######## block 1 ########
block_1/met1.png
Bar = 20 microns.
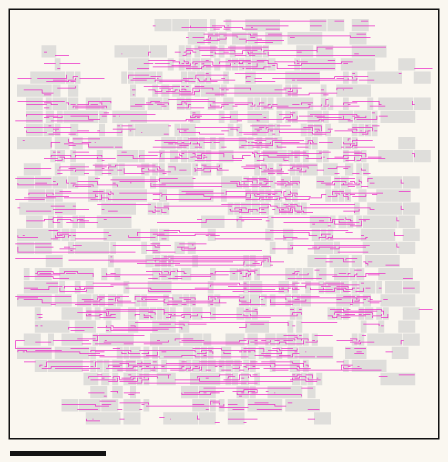
$ cat config.mk
export PLATFORM = sky130hd
export DESIGN_NAME = vga_timing_gen
export DESIGN_NICKNAME = d
export VERILOG_FILES = /design/src/rtl/vga_timing_gen.sv
export SDC_FILE = /design/constraint.sdc
export NUM_CORES = 1
export LEC_CHECK = 0
export ABC_AREA = 1
export CAP_MARGIN = 20
export CORE_UTILIZATION = 45
export CTS_BUF_LIST = sky130_fd_sc_hd__clkbuf_4 sky130_fd_sc_hd__clkbuf_8
export CTS_CLUSTER_DIAMETER = 60
export DETAILED_ROUTE_END_ITERATION = 8
export GPL_TIMING_DRIVEN = 0
export HOLD_SLACK_MARGIN = 0.02
export MAX_ROUTING_LAYER = met4
export PLACE_DENSITY_LB_ADDON = 0.25
export SLEW_MARGIN = 20
export SYNTH_ARGS = -nofsm -noshare
export SYNTH_HDL_FRONTEND = slang
export SYNTH_SLANG_ARGS = --single-unit
$ cat constraint.sdc
create_clock -name vga_clk -period 7.15 [get_ports vga_clk]
set_input_delay 0.715 -clock vga_clk [delete_from_list [all_inputs] [get_ports vga_clk]]
set_output_delay 0.715 -clock vga_clk [all_outputs]
set_load 0.05 [all_outputs]
$ cat src/rtl/vga_timing_gen.sv
// Raster timing generator on the pixel clock: syncs, display enable, pixel and look-ahead
// fetch coordinates, line/frame strobes and a wrapping frame counter. All outputs registered.
module vga_timing_gen #(
  parameter int unsigned H_ACTIVE = 640,
  parameter int unsigned H_FP     = 16,
  parameter int unsigned H_SYNC   = 96,
  parameter int unsigned H_BP     = 48,
  parameter int unsigned V_ACTIVE = 480,
  parameter int unsigned V_FP     = 10,
  parameter int unsigned V_SYNC   = 2,
  parameter int unsigned V_BP     = 33,
  parameter int unsigned SYNC_POL = 0,
  parameter int unsigned LEAD     = 1
) (
  input  logic       vga_clk,
  input  logic       rst_n,
  output logic       h_sync,
  output logic       v_sync,
  output logic       de,
  output logic [9:0] x,
  output logic [9:0] y,
  output logic [9:0] fetch_x,
  output logic [9:0] fetch_y,
  output logic       line_start,
  output logic       frame_start,
  output logic [7:0] frame_cnt
);

  localparam int unsigned H_TOTAL = H_ACTIVE + H_FP + H_SYNC + H_BP;
  localparam int unsigned V_TOTAL = V_ACTIVE + V_FP + V_SYNC + V_BP;

  if (H_TOTAL > 1024 || V_TOTAL > 1024 || LEAD >= H_TOTAL) begin : g_bad_cfg
    $error("vga_timing_gen: illegal geometry or LEAD");
  end

  localparam logic [9:0]  H_MAX    = 10'(H_TOTAL - 1);
  localparam logic [9:0]  V_MAX    = 10'(V_TOTAL - 1);
  localparam logic [10:0] H_TOT_W  = 11'(H_TOTAL);
  localparam logic [10:0] LEAD_W   = 11'(LEAD);
  localparam logic [10:0] H_ACT_W  = 11'(H_ACTIVE);
  localparam logic [10:0] V_ACT_W  = 11'(V_ACTIVE);
  localparam logic [10:0] HS_BEG   = 11'(H_ACTIVE + H_FP);
  localparam logic [10:0] HS_END   = 11'(H_ACTIVE + H_FP + H_SYNC);
  localparam logic [10:0] VS_BEG   = 11'(V_ACTIVE + V_FP);
  localparam logic [10:0] VS_END   = 11'(V_ACTIVE + V_FP + V_SYNC);
  localparam logic        POL      = (SYNC_POL != 0);
  // Look-ahead of the reset point (H_MAX, V_MAX).
  localparam logic [9:0]  RST_FX   = (LEAD == 0) ? 10'(H_TOTAL - 1) : 10'(LEAD - 1);
  localparam logic [9:0]  RST_FY   = (LEAD == 0) ? 10'(V_TOTAL - 1) : 10'd0;

  logic [9:0]  x_q, y_q, x_d, y_d, fx_q, fy_q, fx_d, fy_d;
  logic [10:0] fsum;
  logic        hs_q, vs_q, de_q, ls_q, fs_q, first_q;
  logic        hs_d, vs_d, de_d;
  logic [7:0]  fc_q;

  always_comb begin
    x_d = x_q + 10'd1;
    y_d = y_q;
    if (x_q == H_MAX) begin
      x_d = 10'd0;
      y_d = (y_q == V_MAX) ? 10'd0 : y_q + 10'd1;
    end

    fsum = {1'b0, x_d} + LEAD_W;
    fx_d = fsum[9:0];
    fy_d = y_d;
    if (fsum >= H_TOT_W) begin
      fx_d = 10'(fsum - H_TOT_W);
      fy_d = (y_d == V_MAX) ? 10'd0 : y_d + 10'd1;
    end

    hs_d = ({1'b0, x_d} >= HS_BEG && {1'b0, x_d} < HS_END) ? POL : ~POL;
    vs_d = ({1'b0, y_d} >= VS_BEG && {1'b0, y_d} < VS_END) ? POL : ~POL;
    de_d = ({1'b0, x_d} < H_ACT_W) && ({1'b0, y_d} < V_ACT_W);
  end

  always_ff @(posedge vga_clk) begin
    if (!rst_n) begin
      x_q     <= H_MAX;
      y_q     <= V_MAX;
      fx_q    <= RST_FX;
      fy_q    <= RST_FY;
      hs_q    <= ~POL;
      vs_q    <= ~POL;
      de_q    <= 1'b0;
      ls_q    <= 1'b0;
      fs_q    <= 1'b0;
      fc_q    <= 8'd0;
      first_q <= 1'b1;
    end else begin
      x_q     <= x_d;
      y_q     <= y_d;
      fx_q    <= fx_d;
      fy_q    <= fy_d;
      hs_q    <= hs_d;
      vs_q    <= vs_d;
      de_q    <= de_d;
      ls_q    <= (x_d == 10'd0);
      fs_q    <= (x_d == 10'd0) && (y_d == 10'd0);
      first_q <= 1'b0;
      // The restart frame after reset keeps count 0; later frames advance it.
      if (x_d == 10'd0 && y_d == 10'd0 && !first_q) fc_q <= fc_q + 8'd1;
    end
  end

  assign x           = x_q;
  assign y           = y_q;
  assign fetch_x     = fx_q;
  assign fetch_y     = fy_q;
  assign h_sync      = hs_q;
  assign v_sync      = vs_q;
  assign de          = de_q;
  assign line_start  = ls_q;
  assign frame_start = fs_q;
  assign frame_cnt   = fc_q;

endmodule

==> ci_impl_report.md <==
### Flow metrics

| Metric | Value |
|---|---|
| H-tree levels | 2 |
| Grt total ovfl | 0 |
| Max Root-Sink Buffers | 2 |
| Placement Setup Slack | between 4000 and 5000 ps |
| Max IR drop VDD | 0.270 mV |
| Fp_density | 46.8% |
| Adder Share, Synth | under 10% |
| DRC | 0 |
| Hold_ws | 515 ps |
| Basic Gates by Area | 44.8% |
| WL met3 | 366 microns |
| Mean Syn Cell Area | roughly 6.8 sq um |
| Non-Clock Buffer Area Fraction | 14.2% |
| Most frequent cells in the layout | nand2_1 (118), nor2_1 (85), inv_1 (55), dfxtp_1 (54), clkdlybuf4s50_1 (53) |
| Register-to-register setup slack | 4080 ps |
| Status | complete, no violations |
| Pwr Total | 2.00 mW |
| XOR Share, Synth | under 10% |
| Main flop type | dfxtp_1 |
| Root Driver | clkbuf_8 |
| Placed inst area | 0.00405 sq mm |
| Final setup TNS | 0 ps |
| Flop area | 0.00108 sq mm |
| Mux share | 0% |
| DRC violation total after the first TritonRoute iteration | 175 |
| Commonest Layout Cell | nand2_1 |
| Async S/R FF share, synth | 0% |
| Reg-to-Reg Start | x[0] |
| GR peak layer | met2 |
| Die area | around 0.0079 sq mm |
Notes on block_1/met1.png above:
The layer holds 50% of the routed length. The longest straight run is 40.9 microns.
via count: 3,319
met1 GRT Util: 32.3%
Routed Wire Length: 8.60 mm

[flip-flops by register name (all words and copies together), names as in the netlist]
register	cells
fetch_x	10
fetch_y	10
x	10
y	10
frame_cnt	8
de	1
first_q	1
frame_start	1
h_sync	1
line_start	1
v_sync	1
[cell usage after synthesis, drive strengths merged, types with 3 or more instances]
cell    number  area, sq um
dfxtp       54         1080
nand3       48          280
a21oi        7         35.0
clkbuf       3         11.3
ha          11          138
xor2        17          168
nor4         3         33.8
buf          6         47.5
xnor2        5         43.8
clkinv       3         12.5
nor3        11         60.1
o21ai       12         67.6
inv         60          228
nor2        96          408
nand4       27          184
nand2      129          517
[critical path, stage by stage (launching register included)]
cell,delay [ps]
dfxtp_1,510
ha_1,280
nand4_1,220
nor2_2,330
o21ai_0,240
o21ai_2,320
inv_1,190
ha_1,250
nand3_1,150
nor2_1,60
nand4_1,190
nand2_1,90
a21oi_1,150
[where the power goes]
part	internal, mW	total [mW]	switching, mW
Clock	0.0781	0.179	0.101
Sequential	0.375	0.427	0.0521
Combinational	0.431	1.39	0.960

######## block 2 ########
block_2/met1.png
Bar = 20 microns.
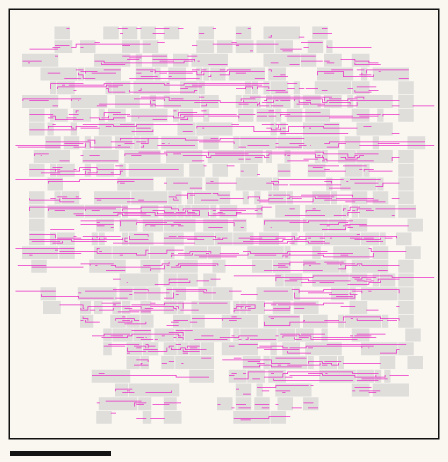
block_2/met2.png
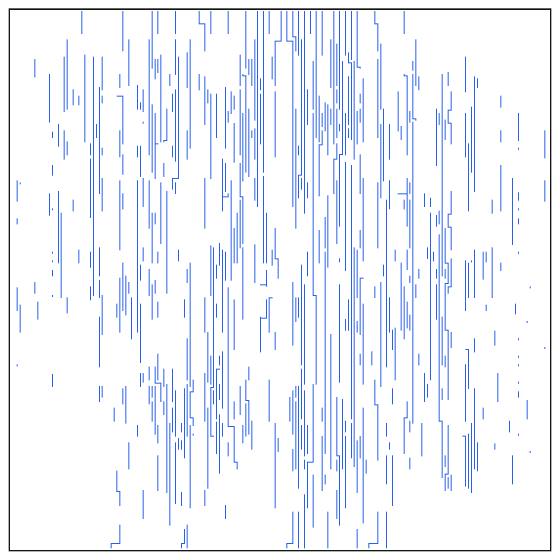
[config.mk]
export PLATFORM = sky130hd
export DESIGN_NAME = operand_loader
export DESIGN_NICKNAME = d
export VERILOG_FILES = /design/src/rtl/operand_loader_pkg.sv /design/src/rtl/operand_loader_byte_lane_writer.sv /design/src/rtl/operand_loader.sv
export SDC_FILE = /design/constraint.sdc
export NUM_CORES = 1
export LEC_CHECK = 0
export CORE_MARGIN = 2
export CORE_UTILIZATION = 42
export CTS_CLUSTER_DIAMETER = 50
export DETAILED_ROUTE_END_ITERATION = 16
export MAX_ROUTING_LAYER = met4
export PLACE_DENSITY_LB_ADDON = 0.2
export SLEW_MARGIN = 0
export SYNTH_ARGS = -nofsm -noshare
export SYNTH_HDL_FRONTEND = slang
export SYNTH_HIERARCHICAL = 1
export SYNTH_SLANG_ARGS = --single-unit
[constraint.sdc]
create_clock -name clk -period 1.3 [get_ports clk]
set_clock_uncertainty 0.05 [all_clocks]
set_input_delay 0.195 -clock clk [delete_from_list [all_inputs] [get_ports clk]]
set_output_delay 0.195 -clock clk [all_outputs]
set_load 0.01 [all_outputs]
[src/rtl/operand_loader_pkg.sv]
// Shared types and constants for operand_loader.
package operand_loader_pkg;

    localparam int DEFAULT_DATA_W = 32;

    // Assembly phase: first operand, second operand, pair waiting for consumer.
    typedef enum logic [1:0] {
        LOAD_A  = 2'd0,
        LOAD_B  = 2'd1,
        PRESENT = 2'd2
    } state_t;

endpackage

[src/rtl/operand_loader_byte_lane_writer.sv]
// byte_lane_writer: writes one byte into a DATA_W register at a lane index.
// Lane mapping is little-endian by default; defining OPERAND_LOADER_BE_EN
// maps byte index 0 to the most significant lane instead.
module byte_lane_writer
    import operand_loader_pkg::*;
#(
    parameter int DATA_W = DEFAULT_DATA_W,
    parameter int IDX_W  = 2
) (
    input  logic              clk,
    input  logic              rst_n,
    input  logic              i_we,
    input  logic [IDX_W-1:0]  i_idx,
    input  logic [7:0]        i_byte,
    output logic [DATA_W-1:0] o_data
);

    localparam int NBYTES = DATA_W / 8;

    logic [IDX_W-1:0]  w_lane;
    logic [DATA_W-1:0] r_data;

`ifdef OPERAND_LOADER_BE_EN
    assign w_lane = IDX_W'(NBYTES - 1) - i_idx;
`else
    assign w_lane = i_idx;
`endif

    // Overwrite only the addressed lane; other lanes keep their old bytes.
    always_ff @(posedge clk) begin
        if (!rst_n) begin
            r_data <= '0;
        end else if (i_we) begin
            for (int k = 0; k < NBYTES; k++) begin
                if (w_lane == IDX_W'(k)) begin
                    r_data[8*k +: 8] <= i_byte;
                end
            end
        end
    end

    assign o_data = r_data;

endmodule

[src/rtl/operand_loader.sv]
// operand_loader: assembles two DATA_W operands from a byte stream and
// presents them as a pair to a downstream adder with valid/ready handshakes.
// Optional macro OPERAND_LOADER_BE_EN selects big-endian byte placement.
module operand_loader
    import operand_loader_pkg::*;
#(
    parameter int DATA_W = DEFAULT_DATA_W
) (
    input  logic              clk,
    input  logic              rst_n,
    input  logic              clr,
    input  logic [7:0]        in_data,
    input  logic              in_valid,
    output logic              in_ready,
    output logic [DATA_W-1:0] di1,
    output logic [DATA_W-1:0] di2,
    output logic              out_valid,
    input  logic              out_ready
);

    localparam int NBYTES = DATA_W / 8;
    localparam int CNT_W  = $clog2(NBYTES);
    localparam logic [CNT_W-1:0] LAST_IDX = CNT_W'(NBYTES - 1);

    state_t           r_state;
    logic [CNT_W-1:0] r_cnt;
    logic             r_in_ready;
    logic             r_out_valid;

    logic w_byte_fire;
    logic w_pair_fire;
    logic w_last;
    logic w_we_a;
    logic w_we_b;

    // A clr edge discards any handshake that coincides with it.
    assign w_byte_fire = in_valid && r_in_ready && !clr;
    assign w_pair_fire = r_out_valid && out_ready && !clr;
    assign w_last      = (r_cnt == LAST_IDX);
    assign w_we_a      = w_byte_fire && (r_state == LOAD_A);
    assign w_we_b      = w_byte_fire && (r_state == LOAD_B);

    // Sequencing FSM with byte counter and registered handshake outputs.
    always_ff @(posedge clk) begin
        if (!rst_n) begin
            r_state     <= LOAD_A;
            r_cnt       <= '0;
            r_in_ready  <= 1'b1;
            r_out_valid <= 1'b0;
        end else if (clr) begin
            r_state     <= LOAD_A;
            r_cnt       <= '0;
            r_in_ready  <= 1'b1;
            r_out_valid <= 1'b0;
        end else begin
            case (r_state)
                LOAD_A: begin
                    if (w_byte_fire) begin
                        if (w_last) begin
                            r_cnt   <= '0;
                            r_state <= LOAD_B;
                        end else begin
                            r_cnt <= r_cnt + 1'b1;
                        end
                    end
                end
                LOAD_B: begin
                    if (w_byte_fire) begin
                        if (w_last) begin
                            r_cnt       <= '0;
                            r_state     <= PRESENT;
                            r_in_ready  <= 1'b0;
                            r_out_valid <= 1'b1;
                        end else begin
                            r_cnt <= r_cnt + 1'b1;
                        end
                    end
                end
                PRESENT: begin
                    if (w_pair_fire) begin
                        r_state     <= LOAD_A;
                        r_in_ready  <= 1'b1;
                        r_out_valid <= 1'b0;
                    end
                end
                default: begin
                    r_state     <= LOAD_A;
                    r_cnt       <= '0;
                    r_in_ready  <= 1'b1;
                    r_out_valid <= 1'b0;
                end
            endcase
        end
    end

    byte_lane_writer #(.DATA_W(DATA_W), .IDX_W(CNT_W)) u_lane_a (
        .clk    (clk),
        .rst_n  (rst_n),
        .i_we   (w_we_a),
        .i_idx  (r_cnt),
        .i_byte (in_data),
        .o_data (di1)
    );

    byte_lane_writer #(.DATA_W(DATA_W), .IDX_W(CNT_W)) u_lane_b (
        .clk    (clk),
        .rst_n  (rst_n),
        .i_we   (w_we_b),
        .i_idx  (r_cnt),
        .i_byte (in_data),
        .o_data (di2)
    );

    assign in_ready  = r_in_ready;
    assign out_valid = r_out_valid;

endmodule

==> ci_impl_report.md <==
### Flow metrics

| Metric | Value |
|---|---|
| Status | finished with violations |
| Failing checks | setup timing |
| DRC violation total after the first TritonRoute iteration | 66 |
| CP Launch Point | in_valid |
| CP Max Fanout | 8 |
| Sequential cell power | between 2 and 2.5 mW |
| Final worst slack | -152 ps |
| Hold Startpoint | rst_n |
| Port Buffer Count | a little under 80 |
| Final setup viols | 56 |
| Metal2 WL | 3.15 mm |
| Bufs and invs on worst path | 2 |
| Fin. Hold Viols | 0 |
| Nets | 377 |
| Worst slew pin tran | between 300 and 400 ps |
| CTS tree | yes |
| Antenna fix cells | 0 |
| RSZ-0062 raised after global routing | yes |
| Flip-flops with a built-in enable | 0 |
About block_2/met1.png:
The layer carries 3,220 microns of wire. 327 nets have wire on it. The layer holds 48% of the routed length. The longest straight run is 32.7 microns.

About block_2/met2.png:
The layer carries 3,150 microns of wire. The wires run mostly vertical. The longest straight run is 47.3 microns.

==> kinds of logic (layout without fill, tap and decap cells) <==
group           Yosys count  after routing  share of synthesized area, %
simple gates            105            105                          18.4
flops                    70             70                          51.1
mux                      65             65                          23.7
buf+inv                  16            119                          4.25
compound gates            7              7                          1.74
fa+ha+maj                 1              1                         0.457
xor+xnor                  1              1                         0.320
==> sequential cells by signal, indices dropped and copies added (netlist names) <==
signal	flops
in_ready	1
out_valid	1
r_cnt	2
r_state	2
u_lane_a/o_data	32
u_lane_b/o_data	32
==> cell usage in the layout (no fill, tap or decap), types with 3 or more instances in the layout <==
master and instances:
mux2i_1 65, buf_6 8, nand2_1 80, clkbuf_8 11, dfxtp_1 64, nand3b_1 7, buf_4 15, clkinvlp_4 3
clkdlybuf4s50_1 10, dfxtp_2 6, dlygate4sd2_1 66, nand3_1 3
==> area by class of cell <==
| class | count | area (sq um) |
|---|---|---|
| clock buffer | 11 | 151 |
| clock inverter | 5 | 57.6 |
| fill | 576 | 2420 |
| inverter | 1 | 3.75 |
| multi-input combinational | 179 | 1260 |
| sequential | 70 | 1410 |
| tap | 77 | 96.3 |
| timing repair buffer | 102 | 911 |

######## block 3 ########
block_3/met1.png
Bar = 100 microns.
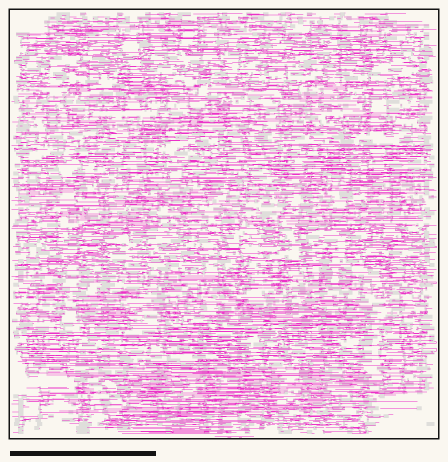
==> src/rtl/dma_rr_ctrl_if.sv <==
// Host/memory-side bundle for dma_rr_ctrl: descriptor config port, per-channel abort,
// beat transfer port, completion strobe and channel status.
interface dma_rr_ctrl_if #(
  parameter int NUM_CH = 4,
  parameter int ADDR_W = 32,
  parameter int LEN_W  = 16
);
  localparam int CH_W = (NUM_CH > 1) ? $clog2(NUM_CH) : 1;

  logic              cfg_valid;
  logic              cfg_ready;
  logic [CH_W-1:0]   cfg_ch;
  logic [ADDR_W-1:0] cfg_src;
  logic [ADDR_W-1:0] cfg_dst;
  logic [LEN_W-1:0]  cfg_len;
  logic [NUM_CH-1:0] abort;

  logic              xfer_valid;
  logic              xfer_ready;
  logic [CH_W-1:0]   xfer_ch;
  logic [ADDR_W-1:0] xfer_src;
  logic [ADDR_W-1:0] xfer_dst;

  logic              done_valid;
  logic [CH_W-1:0]   done_ch;
  logic [LEN_W-1:0]  done_count;
  logic              done_aborted;

  logic [NUM_CH-1:0] ch_busy;
  logic              busy;

  // Controller side
  modport slave (
    input  cfg_valid, cfg_ch, cfg_src, cfg_dst, cfg_len, abort, xfer_ready,
    output cfg_ready, xfer_valid, xfer_ch, xfer_src, xfer_dst,
    output done_valid, done_ch, done_count, done_aborted, ch_busy, busy
  );

  // Host / memory side
  modport master (
    output cfg_valid, cfg_ch, cfg_src, cfg_dst, cfg_len, abort, xfer_ready,
    input  cfg_ready, xfer_valid, xfer_ch, xfer_src, xfer_dst,
    input  done_valid, done_ch, done_count, done_aborted, ch_busy, busy
  );
endinterface

==> src/rtl/dma_rr_ctrl.sv <==
// Multi-channel DMA controller: per-channel descriptor registers, round-robin burst
// arbiter over one beat port, and a one-cycle completion/abort strobe.
module dma_rr_ctrl #(
  parameter int NUM_CH    = 4,
  parameter int ADDR_W    = 32,
  parameter int LEN_W     = 16,
  parameter int BURST_LEN = 16,
  parameter int MAX_LEN   = 256,
  parameter int ADDR_STEP = 4
) (
  input  logic          clk,
  input  logic          rst_n,
  dma_rr_ctrl_if.slave  bus
);

  localparam int CH_W = (NUM_CH > 1) ? $clog2(NUM_CH) : 1;
  localparam logic [LEN_W-1:0]  MAX_LEN_L  = LEN_W'(MAX_LEN);
  localparam logic [ADDR_W-1:0] STEP_L     = ADDR_W'(ADDR_STEP);
  localparam logic [7:0]        BURST_LAST = 8'(BURST_LEN - 1);

  typedef enum logic [2:0] {S_IDLE, S_ARB, S_XFER, S_GAP, S_DONE} state_t;

  state_t            r_state;

  logic [ADDR_W-1:0] r_src [NUM_CH];
  logic [ADDR_W-1:0] r_dst [NUM_CH];
  logic [LEN_W-1:0]  r_len [NUM_CH];
  logic [LEN_W-1:0]  r_cnt [NUM_CH];
  logic [NUM_CH-1:0] r_ch_busy;
  logic [NUM_CH-1:0] r_abort_pend;

  logic [CH_W-1:0]   r_grant;
  logic [CH_W-1:0]   r_rr_ptr;
  logic [ADDR_W-1:0] r_cur_src;
  logic [ADDR_W-1:0] r_cur_dst;
  logic [LEN_W-1:0]  r_cur_cnt;
  logic [LEN_W-1:0]  r_rem;
  logic [7:0]        r_burst;

  logic              r_xfer_valid;
  logic              r_done_valid;
  logic [CH_W-1:0]   r_done_ch;
  logic [LEN_W-1:0]  r_done_count;
  logic              r_done_aborted;

  logic              w_cfg_ch_ok;
  logic              w_cfg_ready;
  logic              w_cfg_fire;
  logic [LEN_W-1:0]  w_eff_len;
  logic [CH_W-1:0]   w_sel;
  logic              w_sel_ok;
  logic [LEN_W-1:0]  w_sel_rem;
  logic              w_sel_abort;
  logic              w_grant_abort;
  logic              w_others_busy;

  assign w_cfg_ch_ok = ({1'b0, bus.cfg_ch} < (CH_W+1)'(NUM_CH));
  assign w_cfg_ready = w_cfg_ch_ok && !r_ch_busy[bus.cfg_ch] && !bus.abort[bus.cfg_ch];
  assign w_cfg_fire  = bus.cfg_valid && w_cfg_ready;
  assign w_eff_len   = (bus.cfg_len > MAX_LEN_L) ? MAX_LEN_L : bus.cfg_len;

  // Round-robin pick: scan downward so the channel closest after r_rr_ptr wins.
  always_comb begin
    logic [CH_W-1:0] idx;
    idx      = '0;
    w_sel    = '0;
    w_sel_ok = 1'b0;
    for (int k = NUM_CH; k >= 1; k--) begin
      idx = CH_W'((int'(r_rr_ptr) + k) % NUM_CH);
      if (r_ch_busy[idx]) begin
        w_sel    = idx;
        w_sel_ok = 1'b1;
      end
    end
  end

  assign w_sel_rem     = r_len[w_sel] - r_cnt[w_sel];
  assign w_sel_abort   = r_abort_pend[w_sel] || bus.abort[w_sel];
  assign w_grant_abort = r_abort_pend[r_grant] || bus.abort[r_grant];
  assign w_others_busy = |(r_ch_busy & ~(NUM_CH'(1) << r_grant));

  always_ff @(posedge clk or negedge rst_n) begin
    if (!rst_n) begin
      r_state        <= S_IDLE;
      r_ch_busy      <= '0;
      r_abort_pend   <= '0;
      r_grant        <= '0;
      r_rr_ptr       <= '0;
      r_cur_src      <= '0;
      r_cur_dst      <= '0;
      r_cur_cnt      <= '0;
      r_rem          <= '0;
      r_burst        <= '0;
      r_xfer_valid   <= 1'b0;
      r_done_valid   <= 1'b0;
      r_done_ch      <= '0;
      r_done_count   <= '0;
      r_done_aborted <= 1'b0;
      for (int i = 0; i < NUM_CH; i++) begin
        r_src[i] <= '0;
        r_dst[i] <= '0;
        r_len[i] <= '0;
        r_cnt[i] <= '0;
      end
    end else begin
      // Aborts are latched so a pulse during a stalled beat is not lost.
      for (int i = 0; i < NUM_CH; i++) begin
        if (bus.abort[i] && r_ch_busy[i]) r_abort_pend[i] <= 1'b1;
      end

      if (w_cfg_fire) begin
        r_src[bus.cfg_ch]        <= bus.cfg_src;
        r_dst[bus.cfg_ch]        <= bus.cfg_dst;
        r_len[bus.cfg_ch]        <= w_eff_len;
        r_cnt[bus.cfg_ch]        <= '0;
        r_ch_busy[bus.cfg_ch]    <= 1'b1;
        r_abort_pend[bus.cfg_ch] <= 1'b0;
      end

      r_done_valid <= 1'b0;

      case (r_state)
        S_IDLE: begin
          if (|r_ch_busy) r_state <= S_ARB;
        end

        S_ARB: begin
          if (!w_sel_ok) begin
            r_state <= S_IDLE;
          end else begin
            r_grant   <= w_sel;
            r_rr_ptr  <= w_sel;
            r_cur_src <= r_src[w_sel];
            r_cur_dst <= r_dst[w_sel];
            r_cur_cnt <= r_cnt[w_sel];
            r_rem     <= w_sel_rem;
            r_burst   <= '0;
            if (w_sel_abort || (w_sel_rem == '0)) begin
              r_state        <= S_DONE;
              r_done_valid   <= 1'b1;
              r_done_ch      <= w_sel;
              r_done_count   <= r_cnt[w_sel];
              r_done_aborted <= w_sel_abort;
            end else begin
              r_state      <= S_XFER;
              r_xfer_valid <= 1'b1;
            end
          end
        end

        S_XFER: begin
          if (bus.xfer_ready) begin
            r_cur_src <= r_cur_src + STEP_L;
            r_cur_dst <= r_cur_dst + STEP_L;
            r_cur_cnt <= r_cur_cnt + LEN_W'(1);
            r_rem     <= r_rem - LEN_W'(1);
            r_burst   <= r_burst + 8'd1;
            if ((r_rem == LEN_W'(1)) || w_grant_abort) begin
              r_state        <= S_DONE;
              r_xfer_valid   <= 1'b0;
              r_done_valid   <= 1'b1;
              r_done_ch      <= r_grant;
              r_done_count   <= r_cur_cnt + LEN_W'(1);
              r_done_aborted <= w_grant_abort;
            end else if (r_burst == BURST_LAST) begin
              r_state      <= S_GAP;
              r_xfer_valid <= 1'b0;
            end
          end
        end

        S_GAP: begin
          r_src[r_grant] <= r_cur_src;
          r_dst[r_grant] <= r_cur_dst;
          r_cnt[r_grant] <= r_cur_cnt;
          r_state        <= S_ARB;
        end

        S_DONE: begin
          // Placed after the abort latch so a late abort cannot leak into the next descriptor.
          r_ch_busy[r_grant]    <= 1'b0;
          r_abort_pend[r_grant] <= 1'b0;
          r_state               <= w_others_busy ? S_ARB : S_IDLE;
        end

        default: r_state <= S_IDLE;
      endcase
    end
  end

  assign bus.cfg_ready    = w_cfg_ready;
  assign bus.xfer_valid   = r_xfer_valid;
  assign bus.xfer_ch      = r_grant;
  assign bus.xfer_src     = r_cur_src;
  assign bus.xfer_dst     = r_cur_dst;
  assign bus.done_valid   = r_done_valid;
  assign bus.done_ch      = r_done_ch;
  assign bus.done_count   = r_done_count;
  assign bus.done_aborted = r_done_aborted;
  assign bus.ch_busy      = r_ch_busy;
  assign bus.busy         = |r_ch_busy;

endmodule
==> src/flat_wrapper.sv <==
// flat-port wrapper written by rule: the top's interface ports become plain ports
module dma_rr_ctrl_flat 
#(
  parameter int NUM_CH    = 4,
  parameter int ADDR_W    = 32,
  parameter int LEN_W     = 16,
  parameter int BURST_LEN = 16,
  parameter int MAX_LEN   = 256,
  parameter int ADDR_STEP = 4
)
  (clk, rst_n, bus_cfg_valid, bus_cfg_ch, bus_cfg_src, bus_cfg_dst, bus_cfg_len, bus_abort, bus_xfer_ready, bus_cfg_ready, bus_xfer_valid, bus_xfer_ch, bus_xfer_src, bus_xfer_dst, bus_done_valid, bus_done_ch, bus_done_count, bus_done_aborted, bus_ch_busy, bus_busy);
  dma_rr_ctrl_if #(.NUM_CH(NUM_CH), .ADDR_W(ADDR_W), .LEN_W(LEN_W)) bus_i ();
  input  logic clk;
  input  logic rst_n;
  input wire logic [$bits(bus_i.cfg_valid)-1:0] bus_cfg_valid;
  input wire logic [$bits(bus_i.cfg_ch)-1:0] bus_cfg_ch;
  input wire logic [$bits(bus_i.cfg_src)-1:0] bus_cfg_src;
  input wire logic [$bits(bus_i.cfg_dst)-1:0] bus_cfg_dst;
  input wire logic [$bits(bus_i.cfg_len)-1:0] bus_cfg_len;
  input wire logic [$bits(bus_i.abort)-1:0] bus_abort;
  input wire logic [$bits(bus_i.xfer_ready)-1:0] bus_xfer_ready;
  output wire logic [$bits(bus_i.cfg_ready)-1:0] bus_cfg_ready;
  output wire logic [$bits(bus_i.xfer_valid)-1:0] bus_xfer_valid;
  output wire logic [$bits(bus_i.xfer_ch)-1:0] bus_xfer_ch;
  output wire logic [$bits(bus_i.xfer_src)-1:0] bus_xfer_src;
  output wire logic [$bits(bus_i.xfer_dst)-1:0] bus_xfer_dst;
  output wire logic [$bits(bus_i.done_valid)-1:0] bus_done_valid;
  output wire logic [$bits(bus_i.done_ch)-1:0] bus_done_ch;
  output wire logic [$bits(bus_i.done_count)-1:0] bus_done_count;
  output wire logic [$bits(bus_i.done_aborted)-1:0] bus_done_aborted;
  output wire logic [$bits(bus_i.ch_busy)-1:0] bus_ch_busy;
  output wire logic [$bits(bus_i.busy)-1:0] bus_busy;
  assign bus_i.cfg_valid = bus_cfg_valid;
  assign bus_i.cfg_ch = bus_cfg_ch;
  assign bus_i.cfg_src = bus_cfg_src;
  assign bus_i.cfg_dst = bus_cfg_dst;
  assign bus_i.cfg_len = bus_cfg_len;
  assign bus_i.abort = bus_abort;
  assign bus_i.xfer_ready = bus_xfer_ready;
  assign bus_cfg_ready = bus_i.cfg_ready;
  assign bus_xfer_valid = bus_i.xfer_valid;
  assign bus_xfer_ch = bus_i.xfer_ch;
  assign bus_xfer_src = bus_i.xfer_src;
  assign bus_xfer_dst = bus_i.xfer_dst;
  assign bus_done_valid = bus_i.done_valid;
  assign bus_done_ch = bus_i.done_ch;
  assign bus_done_count = bus_i.done_count;
  assign bus_done_aborted = bus_i.done_aborted;
  assign bus_ch_busy = bus_i.ch_busy;
  assign bus_busy = bus_i.busy;
  dma_rr_ctrl #(.NUM_CH(NUM_CH), .ADDR_W(ADDR_W), .LEN_W(LEN_W), .BURST_LEN(BURST_LEN), .MAX_LEN(MAX_LEN), .ADDR_STEP(ADDR_STEP)) u_core (.clk(clk), .rst_n(rst_n), .bus(bus_i));
endmodule
==> config.mk <==
export PLATFORM = sky130hd
export DESIGN_NAME = dma_rr_ctrl_flat
export DESIGN_NICKNAME = d
export VERILOG_FILES = /design/src/rtl/dma_rr_ctrl_if.sv /design/src/rtl/dma_rr_ctrl.sv /design/src/flat_wrapper.sv
export SDC_FILE = /design/constraint.sdc
export NUM_CORES = 1
export LEC_CHECK = 0
export CELL_PAD_IN_SITES_DETAIL_PLACEMENT = 2
export CELL_PAD_IN_SITES_GLOBAL_PLACEMENT = 2
export CORE_UTILIZATION = 33
export DETAILED_ROUTE_END_ITERATION = 8
export PLACE_DENSITY_LB_ADDON = 0.05
export SYNTH_ARGS = -nofsm -noshare
export SYNTH_HDL_FRONTEND = slang
export SYNTH_SLANG_ARGS = --single-unit
==> constraint.sdc <==
create_clock -name clk -period 6.1 [get_ports clk]
set_input_delay 1.22 -clock clk [delete_from_list [all_inputs] [get_ports clk]]
set_output_delay 1.22 -clock clk [all_outputs]
set_load 0.01 [all_outputs]
==> ci_impl_report.md <==
### Flow metrics

| Metric | Value |
|---|---|
| Status | complete, no violations |
| Pwr Total | 23.0 mW |
| I/O pin total | 183 |
| Register share after synthesis | 46.9% |
| Synth top cell by count | nand2_1 |
| Aoi share | roughly a fifth |
| Non-Clock Inverter Count | 24 |
| Largest net degree at the start of global routing | 143 |
| Post-CTS Resized | 0 |
| Power Clock | a little over 4 mW |
| Fillers | 9,296 |
| Pre-antenna DRT Iters | 5 |
| Clk sinks | roughly 520 |
| Top cells by count | nand2_1 (903), dfrtp_1 (522), nor2_1 (391), a31oi_1 (335), clkbuf_1 (245) |
| Fin. Hold Viols | 0 |
| Sw Ratio | between 40% and 50% |
| Slowest-stage cell, CP | or4_1 |
| Most frequent cells in the layout | nand2_1 (895), dfrtp_1 (521), nor2_1 (385), a31oi_1 (335), clkdlybuf4s50_1 (181) |
| Port Buffer Count | 182 |
| Fin crit period | 5820 ps |
| Fraction of layout cells with a size suffix above 1 | 6.70% |
| Via count | roughly 27k |
| Commonest Layout Cell | nand2_1 |
Notes on block_3/met1.png above:
The layer carries 53.0 mm of wire. The longest straight run is 76.8 microns. The wires run mostly horizontal. 3,349 nets have wire on it. The layer holds 45% of the routed length.

per-layer routing:
| layer | vias up | routed length [microns] | share of wire [%] |
|---|---|---|---|
| met2 | 457 | 58700 | 49 |
| li1 | 12000 | - | - |
| met4 | 2 | 3530 | 3.0 |
| met3 | 209 | 3700 | 3.1 |
| met1 | 14100 | 53000 | 45 |
| met5 | - | 12 | 0.010 |
sequential cells by signal, summed over array words and instances, names as in the netlist:
register and count:
u_core.bus.ch_busy 4, u_core.bus.done_aborted 1, u_core.bus.done_ch 2, u_core.bus.done_count 16, u_core.bus.done_valid 1, u_core.bus.xfer_ch 2, u_core.bus.xfer_dst 32, u_core.bus.xfer_src 32
u_core.bus.xfer_valid 1, u_core.r_abort_pend 4, u_core.r_burst 8, u_core.r_cnt 64, u_core.r_cur_cnt 16, u_core.r_dst 128, u_core.r_len 64, u_core.r_rem 16
u_core.r_src 128, u_core.r_state 3

######## block 4 ########
--- src/rtl/cache_fill_ctrl_if.sv ---
// Bus between the cache tag/data logic, the fill controller and the main memory port.
// The master side is the cache/memory environment; the slave side is the fill controller.
interface cache_fill_ctrl_if #(
  parameter int ADDR_W = 16,
  parameter int DATA_W = 16,
  parameter int WORDS  = 8
);
  localparam int OFF_W = $clog2(WORDS);

  // Request handshake: a request transfers on every rising edge where mem_req && mem_ready.
  // mem_req and memory_address hold steady until that edge; the memory may raise mem_ready
  // at any time. Responses return in order, one per cycle with memory_data_valid high.
  logic              miss_detected;
  logic [ADDR_W-1:0] miss_address;
  logic              mem_ready;
  logic [DATA_W-1:0] memory_data;
  logic              memory_data_valid;
  logic              fsm_busy;
  logic              mem_req;
  logic [ADDR_W-1:0] memory_address;
  logic              write_data_array;
  logic              write_tag_array;
  logic [OFF_W-1:0]  word_num;
  logic              critical_word_wr;
  logic              fill_done;

  modport master (
    output miss_detected, miss_address, mem_ready, memory_data, memory_data_valid,
    input  fsm_busy, mem_req, memory_address, write_data_array, write_tag_array,
           word_num, critical_word_wr, fill_done
  );

  modport slave (
    input  miss_detected, miss_address, mem_ready, memory_data, memory_data_valid,
    output fsm_busy, mem_req, memory_address, write_data_array, write_tag_array,
           word_num, critical_word_wr, fill_done
  );
endinterface

--- src/rtl/cache_fill_ctrl.sv ---
// Cache-miss block-fill controller: issues WORDS pipelined word reads and writes responses in order.
// Define CRITICAL_WORD_FIRST_EN to start the fill at the missed word and wrap within the block.
module cache_fill_ctrl #(
  parameter int ADDR_W         = 16,
  parameter int DATA_W         = 16,
  parameter int WORDS          = 8,
  parameter int BYTES_PER_WORD = 2,
  parameter int MAX_OUT        = 4
) (
  input  logic              clk,
  input  logic              rst,
  cache_fill_ctrl_if.slave  bus,
  output logic [1:0]        state_dbg
);
  localparam int OFF_W = $clog2(WORDS);
  localparam int BW    = $clog2(BYTES_PER_WORD);
  localparam int BLK_W = OFF_W + BW;
  localparam int CNT_W = OFF_W + 1;

  typedef enum logic [1:0] {
    IDLE = 2'd0,
    FILL = 2'd1,
    DONE = 2'd2
  } state_t;

  state_t            state;
  logic [CNT_W-1:0]  iss_cnt;
  logic [CNT_W-1:0]  rcv_cnt;
  logic [ADDR_W-1:0] base;
  logic [OFF_W-1:0]  miss_off;
  logic [OFF_W-1:0]  start;
  logic [OFF_W-1:0]  iss_idx;
  logic [OFF_W-1:0]  rcv_idx;
  logic              req;
  logic              issue;
  logic              accept;
  logic              last;
  logic              fill_done_r;
  logic              data_unused;

`ifdef CRITICAL_WORD_FIRST_EN
  assign start = miss_off;
`else
  assign start = '0;
`endif

  // Word indices wrap modulo WORDS by truncation, so addresses never carry into the tag bits.
  assign iss_idx = start + iss_cnt[OFF_W-1:0];
  assign rcv_idx = start + rcv_cnt[OFF_W-1:0];

  assign req    = (state == FILL) && !iss_cnt[OFF_W]
                  && ((iss_cnt - rcv_cnt) < CNT_W'(MAX_OUT));
  assign issue  = req && bus.mem_ready;
  assign accept = (state == FILL) && bus.memory_data_valid && (rcv_cnt < iss_cnt);
  assign last   = accept && (rcv_cnt == CNT_W'(WORDS - 1));

  assign bus.mem_req          = req;
  assign bus.memory_address   = base | (ADDR_W'(iss_idx) << BW);
  assign bus.fsm_busy         = (state == IDLE) ? bus.miss_detected : 1'b1;
  assign bus.write_data_array = accept;
  assign bus.write_tag_array  = last;
  assign bus.word_num         = rcv_idx;
  assign bus.critical_word_wr = accept && (rcv_idx == miss_off);
  assign bus.fill_done        = fill_done_r;
  assign state_dbg            = state;

  // Read data goes straight into the data array, never through this block.
  assign data_unused = ^bus.memory_data;

  always_ff @(posedge clk) begin
    if (rst) begin
      state       <= IDLE;
      iss_cnt     <= '0;
      rcv_cnt     <= '0;
      base        <= '0;
      miss_off    <= '0;
      fill_done_r <= 1'b0;
    end else begin
      fill_done_r <= 1'b0;
      case (state)
        IDLE: begin
          if (bus.miss_detected) begin
            base     <= {bus.miss_address[ADDR_W-1:BLK_W], {BLK_W{1'b0}}};
            miss_off <= bus.miss_address[BLK_W-1:BW];
            iss_cnt  <= '0;
            rcv_cnt  <= '0;
            state    <= FILL;
          end
        end
        FILL: begin
          if (issue)  iss_cnt <= iss_cnt + CNT_W'(1);
          if (accept) rcv_cnt <= rcv_cnt + CNT_W'(1);
          if (last) begin
            state       <= DONE;
            fill_done_r <= 1'b1;
          end
        end
        DONE:    state <= IDLE;
        default: state <= IDLE;
      endcase
    end
  end
endmodule

--- src/flat_wrapper.sv ---
// flat-port wrapper written by rule: the top's interface ports become plain ports
module cache_fill_ctrl_flat 
#(
  parameter int ADDR_W         = 16,
  parameter int DATA_W         = 16,
  parameter int WORDS          = 8,
  parameter int BYTES_PER_WORD = 2,
  parameter int MAX_OUT        = 4
)
  (clk, rst, state_dbg, bus_miss_detected, bus_miss_address, bus_mem_ready, bus_memory_data, bus_memory_data_valid, bus_fsm_busy, bus_mem_req, bus_memory_address, bus_write_data_array, bus_write_tag_array, bus_word_num, bus_critical_word_wr, bus_fill_done);
  cache_fill_ctrl_if #(.ADDR_W(ADDR_W), .DATA_W(DATA_W), .WORDS(WORDS)) bus_i ();
  input  logic clk;
  input  logic rst;
  output logic [1:0] state_dbg;
  input wire logic [$bits(bus_i.miss_detected)-1:0] bus_miss_detected;
  input wire logic [$bits(bus_i.miss_address)-1:0] bus_miss_address;
  input wire logic [$bits(bus_i.mem_ready)-1:0] bus_mem_ready;
  input wire logic [$bits(bus_i.memory_data)-1:0] bus_memory_data;
  input wire logic [$bits(bus_i.memory_data_valid)-1:0] bus_memory_data_valid;
  output wire logic [$bits(bus_i.fsm_busy)-1:0] bus_fsm_busy;
  output wire logic [$bits(bus_i.mem_req)-1:0] bus_mem_req;
  output wire logic [$bits(bus_i.memory_address)-1:0] bus_memory_address;
  output wire logic [$bits(bus_i.write_data_array)-1:0] bus_write_data_array;
  output wire logic [$bits(bus_i.write_tag_array)-1:0] bus_write_tag_array;
  output wire logic [$bits(bus_i.word_num)-1:0] bus_word_num;
  output wire logic [$bits(bus_i.critical_word_wr)-1:0] bus_critical_word_wr;
  output wire logic [$bits(bus_i.fill_done)-1:0] bus_fill_done;
  assign bus_i.miss_detected = bus_miss_detected;
  assign bus_i.miss_address = bus_miss_address;
  assign bus_i.mem_ready = bus_mem_ready;
  assign bus_i.memory_data = bus_memory_data;
  assign bus_i.memory_data_valid = bus_memory_data_valid;
  assign bus_fsm_busy = bus_i.fsm_busy;
  assign bus_mem_req = bus_i.mem_req;
  assign bus_memory_address = bus_i.memory_address;
  assign bus_write_data_array = bus_i.write_data_array;
  assign bus_write_tag_array = bus_i.write_tag_array;
  assign bus_word_num = bus_i.word_num;
  assign bus_critical_word_wr = bus_i.critical_word_wr;
  assign bus_fill_done = bus_i.fill_done;
  cache_fill_ctrl #(.ADDR_W(ADDR_W), .DATA_W(DATA_W), .WORDS(WORDS), .BYTES_PER_WORD(BYTES_PER_WORD), .MAX_OUT(MAX_OUT)) u_core (.clk(clk), .rst(rst), .bus(bus_i), .state_dbg(state_dbg));
endmodule
--- config.mk ---
export PLATFORM = sky130hd
export DESIGN_NAME = cache_fill_ctrl_flat
export DESIGN_NICKNAME = d
export VERILOG_FILES = /design/src/rtl/cache_fill_ctrl_if.sv /design/src/rtl/cache_fill_ctrl.sv /design/src/flat_wrapper.sv
export SDC_FILE = /design/constraint.sdc
export NUM_CORES = 1
export LEC_CHECK = 0
export ABC_AREA = 1
export ABC_CLOCK_PERIOD_IN_PS = 4300
export CAP_MARGIN = 20
export CORE_MARGIN = 2
export CORE_UTILIZATION = 45
export CTS_BUF_LIST = sky130_fd_sc_hd__clkbuf_8
export DETAILED_ROUTE_END_ITERATION = 16
export HOLD_SLACK_MARGIN = 0.15
export PLACE_DENSITY = 0.86
export SYNTH_ARGS = -nofsm -noshare
export SYNTH_HDL_FRONTEND = slang
export SYNTH_SLANG_ARGS = --single-unit
--- constraint.sdc ---
create_clock -name clk -period 4.3 [get_ports clk]
set_clock_uncertainty 0.1 [all_clocks]
set_input_delay 0.645 -clock clk [delete_from_list [all_inputs] [get_ports clk]]
set_output_delay 0.645 -clock clk [all_outputs]
set_load 0.005 [all_outputs]
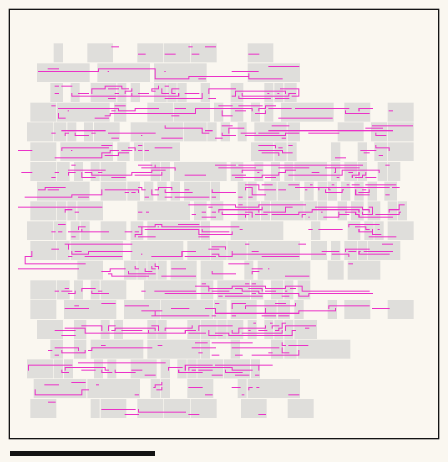
block_4/met1.png
Bar = 20 microns.
226 nets have wire on it. The wires run mostly horizontal. The longest straight run is 17.0 microns. The layer carries 1,250 microns of wire.
met1 GRT Util: 20.3%
Routed Wire Length: 2.80 mm
via count: 1,274

==> ci_impl_report.md <==
### Flow metrics

| Metric | Value |
|---|---|
| Fraction of area in registers | between 20% and 30% |
| Num CTS Buffers | 3 |
| Final Util | 64.4% |
| Clock buf count | 3 |
| Max Cap Viol | 0 |
| Non-Clock Inverter Count | 25 |
| Flops after synth | 26 |
| First-pass GRT wire length | 4.64 mm |
| Mean Syn Cell Area | 6.97 sq um |
| Fin. Hold Viols | 0 |
| Failing checks | DRC |
| Combinational share of power | 29.0% |
| Worst Reg-to-Reg Cells | 11 |
| Cell row count | 19 |
| I/O pin total | 64 |
| Synth unique cells | 22 |
| Max-slew violations | 0 |
| Crit path DAT | 2430 ps |
| Sw Ratio | 29.2% |
| Layout area overhead | 32.9% |
| Adder Share, Synth | ~5.5% |
| Status | finished with violations |
| Hold Startpoint | u_core.base[7] |
| Pre-antenna DRT Iters | 10 |
| H-tree levels | 1 |
| Die width | 59.0 microns |
| Final worst slack | 1130 ps |
| Non-Clock Buffer Area Fraction | approximately a quarter |
| DRC | 3 |
| Wirelength per Cell | 10.7 microns |
[worst max-delay path, cell delays in order (launching register included)]
cell             delay, ps
dfxtp_1                460
inv_1                   70
ha_1                   370
nand2_1                 90
inv_1                   50
nand3_1                 60
clkinv_1                70
nor2_2                  90
nand2_2                120
nor4_1                 200
clkdlybuf4s50_1        570
[stage by stage]
stage | instance area (sq um) | std cells
2_1_floorplan | 1360 | 195
3_3_place_gp | 1760 | 258
3_5_place_dp | 1760 | 258
4_1_cts | 1810 | 261
5_1_grt | 1810 | 261
6_report | 1810 | 261
[sequential cells by signal, summed over array words and instances, names as in the netlist]
| register | count |
|---|---|
| u_core.iss_cnt | 4 |
| u_core.base | 12 |
| u_core.bus.fill_done | 1 |
| u_core.miss_off | 3 |
| u_core.state_dbg | 2 |
| u_core.rcv_cnt | 4 |
[power by group through the flow]
stage | logic (mW) | registers (mW) | clock network (mW)
5_1_grt | 0.191 | 0.279 | 0.148
2_1_floorplan | 0.105 | 0.280 | 0
3_3_place_gp | 0.165 | 0.281 | 0
4_1_cts | 0.169 | 0.276 | 0.139
6_report | 0.168 | 0.276 | 0.134
3_5_place_dp | 0.168 | 0.282 | 0

######## block 5 ########
block_5/met1.png
Bar = 20 microns.
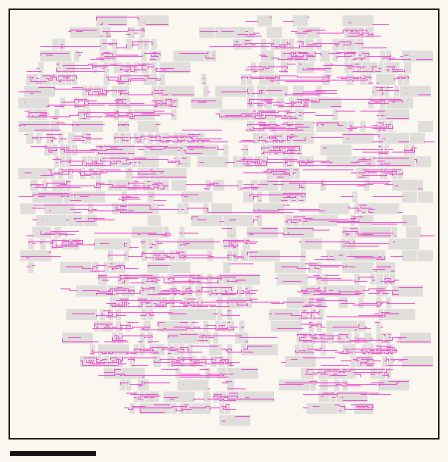
block_5/met2.png
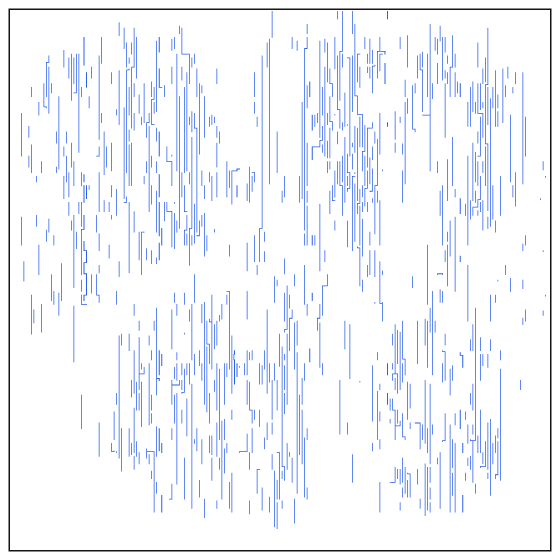
$ cat src/rtl/gear_pkg.sv
// Shared constants and helpers for the gear selector: widths, blank code,
// scan state encoding and binary-to-BCD digit extraction.
package gear_pkg;

  localparam int GEAR_W           = 7;
  localparam int DEFAULT_MAX_GEAR = 22;

  localparam logic [3:0] BLANK_CODE = 4'hF;

  localparam logic [0:0] S_ONES = 1'b0;
  localparam logic [0:0] S_TENS = 1'b1;

  // Gear never exceeds 99, so both digits always fit in 0..9.
  function automatic logic [3:0] gear_ones(input logic [GEAR_W-1:0] g);
    return 4'(g % 7'd10);
  endfunction

  function automatic logic [3:0] gear_tens(input logic [GEAR_W-1:0] g);
    return 4'(g / 7'd10);
  endfunction

endpackage

$ cat src/rtl/gear_counter_debouncer.sv
// Two-flop synchronizer plus stable-level debouncer for one raw button.
// rise pulses for one cycle in the same cycle the accepted level goes high.
module debouncer #(
  parameter int DEBOUNCE_CYCLES = 500000
) (
  input  logic clk,
  input  logic reset,
  input  logic raw,
  output logic level,
  output logic rise
);

  localparam int CW = $clog2(DEBOUNCE_CYCLES);
  localparam logic [CW-1:0] CNT_LAST = CW'(DEBOUNCE_CYCLES - 1);

  logic          sync1;
  logic          sync2;
  logic [CW-1:0] cnt;

  always_ff @(posedge clk) begin
    if (reset) begin
      sync1 <= 1'b0;
      sync2 <= 1'b0;
      cnt   <= '0;
      level <= 1'b0;
      rise  <= 1'b0;
    end else begin
      sync1 <= raw;
      sync2 <= sync1;
      rise  <= 1'b0;
      // Any sample matching the accepted level restarts the stability window.
      if (sync2 == level) begin
        cnt <= '0;
      end else if (cnt == CNT_LAST) begin
        cnt   <= '0;
        level <= sync2;
        rise  <= sync2;
      end else begin
        cnt <= cnt + CW'(1);
      end
    end
  end

endmodule

$ cat src/rtl/gear_counter.sv
// Saturating gear selector driven by two debounced buttons, with a
// two-digit multiplexed BCD display scanner (tens digit blanked when zero).
module gear_counter
  import gear_pkg::*;
#(
  parameter int DEBOUNCE_CYCLES = 500000,
  parameter int MAX_GEAR        = DEFAULT_MAX_GEAR,
  parameter int SCAN_DIV        = 50000
) (
  input  logic              clk,
  input  logic              reset,
  input  logic              shift_up,
  input  logic              shift_down,
  output logic [GEAR_W-1:0] gear,
  output logic              gear_changed,
  output logic [3:0]        bcd_out,
  output logic [1:0]        an
);

  localparam logic [GEAR_W-1:0] MAX_G = GEAR_W'(MAX_GEAR);
  localparam int DW = (SCAN_DIV > 1) ? $clog2(SCAN_DIV) : 1;
  localparam logic [DW-1:0] DIV_LAST = DW'(SCAN_DIV - 1);

  logic level_up, rise_up, level_dn, rise_dn;
  logic up_req, dn_req;

  debouncer #(.DEBOUNCE_CYCLES(DEBOUNCE_CYCLES)) u_deb_up (
    .clk   (clk),
    .reset (reset),
    .raw   (shift_up),
    .level (level_up),
    .rise  (rise_up)
  );

  debouncer #(.DEBOUNCE_CYCLES(DEBOUNCE_CYCLES)) u_deb_dn (
    .clk   (clk),
    .reset (reset),
    .raw   (shift_down),
    .level (level_dn),
    .rise  (rise_dn)
  );

  // A step is only taken on the cycle the accepted level has just risen.
  assign up_req = rise_up & level_up;
  assign dn_req = rise_dn & level_dn;

  always_ff @(posedge clk) begin
    if (reset) begin
      gear         <= GEAR_W'(1);
      gear_changed <= 1'b0;
    end else begin
      gear_changed <= 1'b0;
      if (up_req && !dn_req && gear < MAX_G) begin
        gear         <= gear + GEAR_W'(1);
        gear_changed <= 1'b1;
      end else if (dn_req && !up_req && gear > GEAR_W'(1)) begin
        gear         <= gear - GEAR_W'(1);
        gear_changed <= 1'b1;
      end
    end
  end

  logic [3:0] ones;
  logic [3:0] tens;

  always_ff @(posedge clk) begin
    if (reset) begin
      ones <= 4'd1;
      tens <= 4'd0;
    end else begin
      ones <= gear_ones(gear);
      tens <= gear_tens(gear);
    end
  end

  logic [DW-1:0] div;
  logic [0:0]    scan_state;
  logic [0:0]    scan_next;

  always_comb begin
    scan_next = scan_state;
    if (div == DIV_LAST) scan_next = ~scan_state;
  end

  // an and bcd_out are both decoded from scan_next so they switch together.
  always_ff @(posedge clk) begin
    if (reset) begin
      div        <= '0;
      scan_state <= S_ONES;
      an         <= 2'b10;
      bcd_out    <= 4'd1;
    end else begin
      div        <= (div == DIV_LAST) ? '0 : div + DW'(1);
      scan_state <= scan_next;
      if (scan_next == S_ONES) begin
        an      <= 2'b10;
        bcd_out <= ones;
      end else begin
        an      <= 2'b01;
        bcd_out <= (tens == 4'd0) ? BLANK_CODE : tens;
      end
    end
  end

endmodule

$ cat config.mk
export PLATFORM = sky130hd
export DESIGN_NAME = gear_counter
export DESIGN_NICKNAME = d
export VERILOG_FILES = /design/src/rtl/gear_pkg.sv /design/src/rtl/gear_counter_debouncer.sv /design/src/rtl/gear_counter.sv
export SDC_FILE = /design/constraint.sdc
export NUM_CORES = 1
export LEC_CHECK = 0
export ABC_AREA = 1
export CAP_MARGIN = 20
export CORE_UTILIZATION = 45
export CTS_CLUSTER_DIAMETER = 150
export DETAILED_ROUTE_END_ITERATION = 8
export PLACE_DENSITY = 0.6
export SYNTH_ARGS = -nofsm -noshare
export SYNTH_HDL_FRONTEND = slang
export SYNTH_HIERARCHICAL = 1
export SYNTH_SLANG_ARGS = --single-unit
$ cat constraint.sdc
create_clock -name clk -period 3.5 [get_ports clk]
set_clock_uncertainty 0.15 [all_clocks]
set_input_delay 0.7 -clock clk [delete_from_list [all_inputs] [get_ports clk]]
set_output_delay 0.7 -clock clk [all_outputs]
set_load 0.01 [all_outputs]
==> ci_impl_report.md <==
### Flow metrics

| Metric | Value |
|---|---|
| Status | complete, no violations |
| Aoi share | 9.66% |
| H-tree levels | 3 |
| GR peak layer | met2 |
| Combinational share of cell area | 46.3% |
| Synthesized Nets | around 630 |
| Largest net degree at the start of global routing | 17 |
| Comb power | 0.0293 mW |
| M1 wire length | 4.10 mm |
| Combinational share of power | under 10% |
| DRC violation total after the first TritonRoute iteration | 103 |
| Wirelength per Cell | 10.8 microns |
| Power Clock | roughly 0.71 mW |
| Fraction of layout cells with a size suffix above 1 | 9.05% |
| Hold Crit Class | reg2reg |
| Basic Gates by Area | 36.5% |
| Met1 GRT Util | between 20% and 30% |
| Fin crit period | 2340 ps |
| Top non-seq family | simple AND/OR/NAND/NOR gates |
| Commonest Layout Cell | nand2_1 |
| Reg2reg end | ones[1] |
| Via count | 3,689 |
| Int Power | between 1 and 1.5 mW |
| XOR Share, Synth | under 10% |
## Picture notes: block_5/met1.png
The longest straight run is 38.2 microns. 614 nets have wire on it. The layer carries 4,100 microns of wire. The layer holds 51% of the routed length. The wires run mostly horizontal.

## Picture notes: block_5/met2.png
The layer holds 46% of the routed length. 498 nets have wire on it. The wires run mostly vertical. The layer carries 3,690 microns of wire.

how the worst max path moves through the flow:
stage | startpoint | end | slack, ps
global route | gear[4] | ones[1] | 880
global placement | reset | div[9] | 1110
floorplan | gear[4] | ones[1] | 1320
detailed placement | reset | div[9] | 1030
finish | gear[4] | ones[1] | 1160
CTS | gear[2] | gear[2] | 1150
metrics by stage:
step	total power, mW	hold slack (ps)	instance area [sq um]	util [%]	instances
2_1_floorplan	1.01	238	4240	-	614
3_3_place_gp	1.02	243	4510	49.0	736
3_5_place_dp	1.02	254	4510	49.0	736
4_1_cts	1.72	267	4710	51.2	752
5_1_grt	1.77	273	4710	51.2	752
6_report	1.70	256	4710	51.2	752
registers in the layout, indices dropped and copies added (netlist names):
signal,cells
u_deb_dn/cnt,19
u_deb_dn/sync2,1
u_deb_dn/sync1,1
u_deb_dn/rise,1
div,16
gear,7
u_deb_up/cnt,19
u_deb_dn/level,1
u_deb_up/sync2,1
tens,4
an,2
ones,4
u_deb_up/sync1,1
bcd_out,4
gear_changed,1
u_deb_up/level,1
u_deb_up/rise,1

######## block 6 ########
**src/rtl/serial_add_ctrl.sv**
```systemverilog
// rtl/serial_add_ctrl.sv - bit-serial sequencer driving an external 1-bit full adder, LSB first
module serial_add_ctrl #(
    parameter int WIDTH = 4
) (
    input  logic             clk,
    input  logic             rst,
    input  logic             start,
    input  logic [WIDTH-1:0] op_a,
    input  logic [WIDTH-1:0] op_b,
    input  logic             cin_init,
    output logic             busy,
    output logic             done,
    output logic [WIDTH-1:0] result,
    output logic             cout,
    output logic             fa_a,
    output logic             fa_b,
    output logic             fa_cin,
    input  logic             fa_sum,
    input  logic             fa_c
);

    localparam int CW = (WIDTH > 1) ? $clog2(WIDTH) : 1;
    localparam logic [CW-1:0] LAST = CW'(WIDTH - 1);

    typedef enum logic [1:0] {IDLE, SHIFT, DONE} state_t;

    state_t           state, state_nx;
    logic [WIDTH-1:0] sa, sb, res_sh, res_nx;
    logic             carry;
    logic [CW-1:0]    count;

    // Incoming sum bit enters at the MSB so the LSB-first stream lands in place.
    generate
        if (WIDTH == 1) begin : g_one
            assign res_nx = fa_sum;
        end else begin : g_multi
            assign res_nx = {fa_sum, res_sh[WIDTH-1:1]};
        end
    endgenerate

    always_ff @(posedge clk or posedge rst) begin
        if (rst) state <= IDLE;
        else     state <= state_nx;
    end

    always_comb begin
        state_nx = state;
        busy     = 1'b0;
        done     = 1'b0;
        fa_a     = 1'b0;
        fa_b     = 1'b0;
        fa_cin   = 1'b0;
        case (state)
            IDLE: begin
                if (start) state_nx = SHIFT;
            end
            SHIFT: begin
                busy   = 1'b1;
                fa_a   = sa[0];
                fa_b   = sb[0];
                fa_cin = carry;
                if (count == LAST) state_nx = DONE;
            end
            DONE: begin
                done     = 1'b1;
                state_nx = IDLE;
            end
            default: state_nx = IDLE;
        endcase
    end

    always_ff @(posedge clk or posedge rst) begin
        if (rst) begin
            sa     <= '0;
            sb     <= '0;
            res_sh <= '0;
            carry  <= 1'b0;
            count  <= '0;
            result <= '0;
            cout   <= 1'b0;
        end else begin
            case (state)
                IDLE: begin
                    if (start) begin
                        sa    <= op_a;
                        sb    <= op_b;
                        carry <= cin_init;
                        count <= '0;
                    end
                end
                SHIFT: begin
                    sa     <= sa >> 1;
                    sb     <= sb >> 1;
                    res_sh <= res_nx;
                    carry  <= fa_c;
                    count  <= count + CW'(1);
                    // result/cout only move here, so they hold through the next operation.
                    if (count == LAST) begin
                        result <= res_nx;
                        cout   <= fa_c;
                    end
                end
                default: ;
            endcase
        end
    end

endmodule

```
**config.mk**
```make
export PLATFORM = sky130hd
export DESIGN_NAME = serial_add_ctrl
export DESIGN_NICKNAME = d
export VERILOG_FILES = /design/src/rtl/serial_add_ctrl.sv
export SDC_FILE = /design/constraint.sdc
export NUM_CORES = 1
export LEC_CHECK = 0
export CAP_MARGIN = 30
export CORE_ASPECT_RATIO = 0.7
export CORE_MARGIN = 2
export CORE_UTILIZATION = 30
export CTS_CLUSTER_DIAMETER = 200
export DETAILED_ROUTE_END_ITERATION = 8
export GPL_ROUTABILITY_DRIVEN = 0
export PLACE_DENSITY = 0.62
export SETUP_SLACK_MARGIN = 0.05
export SLEW_MARGIN = 20
export SYNTH_ARGS = -nofsm -noshare
export SYNTH_HDL_FRONTEND = slang
export SYNTH_SLANG_ARGS = --single-unit
```
**constraint.sdc**
```tcl
create_clock -name clk -period 3.2 [get_ports clk]
set_input_delay 0.64 -clock clk [delete_from_list [all_inputs] [get_ports clk]]
set_output_delay 0.64 -clock clk [all_outputs]
set_load 0.005 [all_outputs]
```
==> ci_impl_report.md <==
### Flow metrics

| Metric | Value |
|---|---|
| Status | complete, no violations |
| Non-Filler Instances | ~160 |
| H-tree levels | 1 |
| Mean Syn Cell Area | 12.8 sq um |
| Most frequent cells in the layout | clkdlybuf4s50_1 (23), dfrtp_1 (21), inv_1 (11) |
| Cell row count | 18 |
| CP Max Fanout | 7 |
| Synth top cell by count | dfrtp_1 |
| Top non-seq family | simple AND/OR/NAND/NOR gates |
| Async S/R FF share, synth | 100% |
| DP Cell Count | 153 |
| Num CTS Buffers | 3 |
| Clk sinks | 21 |
| XOR Share, Synth | 0% |
| Top cells by area | dfrtp_1 (49%), mux2_4 (7.1%), nor4b_1 (4.1%) |
| Placement Setup Slack | around 980 ps |
| Port Buffer Count | 23 |
| DRC | 0 |
| Final Util | 39.8% |
| P_sw | between 0.4 and 0.5 mW |
| First-pass GRT wire length | 3.39 mm |
| Fp_density | 30.7% |
| Main flop type | dfrtp_1 |
| Mux share | 11.3% |
| Largest net degree at the start of global routing | 22 |
| Crit path DAT | ~1900 ps |
| Flops after synth | 21 |
| Clock Skew | 3.05 ps |
| Fin. Hold Viols | 0 |
power groups by stage:
stage          Sequential, mW  Combinational, mW  Clock (mW)
2_1_floorplan           0.456              0.416           0
3_3_place_gp            0.461              0.606           0
3_5_place_dp            0.468              0.622           0
4_1_cts                 0.462              0.628       0.178
5_1_grt                 0.481              0.682       0.186
6_report                0.461              0.618       0.172
routing by layer:
metal	part of all wire, %	GRT usage [%]	up-vias
met3	3.5	3.56	2
met1	49	15.4	345
met2	46	17.8	11
li1	-	-	345
met5	0	0	-
met4	0.86	2.63	0
final cells by class:
type	instances	area (sq um)	area share, %
sequential	21	526	38.1
inverter	11	41.3	2.99
clock buffer	4	45.0	3.27
timing repair buffer	26	253	18.3
multi-input combinational	45	452	32.8
tap	50	62.6	4.54
state kept, by name (all words and copies together) (netlist names):
name / count
count: 2
state: 2
result: 4
sa: 4
carry: 1
res_sh: 3
cout: 1
sb: 4
cells by family after synthesis:
group                    Yosys count
AND/OR/NAND/NOR                   23
flip-flops                        21
buffers and inverters             17
AND-OR/OR-AND                     12
multiplexers                       9
adder cells (fa/ha/maj)            1
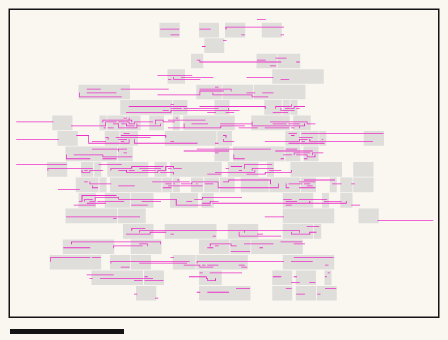
block_6/met1.png
Bar = 20 microns.
The layer holds 49% of the routed length. 113 nets have wire on it. The wires run mostly horizontal.

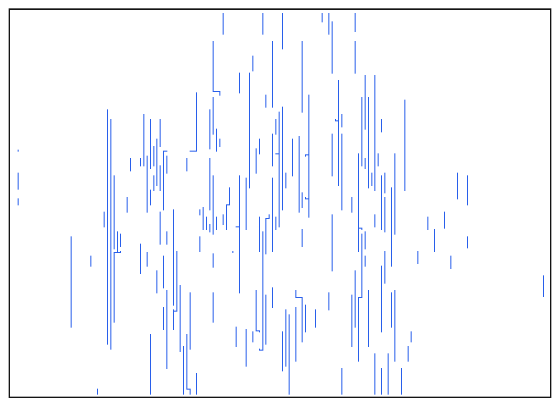
block_6/met2.png
The layer carries 915 microns of wire. The wires run mostly vertical. 108 nets have wire on it.


######## block 7 ########
==> src/rtl/serial_subtractor_pkg.sv <==
// Shared types and constants for the bit-serial subtractor slice.
package serial_sub_pkg;

  localparam int DEFAULT_WIDTH = 8;

  typedef enum logic [1:0] {
    IDLE,
    SHIFT,
    DONE
  } state_t;

endpackage

==> src/rtl/serial_subtractor_if.sv <==
// Operand/result handshake bundle between the operand source, the subtractor
// and the result consumer.
interface serial_subtractor_if
  import serial_sub_pkg::*;
#(
  parameter int WIDTH = DEFAULT_WIDTH
);

  logic             in_valid;
  logic             in_ready;
  logic [WIDTH-1:0] a;
  logic [WIDTH-1:0] b;
  logic             out_valid;
  logic             out_ready;
  logic [WIDTH-1:0] d;
  logic             bout;
  logic             zero;

  // Source/consumer side: presents operands and accepts results.
  modport master (
    output in_valid, a, b, out_ready,
    input  in_ready, out_valid, d, bout, zero
  );

  // Subtractor side.
  modport slave (
    input  in_valid, a, b, out_ready,
    output in_ready, out_valid, d, bout, zero
  );

endinterface

==> src/rtl/serial_subtractor_sub_bit_cell.sv <==
// Combinational 1-bit full subtractor: di = ai - bi - br, with borrow out.
module sub_bit_cell (
  input  logic ai,
  input  logic bi,
  input  logic br,
  output logic di,
  output logic br_next
);

  assign di      = ai ^ bi ^ br;
  assign br_next = (~ai & bi) | (~(ai ^ bi) & br);

endmodule

==> src/rtl/serial_subtractor.sv <==
// Bit-serial WIDTH-bit subtractor: D = A - B, LSB first, one bit per clock,
// through a single reused 1-bit subtract cell and a registered borrow.
module serial_subtractor
  import serial_sub_pkg::*;
#(
  parameter int WIDTH = DEFAULT_WIDTH
) (
  input  logic                 clk,
  input  logic                 rst,
  serial_subtractor_if.slave   bus,
  output logic                 busy
);

  localparam int              CW   = $clog2(WIDTH);
  localparam logic [CW-1:0]   LAST = CW'(WIDTH - 1);

  state_t           state;
  logic [WIDTH-1:0] sh_a;
  logic [WIDTH-1:0] sh_b;
  logic [WIDTH-1:0] res;
  logic [WIDTH-1:0] res_next;
  logic [CW-1:0]    cnt;
  logic             br;
  logic             bout_r;
  logic             zero_r;
  logic             in_ready_r;
  logic             out_valid_r;
  logic             busy_r;
  logic             di;
  logic             br_next;

  // The one subtract cell, fed from the current operand LSBs and borrow.
  sub_bit_cell u_cell (
    .ai      (sh_a[0]),
    .bi      (sh_b[0]),
    .br      (br),
    .di      (di),
    .br_next (br_next)
  );

  // Result after this cycle's bit enters at the MSB.
  assign res_next = {di, res[WIDTH-1:1]};

  // Control FSM and datapath; every output is a register.
  always_ff @(posedge clk or posedge rst) begin
    if (rst) begin
      // NOTE: the operand/result registers are plain flops, not a memory
      // array, so they are reset with everything else at no extra cost.
      state       <= IDLE;
      sh_a        <= '0;
      sh_b        <= '0;
      res         <= '0;
      cnt         <= '0;
      br          <= 1'b0;
      bout_r      <= 1'b0;
      zero_r      <= 1'b0;
      in_ready_r  <= 1'b1;
      out_valid_r <= 1'b0;
      busy_r      <= 1'b0;
    end else begin
      // NOTE: non-blocking assignments everywhere here, so every read below
      // sees the pre-edge value regardless of statement order.
      case (state)
        IDLE: begin
          if (bus.in_valid && in_ready_r) begin
            sh_a       <= bus.a;
            sh_b       <= bus.b;
            res        <= '0;
            br         <= 1'b0;
            cnt        <= '0;
            in_ready_r <= 1'b0;
            busy_r     <= 1'b1;
            state      <= SHIFT;
          end
        end
        SHIFT: begin
          res  <= res_next;
          sh_a <= sh_a >> 1;
          sh_b <= sh_b >> 1;
          br   <= br_next;
          cnt  <= cnt + 1'b1;
          if (cnt == LAST) begin
            bout_r      <= br_next;
            zero_r      <= (res_next == '0);
            out_valid_r <= 1'b1;
            state       <= DONE;
          end
        end
        DONE: begin
          if (bus.out_ready) begin
            out_valid_r <= 1'b0;
            zero_r      <= 1'b0;
            in_ready_r  <= 1'b1;
            busy_r      <= 1'b0;
            state       <= IDLE;
          end
        end
        default: begin
          state <= IDLE;
        end
      endcase
    end
  end

  assign bus.in_ready  = in_ready_r;
  assign bus.out_valid = out_valid_r;
  assign bus.d         = res;
  assign bus.bout      = bout_r;
  assign bus.zero      = zero_r;
  assign busy          = busy_r;

endmodule

==> src/flat_wrapper.sv <==
// flat-port wrapper written by rule: the top's interface ports become plain ports
module serial_subtractor_flat import serial_sub_pkg::*;
#(
  parameter int WIDTH = DEFAULT_WIDTH
)
  (clk, rst, busy, bus_in_valid, bus_a, bus_b, bus_out_ready, bus_in_ready, bus_out_valid, bus_d, bus_bout, bus_zero);
  serial_subtractor_if #(.WIDTH(WIDTH)) bus_i ();
  input  logic clk;
  input  logic rst;
  output logic busy;
  input wire logic [$bits(bus_i.in_valid)-1:0] bus_in_valid;
  input wire logic [$bits(bus_i.a)-1:0] bus_a;
  input wire logic [$bits(bus_i.b)-1:0] bus_b;
  input wire logic [$bits(bus_i.out_ready)-1:0] bus_out_ready;
  output wire logic [$bits(bus_i.in_ready)-1:0] bus_in_ready;
  output wire logic [$bits(bus_i.out_valid)-1:0] bus_out_valid;
  output wire logic [$bits(bus_i.d)-1:0] bus_d;
  output wire logic [$bits(bus_i.bout)-1:0] bus_bout;
  output wire logic [$bits(bus_i.zero)-1:0] bus_zero;
  assign bus_i.in_valid = bus_in_valid;
  assign bus_i.a = bus_a;
  assign bus_i.b = bus_b;
  assign bus_i.out_ready = bus_out_ready;
  assign bus_in_ready = bus_i.in_ready;
  assign bus_out_valid = bus_i.out_valid;
  assign bus_d = bus_i.d;
  assign bus_bout = bus_i.bout;
  assign bus_zero = bus_i.zero;
  serial_subtractor #(.WIDTH(WIDTH)) u_core (.clk(clk), .rst(rst), .bus(bus_i), .busy(busy));
endmodule
==> config.mk <==
export PLATFORM = sky130hd
export DESIGN_NAME = serial_subtractor_flat
export DESIGN_NICKNAME = d
export VERILOG_FILES = /design/src/rtl/serial_subtractor_pkg.sv /design/src/rtl/serial_subtractor_if.sv /design/src/rtl/serial_subtractor_sub_bit_cell.sv /design/src/rtl/serial_subtractor.sv /design/src/flat_wrapper.sv
export SDC_FILE = /design/constraint.sdc
export NUM_CORES = 1
export LEC_CHECK = 0
export ABC_AREA = 1
export CELL_PAD_IN_SITES_DETAIL_PLACEMENT = 0
export CELL_PAD_IN_SITES_GLOBAL_PLACEMENT = 1
export CORE_ASPECT_RATIO = 2
export CORE_MARGIN = 4
export CORE_UTILIZATION = 33
export DETAILED_ROUTE_END_ITERATION = 8
export GPL_ROUTABILITY_DRIVEN = 0
export PLACE_DENSITY = 0.73
export RECOVER_POWER = 50
export SLEW_MARGIN = 40
export SYNTH_ARGS = -nofsm -noshare
export SYNTH_HDL_FRONTEND = slang
export SYNTH_SLANG_ARGS = --single-unit
export TNS_END_PERCENT = 30
==> constraint.sdc <==
create_clock -name clk -period 1.5 [get_ports clk]
set_clock_uncertainty 0.2 [all_clocks]
set_input_delay 0.45 -clock clk [delete_from_list [all_inputs] [get_ports clk]]
set_output_delay 0.45 -clock clk [all_outputs]
set_load 0.01 [all_outputs]
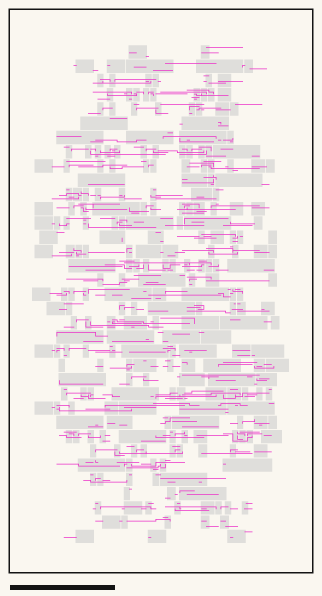
block_7/met1.png
Bar = 20 microns.
The longest straight run is 16.6 microns. 242 nets have wire on it.
Routed Wire Length: 3.69 mm
met1 GRT Util: 13.4%
via count: 1,431

==> ci_impl_report.md <==
### Flow metrics

| Metric | Value |
|---|---|
| Number of post-CTS setup repair buffers | 2 |
| CP Launch Point | u_core.sh_b[0] |
| Status | finished with violations |
| Max-slew violations | 0 |
| Die width | just under 60 microns |
| Max IR drop VDD | 0.609 mV |
| Register-to-register setup slack | -70 ps |
| Post-route ant nets | 0 |
| Most frequent cells in the layout | nand2_1 (130), dfrtp_1 (34), clkdlybuf4s50_1 (17), buf_4 (15), buf_2 (12) |
| Failing checks | setup timing |
| Nets | about 280 |
| Sw Ratio | roughly a fifth |
| CP Max Fanout | 2 |
| Tool Warnings | 28 |
| Final worst slack | -71.3 ps |
| Final setup viols | 3 |
## final cells by class
| class | instances | area (sq um) | area share [%] |
|---|---|---|---|
| inverters | 7 | 38.8 | 1.74 |
| multi-input cells | 155 | 681 | 30.6 |
| flip-flops and latches | 35 | 877 | 39.4 |
| clock inverters | 1 | 5.00 | 0.225 |
| clock buffers | 7 | 76.3 | 3.43 |
| repair buffers | 53 | 460 | 20.7 |
| repair inverters | 2 | 17.5 | 0.787 |
| well taps | 55 | 68.8 | 3.09 |
## metrics by stage
step	setup TNS [ps]	hold slack, ps	instance area [sq um]	utilization, %
final	-192	265	2220	47.5
after global routing	-373	286	2220	47.5
after CTS	-163	166	2180	46.5
after detailed placement	-6720	258	2140	45.7
after global placement	-6740	255	2140	45.7
after floorplan	0	242	1630	-
## flip-flops by register name, indices dropped and copies added (netlist names)
register              flops
u_core.bus.zero           1
u_core.bus.out_valid      1
u_core.br                 1
u_core.sh_b               8
u_core.bus.bout           1
u_core.bus.in_ready       1
u_core.sh_a               8
u_core.busy               1
u_core.state              2
u_core.bus.d              8
u_core.cnt                3
## critical path: stages (launching register included)
cell	delay (ps)
dfrtp_1	360
inv_2	50
fa_1	500
buf_4	160
buf_6	100
nand2_2	50
nand2_1	40

######## block 8 ########
block_8/met1.png
Bar = 20 microns.
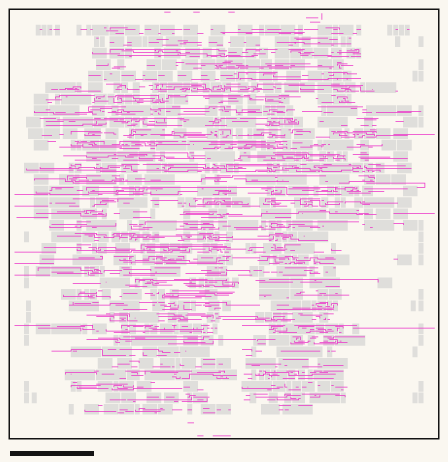
`config.mk`:
```
export PLATFORM = sky130hd
export DESIGN_NAME = apb_i2c_sched_flat
export DESIGN_NICKNAME = d
export VERILOG_FILES = /design/src/rtl/apb_i2c_sched_if.sv /design/src/rtl/apb_i2c_sched.sv /design/src/flat_wrapper.sv
export SDC_FILE = /design/constraint.sdc
export NUM_CORES = 1
export LEC_CHECK = 0
export CORE_MARGIN = 3
export CORE_UTILIZATION = 46
export DETAILED_ROUTE_END_ITERATION = 16
export GPL_ROUTABILITY_DRIVEN = 1
export PLACE_DENSITY = 0.87
export RECOVER_POWER = 25
export SLEW_MARGIN = 25
export SYNTH_ARGS = -nofsm -noshare
export SYNTH_HDL_FRONTEND = slang
export SYNTH_SLANG_ARGS = --single-unit
export TNS_END_PERCENT = 1
```
`constraint.sdc`:
```
create_clock -name PCLK -period 7.6 [get_ports PCLK]
set_input_delay 1.52 -clock PCLK [delete_from_list [all_inputs] [get_ports PCLK]]
set_output_delay 1.52 -clock PCLK [all_outputs]
set_load 0.02 [all_outputs]
```
`src/rtl/apb_i2c_sched_if.sv`:
```
// APB3 link between the I2C scheduler (master) and the I2C bridge register block (slave).
interface apb_i2c_sched_if;
    logic        PSEL;
    logic        PENABLE;
    logic        PWRITE;
    logic [31:0] PADDR;
    logic [31:0] PWDATA;
    logic [31:0] PRDATA;
    logic        PREADY;
    logic        PSLVERR;

    modport master (
        output PSEL, PENABLE, PWRITE, PADDR, PWDATA,
        input  PRDATA, PREADY, PSLVERR
    );

    modport slave (
        input  PSEL, PENABLE, PWRITE, PADDR, PWDATA,
        output PRDATA, PREADY, PSLVERR
    );
endinterface

```
`src/rtl/apb_i2c_sched.sv`:
```
// Round-robin scheduler sharing one APB-attached I2C bridge among NREQ requesters.
// Each grant runs CON1, DIN (writes only), CON2 start, STAT polling and DOUT (reads only).
//
// state      | meaning
// -----------+---------------------------------------------------------
// S_IDLE     | no transaction; waits for any req
// S_ARB      | round-robin pick, latch requester fields, start CON1 setup
// S_W_CON1   | APB write of {addr, rw} to CON1
// S_W_DIN    | APB write of the data byte (write transactions only)
// S_W_CON2   | APB write of start bit; completion arms the timeout
// S_POLL_GAP | idle cycles between STAT reads; timeout checked here
// S_R_STAT   | APB read of STAT; decides done / NACK / poll again
// S_R_DOUT   | APB read of the received byte (read transactions only)
// S_DONE     | done pulse to the granted requester, gnt already low
module apb_i2c_sched #(
    parameter int          NREQ      = 4,
    parameter int          TIMEOUT   = 4096,
    parameter int          POLL_GAP  = 8,
    parameter logic [31:0] ADDR_CON1 = 32'h00,
    parameter logic [31:0] ADDR_CON2 = 32'h04,
    parameter logic [31:0] ADDR_DIN  = 32'h08,
    parameter logic [31:0] ADDR_STAT = 32'h0C,
    parameter logic [31:0] ADDR_DOUT = 32'h10
) (
    input  logic                PCLK,
    input  logic                PRESET,
    input  logic [NREQ-1:0]     req,
    input  logic [NREQ-1:0]     req_rw,
    input  logic [7*NREQ-1:0]   req_addr,
    input  logic [8*NREQ-1:0]   req_wdata,
    output logic [NREQ-1:0]     gnt,
    output logic [NREQ-1:0]     done,
    output logic [7:0]          rdata,
    output logic [1:0]          err,
    apb_i2c_sched_if.master     apb
);

    localparam int IW = (NREQ > 1) ? $clog2(NREQ) : 1;
    localparam int TW = $clog2(TIMEOUT + 1);
    localparam int GW = (POLL_GAP > 1) ? $clog2(POLL_GAP + 1) : 1;

    typedef enum logic [3:0] {
        S_IDLE, S_ARB, S_W_CON1, S_W_DIN, S_W_CON2,
        S_POLL_GAP, S_R_STAT, S_R_DOUT, S_DONE
    } state_t;

    state_t          state_q, state_d;
    logic [IW-1:0]   ptr_q, ptr_d;
    logic            rw_q, rw_d;
    logic [6:0]      addr_q, addr_d;
    logic [7:0]      wdata_q, wdata_d;
    logic [NREQ-1:0] gnt_q, gnt_d;
    logic [NREQ-1:0] done_q, done_d;
    logic [7:0]      rdata_q, rdata_d;
    logic [1:0]      err_q, err_d;
    logic            psel_q, psel_d;
    logic            penable_q, penable_d;
    logic            pwrite_q, pwrite_d;
    logic [31:0]     paddr_q, paddr_d;
    logic [31:0]     pwdata_q, pwdata_d;
    logic [TW-1:0]   tmo_q, tmo_d;
    logic [GW-1:0]   gap_q, gap_d;

    logic [6:0]      addr_arr  [NREQ];
    logic [7:0]      wdata_arr [NREQ];
    logic            win_found;
    logic [IW-1:0]   win_idx;
    logic [IW-1:0]   arb_j;
    logic            start_acc;
    logic            fin;
    logic [1:0]      fin_err;
    logic            unused_prdata;

    assign unused_prdata = ^apb.PRDATA[31:8];

    always_comb begin
        for (int i = 0; i < NREQ; i++) begin
            addr_arr[i]  = req_addr[i*7 +: 7];
            wdata_arr[i] = req_wdata[i*8 +: 8];
        end
    end

    // Scan downward so the candidate nearest the pointer is the last one written.
    always_comb begin
        win_found = 1'b0;
        win_idx   = '0;
        arb_j     = '0;
        for (int k = NREQ - 1; k >= 0; k--) begin
            arb_j = IW'((int'(ptr_q) + k) % NREQ);
            if (req[arb_j]) begin
                win_found = 1'b1;
                win_idx   = arb_j;
            end
        end
    end

    always_comb begin
        state_d   = state_q;
        ptr_d     = ptr_q;
        rw_d      = rw_q;
        addr_d    = addr_q;
        wdata_d   = wdata_q;
        gnt_d     = gnt_q;
        done_d    = '0;
        rdata_d   = rdata_q;
        err_d     = err_q;
        psel_d    = psel_q;
        penable_d = penable_q;
        pwrite_d  = pwrite_q;
        paddr_d   = paddr_q;
        pwdata_d  = pwdata_q;
        tmo_d     = (tmo_q != '0) ? tmo_q - TW'(1) : tmo_q;
        gap_d     = gap_q;
        start_acc = 1'b0;
        fin       = 1'b0;
        fin_err   = 2'b00;

        case (state_q)
            S_IDLE: begin
                if (|req) state_d = S_ARB;
            end

            S_ARB: begin
                if (win_found) begin
                    state_d        = S_W_CON1;
                    start_acc      = 1'b1;
                    ptr_d          = (win_idx == IW'(NREQ - 1)) ? '0 : win_idx + IW'(1);
                    rw_d           = req_rw[win_idx];
                    addr_d         = addr_arr[win_idx];
                    wdata_d        = wdata_arr[win_idx];
                    gnt_d          = '0;
                    gnt_d[win_idx] = 1'b1;
                end else begin
                    state_d = S_IDLE;
                end
            end

            S_W_CON1, S_W_DIN, S_W_CON2, S_R_STAT, S_R_DOUT: begin
                if (!penable_q) begin
                    penable_d = 1'b1;
                end else if (apb.PREADY) begin
                    psel_d    = 1'b0;
                    penable_d = 1'b0;
                    if (apb.PSLVERR) begin
                        fin     = 1'b1;
                        fin_err = 2'b10;
                    end else begin
                        case (state_q)
                            S_W_CON1: begin
                                state_d   = rw_q ? S_W_CON2 : S_W_DIN;
                                start_acc = 1'b1;
                            end
                            S_W_DIN: begin
                                state_d   = S_W_CON2;
                                start_acc = 1'b1;
                            end
                            S_W_CON2: begin
                                state_d = S_POLL_GAP;
                                gap_d   = GW'(POLL_GAP - 1);
                                tmo_d   = TW'(TIMEOUT);
                            end
                            S_R_STAT: begin
                                // A finished transfer wins over a timeout that expired mid-read.
                                if (apb.PRDATA[0]) begin
                                    if (apb.PRDATA[1]) begin
                                        fin     = 1'b1;
                                        fin_err = 2'b01;
                                    end else if (rw_q) begin
                                        state_d   = S_R_DOUT;
                                        start_acc = 1'b1;
                                    end else begin
                                        fin = 1'b1;
                                    end
                                end else if (tmo_q == '0) begin
                                    fin     = 1'b1;
                                    fin_err = 2'b11;
                                end else begin
                                    state_d = S_POLL_GAP;
                                    gap_d   = GW'(POLL_GAP - 1);
                                end
                            end
                            S_R_DOUT: begin
                                rdata_d = apb.PRDATA[7:0];
                                fin     = 1'b1;
                            end
                            default: begin
                                state_d = S_IDLE;
                            end
                        endcase
                    end
                end
            end

            S_POLL_GAP: begin
                if (tmo_q == '0) begin
                    fin     = 1'b1;
                    fin_err = 2'b11;
                end else if (gap_q == '0) begin
                    state_d   = S_R_STAT;
                    start_acc = 1'b1;
                end else begin
                    gap_d = gap_q - GW'(1);
                end
            end

            S_DONE: begin
                state_d = S_IDLE;
            end

            default: begin
                state_d = S_IDLE;
            end
        endcase

        if (fin) begin
            state_d   = S_DONE;
            done_d    = gnt_q;
            gnt_d     = '0;
            err_d     = fin_err;
            psel_d    = 1'b0;
            penable_d = 1'b0;
        end

        // Launch the SETUP phase of whichever access the FSM moves into.
        if (start_acc) begin
            psel_d    = 1'b1;
            penable_d = 1'b0;
            case (state_d)
                S_W_CON1: begin
                    pwrite_d = 1'b1;
                    paddr_d  = ADDR_CON1;
                    pwdata_d = {24'h0, addr_d, rw_d};
                end
                S_W_DIN: begin
                    pwrite_d = 1'b1;
                    paddr_d  = ADDR_DIN;
                    pwdata_d = {24'h0, wdata_d};
                end
                S_W_CON2: begin
                    pwrite_d = 1'b1;
                    paddr_d  = ADDR_CON2;
                    pwdata_d = 32'h1;
                end
                S_R_STAT: begin
                    pwrite_d = 1'b0;
                    paddr_d  = ADDR_STAT;
                    pwdata_d = 32'h0;
                end
                S_R_DOUT: begin
                    pwrite_d = 1'b0;
                    paddr_d  = ADDR_DOUT;
                    pwdata_d = 32'h0;
                end
                default: begin
                    psel_d = 1'b0;
                end
            endcase
        end
    end

    always_ff @(posedge PCLK) begin
        if (PRESET) begin
            state_q   <= S_IDLE;
            ptr_q     <= '0;
            rw_q      <= 1'b0;
            addr_q    <= '0;
            wdata_q   <= '0;
            gnt_q     <= '0;
            done_q    <= '0;
            rdata_q   <= '0;
            err_q     <= '0;
            psel_q    <= 1'b0;
            penable_q <= 1'b0;
            pwrite_q  <= 1'b0;
            paddr_q   <= '0;
            pwdata_q  <= '0;
            tmo_q     <= '0;
            gap_q     <= '0;
        end else begin
            state_q   <= state_d;
            ptr_q     <= ptr_d;
            rw_q      <= rw_d;
            addr_q    <= addr_d;
            wdata_q   <= wdata_d;
            gnt_q     <= gnt_d;
            done_q    <= done_d;
            rdata_q   <= rdata_d;
            err_q     <= err_d;
            psel_q    <= psel_d;
            penable_q <= penable_d;
            pwrite_q  <= pwrite_d;
            paddr_q   <= paddr_d;
            pwdata_q  <= pwdata_d;
            tmo_q     <= tmo_d;
            gap_q     <= gap_d;
        end
    end

    assign gnt         = gnt_q;
    assign done        = done_q;
    assign rdata       = rdata_q;
    assign err         = err_q;
    assign apb.PSEL    = psel_q;
    assign apb.PENABLE = penable_q;
    assign apb.PWRITE  = pwrite_q;
    assign apb.PADDR   = paddr_q;
    assign apb.PWDATA  = pwdata_q;

endmodule

```
`src/flat_wrapper.sv`:
```
// flat-port wrapper written by rule: the top's interface ports become plain ports
module apb_i2c_sched_flat 
#(
    parameter int          NREQ      = 4,
    parameter int          TIMEOUT   = 4096,
    parameter int          POLL_GAP  = 8,
    parameter logic [31:0] ADDR_CON1 = 32'h00,
    parameter logic [31:0] ADDR_CON2 = 32'h04,
    parameter logic [31:0] ADDR_DIN  = 32'h08,
    parameter logic [31:0] ADDR_STAT = 32'h0C,
    parameter logic [31:0] ADDR_DOUT = 32'h10
)
  (PCLK, PRESET, req, req_rw, req_addr, req_wdata, gnt, done, rdata, err, apb_PSEL, apb_PENABLE, apb_PWRITE, apb_PADDR, apb_PWDATA, apb_PRDATA, apb_PREADY, apb_PSLVERR);
  apb_i2c_sched_if apb_i ();
  input  logic PCLK;
  input  logic PRESET;
  input  logic [NREQ-1:0] req;
  input  logic [NREQ-1:0] req_rw;
  input  logic [7*NREQ-1:0] req_addr;
  input  logic [8*NREQ-1:0] req_wdata;
  output logic [NREQ-1:0] gnt;
  output logic [NREQ-1:0] done;
  output logic [7:0] rdata;
  output logic [1:0] err;
  output wire logic [$bits(apb_i.PSEL)-1:0] apb_PSEL;
  output wire logic [$bits(apb_i.PENABLE)-1:0] apb_PENABLE;
  output wire logic [$bits(apb_i.PWRITE)-1:0] apb_PWRITE;
  output wire logic [$bits(apb_i.PADDR)-1:0] apb_PADDR;
  output wire logic [$bits(apb_i.PWDATA)-1:0] apb_PWDATA;
  input wire logic [$bits(apb_i.PRDATA)-1:0] apb_PRDATA;
  input wire logic [$bits(apb_i.PREADY)-1:0] apb_PREADY;
  input wire logic [$bits(apb_i.PSLVERR)-1:0] apb_PSLVERR;
  assign apb_PSEL = apb_i.PSEL;
  assign apb_PENABLE = apb_i.PENABLE;
  assign apb_PWRITE = apb_i.PWRITE;
  assign apb_PADDR = apb_i.PADDR;
  assign apb_PWDATA = apb_i.PWDATA;
  assign apb_i.PRDATA = apb_PRDATA;
  assign apb_i.PREADY = apb_PREADY;
  assign apb_i.PSLVERR = apb_PSLVERR;
  apb_i2c_sched #(.NREQ(NREQ), .TIMEOUT(TIMEOUT), .POLL_GAP(POLL_GAP), .ADDR_CON1(ADDR_CON1), .ADDR_CON2(ADDR_CON2), .ADDR_DIN(ADDR_DIN), .ADDR_STAT(ADDR_STAT), .ADDR_DOUT(ADDR_DOUT)) u_core (.PCLK(PCLK), .PRESET(PRESET), .req(req), .req_rw(req_rw), .req_addr(req_addr), .req_wdata(req_wdata), .gnt(gnt), .done(done), .rdata(rdata), .err(err), .apb(apb_i));
endmodule
```
==> ci_impl_report.md <==
### Flow metrics

| Metric | Value |
|---|---|
| Logic area | 0.00242 sq mm |
| Nets | 715 |
| Top non-seq family | simple AND/OR/NAND/NOR gates |
| Placement Setup Slack | between 2000 and 3000 ps |
| Layout area overhead | 27.7% |
| Crit path DAT | 4950 ps |
| Placed inst area | approximately 0.005 sq mm |
| Initial antenna violation count | 0 |
| Fin. Hold Viols | 0 |
| Setup CP Type | in2reg |
| Hold_ws | between 400 and 500 ps |
| Aoi share | about a fifth |
| Clock buf count | 11 |
| Status | complete, no violations |
| CP Launch Point | req[0] |
| Post-Syn Area | 0.00418 sq mm |
About block_8/met1.png:
The layer holds 42% of the routed length. 595 nets have wire on it. The longest straight run is 47.4 microns. The layer carries 4,670 microns of wire. The wires run mostly horizontal.
via count: 3,957
Routed Wire Length: 11.2 mm
met1 GRT Util: 28.8%

worst max path at each step:
stage / slack (ps) / to / depth (start not counted)
global route: 2610 / u_core.apb.PWDATA[7] / 8
floorplan: 4030 / u_core.apb.PWDATA[7] / 9
finish: 2920 / u_core.apb.PWDATA[7] / 8
CTS: 3000 / u_core.apb.PWDATA[7] / 8
detailed placement: 2680 / u_core.apb.PWDATA[7] / 8
global placement: 2730 / u_core.apb.PWDATA[7] / 8
power by group:
part	internal (mW)	total, mW	switching (mW)
clock	0.194	0.334	0.140
sequential	0.420	0.462	0.0416
combinational	0.199	0.465	0.266
cells in the mapped netlist, types with 8 or more instances:
library cell	number
nand2_1	29
and3_1	17
nor2_1	72
o21ai_0	18
mux2_2	8
a211oi_1	21
o31a_1	9
dfxtp_1	71
nand3_1	11
clkbuf_1	24
nand2b_1	11
a21oi_1	26
buf_4	53
a221oi_1	10
mux2i_1	10
nor3_1	14
routing by layer:
metal	vias up	routed length (microns)	part of all wire, %	GRT usage [%]
li1	1913	-	-	-
met3	22	794	7.1	4.41
met5	-	0	0	0
met1	1860	4670	42	28.8
met2	162	5540	50	33.5
met4	0	191	1.7	7.16

######## block 9 ########
block_9/met1.png
Bar = 50 microns.
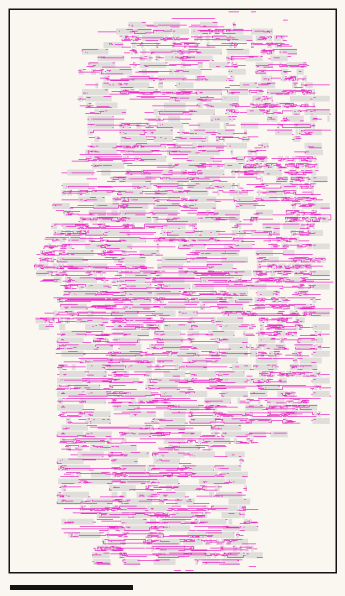
block_9/met2.png
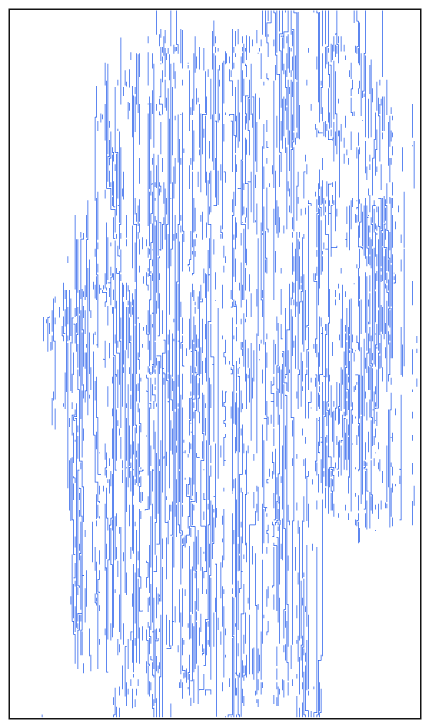
--- config.mk ---
export PLATFORM = sky130hd
export DESIGN_NAME = ad56x4_sequencer
export DESIGN_NICKNAME = d
export VERILOG_FILES = /design/src/rtl/ad56x4_sequencer.sv
export SDC_FILE = /design/constraint.sdc
export NUM_CORES = 1
export LEC_CHECK = 0
export CAP_MARGIN = 20
export CORE_ASPECT_RATIO = 1.75
export CORE_MARGIN = 2
export CORE_UTILIZATION = 45
export DETAILED_ROUTE_END_ITERATION = 8
export DONT_BUFFER_PORTS = 1
export GPL_ROUTABILITY_DRIVEN = 0
export PLACE_DENSITY = 0.63
export SETUP_SLACK_MARGIN = 0.02
export SYNTH_ARGS = -nofsm -noshare
export SYNTH_HDL_FRONTEND = slang
export SYNTH_SLANG_ARGS = --single-unit
--- constraint.sdc ---
create_clock -name clk -period 3.9 [get_ports clk]
set_input_delay 0.585 -clock clk [delete_from_list [all_inputs] [get_ports clk]]
set_output_delay 0.585 -clock clk [all_outputs]
set_load 0.01 [all_outputs]
--- src/rtl/ad56x4_sequencer.sv ---
// Command sequencer for the three-chip AD56x4 serial driver: holds a shadow setpoint file,
// boots/reconfigures the DACs and schedules one "write and update" frame per dirty channel.
module ad56x4_sequencer #(
    parameter int TIMEOUT_CYCLES = 255,
    parameter int GAP_CYCLES     = 4
) (
    input  logic        clk,
    input  logic        rst,
    input  logic        lb_write,
    input  logic [3:0]  lb_addr,
    input  logic [15:0] lb_data,
    input  logic        reconfig_req,
    input  logic        csb,
    output logic [2:0]  addr,
    output logic [15:0] voltage1,
    output logic [15:0] voltage2,
    output logic [15:0] voltage3,
    output logic        sdac_trig,
    output logic        reconfig,
    output logic        busy,
    output logic        timeout_err,
    output logic [15:0] update_cnt,
    output logic [3:0]  state_dbg
);

    typedef enum logic [3:0] {
        SYNC      = 4'd0,
        REQ_RCFG  = 4'd1,
        CFG_TRIG  = 4'd2,
        IDLE      = 4'd3,
        LAUNCH    = 4'd4,
        TRIG      = 4'd5,
        WAIT_LOW  = 4'd6,
        WAIT_HIGH = 4'd7,
        GAP       = 4'd8
    } state_t;

    state_t      state;
    logic [15:0] shadow [0:2][0:3];
    logic [3:0]  dirty;
    logic        rcfg_pend;
    logic [1:0]  ptr;
    logic [1:0]  ch;
    logic        data_frame;
    logic [15:0] cnt;

    assign state_dbg = state;

    // First dirty channel at or after the round-robin pointer, wrapping 3 -> 0.
    function automatic logic [1:0] pick_channel(input logic [3:0] d, input logic [1:0] p);
        logic [1:0] idx;
        logic       found;
        pick_channel = p;
        found        = 1'b0;
        for (int i = 0; i < 4; i++) begin
            idx = p + 2'(i);
            if (!found && d[idx]) begin
                pick_channel = idx;
                found        = 1'b1;
            end
        end
    endfunction

    always_ff @(posedge clk) begin
        if (rst) begin
            state       <= SYNC;
            addr        <= '0;
            voltage1    <= '0;
            voltage2    <= '0;
            voltage3    <= '0;
            sdac_trig   <= 1'b0;
            reconfig    <= 1'b0;
            busy        <= 1'b1;
            timeout_err <= 1'b0;
            update_cnt  <= '0;
            dirty       <= '0;
            rcfg_pend   <= 1'b0;
            ptr         <= '0;
            ch          <= '0;
            data_frame  <= 1'b0;
            cnt         <= '0;
            for (int d = 0; d < 3; d++) begin
                for (int c = 0; c < 4; c++) begin
                    shadow[d][c] <= '0;
                end
            end
        end else begin
            sdac_trig <= 1'b0;
            reconfig  <= 1'b0;
            case (state)
                SYNC: begin
                    if (csb) begin
                        state     <= REQ_RCFG;
                        reconfig  <= 1'b1;
                        rcfg_pend <= 1'b0;
                    end
                end
                REQ_RCFG: begin
                    state      <= CFG_TRIG;
                    sdac_trig  <= 1'b1;
                    data_frame <= 1'b0;
                end
                CFG_TRIG, TRIG: begin
                    state <= WAIT_LOW;
                    cnt   <= '0;
                end
                IDLE: begin
                    // Never start a frame while the driver still has csb low.
                    if (csb) begin
                        if (rcfg_pend) begin
                            state     <= REQ_RCFG;
                            reconfig  <= 1'b1;
                            rcfg_pend <= 1'b0;
                            busy      <= 1'b1;
                        end else if (|dirty) begin
                            ch    <= pick_channel(dirty, ptr);
                            state <= LAUNCH;
                            busy  <= 1'b1;
                        end
                    end
                end
                LAUNCH: begin
                    addr       <= {1'b0, ch};
                    voltage1   <= shadow[0][ch];
                    voltage2   <= shadow[1][ch];
                    voltage3   <= shadow[2][ch];
                    dirty[ch]  <= 1'b0;
                    ptr        <= ch + 2'd1;
                    data_frame <= 1'b1;
                    sdac_trig  <= 1'b1;
                    state      <= TRIG;
                end
                WAIT_LOW: begin
                    if (!csb) begin
                        state <= WAIT_HIGH;
                        cnt   <= '0;
                    end else if (cnt == 16'(TIMEOUT_CYCLES - 1)) begin
                        timeout_err <= 1'b1;
                        state       <= GAP;
                        cnt         <= '0;
                    end else begin
                        cnt <= cnt + 16'd1;
                    end
                end
                WAIT_HIGH: begin
                    if (csb) begin
                        if (data_frame) update_cnt <= update_cnt + 16'd1;
                        state <= GAP;
                        cnt   <= '0;
                    end else if (cnt == 16'(TIMEOUT_CYCLES - 1)) begin
                        timeout_err <= 1'b1;
                        state       <= SYNC;
                    end else begin
                        cnt <= cnt + 16'd1;
                    end
                end
                GAP: begin
                    if (cnt == 16'(GAP_CYCLES - 1)) begin
                        state <= IDLE;
                        busy  <= 1'b0;
                    end else begin
                        cnt <= cnt + 16'd1;
                    end
                end
                default: state <= SYNC;
            endcase

            // Requests and writes land after the FSM so they win over same-cycle clears.
            if (reconfig_req) rcfg_pend <= 1'b1;
            if (lb_write) begin
                dirty[lb_addr[1:0]] <= 1'b1;
                for (int d = 0; d < 3; d++) begin
                    if (lb_addr[3:2] == 2'd3 || lb_addr[3:2] == 2'(d)) begin
                        shadow[d][lb_addr[1:0]] <= lb_data;
                    end
                end
            end
        end
    end

endmodule

==> ci_impl_report.md <==
### Flow metrics

| Metric | Value |
|---|---|
| CP Capture Point | cnt[12] |
| Mean Syn Cell Area | 12.0 sq um |
| Max power group | sequential cells |
| Crit path capture type | flip-flop |
| Top cells by count | edfxtp_1 (192), and3_1 (140), nand2_1 (133), dfxtp_1 (100), a21oi_1 (74) |
| DRC violation total after the first TritonRoute iteration | 560 |
| CP Max Fanout | 15 |
| Number of post-CTS setup repair buffers | 0 |
| Tot GR Track Use | 20.5% |
| Register-to-register setup slack | ~1300 ps |
| Synth top cell by count | edfxtp_1 |
| Most frequent cells in the layout | edfxtp_1 (192), and3_1 (140), nand2_1 (132), dfxtp_1 (98), a21oi_1 (74) |
| Layout area overhead | 8.70% |
| Hold Crit Class | in2reg |
| Die height | 228 microns |
| CTS tree | yes |
| First-pass GRT wire length | 46.9 mm |
| Top non-seq family | simple AND/OR/NAND/NOR gates |
| Final setup TNS | 0 ps |
| Num CTS Buffers | 26 |
| Antenna fix cells | 0 |
| Crit path DRT | 4340 ps |
| Reg-to-Reg Start | state_dbg[2] |
| Hold worst-path end | voltage3[0] |
| I/O pin total | 100 |
| Status | complete, no violations |
About block_9/met1.png:
1,022 nets have wire on it. The layer carries 11,300 microns of wire. The wires run mostly horizontal. The layer holds 36% of the routed length. The longest straight run is 41.9 microns.

About block_9/met2.png:
The wires run mostly vertical. The longest straight run is 87.0 microns.
Routed Wire Length: 31.1 mm
via count: 8,099
grt met2 use: 39.6%

## cell families (layout without fill, tap and decap cells)
logic type,after synthesis,after routing
and+or+nand+nor,462,462
DFF,292,292
AOI/OAI and AO/OA,129,129
buffers and inverters,108,83
muxes,49,49
xor gates and xnor gates,19,19
adders and majority gates,9,9
other,1,1
## layout make-up
type,instances,area [sq um]
repair buffers,22,169
clock inverters,14,109
fillers,2466,14100
inverters,13,48.8
flip-flops and latches,292,7770
multi-input cells,669,4660
clock buffers,34,757
well taps,373,467
## through the flow
step / setup slack [ps] / total power, mW / hold slack, ps / area (sq um) / utilization (%)
2_1_floorplan: 1250 / 4.33 / 460 / 12900 / -
3_3_place_gp: 1370 / 4.47 / 484 / 13100 / 46.7
3_5_place_dp: 1320 / 4.49 / 487 / 13100 / 46.7
4_1_cts: 1280 / 7.05 / 104 / 14000 / 49.8
5_1_grt: 1110 / 7.25 / 106 / 14000 / 49.8
6_report: 1290 / 7.01 / 119 / 14000 / 49.8
## layer usage
metal / vias to the layer above / global-route usage [%] / wire (microns)
li1: 3815 / - / -
met2: 222 / 39.6 / 16900
met3: 57 / 4.13 / 1880
met1: 4005 / 22.0 / 11300
met4: 0 / 7.71 / 1020
met5: - / 0 / 0

######## block 10 ########
block_10/met1.png
Bar = 50 microns.
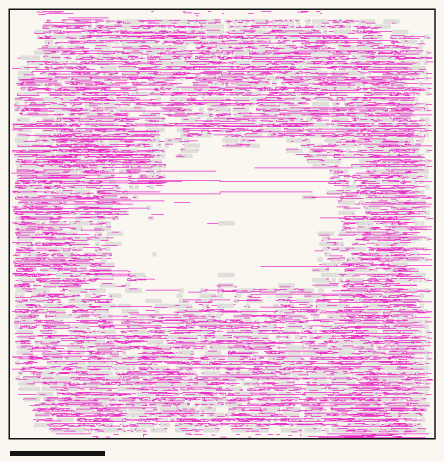
block_10/met2.png
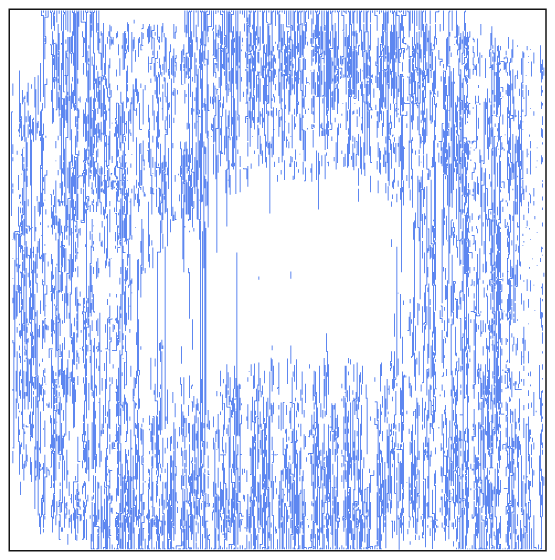
$ cat src/rtl/regbank_write_buffer.sv
// rtl/regbank_write_buffer.sv - in-order write-back FIFO committing into a 16 x 32-bit register bank
module regbank_write_buffer #(
    parameter int          DEPTH     = 2,
    parameter logic [31:0] RESET_VAL = 32'h0000_0000,
    parameter bit          ZERO_R0   = 1'b0
) (
    input  logic                     clk,
    input  logic                     rst_n,
    input  logic                     wb_valid,
    output logic                     wb_ready,
    input  logic [3:0]               wb_addr,
    input  logic [31:0]              wb_data,
    input  logic                     commit_en,
    input  logic                     flush,
    output logic [$clog2(DEPTH):0]   count,
    output logic [15:0]              pending,
    output logic [31:0]              q0,
    output logic [31:0]              q1,
    output logic [31:0]              q2,
    output logic [31:0]              q3,
    output logic [31:0]              q4,
    output logic [31:0]              q5,
    output logic [31:0]              q6,
    output logic [31:0]              q7,
    output logic [31:0]              q8,
    output logic [31:0]              q9,
    output logic [31:0]              q10,
    output logic [31:0]              q11,
    output logic [31:0]              q12,
    output logic [31:0]              q13,
    output logic [31:0]              q14,
    output logic [31:0]              q15
);

    localparam int PW = $clog2(DEPTH);
    localparam int CW = PW + 1;

    logic [PW-1:0] head_q, head_d;
    logic [PW-1:0] tail_q, tail_d;
    logic [CW-1:0] count_q, count_d;
    logic [3:0]    fifo_addr_q [DEPTH];
    logic [3:0]    fifo_addr_d [DEPTH];
    logic [31:0]   fifo_data_q [DEPTH];
    logic [31:0]   fifo_data_d [DEPTH];
    logic [31:0]   regs_q [16];
    logic [31:0]   regs_d [16];
    logic          accept;
    logic          commit;

    always_comb begin
        wb_ready    = (count_q != CW'(DEPTH));
        accept      = wb_valid && wb_ready && !flush;
        commit      = commit_en && (count_q != '0) && !flush;
        head_d      = head_q;
        tail_d      = tail_q;
        count_d     = count_q;
        fifo_addr_d = fifo_addr_q;
        fifo_data_d = fifo_data_q;
        regs_d      = regs_q;

        if (flush) begin
            head_d  = tail_q;
            count_d = '0;
        end else begin
            if (accept) begin
                fifo_addr_d[tail_q] = wb_addr;
                fifo_data_d[tail_q] = wb_data;
                tail_d              = tail_q + PW'(1);
            end
            if (commit) begin
                // r0 entries still pop when hardwired to zero; only the data is dropped
                if (!(ZERO_R0 && fifo_addr_q[head_q] == 4'd0)) begin
                    regs_d[fifo_addr_q[head_q]] = fifo_data_q[head_q];
                end
                head_d = head_q + PW'(1);
            end
            case ({accept, commit})
                2'b10:   count_d = count_q + CW'(1);
                2'b01:   count_d = count_q - CW'(1);
                default: count_d = count_q;
            endcase
        end
    end

    always_comb begin
        pending = '0;
        for (int i = 0; i < DEPTH; i++) begin
            if (CW'(i) < count_q) begin
                pending[fifo_addr_q[head_q + PW'(i)]] = 1'b1;
            end
        end
    end

    always_ff @(posedge clk or negedge rst_n) begin
        if (!rst_n) begin
            head_q  <= '0;
            tail_q  <= '0;
            count_q <= '0;
            for (int i = 0; i < DEPTH; i++) begin
                fifo_addr_q[i] <= '0;
                fifo_data_q[i] <= '0;
            end
            for (int i = 0; i < 16; i++) begin
                regs_q[i] <= (ZERO_R0 && i == 0) ? 32'h0 : RESET_VAL;
            end
        end else begin
            head_q      <= head_d;
            tail_q      <= tail_d;
            count_q     <= count_d;
            fifo_addr_q <= fifo_addr_d;
            fifo_data_q <= fifo_data_d;
            regs_q      <= regs_d;
        end
    end

    assign count = count_q;
    assign q0    = regs_q[0];
    assign q1    = regs_q[1];
    assign q2    = regs_q[2];
    assign q3    = regs_q[3];
    assign q4    = regs_q[4];
    assign q5    = regs_q[5];
    assign q6    = regs_q[6];
    assign q7    = regs_q[7];
    assign q8    = regs_q[8];
    assign q9    = regs_q[9];
    assign q10   = regs_q[10];
    assign q11   = regs_q[11];
    assign q12   = regs_q[12];
    assign q13   = regs_q[13];
    assign q14   = regs_q[14];
    assign q15   = regs_q[15];

endmodule

$ cat config.mk
export PLATFORM = sky130hd
export DESIGN_NAME = regbank_write_buffer
export DESIGN_NICKNAME = d
export VERILOG_FILES = /design/src/rtl/regbank_write_buffer.sv
export SDC_FILE = /design/constraint.sdc
export NUM_CORES = 1
export LEC_CHECK = 0
export CORE_AREA = 2 2 221 223
export CTS_CLUSTER_DIAMETER = 30
export CTS_CLUSTER_SIZE = 14
export DETAILED_ROUTE_END_ITERATION = 12
export DIE_AREA = 0 0 223 225
export PLACE_DENSITY = 0.76
export REMOVE_ABC_BUFFERS = 1
export SKIP_CTS_REPAIR_TIMING = 1
export SKIP_LAST_GASP = 1
export SLEW_MARGIN = 10
export SYNTH_ARGS = -nofsm -noshare
export SYNTH_HDL_FRONTEND = slang
export SYNTH_SLANG_ARGS = --single-unit
$ cat constraint.sdc
create_clock -name clk -period 3.7 [get_ports clk]
set_input_delay 1.11 -clock clk [delete_from_list [all_inputs] [get_ports clk]]
set_output_delay 1.11 -clock clk [all_outputs]
set_load 0.1 [all_outputs]
==> ci_impl_report.md <==
### Flow metrics

| Metric | Value |
|---|---|
| CP Launch Point | head_q |
| WL met3 | around 5.5 mm |
| Crit path capture type | output pin |
| Top cells by count | dfrtp_1 (588), nand2_1 (361), o21ai_0 (342), nor2_1 (170), a21oi_1 (160) |
| Final period utilization | 99.7% |
| Number of cells in Yosys stat | 1,981 |
| Layout clock area frac | 12.2% |
| Flip-flops with a built-in enable | 0 |
| Status | complete, no violations |
| Buffers, non-clock | 669 |
| CP most frequent cell | buf_4 |
| Bufs and invs on worst path | 3 |
| RSZ-0062 raised after global routing | yes |
| Hold Crit Class | reg2reg |
| DRC violation total after the first TritonRoute iteration | 1,273 |
| Vias per cell | roughly 5.5 |
| Clock Skew | 29.0 ps |
| I/O pin total | 572 |
| Max transition margin | 20.2% |
## Picture notes: block_10/met1.png
The layer carries 28.5 mm of wire. The wires run mostly horizontal. The longest straight run is 67.8 microns. The layer holds 40% of the routed length.
via count: 18.1k
Routed Wire Length: 72.0 mm

## Picture notes: block_10/met2.png
The layer carries 34.7 mm of wire. 2,318 nets have wire on it. The wires run mostly vertical.
grt met2 use: 46.6%

through the flow:
step	util (%)	hold WS [ps]	instance area, sq um	instances	TNS (ps)
final	66.4	476	31600	3309	0
after floorplan	-	480	21200	1821	-105820
after detailed placement	57.9	471	27500	3101	0
after global routing	66.4	495	31600	3308	-149
after global placement	57.9	463	27500	3101	0
after CTS	66.0	481	31400	3298	-754
kinds of logic (layout without fill, tap and decap cells):
group / after synthesis / count (layout) / synth area share [%]
AOI/OAI and AO/OA: 554 / 554 / 13.5
xor gates and xnor gates: 2 / 2 / 0.0800
adders and majority gates: 3 / 3 / 0.171
buffers and inverters: 165 / 871 / 3.44
DFF: 588 / 588 / 67.2
muxes: 105 / 105 / 5.20
other: 0 / 7 / 0
and+or+nand+nor: 564 / 564 / 10.4
flip-flops by register name, summed over array words and instances, names as in the netlist, 32 cells and up:
register and flops:
q0 32, q15 32, q5 32, q7 32, fifo_data_q 64, q2 32
q10 32, q13 32, q14 32, q1 32, q3 32, q9 32
q6 32, q8 32, q4 32, q12 32, q11 32
worst register-to-register path, cell delays in order, from the launching register on:
cell and delay, ps:
dfrtp_4 480, buf_6 190, buf_4 350, mux2i_1 1000, o21ai_0 300

######## block 11 ########
block_11/met1.png
Bar = 50 microns.
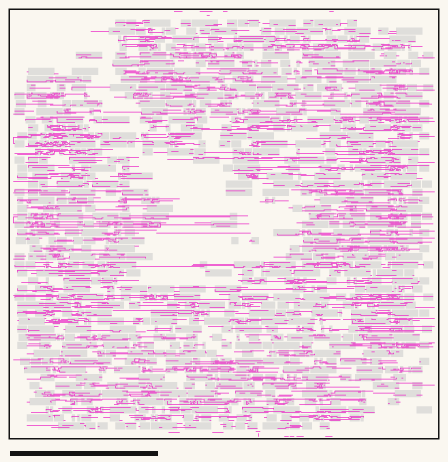
block_11/met2.png
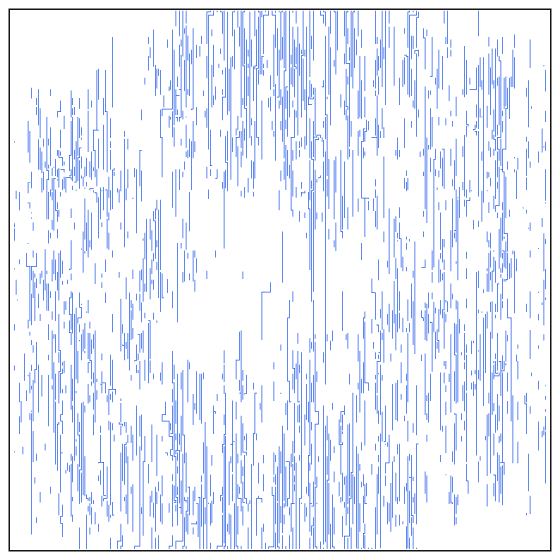
===== src/rtl/pipe_memory_skid.sv =====
// pipe_memory_skid: elastic MEM->WB register with a two-entry skid buffer, flush, x0-write suppression and saturating stall counter
module pipe_memory_skid #(
    parameter int DATA_WIDTH  = 32,
    parameter int WRITE_WIDTH = 5,
    parameter int CNT_WIDTH   = 16
) (
    input  logic                   clk,
    input  logic                   rst_n,
    input  logic                   flush,
    input  logic                   validm,
    output logic                   readym,
    input  logic [DATA_WIDTH-1:0]  aluresultm,
    input  logic [DATA_WIDTH-1:0]  readdatam,
    input  logic [DATA_WIDTH-1:0]  pcplus4m,
    input  logic [WRITE_WIDTH-1:0] rdm,
    input  logic                   regwritem,
    input  logic [1:0]             resultsrcm,
    output logic                   validw,
    input  logic                   readyw,
    output logic [DATA_WIDTH-1:0]  aluresultw,
    output logic [DATA_WIDTH-1:0]  readdataw,
    output logic [DATA_WIDTH-1:0]  pcplus4w,
    output logic [WRITE_WIDTH-1:0] rdw,
    output logic                   regwritew,
    output logic [1:0]             resultsrcw,
    output logic [CNT_WIDTH-1:0]   stallcnt
);
    typedef struct packed {
        logic                   regwrite;
        logic [1:0]             resultsrc;
        logic [DATA_WIDTH-1:0]  aluresult;
        logic [DATA_WIDTH-1:0]  readdata;
        logic [WRITE_WIDTH-1:0] rd;
        logic [DATA_WIDTH-1:0]  pcplus4;
    } payload_t;
    typedef enum logic [1:0] {EMPTY, ONE, TWO} state_t;
    state_t   state, state_d;
    payload_t main_q, skid_q, p;
    logic     accept, emit, load_main, load_skid, shift;
    assign p      = {regwritem, resultsrcm, aluresultm, readdatam, rdm, pcplus4m};
    assign readym = state != TWO;
    assign validw = state != EMPTY;
    assign accept = validm && readym;
    assign emit   = validw && readyw;
    always_comb begin
        state_d   = state;
        load_main = 1'b0;
        load_skid = 1'b0;
        shift     = 1'b0;
        case (state)
            EMPTY: begin
                state_d   = accept ? ONE : EMPTY;
                load_main = accept;
            end
            ONE: begin
                state_d   = accept ? (emit ? ONE : TWO) : (emit ? EMPTY : ONE);
                load_main = accept && emit;
                load_skid = accept && !emit;
            end
            TWO: begin
                state_d = emit ? ONE : TWO;
                shift   = emit;
            end
            default: state_d = EMPTY;
        endcase
        // flush overrides everything; an accept in this cycle is silently dropped
        if (flush) begin
            state_d   = EMPTY;
            load_main = 1'b0;
            load_skid = 1'b0;
            shift     = 1'b0;
        end
    end
    always_ff @(posedge clk or negedge rst_n)
        if (!rst_n) state <= EMPTY;
        else        state <= state_d;
    always_ff @(posedge clk or negedge rst_n) begin
        if (!rst_n) begin
            main_q <= '0;
            skid_q <= '0;
        end else begin
            if (load_main)  main_q <= p;
            else if (shift) main_q <= skid_q;
            if (load_skid)  skid_q <= p;
        end
    end
    always_ff @(posedge clk or negedge rst_n)
        if (!rst_n)                                        stallcnt <= '0;
        else if (validw && !readyw && stallcnt != '1)      stallcnt <= stallcnt + CNT_WIDTH'(1);
    assign aluresultw = main_q.aluresult;
    assign readdataw  = main_q.readdata;
    assign pcplus4w   = main_q.pcplus4;
    assign rdw        = main_q.rd;
    assign resultsrcw = main_q.resultsrc;
    assign regwritew  = main_q.regwrite && validw && (main_q.rd != '0);
endmodule


===== config.mk =====
export PLATFORM = sky130hd
export DESIGN_NAME = pipe_memory_skid
export DESIGN_NICKNAME = d
export VERILOG_FILES = /design/src/rtl/pipe_memory_skid.sv
export SDC_FILE = /design/constraint.sdc
export NUM_CORES = 1
export LEC_CHECK = 0
export ABC_AREA = 0
export CORE_UTILIZATION = 50
export CTS_CLUSTER_DIAMETER = 100
export DETAILED_ROUTE_END_ITERATION = 16
export PLACE_DENSITY = 0.76
export SKIP_LAST_GASP = 1
export SYNTH_ARGS = -nofsm -noshare
export SYNTH_HDL_FRONTEND = slang
export SYNTH_SLANG_ARGS = --single-unit

===== constraint.sdc =====
create_clock -name clk -period 6.7 [get_ports clk]
set_clock_uncertainty 0.1 [all_clocks]
set_input_delay 1.005 -clock clk [delete_from_list [all_inputs] [get_ports clk]]
set_output_delay 1.005 -clock clk [all_outputs]
set_load 0.02 [all_outputs]

==> ci_impl_report.md <==
### Flow metrics

| Metric | Value |
|---|---|
| Comb power | 1.06 mW |
| Combinational share of power | 24.6% |
| Synth top cell by count | dfrtp_1 |
| RSZ-0062 raised after global routing | no |
| Non-Clock Inverter Count | 2 |
| Fp_density | 51.7% |
| Gpl congestion | 0.836 |
| Num CTS Buffers | 24 |
| Buffers, non-clock | 237 |
| Layout area overhead | 23.9% |
| Multi-input gates | approximately 490 |
| Top area contributor share | approximately 56% |
| Sw Ratio | 28.6% |
| Crit path capture type | flip-flop |
| Post-route ant nets | 0 |
| Hold_ws | 370 ps |
| Leading cell kind | registers |
| Vias per cell | 5.31 |
| Via count | 6,682 |
| Grt total ovfl | 0 |
| Fin area | 0.0126 sq mm |
| GR peak layer | met2 |
| CP peak stage delay | 810 ps |
| Top cells by count | dfrtp_1 (226), nand2_1 (214), mux2_2 (106), buf_4 (105), a22oi_1 (74) |
| P_sw | 1.23 mW |
| Status | complete, no violations |
| Largest net degree at the start of global routing | between 100 and 150 |
| Non-Filler Instances | 1,259 |
| Clk ins delay skew pair | between 400 and 500 ps |
Notes on block_11/met1.png above:
The wires run mostly horizontal. The longest straight run is 40.0 microns. The layer holds 43% of the routed length. 943 nets have wire on it.

Notes on block_11/met2.png above:
960 nets have wire on it. The layer holds 47% of the routed length.

## final timing paths
check | from | depth (start not counted) | endpoint | slack (ps)
max | flush | 7 | readdataw[23] | 3320
min | aluresultw[17] | 2 | aluresultw[17] | 370
max reg2reg | state[0] | 9 | readdataw[23] | 3390
min reg2reg | aluresultw[17] | 2 | aluresultw[17] | 370
max in group asynchronous | rst_n | 2 | skid_q[78] | 4620
min in group asynchronous | rst_n | 1 | pcplus4w[3] | 470
## placed cells by master (no fill, tap or decap), drive strengths merged, types with 2 or more instances in the layout
cell type | netlist | layout
and2 | 2 | 2
nor4b | 2 | 2
xor2 | 12 | 12
nor2 | 6 | 6
mux2 | 107 | 107
ha | 3 | 3
xnor2 | 2 | 2
a22oi | 104 | 104
dfrtp | 226 | 226
nand2 | 214 | 214
or2 | 2 | 2
nor3 | 4 | 4
nand3 | 7 | 7
buf | 136 | 8
clkdlybuf4s50 | 0 | 229
nor4 | 6 | 6
nand4 | 4 | 4
inv | 2 | 2
clkbuf | 17 | 40
## registers in the layout (all words and copies together) (netlist names)
register / flops
skid_q: 104
aluresultw: 32
pcplus4w: 32
readdataw: 32
stallcnt: 16
rdw: 5
resultsrcw: 2
state: 2
main_q: 1

######## block 12 ########
block_12/met1.png
Bar = 100 microns.
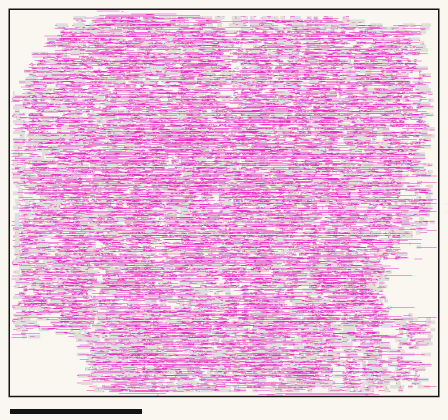
block_12/met2.png
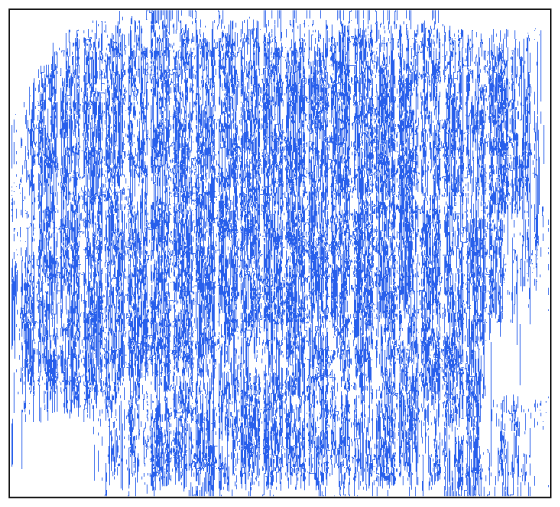
<file path="src/rtl/assoc_cache_wb.sv">
// Set-associative write-back, write-allocate data cache with true-LRU replacement,
// a clocked miss/flush FSM and saturating hit/miss counters.
module assoc_cache_wb #(
    parameter int unsigned ADDR_W         = 16,
    parameter int unsigned WORD_W         = 16,
    parameter int unsigned WORDS_PER_LINE = 4,
    parameter int unsigned SETS           = 2,
    parameter int unsigned WAYS           = 4,
    parameter int unsigned CNT_W          = 16
) (
    input  logic                               clk,
    input  logic                               reset_n,
    input  logic                               read,
    input  logic                               write,
    input  logic [ADDR_W-1:0]                  address,
    input  logic [WORD_W-1:0]                  inputData,
    output logic [WORD_W-1:0]                  readData,
    output logic                               ready,
    input  logic                               flush,
    output logic                               flush_busy,
    output logic [ADDR_W-1:0]                  addressM,
    output logic                               readM,
    output logic                               writeM,
    output logic [WORD_W*WORDS_PER_LINE-1:0]   dataM_out,
    input  logic [WORD_W*WORDS_PER_LINE-1:0]   dataM_in,
    input  logic                               memory_ack,
    output logic [CNT_W-1:0]                   hit_count,
    output logic [CNT_W-1:0]                   miss_count
);

    localparam int unsigned OFF      = $clog2(WORDS_PER_LINE);
    localparam int unsigned SET_BITS = $clog2(SETS);
    localparam int unsigned IDX_W    = (SET_BITS > 0) ? SET_BITS : 1;
    localparam int unsigned TAG_W    = ADDR_W - OFF - SET_BITS;
    localparam int unsigned WAY_W    = $clog2(WAYS);

    typedef logic [WORDS_PER_LINE-1:0][WORD_W-1:0] line_t;

    typedef enum logic [2:0] {StIdle, StWb, StFill, StFlushScan, StFlushWb} state_e;

    state_e            state_q;
    logic [TAG_W-1:0]  tag_q   [SETS][WAYS];
    line_t             data_q  [SETS][WAYS];
    logic [WAY_W-1:0]  rank_q  [SETS][WAYS];
    logic [WAYS-1:0]   valid_q [SETS];
    logic [WAYS-1:0]   dirty_q [SETS];

    logic [TAG_W-1:0]  miss_tag_q;
    logic [IDX_W-1:0]  miss_idx_q;
    logic [WAY_W-1:0]  victim_q;
    logic [IDX_W-1:0]  scan_set_q;
    logic [WAY_W-1:0]  scan_way_q;
    logic              refill_q;

    logic [TAG_W-1:0]  req_tag;
    logic [IDX_W-1:0]  req_idx;
    logic [OFF-1:0]    req_off;
    logic              hit_any;
    logic [WAY_W-1:0]  hit_way;
    logic [WAY_W-1:0]  victim;
    line_t             hit_line;
    logic              scan_last;

    assign req_tag = address[ADDR_W-1 -: TAG_W];
    assign req_off = address[OFF-1:0];

    generate
        if (SET_BITS == 0) begin : g_one_set
            assign req_idx = '0;
        end else begin : g_sets
            assign req_idx = address[OFF +: SET_BITS];
        end
    endgenerate

    function automatic logic [ADDR_W-1:0] line_addr(input logic [TAG_W-1:0] tag,
                                                    input logic [IDX_W-1:0] idx);
        logic [ADDR_W-1:0] a;
        a = '0;
        a[ADDR_W-1 -: TAG_W] = tag;
        a = a | (ADDR_W'(idx) << OFF);
        return a;
    endfunction

    always_comb begin
        hit_any = 1'b0;
        hit_way = '0;
        for (int w = 0; w < WAYS; w++) begin
            if (valid_q[req_idx][w] && (tag_q[req_idx][w] == req_tag)) begin
                hit_any = 1'b1;
                hit_way = WAY_W'(w);
            end
        end
    end

    // Invalid ways take precedence over the LRU way; descending loops leave the lowest index.
    always_comb begin
        victim = '0;
        for (int w = WAYS - 1; w >= 0; w--) begin
            if (rank_q[req_idx][w] == WAY_W'(WAYS - 1)) victim = WAY_W'(w);
        end
        for (int w = WAYS - 1; w >= 0; w--) begin
            if (!valid_q[req_idx][w]) victim = WAY_W'(w);
        end
    end

    assign hit_line  = data_q[req_idx][hit_way];
    assign ready     = (state_q == StIdle) && (read || write) && hit_any;
    assign readData  = (ready && read) ? hit_line[req_off] : '0;
    assign scan_last = (scan_set_q == IDX_W'(SETS - 1)) && (scan_way_q == WAY_W'(WAYS - 1));

    always_ff @(posedge clk or negedge reset_n) begin
        if (!reset_n) begin
            state_q    <= StIdle;
            readM      <= 1'b0;
            writeM     <= 1'b0;
            addressM   <= '0;
            dataM_out  <= '0;
            flush_busy <= 1'b0;
            hit_count  <= '0;
            miss_count <= '0;
            miss_tag_q <= '0;
            miss_idx_q <= '0;
            victim_q   <= '0;
            scan_set_q <= '0;
            scan_way_q <= '0;
            refill_q   <= 1'b0;
            for (int s = 0; s < SETS; s++) begin
                valid_q[s] <= '0;
                dirty_q[s] <= '0;
                for (int w = 0; w < WAYS; w++) begin
                    tag_q[s][w]  <= '0;
                    data_q[s][w] <= '0;
                    rank_q[s][w] <= WAY_W'(w);
                end
            end
        end else begin
            unique case (state_q)
                StIdle: begin
                    refill_q <= 1'b0;
                    if (ready) begin
                        // The hit that completes a refill was already counted as a miss.
                        if (!refill_q && (hit_count != '1)) hit_count <= hit_count + 1'b1;
                        if (write) begin
                            data_q[req_idx][hit_way][req_off] <= inputData;
                            dirty_q[req_idx][hit_way]         <= 1'b1;
                        end
                        for (int w = 0; w < WAYS; w++) begin
                            if (WAY_W'(w) == hit_way) begin
                                rank_q[req_idx][w] <= '0;
                            end else if (rank_q[req_idx][w] < rank_q[req_idx][hit_way]) begin
                                rank_q[req_idx][w] <= rank_q[req_idx][w] + 1'b1;
                            end
                        end
                    end else if (flush) begin
                        flush_busy <= 1'b1;
                        scan_set_q <= '0;
                        scan_way_q <= '0;
                        state_q    <= StFlushScan;
                    end else if (read || write) begin
                        if (miss_count != '1) miss_count <= miss_count + 1'b1;
                        miss_tag_q <= req_tag;
                        miss_idx_q <= req_idx;
                        victim_q   <= victim;
                        if (valid_q[req_idx][victim] && dirty_q[req_idx][victim]) begin
                            writeM    <= 1'b1;
                            addressM  <= line_addr(tag_q[req_idx][victim], req_idx);
                            dataM_out <= data_q[req_idx][victim];
                            state_q   <= StWb;
                        end else begin
                            readM    <= 1'b1;
                            addressM <= line_addr(req_tag, req_idx);
                            state_q  <= StFill;
                        end
                    end
                end
                StWb: begin
                    if (memory_ack) begin
                        writeM                        <= 1'b0;
                        dirty_q[miss_idx_q][victim_q] <= 1'b0;
                        readM                         <= 1'b1;
                        addressM                      <= line_addr(miss_tag_q, miss_idx_q);
                        state_q                       <= StFill;
                    end
                end
                StFill: begin
                    if (memory_ack) begin
                        readM                         <= 1'b0;
                        data_q[miss_idx_q][victim_q]  <= dataM_in;
                        tag_q[miss_idx_q][victim_q]   <= miss_tag_q;
                        valid_q[miss_idx_q][victim_q] <= 1'b1;
                        dirty_q[miss_idx_q][victim_q] <= 1'b0;
                        refill_q                      <= 1'b1;
                        state_q                       <= StIdle;
                    end
                end
                StFlushScan: begin
                    if (valid_q[scan_set_q][scan_way_q] && dirty_q[scan_set_q][scan_way_q]) begin
                        writeM    <= 1'b1;
                        addressM  <= line_addr(tag_q[scan_set_q][scan_way_q], scan_set_q);
                        dataM_out <= data_q[scan_set_q][scan_way_q];
                        state_q   <= StFlushWb;
                    end else if (scan_last) begin
                        for (int s = 0; s < SETS; s++) begin
                            valid_q[s] <= '0;
                            dirty_q[s] <= '0;
                            for (int w = 0; w < WAYS; w++) rank_q[s][w] <= WAY_W'(w);
                        end
                        flush_busy <= 1'b0;
                        state_q    <= StIdle;
                    end else if (scan_way_q == WAY_W'(WAYS - 1)) begin
                        scan_way_q <= '0;
                        scan_set_q <= scan_set_q + 1'b1;
                    end else begin
                        scan_way_q <= scan_way_q + 1'b1;
                    end
                end
                StFlushWb: begin
                    // Rescan the same entry; it is now clean, so the scan simply advances.
                    if (memory_ack) begin
                        writeM                            <= 1'b0;
                        dirty_q[scan_set_q][scan_way_q]   <= 1'b0;
                        state_q                           <= StFlushScan;
                    end
                end
                default: state_q <= StIdle;
            endcase
        end
    end

endmodule

</file>
<file path="config.mk">
export PLATFORM = sky130hd
export DESIGN_NAME = assoc_cache_wb
export DESIGN_NICKNAME = d
export VERILOG_FILES = /design/src/rtl/assoc_cache_wb.sv
export SDC_FILE = /design/constraint.sdc
export NUM_CORES = 2
export LEC_CHECK = 0
export CAP_MARGIN = 10
export CORE_ASPECT_RATIO = 0.9
export CORE_MARGIN = 2
export CORE_UTILIZATION = 55
export CTS_CLUSTER_DIAMETER = 80
export DETAILED_ROUTE_END_ITERATION = 7
export HOLD_SLACK_MARGIN = 0.12
export PLACE_DENSITY_LB_ADDON = 0.12
export SETUP_SLACK_MARGIN = 0.2
export SLEW_MARGIN = 20
export SYNTH_ARGS = -nofsm -noshare
export SYNTH_HDL_FRONTEND = slang
export SYNTH_SLANG_ARGS = --single-unit
export TNS_END_PERCENT = 5
</file>
<file path="constraint.sdc">
create_clock -name clk -period 8.6 [get_ports clk]
set_input_delay 0.86 -clock clk [delete_from_list [all_inputs] [get_ports clk]]
set_output_delay 0.86 -clock clk [all_outputs]
set_load 0.01 [all_outputs]
</file>
==> ci_impl_report.md <==
### Flow metrics

| Metric | Value |
|---|---|
| Top area contributor share | 38.1% |
| Status | complete, no violations |
| Register-to-register setup slack | a little under 4000 ps |
| DP Cell Count | approximately 6.6k |
| Core area | 0.0916 sq mm |
| Largest net degree at the start of global routing | 146 |
| Tool Warnings | between 40 and 50 |
| Yosys Chip Area | 0.0510 sq mm |
| Fillers | 7,763 |
| Nets | 5,604 |
| Crit path DRT | 7740 ps |
| Top cells by count | nand2_1 (966), dfrtp_1 (776), nor2_1 (630), o21ai_0 (606), a21oi_1 (581) |
| DP Wirelength | 123 mm |
| Multi-input gates | 4,226 |
| Clock Skew | between 40 and 50 ps |
| CTS tree | yes |
| Die width | 325 microns |
| Post-CTS Resized | 0 |
| Clk ins delay skew pair | 690 ps |
| Die height | 293 microns |
| Pwr Total | 16.7 mW |
Notes on block_12/met1.png above:
The layer holds 37% of the routed length. The layer carries 74.9 mm of wire.
Routed Wire Length: 202 mm
via count: 47.0k
met1 GRT Util: 56.6%

Notes on block_12/met2.png above:
The layer carries 84.4 mm of wire. The wires run mostly vertical. The longest straight run is 88.0 microns.

## where the power goes
part / leakage [nW] / internal, mW / switching [mW]
Sequential: 10.6 / 4.51 / 0.964
Combinational: 10.2 / 2.61 / 4.77
Clock: 1.43 / 2.18 / 1.65
## flip-flops by register name (all words and copies together) (netlist names)
| signal | flops |
|---|---|
| flush_busy | 1 |
| miss_count | 16 |
| rank_q | 16 |
| addressM | 14 |
| victim_q | 2 |
| scan_way_q | 2 |
| scan_set_q | 1 |
| miss_tag_q | 13 |
| dirty_q | 8 |
| dataM_out | 64 |
| data_q | 512 |
| valid_q | 8 |
| hit_count | 16 |
| refill_q | 1 |
| state_q | 3 |
| miss_idx_q | 1 |
| readM | 1 |
| writeM | 1 |
| tag_q | 104 |
## routing by layer
| metal | GRT usage [%] | share of wire (%) | vias up | routed length, microns |
|---|---|---|---|---|
| met1 | 56.6 | 37 | 22900 | 74900 |
| met4 | 22.1 | 5.9 | 16 | 11900 |
| met2 | 59.5 | 42 | 3601 | 84400 |
| met3 | 15.9 | 15 | 780 | 30200 |
| met5 | 0 | 0.077 | - | 155 |
| li1 | - | - | 19700 | - |

######## block 13 ########
block_13/met1.png
Bar = 20 microns.
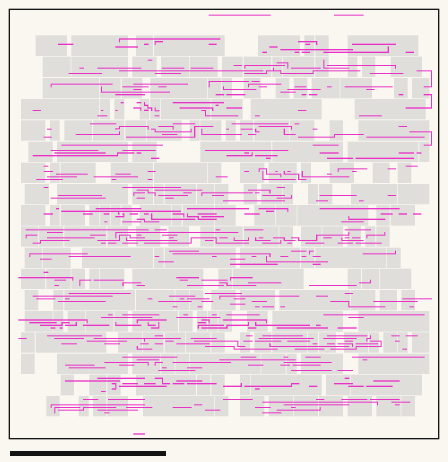
block_13/met2.png
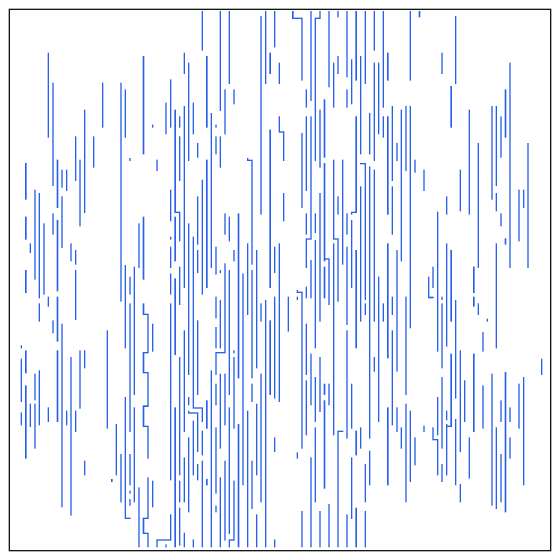
## config.mk

```make
export PLATFORM = sky130hd
export DESIGN_NAME = branch_selector
export DESIGN_NICKNAME = d
export VERILOG_FILES = /design/src/rtl/branch_selector_pkg.sv /design/src/rtl/branch_selector_comparator.sv /design/src/rtl/branch_selector.sv
export SDC_FILE = /design/constraint.sdc
export NUM_CORES = 1
export LEC_CHECK = 0
export CAP_MARGIN = 0
export CORE_UTILIZATION = 33
export CTS_CLUSTER_SIZE = 24
export DETAILED_ROUTE_END_ITERATION = 6
export PLACE_DENSITY = 0.77
export SYNTH_ARGS = -nofsm -noshare
export SYNTH_HDL_FRONTEND = slang
export SYNTH_SLANG_ARGS = --single-unit
```

## constraint.sdc

```tcl
create_clock -name CLK -period 2.5 [get_ports CLK]
set_clock_uncertainty 0.2 [all_clocks]
set_input_delay 0.25 -clock CLK [delete_from_list [all_inputs] [get_ports CLK]]
set_output_delay 0.25 -clock CLK [all_outputs]
set_load 0.1 [all_outputs]
```

## src/rtl/branch_selector_pkg.sv

```systemverilog
// Shared definitions for the EX-stage branch condition evaluator:
// operand width and the RISC-V branch funct3 encodings.
package branch_selector_pkg;

    localparam int XLEN = 32;

    localparam logic [2:0] F3_BEQ  = 3'b000;
    localparam logic [2:0] F3_BNE  = 3'b001;
    localparam logic [2:0] F3_BLT  = 3'b100;
    localparam logic [2:0] F3_BGE  = 3'b101;
    localparam logic [2:0] F3_BLTU = 3'b110;
    localparam logic [2:0] F3_BGEU = 3'b111;

endpackage

```

## src/rtl/branch_selector_comparator.sv

```systemverilog
// Operand comparator: equality, two's-complement less-than and unsigned less-than.
module branch_comparator
    import branch_selector_pkg::*;
#(
    parameter int WIDTH = XLEN
) (
    input  logic [WIDTH-1:0] data1,
    input  logic [WIDTH-1:0] data2,
    output logic             eq,
    output logic             lt,
    output logic             ltu
);

    logic signed [WIDTH-1:0] data1_s;
    logic signed [WIDTH-1:0] data2_s;

    assign data1_s = data1;
    assign data2_s = data2;

    assign eq  = (data1 == data2);
    assign lt  = (data1_s < data2_s);
    assign ltu = (data1 < data2);

endmodule

```

## src/rtl/branch_selector.sv

```systemverilog
// Branch decision from funct3 and the comparator flags; the decision is
// available combinationally for PC redirect and as a registered copy.
module branch_selector
    import branch_selector_pkg::*;
#(
    parameter int XLEN = branch_selector_pkg::XLEN
) (
    input  logic            CLK,
    input  logic            RESET_N,
    input  logic [XLEN-1:0] DATA1,
    input  logic [XLEN-1:0] DATA2,
    input  logic [2:0]      BRANCH_TYPE,
    output logic            BRANCH_TAKEN,
    output logic            BRANCH_TAKEN_Q,
    output logic            EQ_FLAG,
    output logic            LT_FLAG,
    output logic            LTU_FLAG
);

    logic eq;
    logic lt;
    logic ltu;

    branch_comparator #(
        .WIDTH (XLEN)
    ) u_comparator (
        .data1 (DATA1),
        .data2 (DATA2),
        .eq    (eq),
        .lt    (lt),
        .ltu   (ltu)
    );

    assign EQ_FLAG  = eq;
    assign LT_FLAG  = lt;
    assign LTU_FLAG = ltu;

    // Reserved encodings (010, 011) and unknown select values fall to never-taken.
    always_comb begin
        BRANCH_TAKEN = 1'b0;
        case (BRANCH_TYPE)
            F3_BEQ:  BRANCH_TAKEN = eq;
            F3_BNE:  BRANCH_TAKEN = ~eq;
            F3_BLT:  BRANCH_TAKEN = lt;
            F3_BGE:  BRANCH_TAKEN = ~lt;
            F3_BLTU: BRANCH_TAKEN = ltu;
            F3_BGEU: BRANCH_TAKEN = ~ltu;
            default: BRANCH_TAKEN = 1'b0;
        endcase
    end

    always_ff @(posedge CLK or negedge RESET_N) begin
        if (!RESET_N) begin
            BRANCH_TAKEN_Q <= 1'b0;
        end else begin
            BRANCH_TAKEN_Q <= BRANCH_TAKEN;
        end
    end

endmodule

```

==> ci_impl_report.md <==
### Flow metrics

| Metric | Value |
|---|---|
| GR peak layer | met2 |
| Tool Warnings | 33 |
| Fin area | 0.00217 sq mm |
| CP Launch Point | DATA1[4] |
| Crit start category | input port |
| Final worst slack | -164 ps |
| DRC violation total after the first TritonRoute iteration | 25 |
| Final setup viols | 3 |
| M1 wire length | 1.42 mm |
| Layout area overhead | 136% |
| Flops after synth | 1 |
| Multi-input gates | 93 |
| Synth top cell by count | inv_1 |
| Tap cells | 30 |
| Failing checks | setup timing |
| Fillers | 143 |
| Status | finished with violations |
| Crit path capture type | output pin |
| Max-slew violations | 0 |
Notes on block_13/met1.png above:
The layer carries 1,420 microns of wire. The wires run mostly horizontal. The layer holds 37% of the routed length. The longest straight run is 18.4 microns. 276 nets have wire on it.

Notes on block_13/met2.png above:
The layer carries 2,080 microns of wire. The longest straight run is 27.5 microns.
Routed Wire Length: 3.88 mm
grt met2 use: 53.4%

## stage by stage
stage	total power [mW]	instances	hold slack, ps
2_1_floorplan	0.251	128	-246
3_3_place_gp	0.445	242	199
3_5_place_dp	0.458	242	202
4_1_cts	0.486	244	202
5_1_grt	0.552	246	208
6_report	0.516	246	200
## report_power, final
group | switching (mW) | internal, mW | leakage [nW]
Combinational | 0.253 | 0.243 | 0.996
Clock | 0 | 0 | 0
Sequential | 0.000510 | 0.0188 | 0.0125
## what timing repair did
item / in CTS / in global routing
gates resized: 203 / 37
setup buffers: 2 / 2
cloned: 0 / 0
setup endpoints to repair: 5 / 3
pin swaps: 51 / 1
## cell families (layout without fill, tap and decap cells)
family / count (synthesis) / in the layout
buffers and inverters: 34 / 122
AOI/OAI and AO/OA: 26 / 26
and+or+nand+nor: 32 / 32
DFF: 1 / 1
adders and majority gates: 32 / 32
xor gates and xnor gates: 3 / 3
## cell usage in the layout (no fill, tap or decap), drive strengths merged, types with 5 or more instances in the layout
master,count
nand4,6
nor2,5
buf,45
inv,34
ha,32
a21oi,13
dlygate4sd2,16
clkbuf,18
nand3,5
nand2,8

######## block 14 ########
$ cat src/rtl/probe_trace_buffer_pkg.sv
// Shared types and helpers for the probe trace buffer: FSM state encoding
// and a width helper that never returns zero.
package trace_pkg;

    typedef enum logic [1:0] {
        ST_IDLE  = 2'd0,
        ST_ARMED = 2'd1,
        ST_POST  = 2'd2,
        ST_DONE  = 2'd3
    } state_t;

    localparam int DEF_WIDTH    = 32;
    localparam int DEF_CHANNELS = 4;
    localparam int DEF_DEPTH    = 16;

    // Index width for n items, kept at least one bit so single-item ports stay legal.
    function automatic int clog2_min1(input int n);
        return (n > 1) ? $clog2(n) : 1;
    endfunction

endpackage

$ cat src/rtl/probe_trace_buffer_ram.sv
// Simple dual-port trace storage: one synchronous write port, one synchronous
// read port whose output register resets to zero and holds between reads.
module trace_ram #(
    parameter int DW    = 128,
    parameter int DEPTH = 16,
    parameter int AW    = 4
) (
    input  logic          clk,
    input  logic          reset,
    input  logic          we,
    input  logic [AW-1:0] waddr,
    input  logic [DW-1:0] wdata,
    input  logic          re,
    input  logic [AW-1:0] raddr,
    output logic [DW-1:0] rdata
);

    logic [DW-1:0] mem [DEPTH];
    logic [DW-1:0] rdata_d;
    logic [DW-1:0] rdata_q;

    always_ff @(posedge clk) begin
        if (we) begin
            mem[waddr] <= wdata;
        end
    end

    always_comb begin
        rdata_d = rdata_q;
        if (re) begin
            rdata_d = mem[raddr];
        end
    end

    always_ff @(posedge clk or posedge reset) begin
        if (reset) begin
            rdata_q <= '0;
        end else begin
            rdata_q <= rdata_d;
        end
    end

    assign rdata = rdata_q;

endmodule

$ cat src/rtl/probe_trace_buffer.sv
// Circular trace capture of CHANNELS probe words with masked trigger,
// post-trigger window, and oldest-first playback over a read handshake.
module probe_trace_buffer
    import trace_pkg::*;
#(
    parameter int WIDTH    = DEF_WIDTH,
    parameter int CHANNELS = DEF_CHANNELS,
    parameter int DEPTH    = DEF_DEPTH
) (
    input  logic                               clk,
    input  logic                               reset,
    input  logic [CHANNELS*WIDTH-1:0]          probe_in,
    input  logic                               probe_valid,
    input  logic                               arm,
    input  logic [clog2_min1(CHANNELS)-1:0]    trig_chan,
    input  logic [WIDTH-1:0]                   trig_value,
    input  logic [WIDTH-1:0]                   trig_mask,
    input  logic [$clog2(DEPTH):0]             post_count,
    input  logic                               rd_en,
    output logic [CHANNELS*WIDTH-1:0]          rd_data,
    output logic                               rd_valid,
    output logic [$clog2(DEPTH):0]             rd_left,
    output logic                               armed,
    output logic                               triggered,
    output logic                               done
);

    localparam int AW  = $clog2(DEPTH);
    localparam int CNT = AW + 1;
    localparam int CW  = clog2_min1(CHANNELS);

    state_t             state_q, state_d;
    logic [AW-1:0]      wr_ptr_q, wr_ptr_d;
    logic [AW-1:0]      rd_ptr_q, rd_ptr_d;
    logic [CNT-1:0]     fill_q, fill_d;
    logic [CNT-1:0]     remain_q, remain_d;
    logic [CNT-1:0]     post_q, post_d;
    logic [CNT-1:0]     rd_left_q, rd_left_d;
    logic [CW-1:0]      trig_chan_q, trig_chan_d;
    logic [WIDTH-1:0]   trig_value_q, trig_value_d;
    logic [WIDTH-1:0]   trig_mask_q, trig_mask_d;
    logic               triggered_q, triggered_d;
    logic               rd_valid_q, rd_valid_d;
    logic               armed_q, armed_d;
    logic               done_q, done_d;

    logic               start;
    logic               enter_done;
    logic               hit;
    logic               we;
    logic               re;
    logic [WIDTH-1:0]   sel_chan;

    always_comb begin
        sel_chan = '0;
        for (int k = 0; k < CHANNELS; k++) begin
            if (trig_chan_q == CW'(k)) begin
                sel_chan = probe_in[k*WIDTH +: WIDTH];
            end
        end
        hit   = (((sel_chan ^ trig_value_q) & trig_mask_q) == '0);
        start = arm && (state_q == ST_IDLE || state_q == ST_DONE);
    end

    always_comb begin
        state_d      = state_q;
        wr_ptr_d     = wr_ptr_q;
        rd_ptr_d     = rd_ptr_q;
        fill_d       = fill_q;
        remain_d     = remain_q;
        post_d       = post_q;
        rd_left_d    = rd_left_q;
        trig_chan_d  = trig_chan_q;
        trig_value_d = trig_value_q;
        trig_mask_d  = trig_mask_q;
        triggered_d  = triggered_q;
        enter_done   = 1'b0;
        we           = 1'b0;
        re           = 1'b0;

        if (start) begin
            state_d      = ST_ARMED;
            trig_chan_d  = trig_chan;
            trig_value_d = trig_value;
            trig_mask_d  = trig_mask;
            post_d       = (post_count > CNT'(DEPTH-1)) ? CNT'(DEPTH-1) : post_count;
            wr_ptr_d     = '0;
            fill_d       = '0;
            rd_left_d    = '0;
            triggered_d  = 1'b0;
        end else begin
            case (state_q)
                ST_ARMED, ST_POST: begin
                    if (probe_valid) begin
                        we       = 1'b1;
                        wr_ptr_d = wr_ptr_q + AW'(1);
                        if (fill_q != CNT'(DEPTH)) begin
                            fill_d = fill_q + CNT'(1);
                        end
                        if (state_q == ST_ARMED) begin
                            if (hit) begin
                                triggered_d = 1'b1;
                                if (post_q == '0) begin
                                    enter_done = 1'b1;
                                end else begin
                                    state_d  = ST_POST;
                                    remain_d = post_q;
                                end
                            end
                        end else begin
                            remain_d = remain_q - CNT'(1);
                            if (remain_q == CNT'(1)) begin
                                enter_done = 1'b1;
                            end
                        end
                    end
                end
                ST_DONE: begin
                    if (rd_en && rd_left_q != '0) begin
                        re        = 1'b1;
                        rd_ptr_d  = rd_ptr_q + AW'(1);
                        rd_left_d = rd_left_q - CNT'(1);
                        if (rd_left_q == CNT'(1)) begin
                            state_d = ST_IDLE;
                        end
                    end
                end
                default: ;
            endcase
        end

        // Oldest entry sits at the write pointer only once the ring has wrapped.
        if (enter_done) begin
            state_d   = ST_DONE;
            rd_left_d = fill_d;
            rd_ptr_d  = (fill_d == CNT'(DEPTH)) ? wr_ptr_d : '0;
        end

        rd_valid_d = re;
        armed_d    = (state_d == ST_ARMED) || (state_d == ST_POST);
        done_d     = (state_d == ST_DONE);
    end

    always_ff @(posedge clk or posedge reset) begin
        if (reset) begin
            state_q      <= ST_IDLE;
            wr_ptr_q     <= '0;
            rd_ptr_q     <= '0;
            fill_q       <= '0;
            remain_q     <= '0;
            post_q       <= '0;
            rd_left_q    <= '0;
            trig_chan_q  <= '0;
            trig_value_q <= '0;
            trig_mask_q  <= '0;
            triggered_q  <= 1'b0;
            rd_valid_q   <= 1'b0;
            armed_q      <= 1'b0;
            done_q       <= 1'b0;
        end else begin
            state_q      <= state_d;
            wr_ptr_q     <= wr_ptr_d;
            rd_ptr_q     <= rd_ptr_d;
            fill_q       <= fill_d;
            remain_q     <= remain_d;
            post_q       <= post_d;
            rd_left_q    <= rd_left_d;
            trig_chan_q  <= trig_chan_d;
            trig_value_q <= trig_value_d;
            trig_mask_q  <= trig_mask_d;
            triggered_q  <= triggered_d;
            rd_valid_q   <= rd_valid_d;
            armed_q      <= armed_d;
            done_q       <= done_d;
        end
    end

    trace_ram #(
        .DW    (CHANNELS*WIDTH),
        .DEPTH (DEPTH),
        .AW    (AW)
    ) u_ram (
        .clk   (clk),
        .reset (reset),
        .we    (we),
        .waddr (wr_ptr_q),
        .wdata (probe_in),
        .re    (re),
        .raddr (rd_ptr_q),
        .rdata (rd_data)
    );

    assign rd_valid  = rd_valid_q;
    assign rd_left   = rd_left_q;
    assign armed     = armed_q;
    assign triggered = triggered_q;
    assign done      = done_q;

endmodule

$ cat config.mk
export PLATFORM = sky130hd
export DESIGN_NAME = probe_trace_buffer
export DESIGN_NICKNAME = d
export VERILOG_FILES = /design/src/rtl/probe_trace_buffer_pkg.sv /design/src/rtl/probe_trace_buffer_ram.sv /design/src/rtl/probe_trace_buffer.sv
export SDC_FILE = /design/constraint.sdc
export NUM_CORES = 2
export LEC_CHECK = 0
export ABC_AREA = 1
export CAP_MARGIN = 20
export CORE_UTILIZATION = 30
export DETAILED_ROUTE_END_ITERATION = 12
export GPL_ROUTABILITY_DRIVEN = 0
export PLACE_DENSITY = 0.48
export REMOVE_ABC_BUFFERS = 1
export SYNTH_ARGS = -nofsm -noshare
export SYNTH_HDL_FRONTEND = slang
export SYNTH_SLANG_ARGS = --single-unit
$ cat constraint.sdc
create_clock -name clk -period 10.6 [get_ports clk]
set_input_delay 1.59 -clock clk [delete_from_list [all_inputs] [get_ports clk]]
set_output_delay 1.59 -clock clk [all_outputs]
set_load 0.02 [all_outputs]
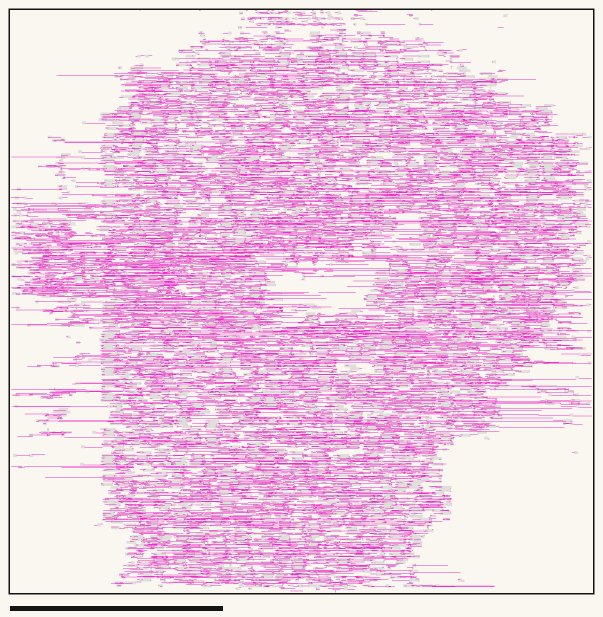
block_14/met1.png
Bar = 200 microns.
The layer holds 44% of the routed length. The wires run mostly horizontal.
Routed Wire Length: 302 mm
met1 GRT Util: 27.0%
via count: 59.7k

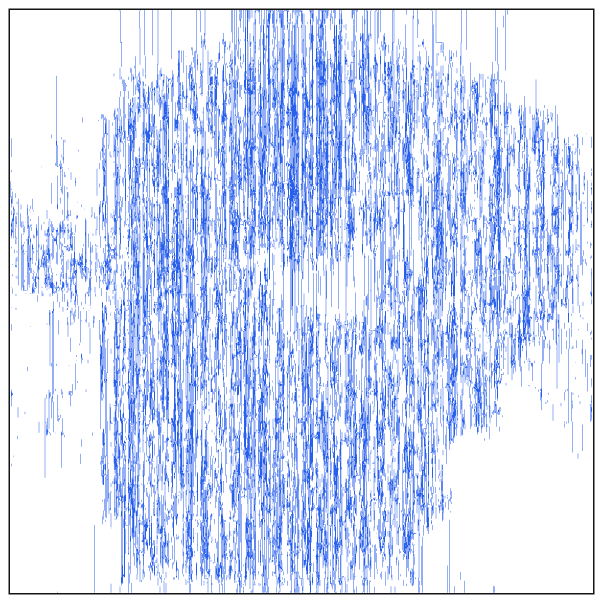
block_14/met2.png
5,762 nets have wire on it. The layer holds 46% of the routed length. The layer carries 139 mm of wire. The longest straight run is 204 microns.

==> ci_impl_report.md <==
### Flow metrics

| Metric | Value |
|---|---|
| Setup CP Type | reg2reg |
| Die area | 0.300 sq mm |
| Vias per cell | ~5.2 |
| Tool Warnings | roughly 55 |
| Crit path capture type | flip-flop |
| Root Driver | clkbuf_16 |
| Status | complete, no violations |
| Clock buf count | 353 |
| Register share after synthesis | roughly 75% |
| Leakage power | 35.0 nW |
| Power Clock | between 8 and 9 mW |
| Crit path DRT | 11,370 ps |
| Number of post-CTS setup repair buffers | 0 |
| Layout clock area frac | 7.92% |
| Layout area overhead | 18.1% |
| Antenna fix cells | 14 |
| Largest reg by FF count | u_ram.mem |
| Non-Clock Buffer Area Fraction | 4.30% |
| Top area contributor share | 68.8% |
| Yosys Chip Area | 0.0894 sq mm |
| CTS tree | yes |
| Multi-input gates | 4,257 |
| Slowest-stage cell, CP | buf_4 |
| Num CTS Buffers | about 260 |
| Comb power | 8.41 mW |
| Crit start category | flip-flop |
## final timing paths
path                            startpoint               end  slack [ps]  cells past startpoint
min reg2reg                u_ram.rdata[69]   u_ram.rdata[69]         470                      2
max in group asynchronous            reset  u_ram.rdata[123]        7670                      3
min                        u_ram.rdata[69]   u_ram.rdata[69]         470                      2
min in group asynchronous            reset   u_ram.rdata[36]        1290                      2
max                         trig_chan_q[1]             armed        5810                     18
max reg2reg                 trig_chan_q[1]             armed        5810                     18
## through the flow
| stage | utilization [%] | worst slack, ps | cell area [sq um] | power [mW] |
|---|---|---|---|---|
| finish | 35.6 | 5810 | 106000 | 28.5 |
| detailed placement | 32.8 | 4920 | 97100 | 19.8 |
| global placement | 32.8 | 5000 | 97100 | 19.7 |
| global route | 35.6 | 5640 | 106000 | 29.9 |
| CTS | 35.6 | 5840 | 105000 | 28.7 |
| floorplan | - | -29490 | 87500 | 16.3 |
## logic make-up after synthesis
group	count (synthesis)	synth area share [%]
AND-OR/OR-AND	1989	12.2
buffers and inverters	577	2.50
AND/OR/NAND/NOR	2246	9.83
adder cells (fa/ha/maj)	15	0.210
XOR/XNOR	7	0.0686
flip-flops	2276	75.2

######## block 15 ########
$ cat config.mk
export PLATFORM = sky130hd
export DESIGN_NAME = xor_encoder_host
export DESIGN_NICKNAME = d
export VERILOG_FILES = /design/src/rtl/xor_encoder_host.sv
export SDC_FILE = /design/constraint.sdc
export NUM_CORES = 1
export LEC_CHECK = 0
export CAP_MARGIN = 25
export CORE_UTILIZATION = 44
export CTS_CLUSTER_SIZE = 20
export DETAILED_ROUTE_END_ITERATION = 8
export SLEW_MARGIN = 25
export SYNTH_ARGS = -nofsm -noshare
export SYNTH_HDL_FRONTEND = slang
export SYNTH_SLANG_ARGS = --single-unit
$ cat constraint.sdc
create_clock -name clk -period 2.4 [get_ports clk]
set_input_delay 0.36 -clock clk [delete_from_list [all_inputs] [get_ports clk]]
set_output_delay 0.36 -clock clk [all_outputs]
set_load 0.05 [all_outputs]
$ cat src/rtl/xor_encoder_host.sv
// xor_encoder_host: buffers plaintext words in a small FIFO and emits each one XORed with XOR_MASK.
// Optional feature macro ENCODER_PARITY_EN adds a registered even-parity bit on encode_parity.
module xor_encoder_host #(
  parameter logic [15:0] XOR_MASK   = 16'h3AB9,
  parameter int          FIFO_DEPTH = 4
) (
  input  logic        clk,
  input  logic        pon_rst_n_i,
  input  logic [15:0] plain_input,
  input  logic        plain_valid,
  output logic        plain_ready,
  output logic [15:0] encoded_output,
  output logic        encode_valid,
  input  logic        encode_ready,
  output logic        encode_parity,
  output logic [3:0]  fifo_level,
  output logic [12:0] prog_adr_out
);

  localparam int               PTR_W    = $clog2(FIFO_DEPTH);
  localparam logic [PTR_W-1:0] PTR_LAST = PTR_W'(FIFO_DEPTH - 1);
  localparam logic [PTR_W-1:0] PTR_ONE  = PTR_W'(1'b1);
  localparam logic [PTR_W-1:0] PTR_ZERO = PTR_W'(1'b0);
  localparam logic [3:0]       DEPTH_L  = 4'(FIFO_DEPTH);

  localparam logic [1:0] ST_IDLE   = 2'd0;
  localparam logic [1:0] ST_ENCODE = 2'd1;
  localparam logic [1:0] ST_HOLD   = 2'd2;

  logic [15:0]      fifo_mem_r [FIFO_DEPTH];
  logic [PTR_W-1:0] wr_ptr_r;
  logic [PTR_W-1:0] rd_ptr_r;
  logic [3:0]       level_r;
  logic [1:0]       state_r;
  logic [1:0]       state_nxt_s;
  logic [15:0]      work_r;
  logic [15:0]      enc_r;
  logic             valid_r;
  logic [12:0]      addr_cnt_r;
  logic [12:0]      prog_adr_r;
  logic             push_s;
  logic             pop_s;

  assign plain_ready    = (level_r != DEPTH_L);
  assign push_s         = plain_valid && plain_ready;
  assign encoded_output = enc_r;
  assign encode_valid   = valid_r;
  assign fifo_level     = level_r;
  assign prog_adr_out   = prog_adr_r;

  // Next-state logic; the FIFO head is popped only when leaving IDLE.
  always_comb begin
    pop_s       = 1'b0;
    state_nxt_s = state_r;
    case (state_r)
      ST_IDLE: begin
        if (level_r != 4'd0) begin
          pop_s       = 1'b1;
          state_nxt_s = ST_ENCODE;
        end else begin
          state_nxt_s = ST_IDLE;
        end
      end
      ST_ENCODE: state_nxt_s = ST_HOLD;
      ST_HOLD: begin
        if (encode_ready) begin
          state_nxt_s = ST_IDLE;
        end else begin
          state_nxt_s = ST_HOLD;
        end
      end
      default: state_nxt_s = ST_IDLE;
    endcase
  end

  // FIFO storage; occupancy lives in level_r so the array itself needs no reset.
  always_ff @(posedge clk) begin
    if (push_s) begin
      fifo_mem_r[wr_ptr_r] <= plain_input;
    end
  end

  // FIFO pointers and occupancy count.
  always_ff @(posedge clk or negedge pon_rst_n_i) begin
    if (!pon_rst_n_i) begin
      wr_ptr_r <= PTR_ZERO;
      rd_ptr_r <= PTR_ZERO;
      level_r  <= 4'd0;
    end else begin
      if (push_s) begin
        wr_ptr_r <= (wr_ptr_r == PTR_LAST) ? PTR_ZERO : wr_ptr_r + PTR_ONE;
      end
      if (pop_s) begin
        rd_ptr_r <= (rd_ptr_r == PTR_LAST) ? PTR_ZERO : rd_ptr_r + PTR_ONE;
      end
      case ({push_s, pop_s})
        2'b10:   level_r <= level_r + 4'd1;
        2'b01:   level_r <= level_r - 4'd1;
        default: level_r <= level_r;
      endcase
    end
  end

  // FSM state, work register, output word and delivery counter.
  always_ff @(posedge clk or negedge pon_rst_n_i) begin
    if (!pon_rst_n_i) begin
      state_r    <= ST_IDLE;
      work_r     <= 16'h0000;
      enc_r      <= 16'h0000;
      valid_r    <= 1'b0;
      addr_cnt_r <= 13'h0000;
      prog_adr_r <= 13'h0000;
    end else begin
      state_r    <= state_nxt_s;
      prog_adr_r <= addr_cnt_r;
      if (pop_s) begin
        work_r <= fifo_mem_r[rd_ptr_r];
      end
      case (state_r)
        ST_ENCODE: begin
          enc_r   <= work_r ^ XOR_MASK;
          valid_r <= 1'b1;
        end
        ST_HOLD: begin
          if (encode_ready) begin
            valid_r    <= 1'b0;
            addr_cnt_r <= addr_cnt_r + 13'd1;
          end
        end
        default: valid_r <= 1'b0;
      endcase
    end
  end

`ifdef ENCODER_PARITY_EN
  function automatic logic even_parity(input logic [15:0] word);
    return ^word;
  endfunction

  logic parity_r;

  // Parity is captured in the same cycle as the encoded word and held with it.
  always_ff @(posedge clk or negedge pon_rst_n_i) begin
    if (!pon_rst_n_i) begin
      parity_r <= 1'b0;
    end else if (state_r == ST_ENCODE) begin
      parity_r <= even_parity(work_r ^ XOR_MASK);
    end
  end

  assign encode_parity = parity_r;
`else
  assign encode_parity = 1'b0;
`endif

endmodule

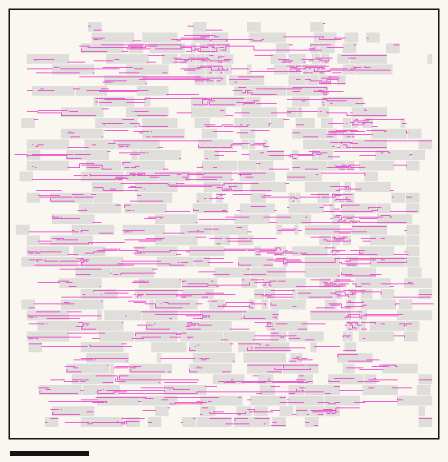
block_15/met1.png
Bar = 20 microns.
The wires run mostly horizontal. 331 nets have wire on it. The layer carries 3,730 microns of wire.
met1 GRT Util: 19.9%
Routed Wire Length: 7.91 mm
via count: 2,564

[critical path: stages, from the launching register on]
cell	delay, ps
dfrtp_2	460
nor3_4	240
nand2_4	90
clkdlybuf4s50_1	700
[cell families after synthesis]
group	Yosys count
xor+xnor	17
mux	44
flops	133
other cells	1
compound gates	17
buf+inv	17
fa+ha+maj	9
simple gates	45
[worst paths after layout]
check                                from                end  slack (ps)  cells after the start
setup / recovery            fifo_level[1]        plain_ready         150                      3
hold / removal             addr_cnt_r[12]   prog_adr_out[12]         400                      0
setup reg to reg            fifo_level[1]      fifo_level[2]         230                     11
hold reg to reg            addr_cnt_r[12]   prog_adr_out[12]         400                      0
max in group asynchronous     pon_rst_n_i  encoded_output[7]        1270                      3
min in group asynchronous     pon_rst_n_i   prog_adr_out[12]         490                      2
[metal layers]
metal / GRT usage (%) / up-vias
met5: 0 / -
met4: 8.40 / 0
met3: 4.18 / 9
met2: 22.6 / 52
met1: 19.9 / 1301
li1: - / 1202
[layout make-up]
type                            count  area, sq um
Timing Repair Buffer               65          633
Inverter                            6         22.5
Sequential cell                   133         3650
Clock inverter                      6         55.1
Clock buffer                       25          485
Multi-Input combinational cell    133         1310
Tap cell                          140          175
Fill cell                         854         4650
==> ci_impl_report.md <==
### Flow metrics

| Metric | Value |
|---|---|
| Adder Share, Synth | 2.23% |
| Mean Syn Cell Area | 17.8 sq um |
| Top cells by count | dfrtp_1 (69), edfxtp_1 (64), mux2_2 (19), nand2_1 (14), mux4_2 (11) |
| FMAX | ~0.44 GHz |
| Number of cells in Yosys stat | between 200 and 300 |
| DRC violation total after the first TritonRoute iteration | 89 |
| Flops after synth | 133 |
| Top Metal Used | met4 |
| Top cells by area | edfxtp_1 (38%), dfrtp_1 (34%), mux4_2 (4.9%) |
| Mux share | about 14% |
| Nets | around 390 |
| Sw Ratio | around 33% |
| Status | complete, no violations |
| First-pass GRT wire length | ~13 mm |
| Max FFs per register | 64 |
| P_sw | 2.95 mW |
| Placed inst area | approximately 0.0058 sq mm |
| Num CTS Buffers | 17 |
| Number of post-CTS setup repair buffers | 0 |
| Final Util | 57.7% |
| Yosys warning tally | 0 |
| Worst slew pin tran | between 700 and 800 ps |
| Reg clk slew, reported paths | approximately 50 ps |
| Hold_ws | just under 400 ps |
| Root Driver | clkbuf_16 |
| Die width | around 110 microns |
| Cell row count | 38 |
| Antenna fix cells | 0 |
| Non-Filler Instances | 508 |

######## block 16 ########
block_16/met1.png
Bar = 50 microns.
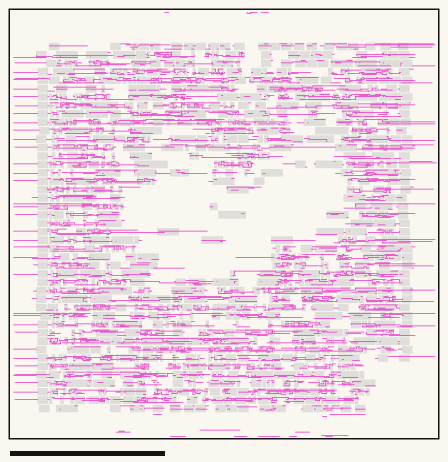
block_16/met2.png
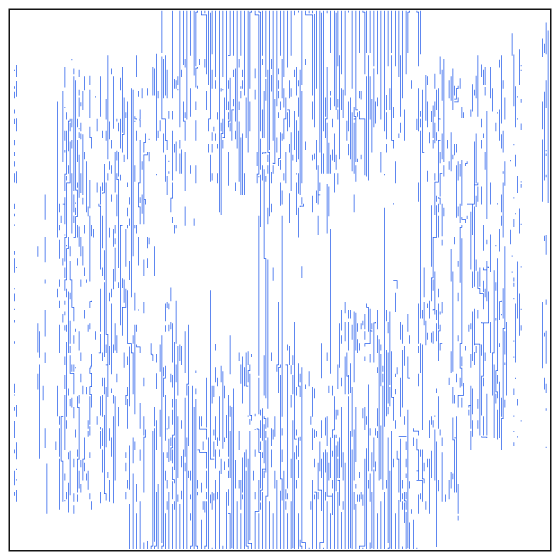
### config.mk
export PLATFORM = sky130hd
export DESIGN_NAME = alu_share_arb
export DESIGN_NICKNAME = d
export VERILOG_FILES = /design/src/rtl/alu_arb_pkg.sv /design/src/rtl/alu_arb_pick.sv /design/src/rtl/alu_share_arb.sv
export SDC_FILE = /design/constraint.sdc
export NUM_CORES = 1
export LEC_CHECK = 0
export ABC_AREA = 1
export CAP_MARGIN = 20
export CORE_MARGIN = 8
export CORE_UTILIZATION = 38
export DETAILED_ROUTE_END_ITERATION = 6
export PLACE_DENSITY = 0.81
export SYNTH_ARGS = -nofsm -noshare
export SYNTH_HDL_FRONTEND = slang
export SYNTH_SLANG_ARGS = --single-unit
### constraint.sdc
create_clock -name Clk -period 3.25 [get_ports Clk]
set_input_delay 0.65 -clock Clk [delete_from_list [all_inputs] [get_ports Clk]]
set_output_delay 0.65 -clock Clk [all_outputs]
set_load 0.01 [all_outputs]
### src/rtl/alu_arb_pkg.sv
// Shared types and constants for the two-port ALU share arbiter.
// Holds the sequencer state enum, ALU op codes and the settle counter width.
package alu_arb_pkg;

  typedef enum logic [1:0] {IDLE, EXEC, RESP} state_t;

  localparam logic [3:0] OP_AND  = 4'd0;
  localparam logic [3:0] OP_OR   = 4'd1;
  localparam logic [3:0] OP_ADD  = 4'd2;
  localparam logic [3:0] OP_NOR  = 4'd3;
  localparam logic [3:0] OP_XOR  = 4'd4;
  localparam logic [3:0] OP_SEXT = 4'd5;
  localparam logic [3:0] OP_SUB  = 4'd6;
  localparam logic [3:0] OP_SLT  = 4'd7;
  localparam logic [3:0] OP_RSVD = 4'd8;
  localparam logic [3:0] OP_MUL  = 4'd9;
  localparam logic [3:0] OP_SLL  = 4'd10;
  localparam logic [3:0] OP_SGT  = 4'd11;
  localparam logic [3:0] OP_CLZ  = 4'd12;
  localparam logic [3:0] OP_SRL  = 4'd13;
  localparam logic [3:0] OP_SLTU = 4'd14;
  localparam logic [3:0] OP_SRA  = 4'd15;

  localparam int CNT_W = 4;

endpackage

### src/rtl/alu_arb_pick.sv
// 2-way request picker producing a one-hot grant; round-robin on last_grant by
// default, fixed port-0 priority when ALU_ARB_FIXED_PRIO_EN is defined.
module alu_arb_pick (
  input  logic       valid0,
  input  logic       valid1,
  input  logic       last_grant,
  output logic [1:0] grant
);

`ifdef ALU_ARB_FIXED_PRIO_EN
  logic unused_last_grant;
  assign unused_last_grant = last_grant;
`endif

  always_comb begin
    grant = 2'b00;
    if (valid0 && valid1) begin
`ifdef ALU_ARB_FIXED_PRIO_EN
      grant = 2'b01;
`else
      // On a tie the port that did not win last time goes next.
      grant = last_grant ? 2'b01 : 2'b10;
`endif
    end else if (valid0) begin
      grant = 2'b01;
    end else if (valid1) begin
      grant = 2'b10;
    end
  end

endmodule

### src/rtl/alu_share_arb.sv
// Shares one external ALU between two requesters: accept, hold operands for
// SETTLE_CYCLES, capture result, return it on the granted port's response handshake.
module alu_share_arb
  import alu_arb_pkg::*;
#(
  parameter int SETTLE_CYCLES = 1
) (
  input  logic        Clk,
  input  logic        Rst_n,
  input  logic        Req0Valid,
  input  logic        Req1Valid,
  output logic        Req0Ready,
  output logic        Req1Ready,
  input  logic [3:0]  Req0Op,
  input  logic [3:0]  Req1Op,
  input  logic [31:0] Req0A,
  input  logic [31:0] Req0B,
  input  logic [31:0] Req1A,
  input  logic [31:0] Req1B,
  output logic        Resp0Valid,
  output logic        Resp1Valid,
  input  logic        Resp0Ready,
  input  logic        Resp1Ready,
  output logic [31:0] Resp0Result,
  output logic [31:0] Resp1Result,
  output logic        Resp0Zero,
  output logic        Resp1Zero,
  output logic        Resp0Err,
  output logic        Resp1Err,
  output logic [3:0]  AluControl,
  output logic [31:0] AluA,
  output logic [31:0] AluB,
  input  logic [31:0] AluResult,
  input  logic        AluZero
);

  localparam logic [CNT_W-1:0] CNT_LOAD = CNT_W'(SETTLE_CYCLES - 1);

  state_t             state, state_nxt;
  logic [CNT_W-1:0]   cnt;
  logic               gnt_port;
  logic               last_grant;
  logic [31:0]        res_q;
  logic               zero_q;
  logic               err_q;
  logic [1:0]         grant;
  logic               accept;
  logic               capture;
  logic               resp_take;

  alu_arb_pick u_pick (
    .valid0     (Req0Valid),
    .valid1     (Req1Valid),
    .last_grant (last_grant),
    .grant      (grant)
  );

  assign Req0Ready = Rst_n && (state == IDLE) && grant[0];
  assign Req1Ready = Rst_n && (state == IDLE) && grant[1];
  assign resp_take = gnt_port ? Resp1Ready : Resp0Ready;

  always_ff @(posedge Clk) begin
    if (!Rst_n) state <= IDLE;
    else        state <= state_nxt;
  end

  always_comb begin
    state_nxt = state;
    accept    = 1'b0;
    capture   = 1'b0;
    unique case (state)
      IDLE: if (Req0Ready || Req1Ready) begin
        accept    = 1'b1;
        state_nxt = EXEC;
      end
      EXEC: if (cnt == '0) begin
        capture   = 1'b1;
        state_nxt = RESP;
      end
      RESP: if (resp_take) state_nxt = IDLE;
      default: state_nxt = IDLE;
    endcase
  end

  always_ff @(posedge Clk) begin
    if (!Rst_n) begin
      AluControl <= '0;
      AluA       <= '0;
      AluB       <= '0;
      cnt        <= '0;
      gnt_port   <= 1'b0;
      last_grant <= 1'b1;
      res_q      <= '0;
      zero_q     <= 1'b0;
      err_q      <= 1'b0;
      Resp0Valid <= 1'b0;
      Resp1Valid <= 1'b0;
    end else begin
      if (accept) begin
        AluControl <= grant[1] ? Req1Op : Req0Op;
        AluA       <= grant[1] ? Req1A  : Req0A;
        AluB       <= grant[1] ? Req1B  : Req0B;
        gnt_port   <= grant[1];
        last_grant <= grant[1];
        cnt        <= CNT_LOAD;
      end else if (state == EXEC && cnt != '0) begin
        cnt <= cnt - CNT_W'(1);
      end

      if (capture) begin
        // The reserved op still takes the full latency but never trusts the ALU.
        if (AluControl == OP_RSVD) begin
          res_q  <= '0;
          zero_q <= 1'b1;
          err_q  <= 1'b1;
        end else begin
          res_q  <= AluResult;
          zero_q <= AluZero;
          err_q  <= 1'b0;
        end
        Resp0Valid <= ~gnt_port;
        Resp1Valid <= gnt_port;
      end else if (state == RESP && resp_take) begin
        Resp0Valid <= 1'b0;
        Resp1Valid <= 1'b0;
      end
    end
  end

  assign Resp0Result = res_q;
  assign Resp1Result = res_q;
  assign Resp0Zero   = zero_q;
  assign Resp1Zero   = zero_q;
  assign Resp0Err    = err_q;
  assign Resp1Err    = err_q;

endmodule

==> ci_impl_report.md <==
### Flow metrics

| Metric | Value |
|---|---|
| CP Launch Point | Req0Valid |
| CTS Hold Bufs | 0 |
| Post-CTS Resized | 0 |
| Die width | 138 microns |
| Status | complete, no violations |
| Yosys warning tally | 0 |
| Tot GR Track Use | 19.9% |
| Adder Share, Synth | 0.220% |
| Grt total ovfl | 0 |
| DP Cell Count | 1,338 |
| Max-slew violations | 0 |
| Fin area | 0.00899 sq mm |
| Cell Chain, Critical Path | clkdlybuf4s50_1, nand3_1, nand2_1, nand2_2, inv_1, clkdlybuf4s50_1 |
| RSZ-0062 raised after global routing | no |
| Wirelength per Cell | 14.5 microns |
| Register share after synthesis | just under 40% |
| Root Driver | clkbuf_16 |
| Crit path DAT | 2210 ps |
## Picture notes: block_16/met1.png
The wires run mostly horizontal. 1,187 nets have wire on it. The layer holds 38% of the routed length.

## Picture notes: block_16/met2.png
The longest straight run is 55.9 microns. The layer carries 9,940 microns of wire. The wires run mostly vertical.

==> report_power, final <==
group	total, mW	switching (mW)	internal, mW	leakage, nW
registers	1.60	0.0840	1.52	0.919
logic	1.27	0.604	0.667	3.06
clock network	1.20	0.486	0.713	0.159
total	4.07	1.17	2.90	4.14
==> sequential cells by signal (all words and copies together), names as in the netlist, 2 cells and up <==
register / count
Resp0Result: 32
state: 2
AluA: 32
AluB: 32
AluControl: 4
cnt: 4
==> how the worst min path moves through the flow <==
stage	from	end
3_3_place_gp	Resp0Result[21]	Resp0Result[21]
5_1_grt	Resp0Result[31]	Resp0Result[31]
3_5_place_dp	Resp0Result[26]	Resp0Result[26]
4_1_cts	Resp0Result[26]	Resp0Result[26]
6_report	Resp0Result[26]	Resp0Result[26]
2_1_floorplan	cnt[3]	cnt[3]
==> layout make-up <==
| type | instances | area (sq um) |
|---|---|---|
| clock inverter | 3 | 65.1 |
| inverter | 82 | 308 |
| clock buffer | 12 | 256 |
| tap | 184 | 230 |
| multi-input combinational | 634 | 2630 |
| fill | 1363 | 5600 |
| antenna | 1 | 2.50 |
| sequential | 112 | 2240 |
| timing repair buffer | 326 | 3250 |

######## block 17 ########
==> src/rtl/clb_cfg_pkg.sv <==
// Shared widths and FSM state encoding for the CLB configuration loader.
package clb_cfg_pkg;

  localparam int LUT_W        = 8;
  localparam int CLB_CFG_BITS = 9;
  localparam int CKSUM_W      = 8;

  typedef enum logic [1:0] {IDLE, LOAD, CHECK, COMMIT} cfg_state_t;

endpackage

==> src/rtl/clb_config_loader_if.sv <==
// Serial config bitstream handshake: source drives start/bit/valid, loader drives ready.
interface clb_config_loader_if;

  logic cfg_start;
  logic cfg_bit;
  logic cfg_valid;
  logic cfg_ready;

  modport master (output cfg_start, output cfg_bit, output cfg_valid, input cfg_ready);
  modport slave  (input cfg_start, input cfg_bit, input cfg_valid, output cfg_ready);

endinterface

==> src/rtl/clb_cfg_shadow.sv <==
// Shadow LUT/select storage written one bit per slot, plus XOR of completed LUT bytes.
// Slot s maps to CLB s/9, position s%9: positions 0..7 are LUT[7..0], position 8 is sel.
module clb_cfg_shadow
  import clb_cfg_pkg::*;
#(
  parameter int NUM_CLB = 4,
  parameter int CNT_W   = 6
) (
  input  logic                     clk,
  input  logic                     reset,
  input  logic                     acc_clr,
  input  logic                     wr_en,
  input  logic [CNT_W-1:0]         slot,
  input  logic                     din,
  output logic [LUT_W*NUM_CLB-1:0] lut_shadow,
  output logic [NUM_CLB-1:0]       sel_shadow,
  output logic [CKSUM_W-1:0]       acc
);

  always_ff @(posedge clk or posedge reset) begin
    if (reset) begin
      lut_shadow <= '0;
      sel_shadow <= '0;
      acc        <= '0;
    end else if (acc_clr) begin
      acc <= '0;
    end else if (wr_en) begin
      for (int k = 0; k < NUM_CLB; k++) begin
        for (int p = 0; p < LUT_W; p++) begin
          if (slot == CNT_W'(k*CLB_CFG_BITS + p)) begin
            lut_shadow[k*LUT_W + LUT_W-1 - p] <= din;
            // Last LUT bit closes the byte: fold it in using the incoming bit directly.
            if (p == LUT_W-1)
              acc <= acc ^ {lut_shadow[k*LUT_W + LUT_W-1 -: LUT_W-1], din};
          end
        end
        if (slot == CNT_W'(k*CLB_CFG_BITS + LUT_W))
          sel_shadow[k] <= din;
      end
    end
  end

endmodule

==> src/rtl/clb_config_loader.sv <==
// Serial CLB config loader: assembles LUT/select per CLB, checks XOR checksum, commits atomically.
// Commit lands on the COMMIT exit edge after the last checksum bit; cfg_valid low stalls with no state change.
module clb_config_loader
  import clb_cfg_pkg::*;
#(
  parameter int NUM_CLB = 4
) (
  input  logic                     clk,
  input  logic                     reset,
  clb_config_loader_if.slave       cfg,
  output logic [LUT_W*NUM_CLB-1:0] lut_cfg,
  output logic [NUM_CLB-1:0]       sel_cfg,
  output logic                     busy,
  output logic                     cfg_done,
  output logic                     cfg_err
);

  localparam int DATA_BITS = CLB_CFG_BITS * NUM_CLB;
  localparam int CNT_W     = $clog2(DATA_BITS + 1);

  cfg_state_t                 state, state_nxt;
  logic [CNT_W-1:0]           cnt;
  logic [CKSUM_W-1:0]         rx_cksum;
  logic [LUT_W*NUM_CLB-1:0]   lut_shadow;
  logic [NUM_CLB-1:0]         sel_shadow;
  logic [CKSUM_W-1:0]         acc;

  logic ready_c, busy_c;
  logic cnt_clr, cnt_inc, acc_clr, flags_clr;
  logic shadow_wr, cksum_shift, commit_ok, commit_bad;

  assign cfg.cfg_ready = ready_c;
  assign busy          = busy_c;

  always_comb begin
    state_nxt   = state;
    ready_c     = 1'b0;
    busy_c      = 1'b0;
    cnt_clr     = 1'b0;
    cnt_inc     = 1'b0;
    acc_clr     = 1'b0;
    flags_clr   = 1'b0;
    shadow_wr   = 1'b0;
    cksum_shift = 1'b0;
    commit_ok   = 1'b0;
    commit_bad  = 1'b0;
    case (state)
      IDLE: begin
        if (cfg.cfg_start) begin
          state_nxt = LOAD;
          cnt_clr   = 1'b1;
          acc_clr   = 1'b1;
          flags_clr = 1'b1;
        end
      end
      LOAD: begin
        ready_c = 1'b1;
        busy_c  = 1'b1;
        if (cfg.cfg_start) begin
          cnt_clr = 1'b1;
          acc_clr = 1'b1;
        end else if (cfg.cfg_valid) begin
          shadow_wr = 1'b1;
          if (cnt == CNT_W'(DATA_BITS - 1)) begin
            cnt_clr   = 1'b1;
            state_nxt = CHECK;
          end else begin
            cnt_inc = 1'b1;
          end
        end
      end
      CHECK: begin
        ready_c = 1'b1;
        busy_c  = 1'b1;
        if (cfg.cfg_start) begin
          cnt_clr   = 1'b1;
          acc_clr   = 1'b1;
          state_nxt = LOAD;
        end else if (cfg.cfg_valid) begin
          cksum_shift = 1'b1;
          if (cnt == CNT_W'(CKSUM_W - 1)) begin
            cnt_clr   = 1'b1;
            state_nxt = COMMIT;
          end else begin
            cnt_inc = 1'b1;
          end
        end
      end
      COMMIT: begin
        busy_c     = 1'b1;
        commit_ok  = (acc == rx_cksum);
        commit_bad = (acc != rx_cksum);
        state_nxt  = IDLE;
      end
      default: state_nxt = IDLE;
    endcase
  end

  always_ff @(posedge clk or posedge reset) begin
    if (reset) begin
      state    <= IDLE;
      cnt      <= '0;
      rx_cksum <= '0;
      lut_cfg  <= '0;
      sel_cfg  <= '0;
      cfg_done <= 1'b0;
      cfg_err  <= 1'b0;
    end else begin
      state <= state_nxt;
      if (cnt_clr)
        cnt <= '0;
      else if (cnt_inc)
        cnt <= cnt + CNT_W'(1);
      if (cksum_shift)
        rx_cksum <= {rx_cksum[CKSUM_W-2:0], cfg.cfg_bit};
      if (flags_clr) begin
        cfg_done <= 1'b0;
        cfg_err  <= 1'b0;
      end
      if (commit_ok) begin
        lut_cfg  <= lut_shadow;
        sel_cfg  <= sel_shadow;
        cfg_done <= 1'b1;
      end
      if (commit_bad)
        cfg_err <= 1'b1;
    end
  end

  clb_cfg_shadow #(
    .NUM_CLB (NUM_CLB),
    .CNT_W   (CNT_W)
  ) u_shadow (
    .clk        (clk),
    .reset      (reset),
    .acc_clr    (acc_clr),
    .wr_en      (shadow_wr),
    .slot       (cnt),
    .din        (cfg.cfg_bit),
    .lut_shadow (lut_shadow),
    .sel_shadow (sel_shadow),
    .acc        (acc)
  );

endmodule

==> src/flat_wrapper.sv <==
// flat-port wrapper written by rule: the top's interface ports become plain ports
module clb_config_loader_flat import clb_cfg_pkg::*;
#(
  parameter int NUM_CLB = 4
)
  (clk, reset, lut_cfg, sel_cfg, busy, cfg_done, cfg_err, cfg_cfg_start, cfg_cfg_bit, cfg_cfg_valid, cfg_cfg_ready);
  clb_config_loader_if cfg_i ();
  input  logic clk;
  input  logic reset;
  output logic [LUT_W*NUM_CLB-1:0] lut_cfg;
  output logic [NUM_CLB-1:0] sel_cfg;
  output logic busy;
  output logic cfg_done;
  output logic cfg_err;
  input wire logic [$bits(cfg_i.cfg_start)-1:0] cfg_cfg_start;
  input wire logic [$bits(cfg_i.cfg_bit)-1:0] cfg_cfg_bit;
  input wire logic [$bits(cfg_i.cfg_valid)-1:0] cfg_cfg_valid;
  output wire logic [$bits(cfg_i.cfg_ready)-1:0] cfg_cfg_ready;
  assign cfg_i.cfg_start = cfg_cfg_start;
  assign cfg_i.cfg_bit = cfg_cfg_bit;
  assign cfg_i.cfg_valid = cfg_cfg_valid;
  assign cfg_cfg_ready = cfg_i.cfg_ready;
  clb_config_loader #(.NUM_CLB(NUM_CLB)) u_core (.clk(clk), .reset(reset), .cfg(cfg_i), .lut_cfg(lut_cfg), .sel_cfg(sel_cfg), .busy(busy), .cfg_done(cfg_done), .cfg_err(cfg_err));
endmodule
==> config.mk <==
export PLATFORM = sky130hd
export DESIGN_NAME = clb_config_loader_flat
export DESIGN_NICKNAME = d
export VERILOG_FILES = /design/src/rtl/clb_cfg_pkg.sv /design/src/rtl/clb_config_loader_if.sv /design/src/rtl/clb_cfg_shadow.sv /design/src/rtl/clb_config_loader.sv /design/src/flat_wrapper.sv
export SDC_FILE = /design/constraint.sdc
export NUM_CORES = 1
export LEC_CHECK = 0
export CAP_MARGIN = 20
export CORE_ASPECT_RATIO = 0.9
export CORE_MARGIN = 3
export CORE_UTILIZATION = 57
export DETAILED_ROUTE_END_ITERATION = 12
export GPL_TIMING_DRIVEN = 0
export PLACE_DENSITY = 0.86
export SYNTH_ARGS = -nofsm -noshare
export SYNTH_HDL_FRONTEND = slang
export SYNTH_SLANG_ARGS = --single-unit
==> constraint.sdc <==
create_clock -name clk -period 4.15 [get_ports clk]
set_input_delay 1.0375 -clock clk [delete_from_list [all_inputs] [get_ports clk]]
set_output_delay 1.0375 -clock clk [all_outputs]
set_load 0.02 [all_outputs]
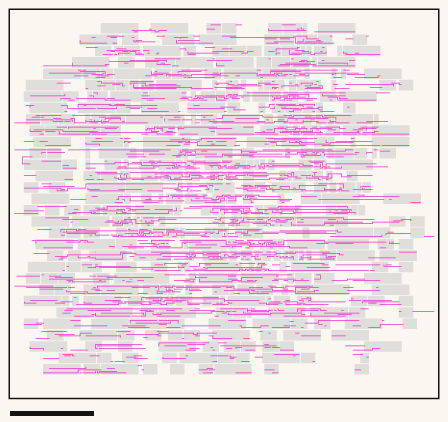
block_17/met1.png
Bar = 20 microns.
433 nets have wire on it. The wires run mostly horizontal. The longest straight run is 33.6 microns. The layer holds 46% of the routed length.
Routed Wire Length: 10.8 mm
via count: 3,371
met1 GRT Util: 35.2%

==> ci_impl_report.md <==
### Flow metrics

| Metric | Value |
|---|---|
| Status | complete, no violations |
| Clk sinks | approximately 100 |
| Cell row count | 31 |
| Int Power | 1.60 mW |
| Pre-antenna DRT Iters | 4 |
| Grt total ovfl | 0 |
| Final setup TNS | 0 ps |
| Cell Chain, Critical Path | inv_1, ha_1, clkdlybuf4s50_1 |
| Vias per cell | 6.00 |
| Adder Share, Synth | between 2 and 2.5% |
| Flop count | 98 |
| Mean Syn Cell Area | roughly 12 sq um |
| DRC violation total after the first TritonRoute iteration | 210 |
| Crit start category | flip-flop |
| Final worst slack | 1150 ps |
| Main flop type | dfrtp_1 |
| Placement Setup Slack | 809 ps |
| H-tree levels | 3 |
| Post-route ant nets | 0 |
| Hold_ws | 491 ps |
| DP Cell Count | 546 |
| Non-Clock Buffer Area Fraction | 10.4% |
| RSZ-0062 raised after global routing | no |
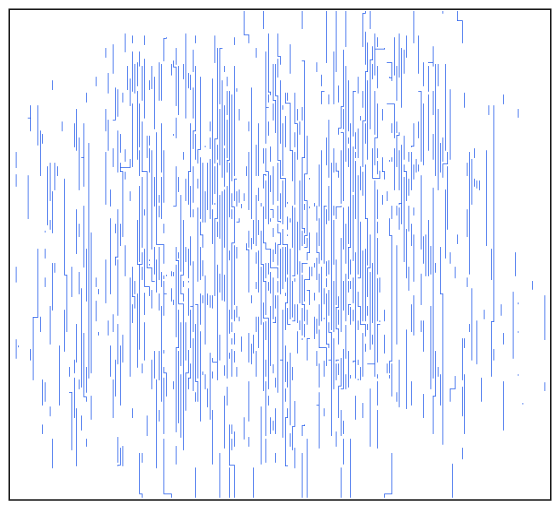
block_17/met2.png
The wires run mostly vertical. The layer holds 47% of the routed length. The layer carries 5,110 microns of wire.
grt met2 use: 37.0%

flip-flops by register name, summed over array words and instances (netlist names), 2 cells and up:
name                        count
u_core.lut_cfg                 32
u_core.u_shadow.sel_shadow      4
u_core.state                    2
u_core.sel_cfg                  4
u_core.u_shadow.lut_shadow     32
u_core.u_shadow.acc             8
u_core.rx_cksum                 8
u_core.cnt                      6
routing by layer:
metal	share of wire (%)	track usage, %
met2	47	37.0
met1	46	35.2
met5	0	0
met4	1.7	6.45
met3	5.3	5.27
worst min-delay path, delay by kind of cell, from the launching register on:
kind	cells	cell delay (ps)
DFF	1	350
AOI/OAI and AO/OA	1	60
and+or+nand+nor	1	50
worst paths after layout:
kind | startpoint | endpoint | cells after the start
hold reg to reg | u_core.cfg_err | u_core.cfg_err | 2
setup / recovery | u_core.state[1] | cfg_cfg_ready | 3
hold / removal | u_core.cfg_err | u_core.cfg_err | 2
setup reg to reg | u_core.cnt[1] | u_core.u_shadow.acc[4] | 8
max in group asynchronous | reset | u_core.u_shadow.acc[0] | 3
min in group asynchronous | reset | u_core.lut_cfg[31] | 2

######## block 18 ########
block_18/met1.png
Bar = 50 microns.
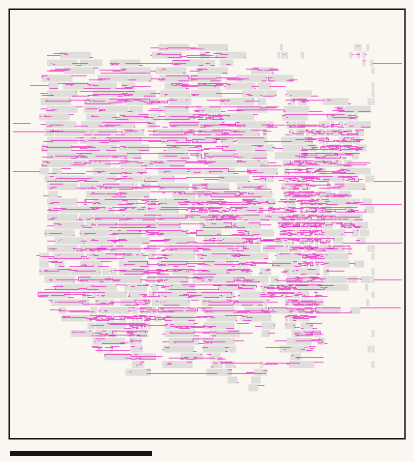
block_18/met2.png
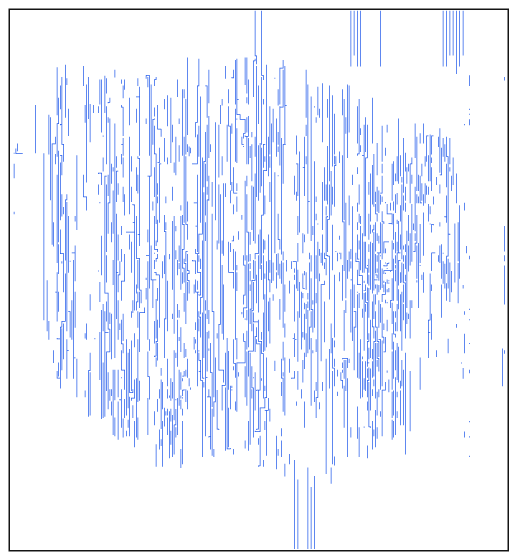
block_18/met3.png
Bar = 50 microns.
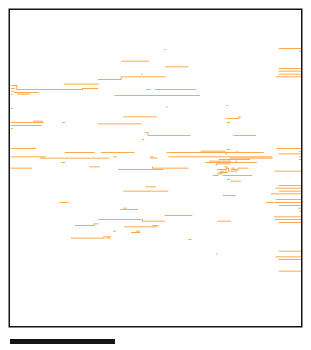
### config.mk
export PLATFORM = sky130hd
export DESIGN_NAME = lcd_ctrl_flat
export DESIGN_NICKNAME = d
export VERILOG_FILES = /design/src/rtl/lcd_if.sv /design/src/rtl/lcd_ctrl.sv /design/src/flat_wrapper.sv
export SDC_FILE = /design/constraint.sdc
export NUM_CORES = 1
export LEC_CHECK = 0
export ABC_CLOCK_PERIOD_IN_PS = 2800
export CAP_MARGIN = 20
export CORE_ASPECT_RATIO = 1.1
export CORE_MARGIN = 10
export CORE_UTILIZATION = 54
export CTS_BUF_LIST = sky130_fd_sc_hd__clkbuf_8
export CTS_CLUSTER_SIZE = 20
export DETAILED_ROUTE_END_ITERATION = 12
export GPL_ROUTABILITY_DRIVEN = 0
export PLACE_DENSITY = 0.85
export SKIP_LAST_GASP = 1
export SLEW_MARGIN = 20
export SYNTH_ARGS = -nofsm -noshare
export SYNTH_HDL_FRONTEND = slang
export SYNTH_SLANG_ARGS = --single-unit
### constraint.sdc
create_clock -name i_clk -period 2.8 [get_ports i_clk]
set_input_delay 0.42 -clock i_clk [delete_from_list [all_inputs] [get_ports i_clk]]
set_output_delay 0.42 -clock i_clk [all_outputs]
set_load 0.02 [all_outputs]
### src/rtl/lcd_if.sv
// LSU-side LCD MMIO channel: one-cycle store strobe with data word, plus the status word read back.
interface lcd_if;
    logic [31:0] lcd_wdata;
    logic        lcd_vld;
    logic [31:0] status;

    modport master (output lcd_wdata, output lcd_vld, input  status);
    modport slave  (input  lcd_wdata, input  lcd_vld, output status);
endinterface

### src/rtl/lcd_ctrl.sv
// HD44780-style LCD write controller: buffers LSU stores in a command FIFO and replays them
// on the LCD pins with setup / enable / hold / execution timing.
module lcd_ctrl #(
    parameter int unsigned FIFO_DEPTH  = 16,
    parameter int unsigned T_SETUP_CYC = 4,
    parameter int unsigned T_EN_CYC    = 25,
    parameter int unsigned T_HOLD_CYC  = 4,
    parameter int unsigned T_EXEC_CYC  = 2000,
    parameter int unsigned T_CLEAR_CYC = 82000
) (
    input  logic       i_clk,
    input  logic       i_rst,
    lcd_if.slave       lsu,
    output logic [7:0] o_lcd_data,
    output logic       o_lcd_rs,
    output logic       o_lcd_rw,
    output logic       o_lcd_en,
    output logic       o_lcd_on,
    output logic       o_lcd_blon
);

    localparam int unsigned AW    = (FIFO_DEPTH > 2) ? $clog2(FIFO_DEPTH) : 1;
    localparam int unsigned CW    = $clog2(FIFO_DEPTH + 1);
    localparam int unsigned T_M1  = (T_SETUP_CYC > T_EN_CYC)   ? T_SETUP_CYC : T_EN_CYC;
    localparam int unsigned T_M2  = (T_HOLD_CYC  > T_EXEC_CYC) ? T_HOLD_CYC  : T_EXEC_CYC;
    localparam int unsigned T_M3  = (T_M1 > T_M2) ? T_M1 : T_M2;
    localparam int unsigned T_MAX = (T_M3 > T_CLEAR_CYC) ? T_M3 : T_CLEAR_CYC;
    localparam int unsigned CNT_W = (T_MAX > 2) ? $clog2(T_MAX) : 1;

    typedef enum logic [2:0] {
        ST_IDLE,
        ST_SETUP,
        ST_ENHI,
        ST_HOLD,
        ST_WAIT
    } state_t;

    state_t           r_state;
    state_t           w_next_state;
    logic [CNT_W-1:0] r_cnt;
    logic [CNT_W-1:0] w_next_cnt;

    logic [8:0]       r_mem [FIFO_DEPTH];
    logic [AW-1:0]    r_wr_ptr;
    logic [AW-1:0]    r_rd_ptr;
    logic [CW-1:0]    r_count;

    logic             r_overflow;
    logic             r_busy;
    logic             r_full;

    logic             w_ctrl;
    logic             w_push_req;
    logic             w_push;
    logic             w_pop;
    logic             w_empty;
    logic             w_full;
    logic             w_ovf_set;
    logic             w_is_clear;
    logic             w_unused_bits;

    // Word decode: bit 31 selects the control path, otherwise a command for the FIFO
    assign w_ctrl        = lsu.lcd_vld &  lsu.lcd_wdata[31];
    assign w_push_req    = lsu.lcd_vld & ~lsu.lcd_wdata[31];
    assign w_empty       = (r_count == '0);
    assign w_full        = (r_count == CW'(FIFO_DEPTH));
    assign w_push        = w_push_req & (~w_full | w_pop);
    assign w_ovf_set     = w_push_req & w_full & ~w_pop;
    assign w_is_clear    = ~o_lcd_rs & (o_lcd_data[7:2] == 6'd0) & (o_lcd_data != 8'd0);
    assign w_unused_bits = ^lsu.lcd_wdata[30:9];

    assign o_lcd_rw   = 1'b0;
    assign lsu.status = {27'd0, r_overflow, r_full, r_busy, 2'd0};

    // FIFO storage; contents need no reset because count gates every read
    always_ff @(posedge i_clk) begin
        if (w_push) begin
            r_mem[r_wr_ptr] <= lsu.lcd_wdata[8:0];
        end
    end

    always_ff @(posedge i_clk or posedge i_rst) begin
        if (i_rst) begin
            r_wr_ptr <= '0;
            r_rd_ptr <= '0;
            r_count  <= '0;
        end else begin
            if (w_push) r_wr_ptr <= r_wr_ptr + 1'b1;
            if (w_pop)  r_rd_ptr <= r_rd_ptr + 1'b1;
            case ({w_push, w_pop})
                2'b10:   r_count <= r_count + 1'b1;
                2'b01:   r_count <= r_count - 1'b1;
                default: r_count <= r_count;
            endcase
        end
    end

    always_ff @(posedge i_clk or posedge i_rst) begin
        if (i_rst) begin
            r_state <= ST_IDLE;
            r_cnt   <= '0;
        end else begin
            r_state <= w_next_state;
            r_cnt   <= w_next_cnt;
        end
    end

    // Each timed state exits when the down-counter, loaded with N-1 on entry, reaches zero
    always_comb begin
        w_next_state = r_state;
        w_next_cnt   = (r_cnt != '0) ? r_cnt - 1'b1 : r_cnt;
        w_pop        = 1'b0;
        case (r_state)
            ST_IDLE: begin
                if (!w_empty) begin
                    w_pop        = 1'b1;
                    w_next_state = ST_SETUP;
                    w_next_cnt   = CNT_W'(T_SETUP_CYC - 1);
                end
            end
            ST_SETUP: begin
                if (r_cnt == '0) begin
                    w_next_state = ST_ENHI;
                    w_next_cnt   = CNT_W'(T_EN_CYC - 1);
                end
            end
            ST_ENHI: begin
                if (r_cnt == '0) begin
                    w_next_state = ST_HOLD;
                    w_next_cnt   = CNT_W'(T_HOLD_CYC - 1);
                end
            end
            ST_HOLD: begin
                if (r_cnt == '0) begin
                    w_next_state = ST_WAIT;
                    w_next_cnt   = w_is_clear ? CNT_W'(T_CLEAR_CYC - 1) : CNT_W'(T_EXEC_CYC - 1);
                end
            end
            ST_WAIT: begin
                if (r_cnt == '0) begin
                    w_next_state = ST_IDLE;
                end
            end
            default: begin
                w_next_state = ST_IDLE;
                w_next_cnt   = '0;
            end
        endcase
    end

    // Pin and status registers; E follows the next state so it lines up with ENHI
    always_ff @(posedge i_clk or posedge i_rst) begin
        if (i_rst) begin
            o_lcd_data <= 8'd0;
            o_lcd_rs   <= 1'b0;
            o_lcd_en   <= 1'b0;
            o_lcd_on   <= 1'b0;
            o_lcd_blon <= 1'b0;
            r_overflow <= 1'b0;
            r_busy     <= 1'b0;
            r_full     <= 1'b0;
        end else begin
            o_lcd_en <= (w_next_state == ST_ENHI);
            if (w_pop) begin
                o_lcd_rs   <= r_mem[r_rd_ptr][8];
                o_lcd_data <= r_mem[r_rd_ptr][7:0];
            end
            if (w_ctrl) begin
                o_lcd_on   <= lsu.lcd_wdata[1];
                o_lcd_blon <= lsu.lcd_wdata[0];
            end
            if (w_ovf_set) begin
                r_overflow <= 1'b1;
            end else if (w_ctrl && lsu.lcd_wdata[2]) begin
                r_overflow <= 1'b0;
            end
            r_busy <= (r_state != ST_IDLE) | ~w_empty;
            r_full <= w_full;
        end
    end

endmodule

### src/flat_wrapper.sv
// flat-port wrapper written by rule: the top's interface ports become plain ports
module lcd_ctrl_flat 
#(
    parameter int unsigned FIFO_DEPTH  = 16,
    parameter int unsigned T_SETUP_CYC = 4,
    parameter int unsigned T_EN_CYC    = 25,
    parameter int unsigned T_HOLD_CYC  = 4,
    parameter int unsigned T_EXEC_CYC  = 2000,
    parameter int unsigned T_CLEAR_CYC = 82000
)
  (i_clk, i_rst, o_lcd_data, o_lcd_rs, o_lcd_rw, o_lcd_en, o_lcd_on, o_lcd_blon, lsu_lcd_wdata, lsu_lcd_vld, lsu_status);
  lcd_if lsu_i ();
  input  logic i_clk;
  input  logic i_rst;
  output logic [7:0] o_lcd_data;
  output logic o_lcd_rs;
  output logic o_lcd_rw;
  output logic o_lcd_en;
  output logic o_lcd_on;
  output logic o_lcd_blon;
  input wire logic [$bits(lsu_i.lcd_wdata)-1:0] lsu_lcd_wdata;
  input wire logic [$bits(lsu_i.lcd_vld)-1:0] lsu_lcd_vld;
  output wire logic [$bits(lsu_i.status)-1:0] lsu_status;
  assign lsu_i.lcd_wdata = lsu_lcd_wdata;
  assign lsu_i.lcd_vld = lsu_lcd_vld;
  assign lsu_status = lsu_i.status;
  lcd_ctrl #(.FIFO_DEPTH(FIFO_DEPTH), .T_SETUP_CYC(T_SETUP_CYC), .T_EN_CYC(T_EN_CYC), .T_HOLD_CYC(T_HOLD_CYC), .T_EXEC_CYC(T_EXEC_CYC), .T_CLEAR_CYC(T_CLEAR_CYC)) u_core (.i_clk(i_clk), .i_rst(i_rst), .lsu(lsu_i), .o_lcd_data(o_lcd_data), .o_lcd_rs(o_lcd_rs), .o_lcd_rw(o_lcd_rw), .o_lcd_en(o_lcd_en), .o_lcd_on(o_lcd_on), .o_lcd_blon(o_lcd_blon));
endmodule
==> ci_impl_report.md <==
### Flow metrics

| Metric | Value |
|---|---|
| WL met3 | between 1 and 1.5 mm |
| Fraction of layout cells with a size suffix above 1 | 19.4% |
| Tool Warnings | 53 |
| Max power group | sequential cells |
| Clk sinks | approximately 190 |
| Buffers, non-clock | roughly 58 |
| Crit path DRT | 3160 ps |
| Placed inst area | 0.00889 sq mm |
| Fin area | 0.00925 sq mm |
| Worst Reg-to-Reg Cells | 7 |
| Number of post-CTS setup repair buffers | 0 |
| Top cells by count | edfxtp_1 (144), dfrtp_1 (48), mux4_2 (36), buf_4 (33), a21oi_1 (30) |
| Max-slew violations | 0 |
| Bufs and invs on worst path | 1 |
| Cell Chain, Critical Path | inv_1, ha_1, or4b_4, or4_4, nor3_1, nor3_1, nor4_1 |
| Int Power | 4.25 mW |
| Status | complete, no violations |
| Clk ins delay skew pair | 450 ps |
| DP Wirelength | 11.4 mm |
| Largest net degree at the start of global routing | 40 |
| Flops after synth | 192 |
## Picture notes: block_18/met1.png
551 nets have wire on it. The layer holds 38% of the routed length. The layer carries 6,100 microns of wire.

## Picture notes: block_18/met2.png
The layer holds 54% of the routed length. 546 nets have wire on it.
via count: 4,690
Routed Wire Length: 16.2 mm
grt met2 use: 28.9%

## Picture notes: block_18/met3.png
The longest straight run is 49.2 microns. The layer holds 6.9% of the routed length.
GR Util met3: 4.98%

[logic make-up (layout without fill, tap and decap cells)]
| kind of cell | count (synthesis) | in the layout | share of synthesized area, % |
|---|---|---|---|
| DFF | 192 | 192 | 66.1 |
| and+or+nand+nor | 115 | 115 | 7.47 |
| AOI/OAI and AO/OA | 66 | 66 | 4.80 |
| other | 1 | 30 | 0.0448 |
| xor gates and xnor gates | 20 | 20 | 2.09 |
| adders and majority gates | 13 | 13 | 2.03 |
| buffers and inverters | 66 | 100 | 4.59 |
| muxes | 61 | 61 | 12.9 |
[through the flow]
stage	util (%)	power, mW
global placement	58.8	3.96
global route	61.2	5.86
detailed placement	58.8	4.02
CTS	61.2	5.67
finish	61.2	5.62
floorplan	-	3.84
[placed cells by master, fill, tap and decap left out, types with 4 or more instances in the layout]
cell and n:
mux2_2 13, mux4_2 36, clkinv_1 5, nor2_1 28, xnor2_1 19, a21oi_1 30, nor4_1 11, conb_1 30
nand2b_1 5, inv_1 12, edfxtp_1 144, nand2_1 26, or4_1 4, o21ai_0 8, nand3_1 6, or3_1 4
buf_4 30, nor3_1 14, dfrtp_1 47, o22ai_1 11, nand4_1 4, clkbuf_8 17, mux2i_1 12, ha_1 12
clkdlybuf4s50_1 27

######## block 19 ########
block_19/met4.png
Bar = 50 microns.
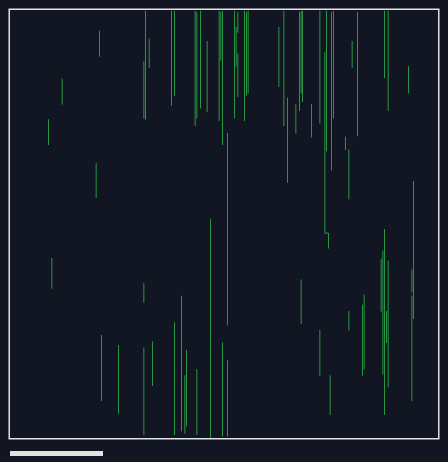
block_19/met1.png
Bar = 50 microns.
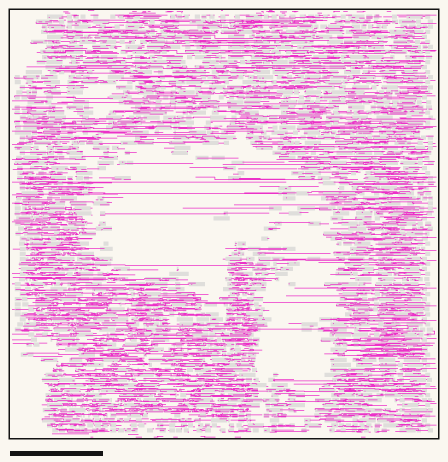
block_19/final_clocks.png
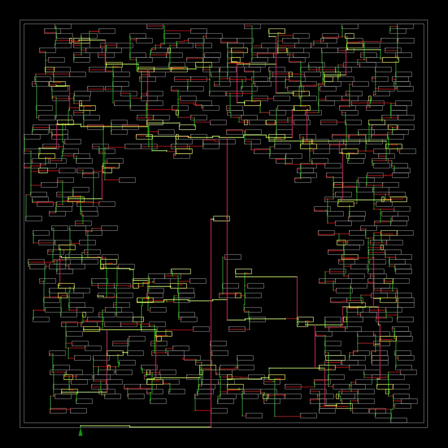
==> src/rtl/fifo2rsa_pkg.sv <==
// Shared state encoding and sizing helpers for the FIFO-to-RSA engine bridge.
package fifo2rsa_pkg;
  typedef enum logic [2:0] {IDLE, LOAD, GO, WAIT, DRAIN} state_e;

  localparam int WORD_W = 32;

  function automatic int words_per_op(input int k);
    return k / WORD_W;
  endfunction

  function automatic int wcnt_width(input int k);
    return $clog2(3 * words_per_op(k)) + 1;
  endfunction

  localparam int WCNT_W = wcnt_width(128);
endpackage

==> src/rtl/fifo2rsa_if.sv <==
// FIFO-side handshake bundle: forward FIFO read port and backward FIFO write port.
interface fifo2rsa_if;
  logic        frd_rdy, frd_vld, frd_empty;
  logic [31:0] frd_dat;
  logic        bwr_vld, bwr_rdy, bwr_full;
  logic [31:0] bwr_dat;

  modport master (output frd_rdy, bwr_vld, bwr_dat,
                  input  frd_vld, frd_dat, frd_empty, bwr_rdy, bwr_full);
  modport slave  (input  frd_rdy, bwr_vld, bwr_dat,
                  output frd_vld, frd_dat, frd_empty, bwr_rdy, bwr_full);
endinterface

==> src/rtl/rsa_operand_sreg.sv <==
// Operand storage (indexed 32-bit writes) and the result parallel-load / right-shift register.
module rsa_operand_sreg import fifo2rsa_pkg::*; #(
  parameter int K  = 128,
  parameter int CW = wcnt_width(K)
) (
  input  logic          clk,
  input  logic          rst_n,
  input  logic          wr_en,
  input  logic [CW-1:0] wr_idx,
  input  logic [31:0]   wr_dat,
  input  logic          ld_en,
  input  logic [K-1:0]  ld_dat,
  input  logic          sh_en,
  output logic [K-1:0]  op_msg,
  output logic [K-1:0]  op_exp,
  output logic [K-1:0]  op_mod,
  output logic [31:0]   res_lo
);
  localparam int W = words_per_op(K);

  // msg, exp, mod laid end to end, so load word i lands at bit 32*i
  logic [3*K-1:0] ops_q, ops_d;
  logic [K-1:0]   res_q, res_d;

  always_comb begin
    ops_d = ops_q;
    for (int i = 0; i < 3*W; i++)
      if (wr_en && wr_idx == CW'(i)) ops_d[WORD_W*i +: WORD_W] = wr_dat;
  end

  always_comb begin
    res_d = res_q;
    if (ld_en)      res_d = ld_dat;
    else if (sh_en) res_d = {{WORD_W{1'b0}}, res_q[K-1:WORD_W]};
  end

  always_ff @(posedge clk or negedge rst_n) begin
    if (!rst_n) begin
      ops_q <= '0;
      res_q <= '0;
    end else begin
      ops_q <= ops_d;
      res_q <= res_d;
    end
  end

  assign op_msg = ops_q[K-1:0];
  assign op_exp = ops_q[2*K-1:K];
  assign op_mod = ops_q[3*K-1:2*K];
  assign res_lo = res_q[WORD_W-1:0];
endmodule

==> src/rtl/fifo2rsa_core.sv <==
// Loads msg/exp/mod from the forward FIFO, launches the RSA engine, drains the result
// to the backward FIFO. FIFO2RSA_TIMEOUT_EN adds a WAIT watchdog and the rsa_err flag.
module fifo2rsa_core import fifo2rsa_pkg::*; #(
  parameter int K       = 128,
  parameter int TIMEOUT = 65535
) (
  input  logic         HCLK,
  input  logic         HRESETn,
  input  logic         rsa_start,
  output logic         rsa_finish,
  fifo2rsa_if.master   fif,
  output logic [K-1:0] rsa_msg,
  output logic [K-1:0] rsa_exp,
  output logic [K-1:0] rsa_mod,
  output logic         rsa_go,
  input  logic         rsa_done,
  input  logic [K-1:0] rsa_result
`ifdef FIFO2RSA_TIMEOUT_EN
  , output logic       rsa_err
`endif
);
  localparam int W  = words_per_op(K);
  localparam int CW = wcnt_width(K);
  localparam logic [CW-1:0] LAST_LD = CW'(3*W-1);
  localparam logic [CW-1:0] LAST_DR = CW'(W-1);

  state_e        state_q, state_d;
  logic [CW-1:0] wcnt_q, wcnt_d;
  logic          fin_q, fin_d;
  logic          ld_acc, dr_acc, res_ld, tmo_hit;
  logic [K-1:0]  res_in;

  // frd_rdy / bwr_vld decode LOAD / DRAIN, so only the FIFO-side valid/ready matter here
  assign ld_acc = (state_q == LOAD)  && fif.frd_vld;
  assign dr_acc = (state_q == DRAIN) && fif.bwr_rdy;
  assign res_ld = (state_q == WAIT)  && (rsa_done || tmo_hit);
  assign res_in = tmo_hit ? {K{1'b1}} : rsa_result;

`ifdef FIFO2RSA_TIMEOUT_EN
  localparam int TW = $clog2(TIMEOUT + 1);
  logic [TW-1:0] tmo_q, tmo_d;
  logic          err_q, err_d;
  logic          unused_in;

  assign tmo_hit = (state_q == WAIT) && !rsa_done && (tmo_q == TW'(1));

  always_comb begin
    tmo_d = tmo_q;
    err_d = err_q;
    if (state_q == GO)                         tmo_d = TW'(TIMEOUT);
    else if (state_q == WAIT && tmo_q != '0)   tmo_d = tmo_q - 1'b1;
    if (state_q == IDLE && rsa_start)          err_d = 1'b0;
    else if (tmo_hit)                          err_d = 1'b1;
  end

  always_ff @(posedge HCLK or negedge HRESETn) begin
    if (!HRESETn) begin
      tmo_q <= '0;
      err_q <= 1'b0;
    end else begin
      tmo_q <= tmo_d;
      err_q <= err_d;
    end
  end

  assign rsa_err   = err_q;
  assign unused_in = ^{fif.frd_empty, fif.bwr_full};
`else
  logic unused_in;
  assign tmo_hit   = 1'b0;
  assign unused_in = ^{fif.frd_empty, fif.bwr_full, TIMEOUT[0]};
`endif

  always_ff @(posedge HCLK or negedge HRESETn) begin
    if (!HRESETn) state_q <= IDLE;
    else          state_q <= state_d;
  end

  always_comb begin
    state_d = state_q;
    case (state_q)
      IDLE:    if (rsa_start)                     state_d = LOAD;
      LOAD:    if (ld_acc && wcnt_q == LAST_LD)   state_d = GO;
      GO:                                         state_d = WAIT;
      WAIT:    if (res_ld)                        state_d = DRAIN;
      DRAIN:   if (dr_acc && wcnt_q == LAST_DR)   state_d = IDLE;
      default:                                    state_d = IDLE;
    endcase
  end

  always_comb begin
    fif.frd_rdy = (state_q == LOAD);
    fif.bwr_vld = (state_q == DRAIN);
    rsa_go      = (state_q == GO);
  end

  always_comb begin
    wcnt_d = wcnt_q;
    fin_d  = 1'b0;
    case (state_q)
      IDLE:  if (rsa_start) wcnt_d = '0;
      LOAD:  if (ld_acc)    wcnt_d = wcnt_q + 1'b1;
      WAIT:  if (res_ld)    wcnt_d = '0;
      DRAIN: if (dr_acc) begin
        wcnt_d = wcnt_q + 1'b1;
        fin_d  = (wcnt_q == LAST_DR);
      end
      default: ;
    endcase
  end

  always_ff @(posedge HCLK or negedge HRESETn) begin
    if (!HRESETn) begin
      wcnt_q <= '0;
      fin_q  <= 1'b0;
    end else begin
      wcnt_q <= wcnt_d;
      fin_q  <= fin_d;
    end
  end

  assign rsa_finish = fin_q;

  rsa_operand_sreg #(.K(K), .CW(CW)) u_sreg (
    .clk    (HCLK),
    .rst_n  (HRESETn),
    .wr_en  (ld_acc),
    .wr_idx (wcnt_q),
    .wr_dat (fif.frd_dat),
    .ld_en  (res_ld),
    .ld_dat (res_in),
    .sh_en  (dr_acc),
    .op_msg (rsa_msg),
    .op_exp (rsa_exp),
    .op_mod (rsa_mod),
    .res_lo (fif.bwr_dat)
  );
endmodule
==> src/flat_wrapper.sv <==
// flat-port wrapper written by rule: the top's interface ports become plain ports
module fifo2rsa_core_flat import fifo2rsa_pkg::*;
#(
  parameter int K       = 128,
  parameter int TIMEOUT = 65535
)
  (HCLK, HRESETn, rsa_start, rsa_finish, rsa_msg, rsa_exp, rsa_mod, rsa_go, rsa_done, rsa_result, fif_frd_rdy, fif_bwr_vld, fif_bwr_dat, fif_frd_vld, fif_frd_dat, fif_frd_empty, fif_bwr_rdy, fif_bwr_full);
  fifo2rsa_if fif_i ();
  input  logic HCLK;
  input  logic HRESETn;
  input  logic rsa_start;
  output logic rsa_finish;
  output logic [K-1:0] rsa_msg;
  output logic [K-1:0] rsa_exp;
  output logic [K-1:0] rsa_mod;
  output logic rsa_go;
  input  logic rsa_done;
  input  logic [K-1:0] rsa_result;
  output wire logic [$bits(fif_i.frd_rdy)-1:0] fif_frd_rdy;
  output wire logic [$bits(fif_i.bwr_vld)-1:0] fif_bwr_vld;
  output wire logic [$bits(fif_i.bwr_dat)-1:0] fif_bwr_dat;
  input wire logic [$bits(fif_i.frd_vld)-1:0] fif_frd_vld;
  input wire logic [$bits(fif_i.frd_dat)-1:0] fif_frd_dat;
  input wire logic [$bits(fif_i.frd_empty)-1:0] fif_frd_empty;
  input wire logic [$bits(fif_i.bwr_rdy)-1:0] fif_bwr_rdy;
  input wire logic [$bits(fif_i.bwr_full)-1:0] fif_bwr_full;
  assign fif_frd_rdy = fif_i.frd_rdy;
  assign fif_bwr_vld = fif_i.bwr_vld;
  assign fif_bwr_dat = fif_i.bwr_dat;
  assign fif_i.frd_vld = fif_frd_vld;
  assign fif_i.frd_dat = fif_frd_dat;
  assign fif_i.frd_empty = fif_frd_empty;
  assign fif_i.bwr_rdy = fif_bwr_rdy;
  assign fif_i.bwr_full = fif_bwr_full;
  fifo2rsa_core #(.K(K), .TIMEOUT(TIMEOUT)) u_core (.HCLK(HCLK), .HRESETn(HRESETn), .rsa_start(rsa_start), .rsa_finish(rsa_finish), .fif(fif_i), .rsa_msg(rsa_msg), .rsa_exp(rsa_exp), .rsa_mod(rsa_mod), .rsa_go(rsa_go), .rsa_done(rsa_done), .rsa_result(rsa_result));
endmodule
==> config.mk <==
export PLATFORM = sky130hd
export DESIGN_NAME = fifo2rsa_core_flat
export DESIGN_NICKNAME = d
export VERILOG_FILES = /design/src/rtl/fifo2rsa_pkg.sv /design/src/rtl/fifo2rsa_if.sv /design/src/rtl/rsa_operand_sreg.sv /design/src/rtl/fifo2rsa_core.sv /design/src/flat_wrapper.sv
export SDC_FILE = /design/constraint.sdc
export NUM_CORES = 1
export LEC_CHECK = 0
export CAP_MARGIN = 20
export CORE_MARGIN = 2
export CORE_UTILIZATION = 40
export DETAILED_ROUTE_END_ITERATION = 6
export PLACE_DENSITY = 0.72
export SLEW_MARGIN = 20
export SYNTH_ARGS = -nofsm -noshare
export SYNTH_HDL_FRONTEND = slang
export SYNTH_SLANG_ARGS = --single-unit
==> constraint.sdc <==
create_clock -name HCLK -period 1.8 [get_ports HCLK]
set_input_delay 0.36 -clock HCLK [delete_from_list [all_inputs] [get_ports HCLK]]
set_output_delay 0.36 -clock HCLK [all_outputs]
set_load 0.005 [all_outputs]
==> ci_impl_report.md <==
### Flow metrics

| Metric | Value |
|---|---|
| Status | finished with violations |
| Failing checks | setup timing |
| Placed inst area | 0.0278 sq mm |
| Synth unique cells | 41 |
| Fraction of layout cells with a size suffix above 1 | a little under a third |
| WL met3 | ~4.9 mm |
| CP most frequent cell | buf_6 |
| Non-Filler Instances | between 2k and 3k |
| CP top delay family | buffers and inverters |
| Die width | 231 microns |
| GR peak layer | met2 |
| Reg clk slew, reported paths | 60 ps |
| PwrDens | 1620 mW/mm^2 |
| M1 wire length | ~27 mm |
| Port Buffer Count | 585 |
| Final worst slack | -123 ps |
| Crit path capture type | output pin |
| Final setup viols | 265 |
| DRC | 0 |
| Top Metal Used | met4 |
| Number of post-CTS setup repair buffers | 31 |
| Mux share | 21.1% |
| Nets | 2,407 |
| Clk sinks | approximately 520 |
| Fin crit period | 1920 ps |
| Pwr Total | ~49 mW |
| Grt met2 use | 40.6% |
| Layout area overhead | 47.6% |
## Picture notes: block_19/met4.png
The layer carries 3,110 microns of wire. The longest straight run is 118 microns. 52 nets have wire on it. The layer holds 4.6% of the routed length. The wires run mostly vertical.
via count: 15.3k
Routed Wire Length: 67.8 mm

## Picture notes: block_19/met1.png
The wires run mostly horizontal. The layer holds 39% of the routed length. 2,140 nets have wire on it. The layer carries 26.6 mm of wire.

## Picture notes: block_19/final_clocks.png
Clock Skew: 13.5 ps
Power Clock: 11.1 mW

## flip-flops by register name, summed over array words and instances (netlist names)
| signal | flops |
|---|---|
| u_core.state_q | 3 |
| u_core.wcnt_q | 5 |
| u_core.u_sreg.ops_q | 384 |
| u_core.u_sreg.res_q | 128 |
| u_core.rsa_finish | 1 |
## worst max path at each step
| stage | end | cells past startpoint |
|---|---|---|
| 2_1_floorplan | u_core.u_sreg.ops_q[355] | 5 |
| 3_3_place_gp | u_core.u_sreg.ops_q[325] | 7 |
| 3_5_place_dp | u_core.u_sreg.ops_q[325] | 7 |
| 4_1_cts | fif_bwr_vld | 3 |
| 5_1_grt | rsa_go | 4 |
| 6_report | rsa_go | 4 |
## final cells by class
cell class	count	area (sq um)
diodes	2	5.00
multi-input cells	895	7060
clock buffers	81	1620
flip-flops and latches	521	13000
repair buffers	759	7570
fillers	4088	20800
well taps	680	851
inverters	4	15.0
clock inverters	17	173
## report_power, final
group          leakage [nW]  switching (mW)  internal (mW)
sequential             6.66            3.01           17.2
combinational          7.78            7.40           10.3
clock                 0.881            4.63           6.52

######## block 20 ########
block_20/met1.png
Bar = 20 microns.
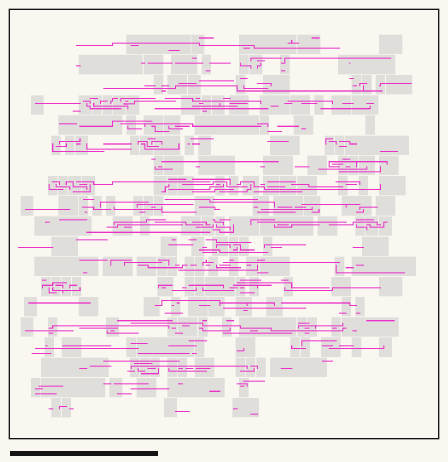
block_20/met2.png
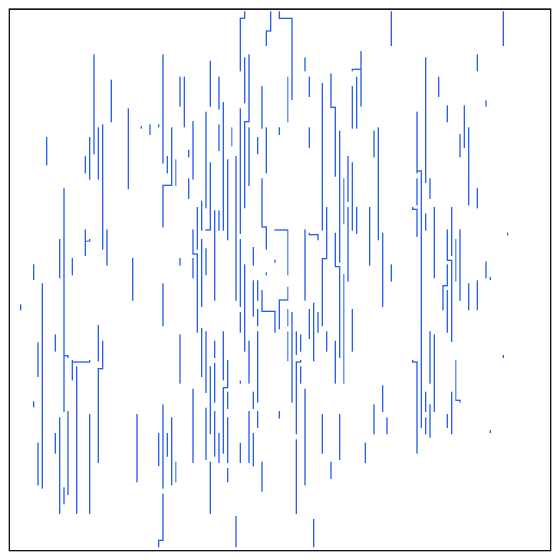
block_20/met3.png
Bar = 20 microns.
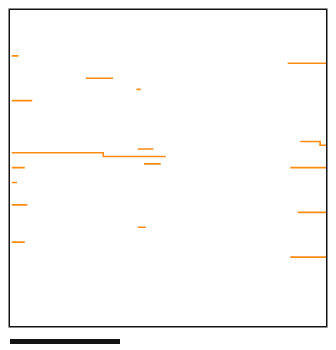
## config.mk

```make
export PLATFORM = sky130hd
export DESIGN_NAME = sat_counter
export DESIGN_NICKNAME = d
export VERILOG_FILES = /design/src/rtl/sat_counter.sv
export SDC_FILE = /design/constraint.sdc
export NUM_CORES = 1
export LEC_CHECK = 0
export ABC_AREA = 1
export CAP_MARGIN = 15
export CELL_PAD_IN_SITES_DETAIL_PLACEMENT = 0
export CELL_PAD_IN_SITES_GLOBAL_PLACEMENT = 1
export CORE_MARGIN = 1
export CORE_UTILIZATION = 30
export DETAILED_ROUTE_END_ITERATION = 8
export PLACE_DENSITY_LB_ADDON = 0.1
export SYNTH_ARGS = -nofsm -noshare
export SYNTH_HDL_FRONTEND = slang
export SYNTH_SLANG_ARGS = --single-unit
```

## constraint.sdc

```tcl
create_clock -name clk -period 1.22 [get_ports clk]
set_input_delay 0.122 -clock clk [delete_from_list [all_inputs] [get_ports clk]]
set_output_delay 0.122 -clock clk [all_outputs]
set_load 0.02 [all_outputs]
```

## src/rtl/sat_counter.sv

```systemverilog
`default_nettype none
// ============================================================================
// Module  : sat_counter
// Brief   : Up-counter that sticks at all-ones instead of wrapping.
// Revision: 1.0
// ============================================================================
module sat_counter #(
    parameter int CNT_W = 16
) (
    input  logic             clk,
    input  logic             rst,
    input  logic             inc,
    output logic [CNT_W-1:0] q
);

    always_ff @(posedge clk) begin
        if (rst) begin
            q <= '0;
        end else if (inc && (q != '1)) begin
            q <= q + {{(CNT_W-1){1'b0}}, 1'b1};
        end
    end

endmodule
`default_nettype wire

```

==> ci_impl_report.md <==
### Flow metrics

| Metric | Value |
|---|---|
| RSZ-0062 raised after global routing | yes |
| DRC | 1 |
| CP Max Fanout | 7 |
| Final setup TNS | -953 ps |
| Core area | 0.00285 sq mm |
| Slowest-stage cell, CP | dfxtp_4 |
| Flop area | ~360 sq um |
| Final worst slack | -90.7 ps |
| Most frequent cells in the layout | nand2_1 (45), nor2_1 (32), buf_4 (25), clkbuf_2 (10) |
| Max FFs per register | 16 |
| Failing checks | DRC, setup timing |
| GR Util met3 | under 10% |
| Yosys warning tally | 0 |
| Final setup viols | 16 |
| Max Cap Viol | 0 |
| Fp_density | 32.6% |
| Status | finished with violations |
| Placement Setup Slack | -271 ps |
| Tool Warnings | 29 |
| Vias in the first global route | about 970 |
| PwrDens | 679 mW/mm^2 |
About block_20/met1.png:
The wires run mostly horizontal. 177 nets have wire on it. The layer holds 50% of the routed length. The layer carries 1,190 microns of wire.

About block_20/met2.png:
The longest straight run is 27.4 microns. The wires run mostly vertical. The layer holds 45% of the routed length. The layer carries 1,080 microns of wire. 161 nets have wire on it.
Routed Wire Length: 2.40 mm
grt met2 use: 26.1%
via count: 1,044

About block_20/met3.png:
The wires run mostly horizontal. The longest straight run is 16.6 microns. The layer carries 80.5 microns of wire. The layer holds 3.4% of the routed length.

## power breakdown
group / leakage, nW / switching, mW / internal, mW
Combinational: 0.500 / 0.0494 / 0.0411
Clock: 0.0210 / 0.181 / 0.182
Sequential: 0.140 / 0.00762 / 0.515
Total: 0.661 / 0.238 / 0.738
## final timing paths
path              slack [ps]  depth (start not counted)     to  startpoint
setup / recovery         -90                          9   q[1]        q[1]
hold / removal           500                          2  q[15]       q[15]
setup reg to reg         -90                          9   q[1]        q[1]
hold reg to reg          500                          2  q[15]       q[15]
## logic make-up (layout without fill, tap and decap cells)
group / count (synthesis) / count (layout) / synth area share, %
compound gates: 7 / 7 / 3.77
fa+ha+maj: 1 / 1 / 1.35
buf+inv: 12 / 59 / 5.38
flops: 16 / 16 / 34.5
simple gates: 113 / 113 / 55.0
## timing repair
action	CTS	global route
setup endpoints to repair	32	28
buffers inserted	0	1
pin swaps	5	9
resized	30	20
## cells in the mapped netlist, types with 2 or more instances
library cell,instances,area [sq um]
nand2_2,2,12.5
nor2_2,10,62.6
nand3_1,12,60.1
dfxtp_1,16,320
nand2_1,46,173
nand4_1,3,18.8
nor2_4,2,22.5
nor2_1,35,131
inv_1,10,37.5
a21oi_1,7,35.0

######## block 21 ########
$ cat src/rtl/if_prefetch_stage.sv
// Instruction-fetch prefetch stage: issues fetches, queues {pc, instruction} pairs for decode.
// Latency: first request 1 cycle after reset release or redirect; instruction valid 2 cycles after its request.
// Backpressure: stall freezes the head; fetch continues until queued + outstanding reach DEPTH.
//
// Ports:
//   clk, rst_n           clock, synchronous active-low reset
//   branch_taken/target  redirect from EX (flushes queue and outstanding response)
//   stall                decode cannot accept the head this cycle
//   imem_req/addr        registered read strobe/address to 1-cycle synchronous instruction memory
//   imem_rdata           read data, valid the cycle after imem_req
//   pc/instruction       head entry shown to decode (hold last value while empty)
//   instr_valid          head entry valid
//   fifo_level           occupied queue entries
module if_prefetch_stage #(
  parameter int                 ADDR_W   = 19,
  parameter int                 INSTR_W  = 19,
  parameter int                 DEPTH    = 4,
  parameter logic [ADDR_W-1:0]  RESET_PC = '0
) (
  input  logic                          clk,
  input  logic                          rst_n,
  input  logic                          branch_taken,
  input  logic [ADDR_W-1:0]             branch_target,
  input  logic                          stall,
  output logic                          imem_req,
  output logic [ADDR_W-1:0]             imem_addr,
  input  logic [INSTR_W-1:0]            imem_rdata,
  output logic [ADDR_W-1:0]             pc,
  output logic [INSTR_W-1:0]            instruction,
  output logic                          instr_valid,
  output logic [$clog2(DEPTH+1)-1:0]    fifo_level
);

  localparam int PTR_W = $clog2(DEPTH);
  localparam int LVL_W = $clog2(DEPTH+1);

  typedef enum logic [1:0] {
    RUN      = 2'd0,  // issuing normally
    FULL     = 2'd1,  // credit exhausted, no request this cycle
    REDIRECT = 2'd2   // first cycle after a branch, queue known empty
  } state_t;

  state_t               state;
  logic [ADDR_W-1:0]    fetch_pc;
  logic                 inflight;   // imem_rdata carries a response this cycle
  logic                 drop;       // that response belongs to a flushed path
  logic [ADDR_W-1:0]    rsp_pc;     // address of the response in imem_rdata

  logic [ADDR_W-1:0]    pc_mem  [DEPTH];
  logic [INSTR_W-1:0]   ins_mem [DEPTH];
  logic [PTR_W-1:0]     rd_ptr;
  logic [PTR_W-1:0]     wr_ptr;
  logic [LVL_W-1:0]     level;

  // Last value shown to decode, used while the queue is empty.
  logic [ADDR_W-1:0]    pc_hold;
  logic [INSTR_W-1:0]   ins_hold;

  logic                 head_vld;
  logic                 push;
  logic                 pop;
  logic                 issue;
  logic [LVL_W:0]       credit_use;

  assign head_vld    = (level != '0);
  assign instr_valid = head_vld;
  assign fifo_level  = level;
  assign pc          = head_vld ? pc_mem[rd_ptr]  : pc_hold;
  assign instruction = head_vld ? ins_mem[rd_ptr] : ins_hold;

  // A branch overrides every other queue operation in its cycle.
  assign pop  = head_vld && !stall && !branch_taken;
  assign push = inflight && !drop && !branch_taken;

  // Entries held + responses still owed (data now, request now) minus the
  // entry leaving this cycle; a new request needs one free slot beyond that.
  assign credit_use = (LVL_W+1)'(level) + (LVL_W+1)'(inflight)
                    + (LVL_W+1)'(imem_req) - (LVL_W+1)'(pop);

  // Right after a redirect the queue is empty and the only response still owed
  // is being dropped, so a request is always safe.
  assign issue = !branch_taken &&
                 ((state == REDIRECT) || (credit_use < (LVL_W+1)'(DEPTH)));

  always_ff @(posedge clk) begin
    if (!rst_n) begin
      state     <= RUN;
      fetch_pc  <= RESET_PC;
      imem_req  <= 1'b0;
      imem_addr <= '0;
      inflight  <= 1'b0;
      drop      <= 1'b0;
      rsp_pc    <= '0;
      rd_ptr    <= '0;
      wr_ptr    <= '0;
      level     <= '0;
      pc_hold   <= '0;
      ins_hold  <= '0;
    end else begin
      pc_hold  <= pc;
      ins_hold <= instruction;
      inflight <= imem_req;
      rsp_pc   <= imem_addr;

      if (branch_taken) begin
        state    <= REDIRECT;
        fetch_pc <= branch_target;
        imem_req <= 1'b0;
        // A request out this cycle answers next cycle on the old path.
        drop     <= imem_req;
        rd_ptr   <= '0;
        wr_ptr   <= '0;
        level    <= '0;
      end else begin
        drop <= 1'b0;
        if (push) wr_ptr <= wr_ptr + PTR_W'(1);
        if (pop)  rd_ptr <= rd_ptr + PTR_W'(1);
        level <= level + LVL_W'(push) - LVL_W'(pop);

        if (issue) begin
          state     <= RUN;
          imem_req  <= 1'b1;
          imem_addr <= fetch_pc;
          fetch_pc  <= fetch_pc + ADDR_W'(1);
        end else begin
          state    <= FULL;
          imem_req <= 1'b0;
        end
      end
    end
  end

  // Queue storage carries no reset; validity is tracked by level/pointers.
  always_ff @(posedge clk) begin
    if (push) begin
      pc_mem[wr_ptr]  <= rsp_pc;
      ins_mem[wr_ptr] <= imem_rdata;
    end
  end

  fifo_no_overflow: assert property (@(posedge clk) disable iff (!rst_n)
    !(push && !pop && (level == LVL_W'(DEPTH))));

endmodule

$ cat config.mk
export PLATFORM = sky130hd
export DESIGN_NAME = if_prefetch_stage
export DESIGN_NICKNAME = d
export VERILOG_FILES = /design/src/rtl/if_prefetch_stage.sv
export SDC_FILE = /design/constraint.sdc
export NUM_CORES = 1
export LEC_CHECK = 0
export CORE_MARGIN = 2
export CORE_UTILIZATION = 50
export CTS_BUF_LIST = sky130_fd_sc_hd__clkbuf_2
export CTS_CLUSTER_DIAMETER = 80
export CTS_CLUSTER_SIZE = 16
export DETAILED_ROUTE_END_ITERATION = 16
export PLACE_DENSITY = 0.75
export SLEW_MARGIN = 20
export SYNTH_ARGS = -nofsm -noshare
export SYNTH_HDL_FRONTEND = slang
export SYNTH_SLANG_ARGS = --single-unit
$ cat constraint.sdc
create_clock -name clk -period 3.5 [get_ports clk]
set_clock_uncertainty 0.15 [all_clocks]
set_input_delay 0.7 -clock clk [delete_from_list [all_inputs] [get_ports clk]]
set_output_delay 0.7 -clock clk [all_outputs]
set_load 0.05 [all_outputs]
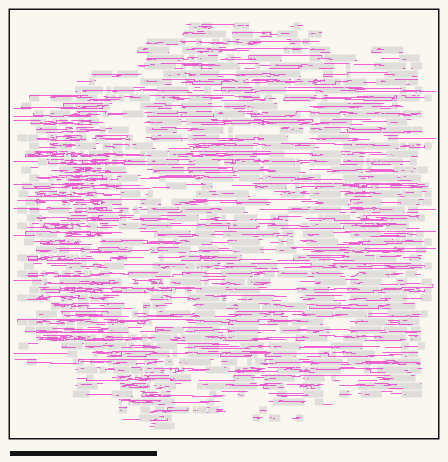
block_21/met1.png
Bar = 50 microns.
707 nets have wire on it. The wires run mostly horizontal. The layer holds 44% of the routed length. The longest straight run is 31.3 microns.

==> ci_impl_report.md <==
### Flow metrics

| Metric | Value |
|---|---|
| CP Capture Point | instruction[14] |
| Final setup viols | 0 |
| Final period utilization | 95.1% |
| Non-Clock Buffer Area Fraction | 10.9% |
| Synth top cell by count | edfxtp_1 |
| Synthesized Nets | 677 |
| Post-CTS Resized | 11 |
| Crit start category | flip-flop |
| Max-slew violations | 0 |
| Max Root-Sink Buffers | 3 |
| CP peak stage delay | 510 ps |
| Die area | 0.0212 sq mm |
| Max IR drop VDD | 0.192 mV |
| Status | complete, no violations |
| Clk sinks | 261 |
| Hold Crit Class | in2reg |
| Vias in the first global route | about 5.6k |
| Vias per cell | 5.27 |
| Hold_ws | 280 ps |
| Yosys Chip Area | 0.0100 sq mm |
| Top cells by area | edfxtp_1 (46%), dfxtp_1 (22%), mux4_2 (8.5%) |
routing by layer:
layer	share of wire [%]	global-route usage (%)	vias up	wire length, microns
li1	-	-	2532	-
met4	1.1	3.53	0	203
met3	5.6	3.04	23	1050
met5	0	0	-	0
met1	44	24.6	2646	8260
met2	49	31.1	142	9210
metrics by stage:
| stage | setup WS (ps) | setup TNS, ps | total power, mW | std cells | cell area, sq um |
|---|---|---|---|---|---|
| final | 173 | 0 | 4.86 | 1014 | 11600 |
| after global routing | 5.11 | 0 | 5.10 | 1014 | 11600 |
| after CTS | 4.32 | 0 | 4.93 | 1012 | 11500 |
| after detailed placement | -101 | -1800 | 3.78 | 974 | 11300 |
| after global placement | -10.9 | -117 | 3.77 | 974 | 11300 |
| after floorplan | 176 | 0 | 3.63 | 625 | 10000 |
report_power, final:
part / total, mW / switching (mW) / internal, mW
logic: 0.382 / 0.216 / 0.165
registers: 3.34 / 0.0434 / 3.29
clock network: 1.14 / 0.881 / 0.261
total: 4.86 / 1.14 / 3.72

######## block 22 ########
block_22/met1.png
Bar = 50 microns.
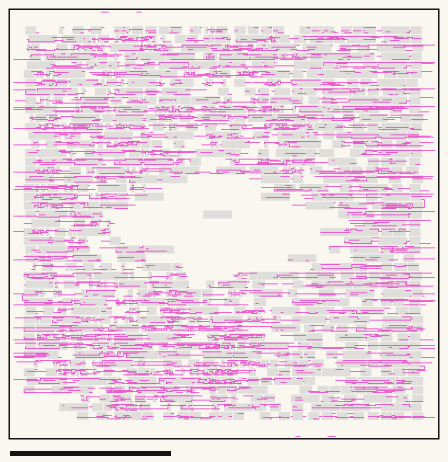
block_22/met2.png
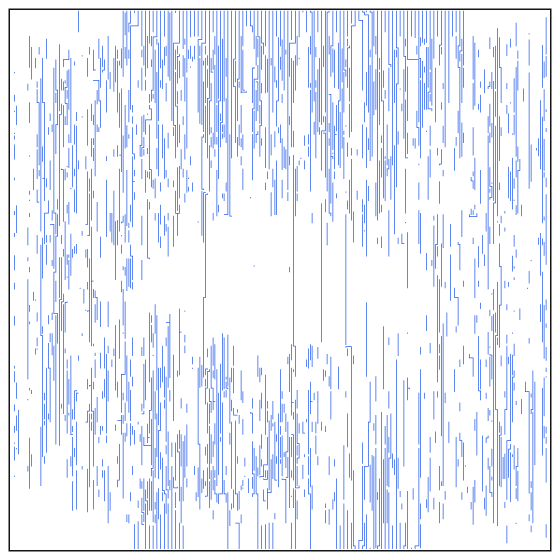
block_22/met3.png
Bar = 50 microns.
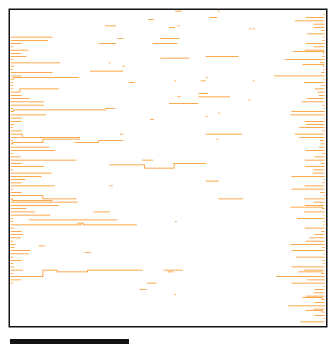
--- config.mk ---
export PLATFORM = sky130hd
export DESIGN_NAME = scarv_cop_issue
export DESIGN_NICKNAME = d
export VERILOG_FILES = /design/src/rtl/scarv_cop_issue.sv
export SDC_FILE = /design/constraint.sdc
export NUM_CORES = 1
export LEC_CHECK = 0
export CORE_MARGIN = 4
export CORE_UTILIZATION = 45
export DETAILED_ROUTE_END_ITERATION = 8
export PLACE_DENSITY = 0.85
export SLEW_MARGIN = 10
export SYNTH_ARGS = -nofsm -noshare
export SYNTH_HDL_FRONTEND = slang
export SYNTH_SLANG_ARGS = --single-unit
--- constraint.sdc ---
create_clock -name g_clk -period 12 [get_ports g_clk]
set_clock_uncertainty 0.05 [all_clocks]
set_input_delay 3.6 -clock g_clk [delete_from_list [all_inputs] [get_ports g_clk]]
set_output_delay 3.6 -clock g_clk [all_outputs]
set_load 0.005 [all_outputs]
--- src/rtl/scarv_cop_issue.sv ---
// SCARV coprocessor issue controller: holds one ISE instruction, dispatches it to a
// functional unit, sequences CPR writeback (split into two writes for wide results) and responds.
module scarv_cop_issue #(
  parameter int TIMEOUT_CYCLES = 255
) (
  input  logic        g_clk,
  input  logic        g_reset,
  input  logic        cpu_insn_req,
  output logic        cpu_insn_ack,
  input  logic [31:0] cpu_insn_enc,
  input  logic [31:0] cpu_rs1,
  output logic        cpu_rsp_valid,
  input  logic        cpu_rsp_ack,
  output logic [2:0]  cpu_rsp_status,
  output logic        cpu_rsp_wen,
  output logic [4:0]  cpu_rsp_rd,
  output logic [31:0] cpu_rsp_wdata,
  output logic [31:0] id_encoded,
  input  logic        id_exception,
  input  logic [2:0]  id_class,
  input  logic [4:0]  id_rd,
  input  logic [3:0]  id_crd,
  input  logic [3:0]  id_crd1,
  input  logic [3:0]  id_crd2,
  output logic [31:0] fu_rs1,
  output logic [7:0]  fu_valid,
  output logic        fu_flush,
  input  logic        fu_done,
  input  logic        fu_error,
  input  logic        fu_gpr_wen,
  input  logic        fu_cpr_wen,
  input  logic        fu_wide,
  input  logic [31:0] fu_rdata_lo,
  input  logic [31:0] fu_rdata_hi,
  output logic        cpr_wen,
  output logic [3:0]  cpr_waddr,
  output logic [31:0] cpr_wdata
);

  localparam int CW = (TIMEOUT_CYCLES > 1) ? $clog2(TIMEOUT_CYCLES) : 1;
  localparam logic [CW-1:0] CNT_LAST = CW'(TIMEOUT_CYCLES - 1);
  localparam logic [CW-1:0] CNT_ONE  = CW'(1);
  localparam logic [CW-1:0] CNT_ZERO = CW'(0);

  localparam logic [2:0] ST_OK  = 3'd0;
  localparam logic [2:0] ST_ILL = 3'd1;
  localparam logic [2:0] ST_FU  = 3'd2;
  localparam logic [2:0] ST_TMO = 3'd3;

  typedef enum logic [2:0] {
    IDLE    = 3'd0,
    DECODE  = 3'd1,
    EXEC    = 3'd2,
    WB_LO   = 3'd3,
    WB_HI   = 3'd4,
    RESPOND = 3'd5
  } state_t;

  state_t        state_q, state_d;
  logic [31:0]   enc_q, enc_d;
  logic [31:0]   rs1_q, rs1_d;
  logic [CW-1:0] cnt_q, cnt_d;
  logic [4:0]    rd_q, rd_d;
  logic [3:0]    crd_q, crd_d;
  logic [3:0]    crd1_q, crd1_d;
  logic [3:0]    crd2_q, crd2_d;
  logic          gpr_wen_q, gpr_wen_d;
  logic          wide_q, wide_d;
  logic [31:0]   lo_q, lo_d;
  logic [31:0]   hi_q, hi_d;
  logic [2:0]    status_q, status_d;
  logic          rsp_valid_q, rsp_valid_d;
  logic          rsp_wen_q, rsp_wen_d;

  // Next-state and latched-field computation for the issue sequence
  always_comb begin
    state_d     = state_q;
    enc_d       = enc_q;
    rs1_d       = rs1_q;
    cnt_d       = cnt_q;
    rd_d        = rd_q;
    crd_d       = crd_q;
    crd1_d      = crd1_q;
    crd2_d      = crd2_q;
    gpr_wen_d   = gpr_wen_q;
    wide_d      = wide_q;
    lo_d        = lo_q;
    hi_d        = hi_q;
    status_d    = status_q;
    rsp_valid_d = rsp_valid_q;
    rsp_wen_d   = rsp_wen_q;
    case (state_q)
      IDLE: begin
        if (cpu_insn_req) begin
          enc_d   = cpu_insn_enc;
          rs1_d   = cpu_rs1;
          state_d = DECODE;
        end else begin
          state_d = IDLE;
        end
      end
      DECODE: begin
        if (id_exception) begin
          status_d    = ST_ILL;
          rsp_valid_d = 1'b1;
          rsp_wen_d   = 1'b0;
          state_d     = RESPOND;
        end else begin
          cnt_d   = CNT_ZERO;
          rd_d    = id_rd;
          crd_d   = id_crd;
          crd1_d  = id_crd1;
          crd2_d  = id_crd2;
          state_d = EXEC;
        end
      end
      EXEC: begin
        // Completion takes priority over the timeout in the same cycle
        if (fu_done) begin
          gpr_wen_d = fu_gpr_wen & ~fu_error;
          wide_d    = fu_wide & ~fu_error;
          lo_d      = fu_rdata_lo;
          hi_d      = fu_rdata_hi;
          if (fu_error) begin
            status_d    = ST_FU;
            rsp_valid_d = 1'b1;
            rsp_wen_d   = 1'b0;
            state_d     = RESPOND;
          end else if (fu_cpr_wen) begin
            status_d = ST_OK;
            state_d  = WB_LO;
          end else begin
            status_d    = ST_OK;
            rsp_valid_d = 1'b1;
            rsp_wen_d   = fu_gpr_wen;
            state_d     = RESPOND;
          end
        end else if (cnt_q == CNT_LAST) begin
          status_d    = ST_TMO;
          rsp_valid_d = 1'b1;
          rsp_wen_d   = 1'b0;
          state_d     = RESPOND;
        end else begin
          cnt_d = cnt_q + CNT_ONE;
        end
      end
      WB_LO: begin
        if (wide_q) begin
          state_d = WB_HI;
        end else begin
          rsp_valid_d = 1'b1;
          rsp_wen_d   = gpr_wen_q;
          state_d     = RESPOND;
        end
      end
      WB_HI: begin
        rsp_valid_d = 1'b1;
        rsp_wen_d   = gpr_wen_q;
        state_d     = RESPOND;
      end
      RESPOND: begin
        if (cpu_rsp_ack) begin
          rsp_valid_d = 1'b0;
          rsp_wen_d   = 1'b0;
          state_d     = IDLE;
        end else begin
          state_d = RESPOND;
        end
      end
      default: begin
        state_d = IDLE;
      end
    endcase
  end

  // State and latched-field registers
  always_ff @(posedge g_clk or posedge g_reset) begin
    if (g_reset) begin
      state_q     <= IDLE;
      enc_q       <= 32'h0000_0000;
      rs1_q       <= 32'h0000_0000;
      cnt_q       <= CNT_ZERO;
      rd_q        <= 5'd0;
      crd_q       <= 4'd0;
      crd1_q      <= 4'd0;
      crd2_q      <= 4'd0;
      gpr_wen_q   <= 1'b0;
      wide_q      <= 1'b0;
      lo_q        <= 32'h0000_0000;
      hi_q        <= 32'h0000_0000;
      status_q    <= 3'd0;
      rsp_valid_q <= 1'b0;
      rsp_wen_q   <= 1'b0;
    end else begin
      state_q     <= state_d;
      enc_q       <= enc_d;
      rs1_q       <= rs1_d;
      cnt_q       <= cnt_d;
      rd_q        <= rd_d;
      crd_q       <= crd_d;
      crd1_q      <= crd1_d;
      crd2_q      <= crd2_d;
      gpr_wen_q   <= gpr_wen_d;
      wide_q      <= wide_d;
      lo_q        <= lo_d;
      hi_q        <= hi_d;
      status_q    <= status_d;
      rsp_valid_q <= rsp_valid_d;
      rsp_wen_q   <= rsp_wen_d;
    end
  end

  // Dispatch, flush and CPR write port decoded from state plus latched data
  always_comb begin
    cpu_insn_ack = (state_q == IDLE);
    fu_flush     = (state_q == EXEC) && !fu_done && (cnt_q == CNT_LAST);
    fu_valid     = 8'h00;
    if ((state_q == DECODE) && !id_exception) begin
      fu_valid[id_class] = 1'b1;
    end else begin
      fu_valid = 8'h00;
    end
    case (state_q)
      WB_LO: begin
        cpr_wen   = 1'b1;
        cpr_waddr = wide_q ? crd1_q : crd_q;
        cpr_wdata = lo_q;
      end
      WB_HI: begin
        cpr_wen   = 1'b1;
        cpr_waddr = crd2_q;
        cpr_wdata = hi_q;
      end
      default: begin
        cpr_wen   = 1'b0;
        cpr_waddr = 4'd0;
        cpr_wdata = 32'h0000_0000;
      end
    endcase
  end

  assign id_encoded     = enc_q;
  assign fu_rs1         = rs1_q;
  assign cpu_rsp_valid  = rsp_valid_q;
  assign cpu_rsp_status = status_q;
  assign cpu_rsp_wen    = rsp_wen_q;
  assign cpu_rsp_rd     = rd_q;
  assign cpu_rsp_wdata  = lo_q;

endmodule

==> ci_impl_report.md <==
### Flow metrics

| Metric | Value |
|---|---|
| Placed inst area | 0.0102 sq mm |
| Pwr Total | between 2 and 3 mW |
| Tot GR Track Use | 23.3% |
| Fraction of area in registers | 37.6% |
| Cell row count | between 40 and 50 |
| Gpl congestion | 0.821 |
| Commonest Layout Cell | clkdlybuf4s50_1 |
| Cells after Synth | 664 |
| Status | complete, no violations |
| Grt total ovfl | 0 |
| Fin crit period | 9740 ps |
| Reg clk slew, reported paths | 60 ps |
| Number of cells in Yosys stat | 664 |
| Crit path DAT | 6090 ps |
| Combinational share of power | 39.5% |
| RSZ-0062 raised after global routing | no |
| Die width | 133 microns |
| Non-Clock Buffer Area Fraction | between 20 and 30% |
| Flip-flops with a built-in enable | 0 |
| Layout clock area frac | about 5.7% |
## Picture notes: block_22/met1.png
The wires run mostly horizontal. The layer carries 8,100 microns of wire. The longest straight run is 44.2 microns.

## Picture notes: block_22/met2.png
The wires run mostly vertical. The layer holds 50% of the routed length. 944 nets have wire on it. The longest straight run is 51.4 microns. The layer carries 10,100 microns of wire.

## Picture notes: block_22/met3.png
The layer carries 1,640 microns of wire. The layer holds 8.1% of the routed length.
via count: 5,840
GR Util met3: 7.83%
Routed Wire Length: 20.3 mm

-- power groups by stage --
stage          logic, mW  clock network, mW  registers, mW
6_report            1.00              0.552          0.983
5_1_grt             1.10              0.586           1.02
4_1_cts             1.02              0.565          0.984
3_5_place_dp        1.01                  0          0.992
3_3_place_gp       0.990                  0          0.977
2_1_floorplan      0.441                  0          0.958
-- how the worst min path moves through the flow --
stage                     to  cells past startpoint
3_3_place_gp       gpr_wen_q                      2
6_report       cpu_rsp_rd[4]                      2
3_5_place_dp       gpr_wen_q                      2
2_1_floorplan      gpr_wen_q                      2
4_1_cts            gpr_wen_q                      2
5_1_grt             hi_q[19]                      2
-- worst max-delay path, delay by kind of cell --
family | cells | cell delay, ps
AND/OR/NAND/NOR | 3 | 1430
buffers and inverters | 2 | 1060
-- per-layer routing --
metal / part of all wire (%) / GRT usage (%) / vias to the layer above
met4: 2.4 / 8.60 / 0
met3: 8.1 / 7.83 / 37
met5: 0 / 0 / -
li1: - / - / 2784
met1: 40 / 28.8 / 2773
met2: 50 / 38.2 / 246

######## block 23 ########
`config.mk`:
```
export PLATFORM = sky130hd
export DESIGN_NAME = ora_misr_gen
export DESIGN_NICKNAME = d
export VERILOG_FILES = /design/src/rtl/ora_misr_gen_pkg.sv /design/src/rtl/ora_misr_gen_misr_core.sv /design/src/rtl/ora_misr_gen.sv
export SDC_FILE = /design/constraint.sdc
export NUM_CORES = 1
export LEC_CHECK = 0
export ABC_AREA = 1
export ABC_CLOCK_PERIOD_IN_PS = 2100
export CAP_MARGIN = 20
export CORE_ASPECT_RATIO = 1.2
export CORE_MARGIN = 4
export CORE_UTILIZATION = 50
export DETAILED_ROUTE_END_ITERATION = 8
export PLACE_DENSITY = 0.78
export SYNTH_ARGS = -nofsm -noshare
export SYNTH_HDL_FRONTEND = slang
export SYNTH_SLANG_ARGS = --single-unit
```
`constraint.sdc`:
```
create_clock -name clock -period 2.1 [get_ports clock]
set_clock_uncertainty 0.1 [all_clocks]
set_input_delay 0.42 -clock clock [delete_from_list [all_inputs] [get_ports clock]]
set_output_delay 0.42 -clock clock [all_outputs]
set_load 0.02 [all_outputs]
```
`src/rtl/ora_misr_gen_pkg.sv`:
```
// ---------------------------------------------------------------------------
// ora_pkg
//   Shared definitions for the output-response-analyser MISR block.
//   - ora_state_t  : session FSM state encoding (IDLE / COMPACT / DONE)
//   - POLY_W*      : default Galois feedback tap masks for common widths
//   - default_poly : picks the default tap mask for a given signature width
// ---------------------------------------------------------------------------
package ora_pkg;

    typedef enum logic [1:0] {
        ST_IDLE    = 2'd0,
        ST_COMPACT = 2'd1,
        ST_DONE    = 2'd2
    } ora_state_t;

    // Bit i set means the MSB is fed back into stage i; bit 0 is always set.
    localparam logic [3:0]  POLY_W4  = 4'b0011;
    localparam logic [7:0]  POLY_W8  = 8'h1D;
    localparam logic [15:0] POLY_W16 = 16'h002D;

    // Default tap mask for a width; widths without a named mask fall back to
    // the 4-bit mask, which still has stage 0 fed back.
    function automatic logic [31:0] default_poly(input int width);
        logic [31:0] poly;
        case (width)
            8:       poly = {24'd0, POLY_W8};
            16:      poly = {16'd0, POLY_W16};
            default: poly = {28'd0, POLY_W4};
        endcase
        return poly;
    endfunction

endpackage

```
`src/rtl/ora_misr_gen_misr_core.sv`:
```
// ---------------------------------------------------------------------------
// misr_core
//   Galois-form multiple-input signature register.
//   Ports:
//     clock    : rising-edge clock
//     reset    : asynchronous active-low reset, clears the signature
//     load     : load load_val into the signature (has priority over en)
//     en       : perform one compaction step with data_in
//     load_val : value loaded on load (session seed)
//     data_in  : parallel response bits folded into stages 0..IN_W-1
//     sig      : current signature
//     sig_next : signature the next enabled step would produce; lets the
//                controller compare against the golden value on the same
//                edge that commits the final step
// ---------------------------------------------------------------------------
module misr_core #(
    parameter int               WIDTH = 4,
    parameter int               IN_W  = 2,
    parameter logic [WIDTH-1:0] POLY  = 4'b0011
) (
    input  logic             clock,
    input  logic             reset,
    input  logic             load,
    input  logic             en,
    input  logic [WIDTH-1:0] load_val,
    input  logic [IN_W-1:0]  data_in,
    output logic [WIDTH-1:0] sig,
    output logic [WIDTH-1:0] sig_next
);

    logic [WIDTH-1:0] sig_q;
    logic [WIDTH-1:0] sig_d;
    logic [WIDTH-1:0] step;

    // Shift towards the MSB, inject the MSB at every tapped stage, then fold
    // the response bits into the low stages.
    always_comb begin
        step = {sig_q[WIDTH-2:0], 1'b0} ^ (POLY & {WIDTH{sig_q[WIDTH-1]}});
        for (int i = 0; i < IN_W; i++) begin
            step[i] = step[i] ^ data_in[i];
        end
    end

    always_comb begin
        sig_d = sig_q;
        if (load) begin
            sig_d = load_val;
        end else if (en) begin
            sig_d = step;
        end
    end

    always_ff @(posedge clock or negedge reset) begin
        if (!reset) begin
            sig_q <= '0;
        end else begin
            sig_q <= sig_d;
        end
    end

    assign sig      = sig_q;
    assign sig_next = step;

endmodule

```
`src/rtl/ora_misr_gen.sv`:
```
// ---------------------------------------------------------------------------
// ora_misr_gen
//   Output-response analyser: compacts numPatterns qualified response words
//   into a MISR signature and compares the result with a golden signature.
//   Ports:
//     clock, reset : rising-edge clock, asynchronous active-low reset
//     start        : begin a session (from IDLE or DONE; ignored in COMPACT)
//     abort        : return to IDLE, clear done/pass, hold the signature
//     seed         : signature loaded on start
//     numPatterns  : responses per session, sampled on start
//     dataIn       : response bits, qualified by dataValid
//     golden       : expected signature, sampled on the final compaction edge
//     dataOut      : current signature
//     busy / done  : high in COMPACT / DONE
//     pass         : registered match result, meaningful while done=1
//     dbg_state    : current FSM state
//
//   Handshake: a response is consumed on every rising edge where the block is
//   in COMPACT and dataValid=1; there is no back-pressure, the block accepts
//   one response per cycle while busy=1.
// ---------------------------------------------------------------------------
module ora_misr_gen
    import ora_pkg::*;
#(
    parameter int               WIDTH = 4,
    parameter int               IN_W  = 2,
    parameter logic [WIDTH-1:0] POLY  = WIDTH'(default_poly(WIDTH)),
    parameter int               CNT_W = 8
) (
    input  logic             clock,
    input  logic             reset,
    input  logic             start,
    input  logic             abort,
    input  logic [WIDTH-1:0] seed,
    input  logic [CNT_W-1:0] numPatterns,
    input  logic [IN_W-1:0]  dataIn,
    input  logic             dataValid,
    input  logic [WIDTH-1:0] golden,
    output logic [WIDTH-1:0] dataOut,
    output logic             busy,
    output logic             done,
    output logic             pass,
    output logic [1:0]       dbg_state
);

    ora_state_t       state_q, state_d;
    logic [CNT_W-1:0] cnt_q, cnt_d;
    logic [CNT_W-1:0] target_q, target_d;
    logic             pass_q, pass_d;

    logic             misr_load;
    logic             misr_en;
    logic [WIDTH-1:0] sig;
    logic [WIDTH-1:0] sig_next;
    logic [CNT_W-1:0] cnt_inc;

    misr_core #(
        .WIDTH (WIDTH),
        .IN_W  (IN_W),
        .POLY  (POLY)
    ) u_misr (
        .clock    (clock),
        .reset    (reset),
        .load     (misr_load),
        .en       (misr_en),
        .load_val (seed),
        .data_in  (dataIn),
        .sig      (sig),
        .sig_next (sig_next)
    );

    // The session ends when the count reaches the target, so the increment
    // never wraps for any legal target.
    assign cnt_inc = cnt_q + {{(CNT_W-1){1'b0}}, 1'b1};

    always_comb begin
        state_d   = state_q;
        cnt_d     = cnt_q;
        target_d  = target_q;
        pass_d    = pass_q;
        misr_load = 1'b0;
        misr_en   = 1'b0;

        if (abort) begin
            // Abort beats start and leaves the signature untouched.
            state_d = ST_IDLE;
            pass_d  = 1'b0;
        end else begin
            case (state_q)
                ST_IDLE, ST_DONE: begin
                    if (start) begin
                        misr_load = 1'b1;
                        target_d  = numPatterns;
                        cnt_d     = '0;
                        if (numPatterns == '0) begin
                            // Empty session: the seed itself is the signature.
                            state_d = ST_DONE;
                            pass_d  = (seed == golden);
                        end else begin
                            state_d = ST_COMPACT;
                            pass_d  = 1'b0;
                        end
                    end
                end
                ST_COMPACT: begin
                    if (dataValid) begin
                        misr_en = 1'b1;
                        cnt_d   = cnt_inc;
                        if (cnt_inc == target_q) begin
                            state_d = ST_DONE;
                            pass_d  = (sig_next == golden);
                        end
                    end
                end
                default: begin
                    state_d = ST_IDLE;
                    pass_d  = 1'b0;
                end
            endcase
        end
    end

    always_ff @(posedge clock or negedge reset) begin
        if (!reset) begin
            state_q  <= ST_IDLE;
            cnt_q    <= '0;
            target_q <= '0;
            pass_q   <= 1'b0;
        end else begin
            state_q  <= state_d;
            cnt_q    <= cnt_d;
            target_q <= target_d;
            pass_q   <= pass_d;
        end
    end

    assign dataOut   = sig;
    assign busy      = (state_q == ST_COMPACT);
    assign done      = (state_q == ST_DONE);
    assign pass      = pass_q;
    assign dbg_state = state_q;

endmodule

```
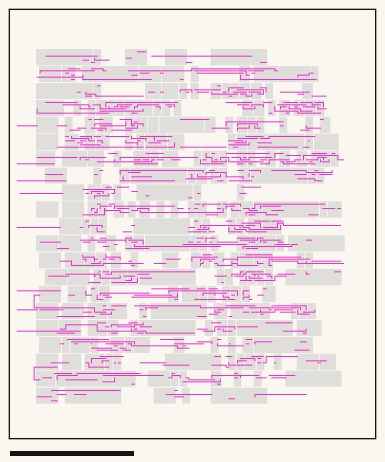
block_23/met1.png
Bar = 20 microns.
The layer carries 1,560 microns of wire. The wires run mostly horizontal.

==> ci_impl_report.md <==
### Flow metrics

| Metric | Value |
|---|---|
| Status | complete, no violations |
| Wirelength per Cell | roughly 12 microns |
| Post-route ant nets | 0 |
| Register share after synthesis | a little under two fifths |
| Int Power | ~1 mW |
| Placed inst area | 0.00194 sq mm |
| Reg clk slew, reported paths | 140 ps |
| Fin crit period | 1930 ps |
| First-pass GRT wire length | 6.31 mm |
| Clock group share of total power | 12.5% |
| Top cells by area | dfrtp_1 (37%), nand2_1 (16%), nand3_1 (9.8%) |
| Top non-seq family | simple AND/OR/NAND/NOR gates |
| Commonest Layout Cell | nand2_1 |
| Adder Share, Synth | 0.813% |
| CP Launch Point | dbg_state[1] |
| Top Metal Used | met4 |
| Sw Ratio | 41.8% |
| Fraction of layout cells with a size suffix above 1 | 8.85% |
| Max IR drop VDD | ~0.83 mV |
| Die width | 58.6 microns |
| Yosys Chip Area | 0.00154 sq mm |
| Basic Gates by Area | 37.1% |
| Num CTS Buffers | 3 |
| Flip-flops with a built-in enable | 0 |
| Async S/R FF share, synth | 100% |
| Cell Chain, Critical Path | clkdlybuf4s50_1 |
| Clk ins delay skew pair | roughly 320 ps |
| Largest net degree at the start of global routing | 24 |
| Mean Syn Cell Area | 6.96 sq um |
==> cells by family after synthesis <==
kind of cell | count (synthesis)
AND/OR/NAND/NOR | 124
buffers and inverters | 35
AND-OR/OR-AND | 29
flip-flops | 23
XOR/XNOR | 9
adder cells (fa/ha/maj) | 1
==> flip-flops by register name, summed over array words and instances (netlist names) <==
signal	cells
dbg_state	2
target_q	8
pass	1
u_misr.sig	4
cnt_q	8
==> per-stage QoR <==
stage | instances | utilization (%) | power [mW]
2_1_floorplan | 221 | - | 1.20
4_1_cts | 294 | 68.8 | 1.72
5_1_grt | 294 | 69.0 | 1.86
3_5_place_dp | 290 | 67.8 | 1.51
6_report | 294 | 69.0 | 1.71
3_3_place_gp | 290 | 67.8 | 1.50
==> per-layer routing <==
metal | global-route usage [%] | up-vias
li1 | - | 800
met1 | 25.1 | 685
met2 | 35.8 | 51
met3 | 2.98 | 8
met4 | 9.07 | 0
met5 | 0 | -
==> area by class of cell <==
type	instances	share of cell area [%]
Multi-Input combinational cell	163	42.1
Sequential cell	23	29.2
Timing Repair Buffer	38	19.1
Inverter	32	6.08
Tap cell	34	2.15
Clock buffer	3	1.14
Clock inverter	1	0.253

######## block 24 ########
File: config.mk
export PLATFORM = sky130hd
export DESIGN_NAME = pdm_cic_decim_mc
export DESIGN_NICKNAME = d
export VERILOG_FILES = /design/src/rtl/pdm_cic_decim_mc.sv
export SDC_FILE = /design/constraint.sdc
export NUM_CORES = 1
export LEC_CHECK = 0
export ABC_AREA = 1
export ABC_CLOCK_PERIOD_IN_PS = 6400
export CORE_UTILIZATION = 50
export DETAILED_ROUTE_END_ITERATION = 6
export PLACE_DENSITY = 0.76
export RECOVER_POWER = 50
export SETUP_SLACK_MARGIN = 0.02
export SLEW_MARGIN = 30
export SYNTH_ARGS = -nofsm -noshare
export SYNTH_HDL_FRONTEND = slang
export SYNTH_SLANG_ARGS = --single-unit
File: constraint.sdc
create_clock -name clk -period 6.4 [get_ports clk]
set_input_delay 0.64 -clock clk [delete_from_list [all_inputs] [get_ports clk]]
set_output_delay 0.64 -clock clk [all_outputs]
set_load 0.005 [all_outputs]
File: src/rtl/pdm_cic_decim_mc.sv
// Multi-channel PDM to PCM decimator: 3-stage CIC per channel
// with a framed valid/ready output stream and a sticky overrun flag.
module pdm_cic_decim_mc #(
    parameter int NUM_CH = 2,
    parameter int DEC    = 64,
    parameter int OUT_W  = 16,
    localparam int LD    = $clog2(DEC),
    localparam int W     = 3 * LD + 2,
    localparam int CW    = (NUM_CH > 1) ? $clog2(NUM_CH) : 1
) (
    input  logic              clk,
    input  logic              rst,
    input  logic              en,
    input  logic              pdm_tick,
    input  logic [NUM_CH-1:0] pdm_in,
    output logic              out_valid,
    input  logic              out_ready,
    output logic [OUT_W-1:0]  out_data,
    output logic [CW-1:0]     out_ch,
    output logic              out_last,
    output logic              overrun,
    input  logic              overrun_clr
);

    localparam int SH = W - OUT_W;

    logic [LD-1:0]    cnt;
    logic             dec_pend;
    logic             acc;

    logic [W-1:0]     i1 [NUM_CH];
    logic [W-1:0]     i2 [NUM_CH];
    logic [W-1:0]     i3 [NUM_CH];
    logic [W-1:0]     d1 [NUM_CH];
    logic [W-1:0]     d2 [NUM_CH];
    logic [W-1:0]     d3 [NUM_CH];
    logic [W-1:0]     c1 [NUM_CH];
    logic [W-1:0]     c2 [NUM_CH];
    logic [W-1:0]     c3 [NUM_CH];
    logic signed [W-1:0] shv [NUM_CH];
    logic [OUT_W-1:0] nxt_word [NUM_CH];
    logic [OUT_W-1:0] fbuf [NUM_CH];

    logic             valid_q;
    logic [CW-1:0]    ch_q;
    logic             ovr_q;
    logic             hs;
    logic             last;
    logic             free;
    logic             load;
    logic             drop;

    assign acc = en & pdm_tick;

    // Combs run only in the cycle after the decimation tick.
    always_comb begin
        for (int ch = 0; ch < NUM_CH; ch++) begin
            c1[ch]       = i3[ch] - d1[ch];
            c2[ch]       = c1[ch] - d2[ch];
            c3[ch]       = c2[ch] - d3[ch];
            shv[ch]      = $signed(c3[ch]) >>> SH;
            nxt_word[ch] = shv[ch][OUT_W-1:0];
        end
    end

    always_comb begin
        hs   = valid_q & out_ready;
        last = valid_q & (ch_q == CW'(NUM_CH - 1));
        free = ~valid_q | (hs & last);
        load = dec_pend & free;
        drop = dec_pend & ~free;
    end

    always_ff @(posedge clk) begin
        if (rst) begin
            cnt      <= '0;
            dec_pend <= 1'b0;
            valid_q  <= 1'b0;
            ch_q     <= '0;
            ovr_q    <= 1'b0;
            for (int ch = 0; ch < NUM_CH; ch++) begin
                i1[ch]   <= '0;
                i2[ch]   <= '0;
                i3[ch]   <= '0;
                d1[ch]   <= '0;
                d2[ch]   <= '0;
                d3[ch]   <= '0;
                fbuf[ch] <= '0;
            end
        end else begin
            dec_pend <= acc & (cnt == LD'(DEC - 1));
            if (acc) begin
                cnt <= cnt + LD'(1);
                for (int ch = 0; ch < NUM_CH; ch++) begin
                    i1[ch] <= i1[ch] + (pdm_in[ch] ? W'(1) : {W{1'b1}});
                    i2[ch] <= i2[ch] + i1[ch];
                    i3[ch] <= i3[ch] + i2[ch];
                end
            end
            // Delay lines advance even when the frame itself is dropped.
            if (dec_pend) begin
                for (int ch = 0; ch < NUM_CH; ch++) begin
                    d1[ch] <= i3[ch];
                    d2[ch] <= c1[ch];
                    d3[ch] <= c2[ch];
                end
            end
            if (load) begin
                for (int ch = 0; ch < NUM_CH; ch++)
                    fbuf[ch] <= nxt_word[ch];
                valid_q <= 1'b1;
                ch_q    <= '0;
            end else if (hs) begin
                if (last) begin
                    valid_q <= 1'b0;
                    ch_q    <= '0;
                end else begin
                    ch_q <= ch_q + CW'(1);
                end
            end
            if (drop)
                ovr_q <= 1'b1;
            else if (overrun_clr)
                ovr_q <= 1'b0;
        end
    end

    assign out_valid = valid_q;
    assign out_ch    = ch_q;
    assign out_last  = last;
    assign out_data  = fbuf[ch_q];
    assign overrun   = ovr_q;

endmodule

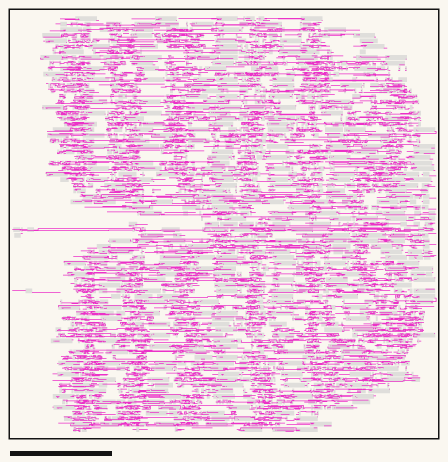
block_24/met1.png
Bar = 50 microns.
The longest straight run is 60.7 microns. The layer holds 44% of the routed length. The wires run mostly horizontal.

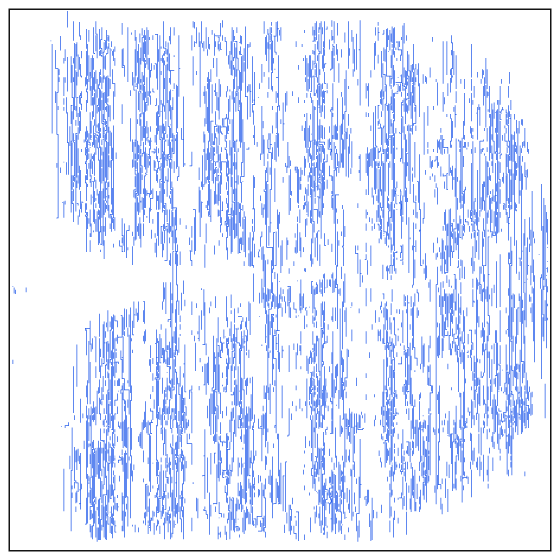
block_24/met2.png
The wires run mostly vertical. 2,414 nets have wire on it. The longest straight run is 85.2 microns. The layer holds 48% of the routed length.
via count: 17.7k
Routed Wire Length: 46.1 mm

==> ci_impl_report.md <==
### Flow metrics

| Metric | Value |
|---|---|
| CP top delay family | AND-OR/OR-AND gates |
| Vias in the first global route | 17.4k |
| Max-slew violations | 339 |
| Yosys Chip Area | 0.0215 sq mm |
| Metal2 WL | 22.4 mm |
| CP Depth | 25 |
| Basic Gates by Area | 17.8% |
| Worst Reg-to-Reg Cells | 25 |
| Gpl congestion | 0.925 |
| Number of post-CTS setup repair buffers | 0 |
| GR peak layer | met2 |
| Max IR drop VDD | 0.150 mV |
| Final period utilization | 79.9% |
| Max Cap Viol | 5 |
| Commonest Layout Cell | inv_1 |
| Failing checks | capacitance limit, slew limit |
| Reg-to-Reg Start | i3[0][2] |
| CTS tree | yes |
| XOR Share, Synth | 2.72% |
| Top area contributor share | between 30% and 40% |
| Status | finished with violations |
| Top Metal Used | met4 |
| Top cells by count | inv_1 (434), nand2_1 (424), a21oi_1 (348), edfxtp_1 (272), nor2_1 (233) |
| FMAX | a little under 0.2 GHz |
report_power, final:
group / internal (mW) / total (mW) / switching (mW)
clock network: 1.25 / 2.05 / 0.793
registers: 2.14 / 2.20 / 0.0654
logic: 0.987 / 2.70 / 1.71
state kept, by name, indices dropped and copies added (netlist names), named ones only:
register,count
i1,40
d3,40
dec_pend,1
i3,40
d2,40
out_valid,1
d1,40
out_ch,1
fbuf,32
i2,40
overrun,1
cnt,6
metrics by stage:
step | instance area, sq um | utilization [%] | setup slack, ps | std cells
after floorplan | 21500 | - | 1900 | 2636
after global placement | 22400 | 53.2 | 1420 | 3178
after detailed placement | 22500 | 53.2 | 1320 | 3178
after CTS | 23600 | 56.0 | 1280 | 3239
after global routing | 23600 | 55.9 | 794 | 3239
final | 23600 | 55.9 | 1290 | 3239
cell type report:
cell class | count | area (sq um) | share of cell area, %
inverters | 437 | 1640 | 6.96
repair buffers | 34 | 308 | 1.30
clock buffers | 43 | 946 | 4.01
flip-flops and latches | 283 | 8390 | 35.6
clock inverters | 18 | 233 | 0.987
well taps | 539 | 674 | 2.86
multi-input cells | 1885 | 11400 | 48.3


==> layout pictures side by side <==
Clock nets.
(a)
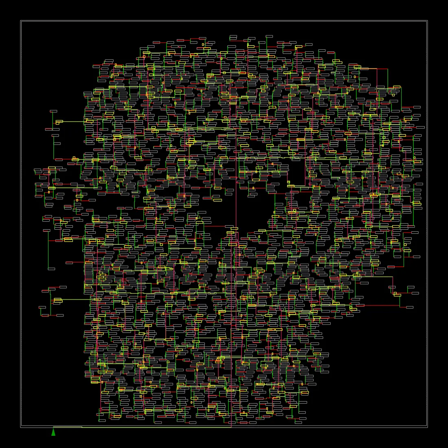
(b)
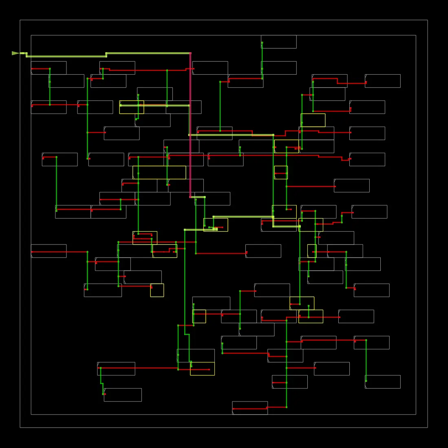
(c)
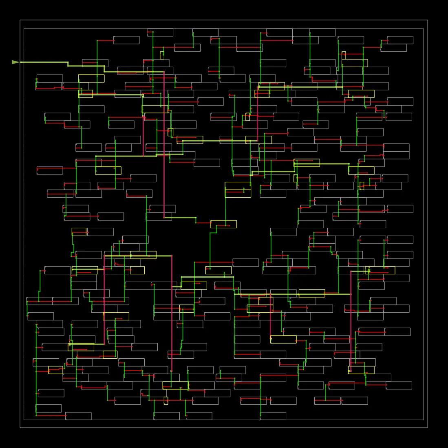
(d)
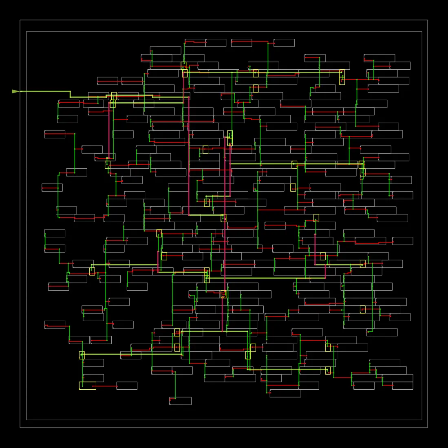
(e)
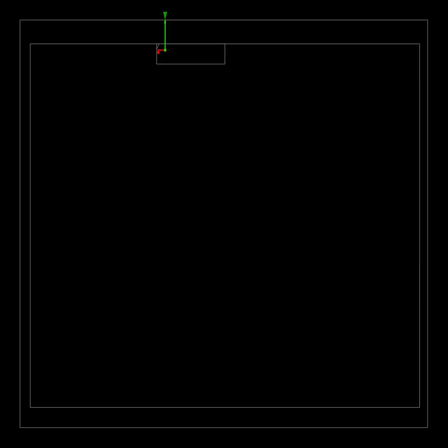
(f)
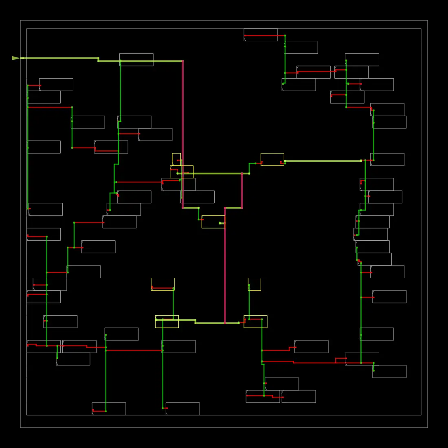
| from | picture |
|---|---|
| block 1 | (f) |
| block 11 | (c) |
| block 14 | (a) |
| block 2 | (b) |
| block 13 | (e) |
| block 21 | (d) |
The one with the fewest sequential cells is (e).
The one with the most sequential cells is (a).


==> screenshots <==
Cells by drive strength.
image #1
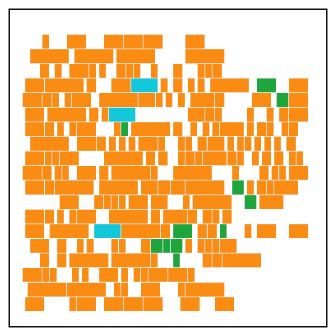
image #2
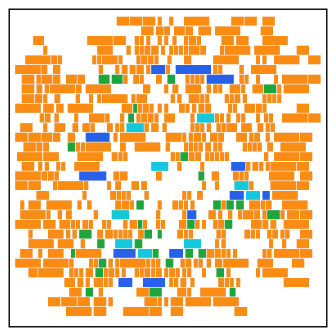
image #3
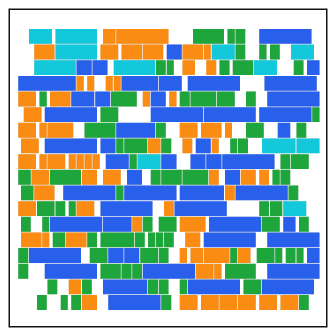
image #4
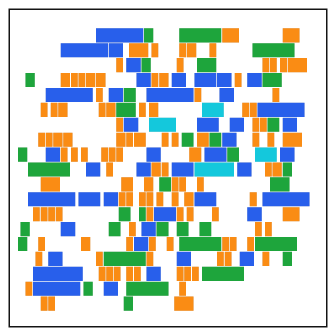
image #5
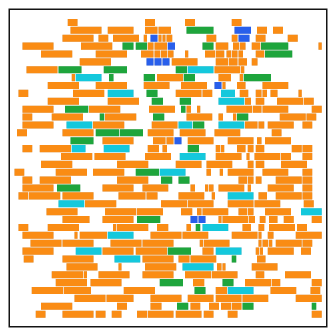
image #6
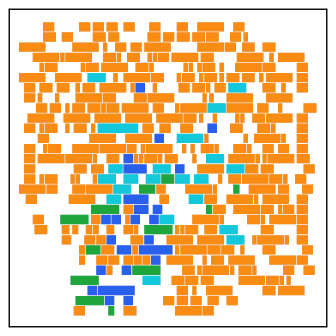
block 20 -> image #4
block 15 -> image #5
block 2 -> image #6
block 13 -> image #3
block 4 -> image #1
block 1 -> image #2

Key to image #3:
Key: drive 6 and up = cyan [cells 12, share 5.6%]; drive 1 or less = orange [cells 67, share 31%]; drive 2 = green [cells 84, share 39%]; drive 3 to 4 = blue [cells 53, share 25%]

Power and IR drop assume default switching activity.
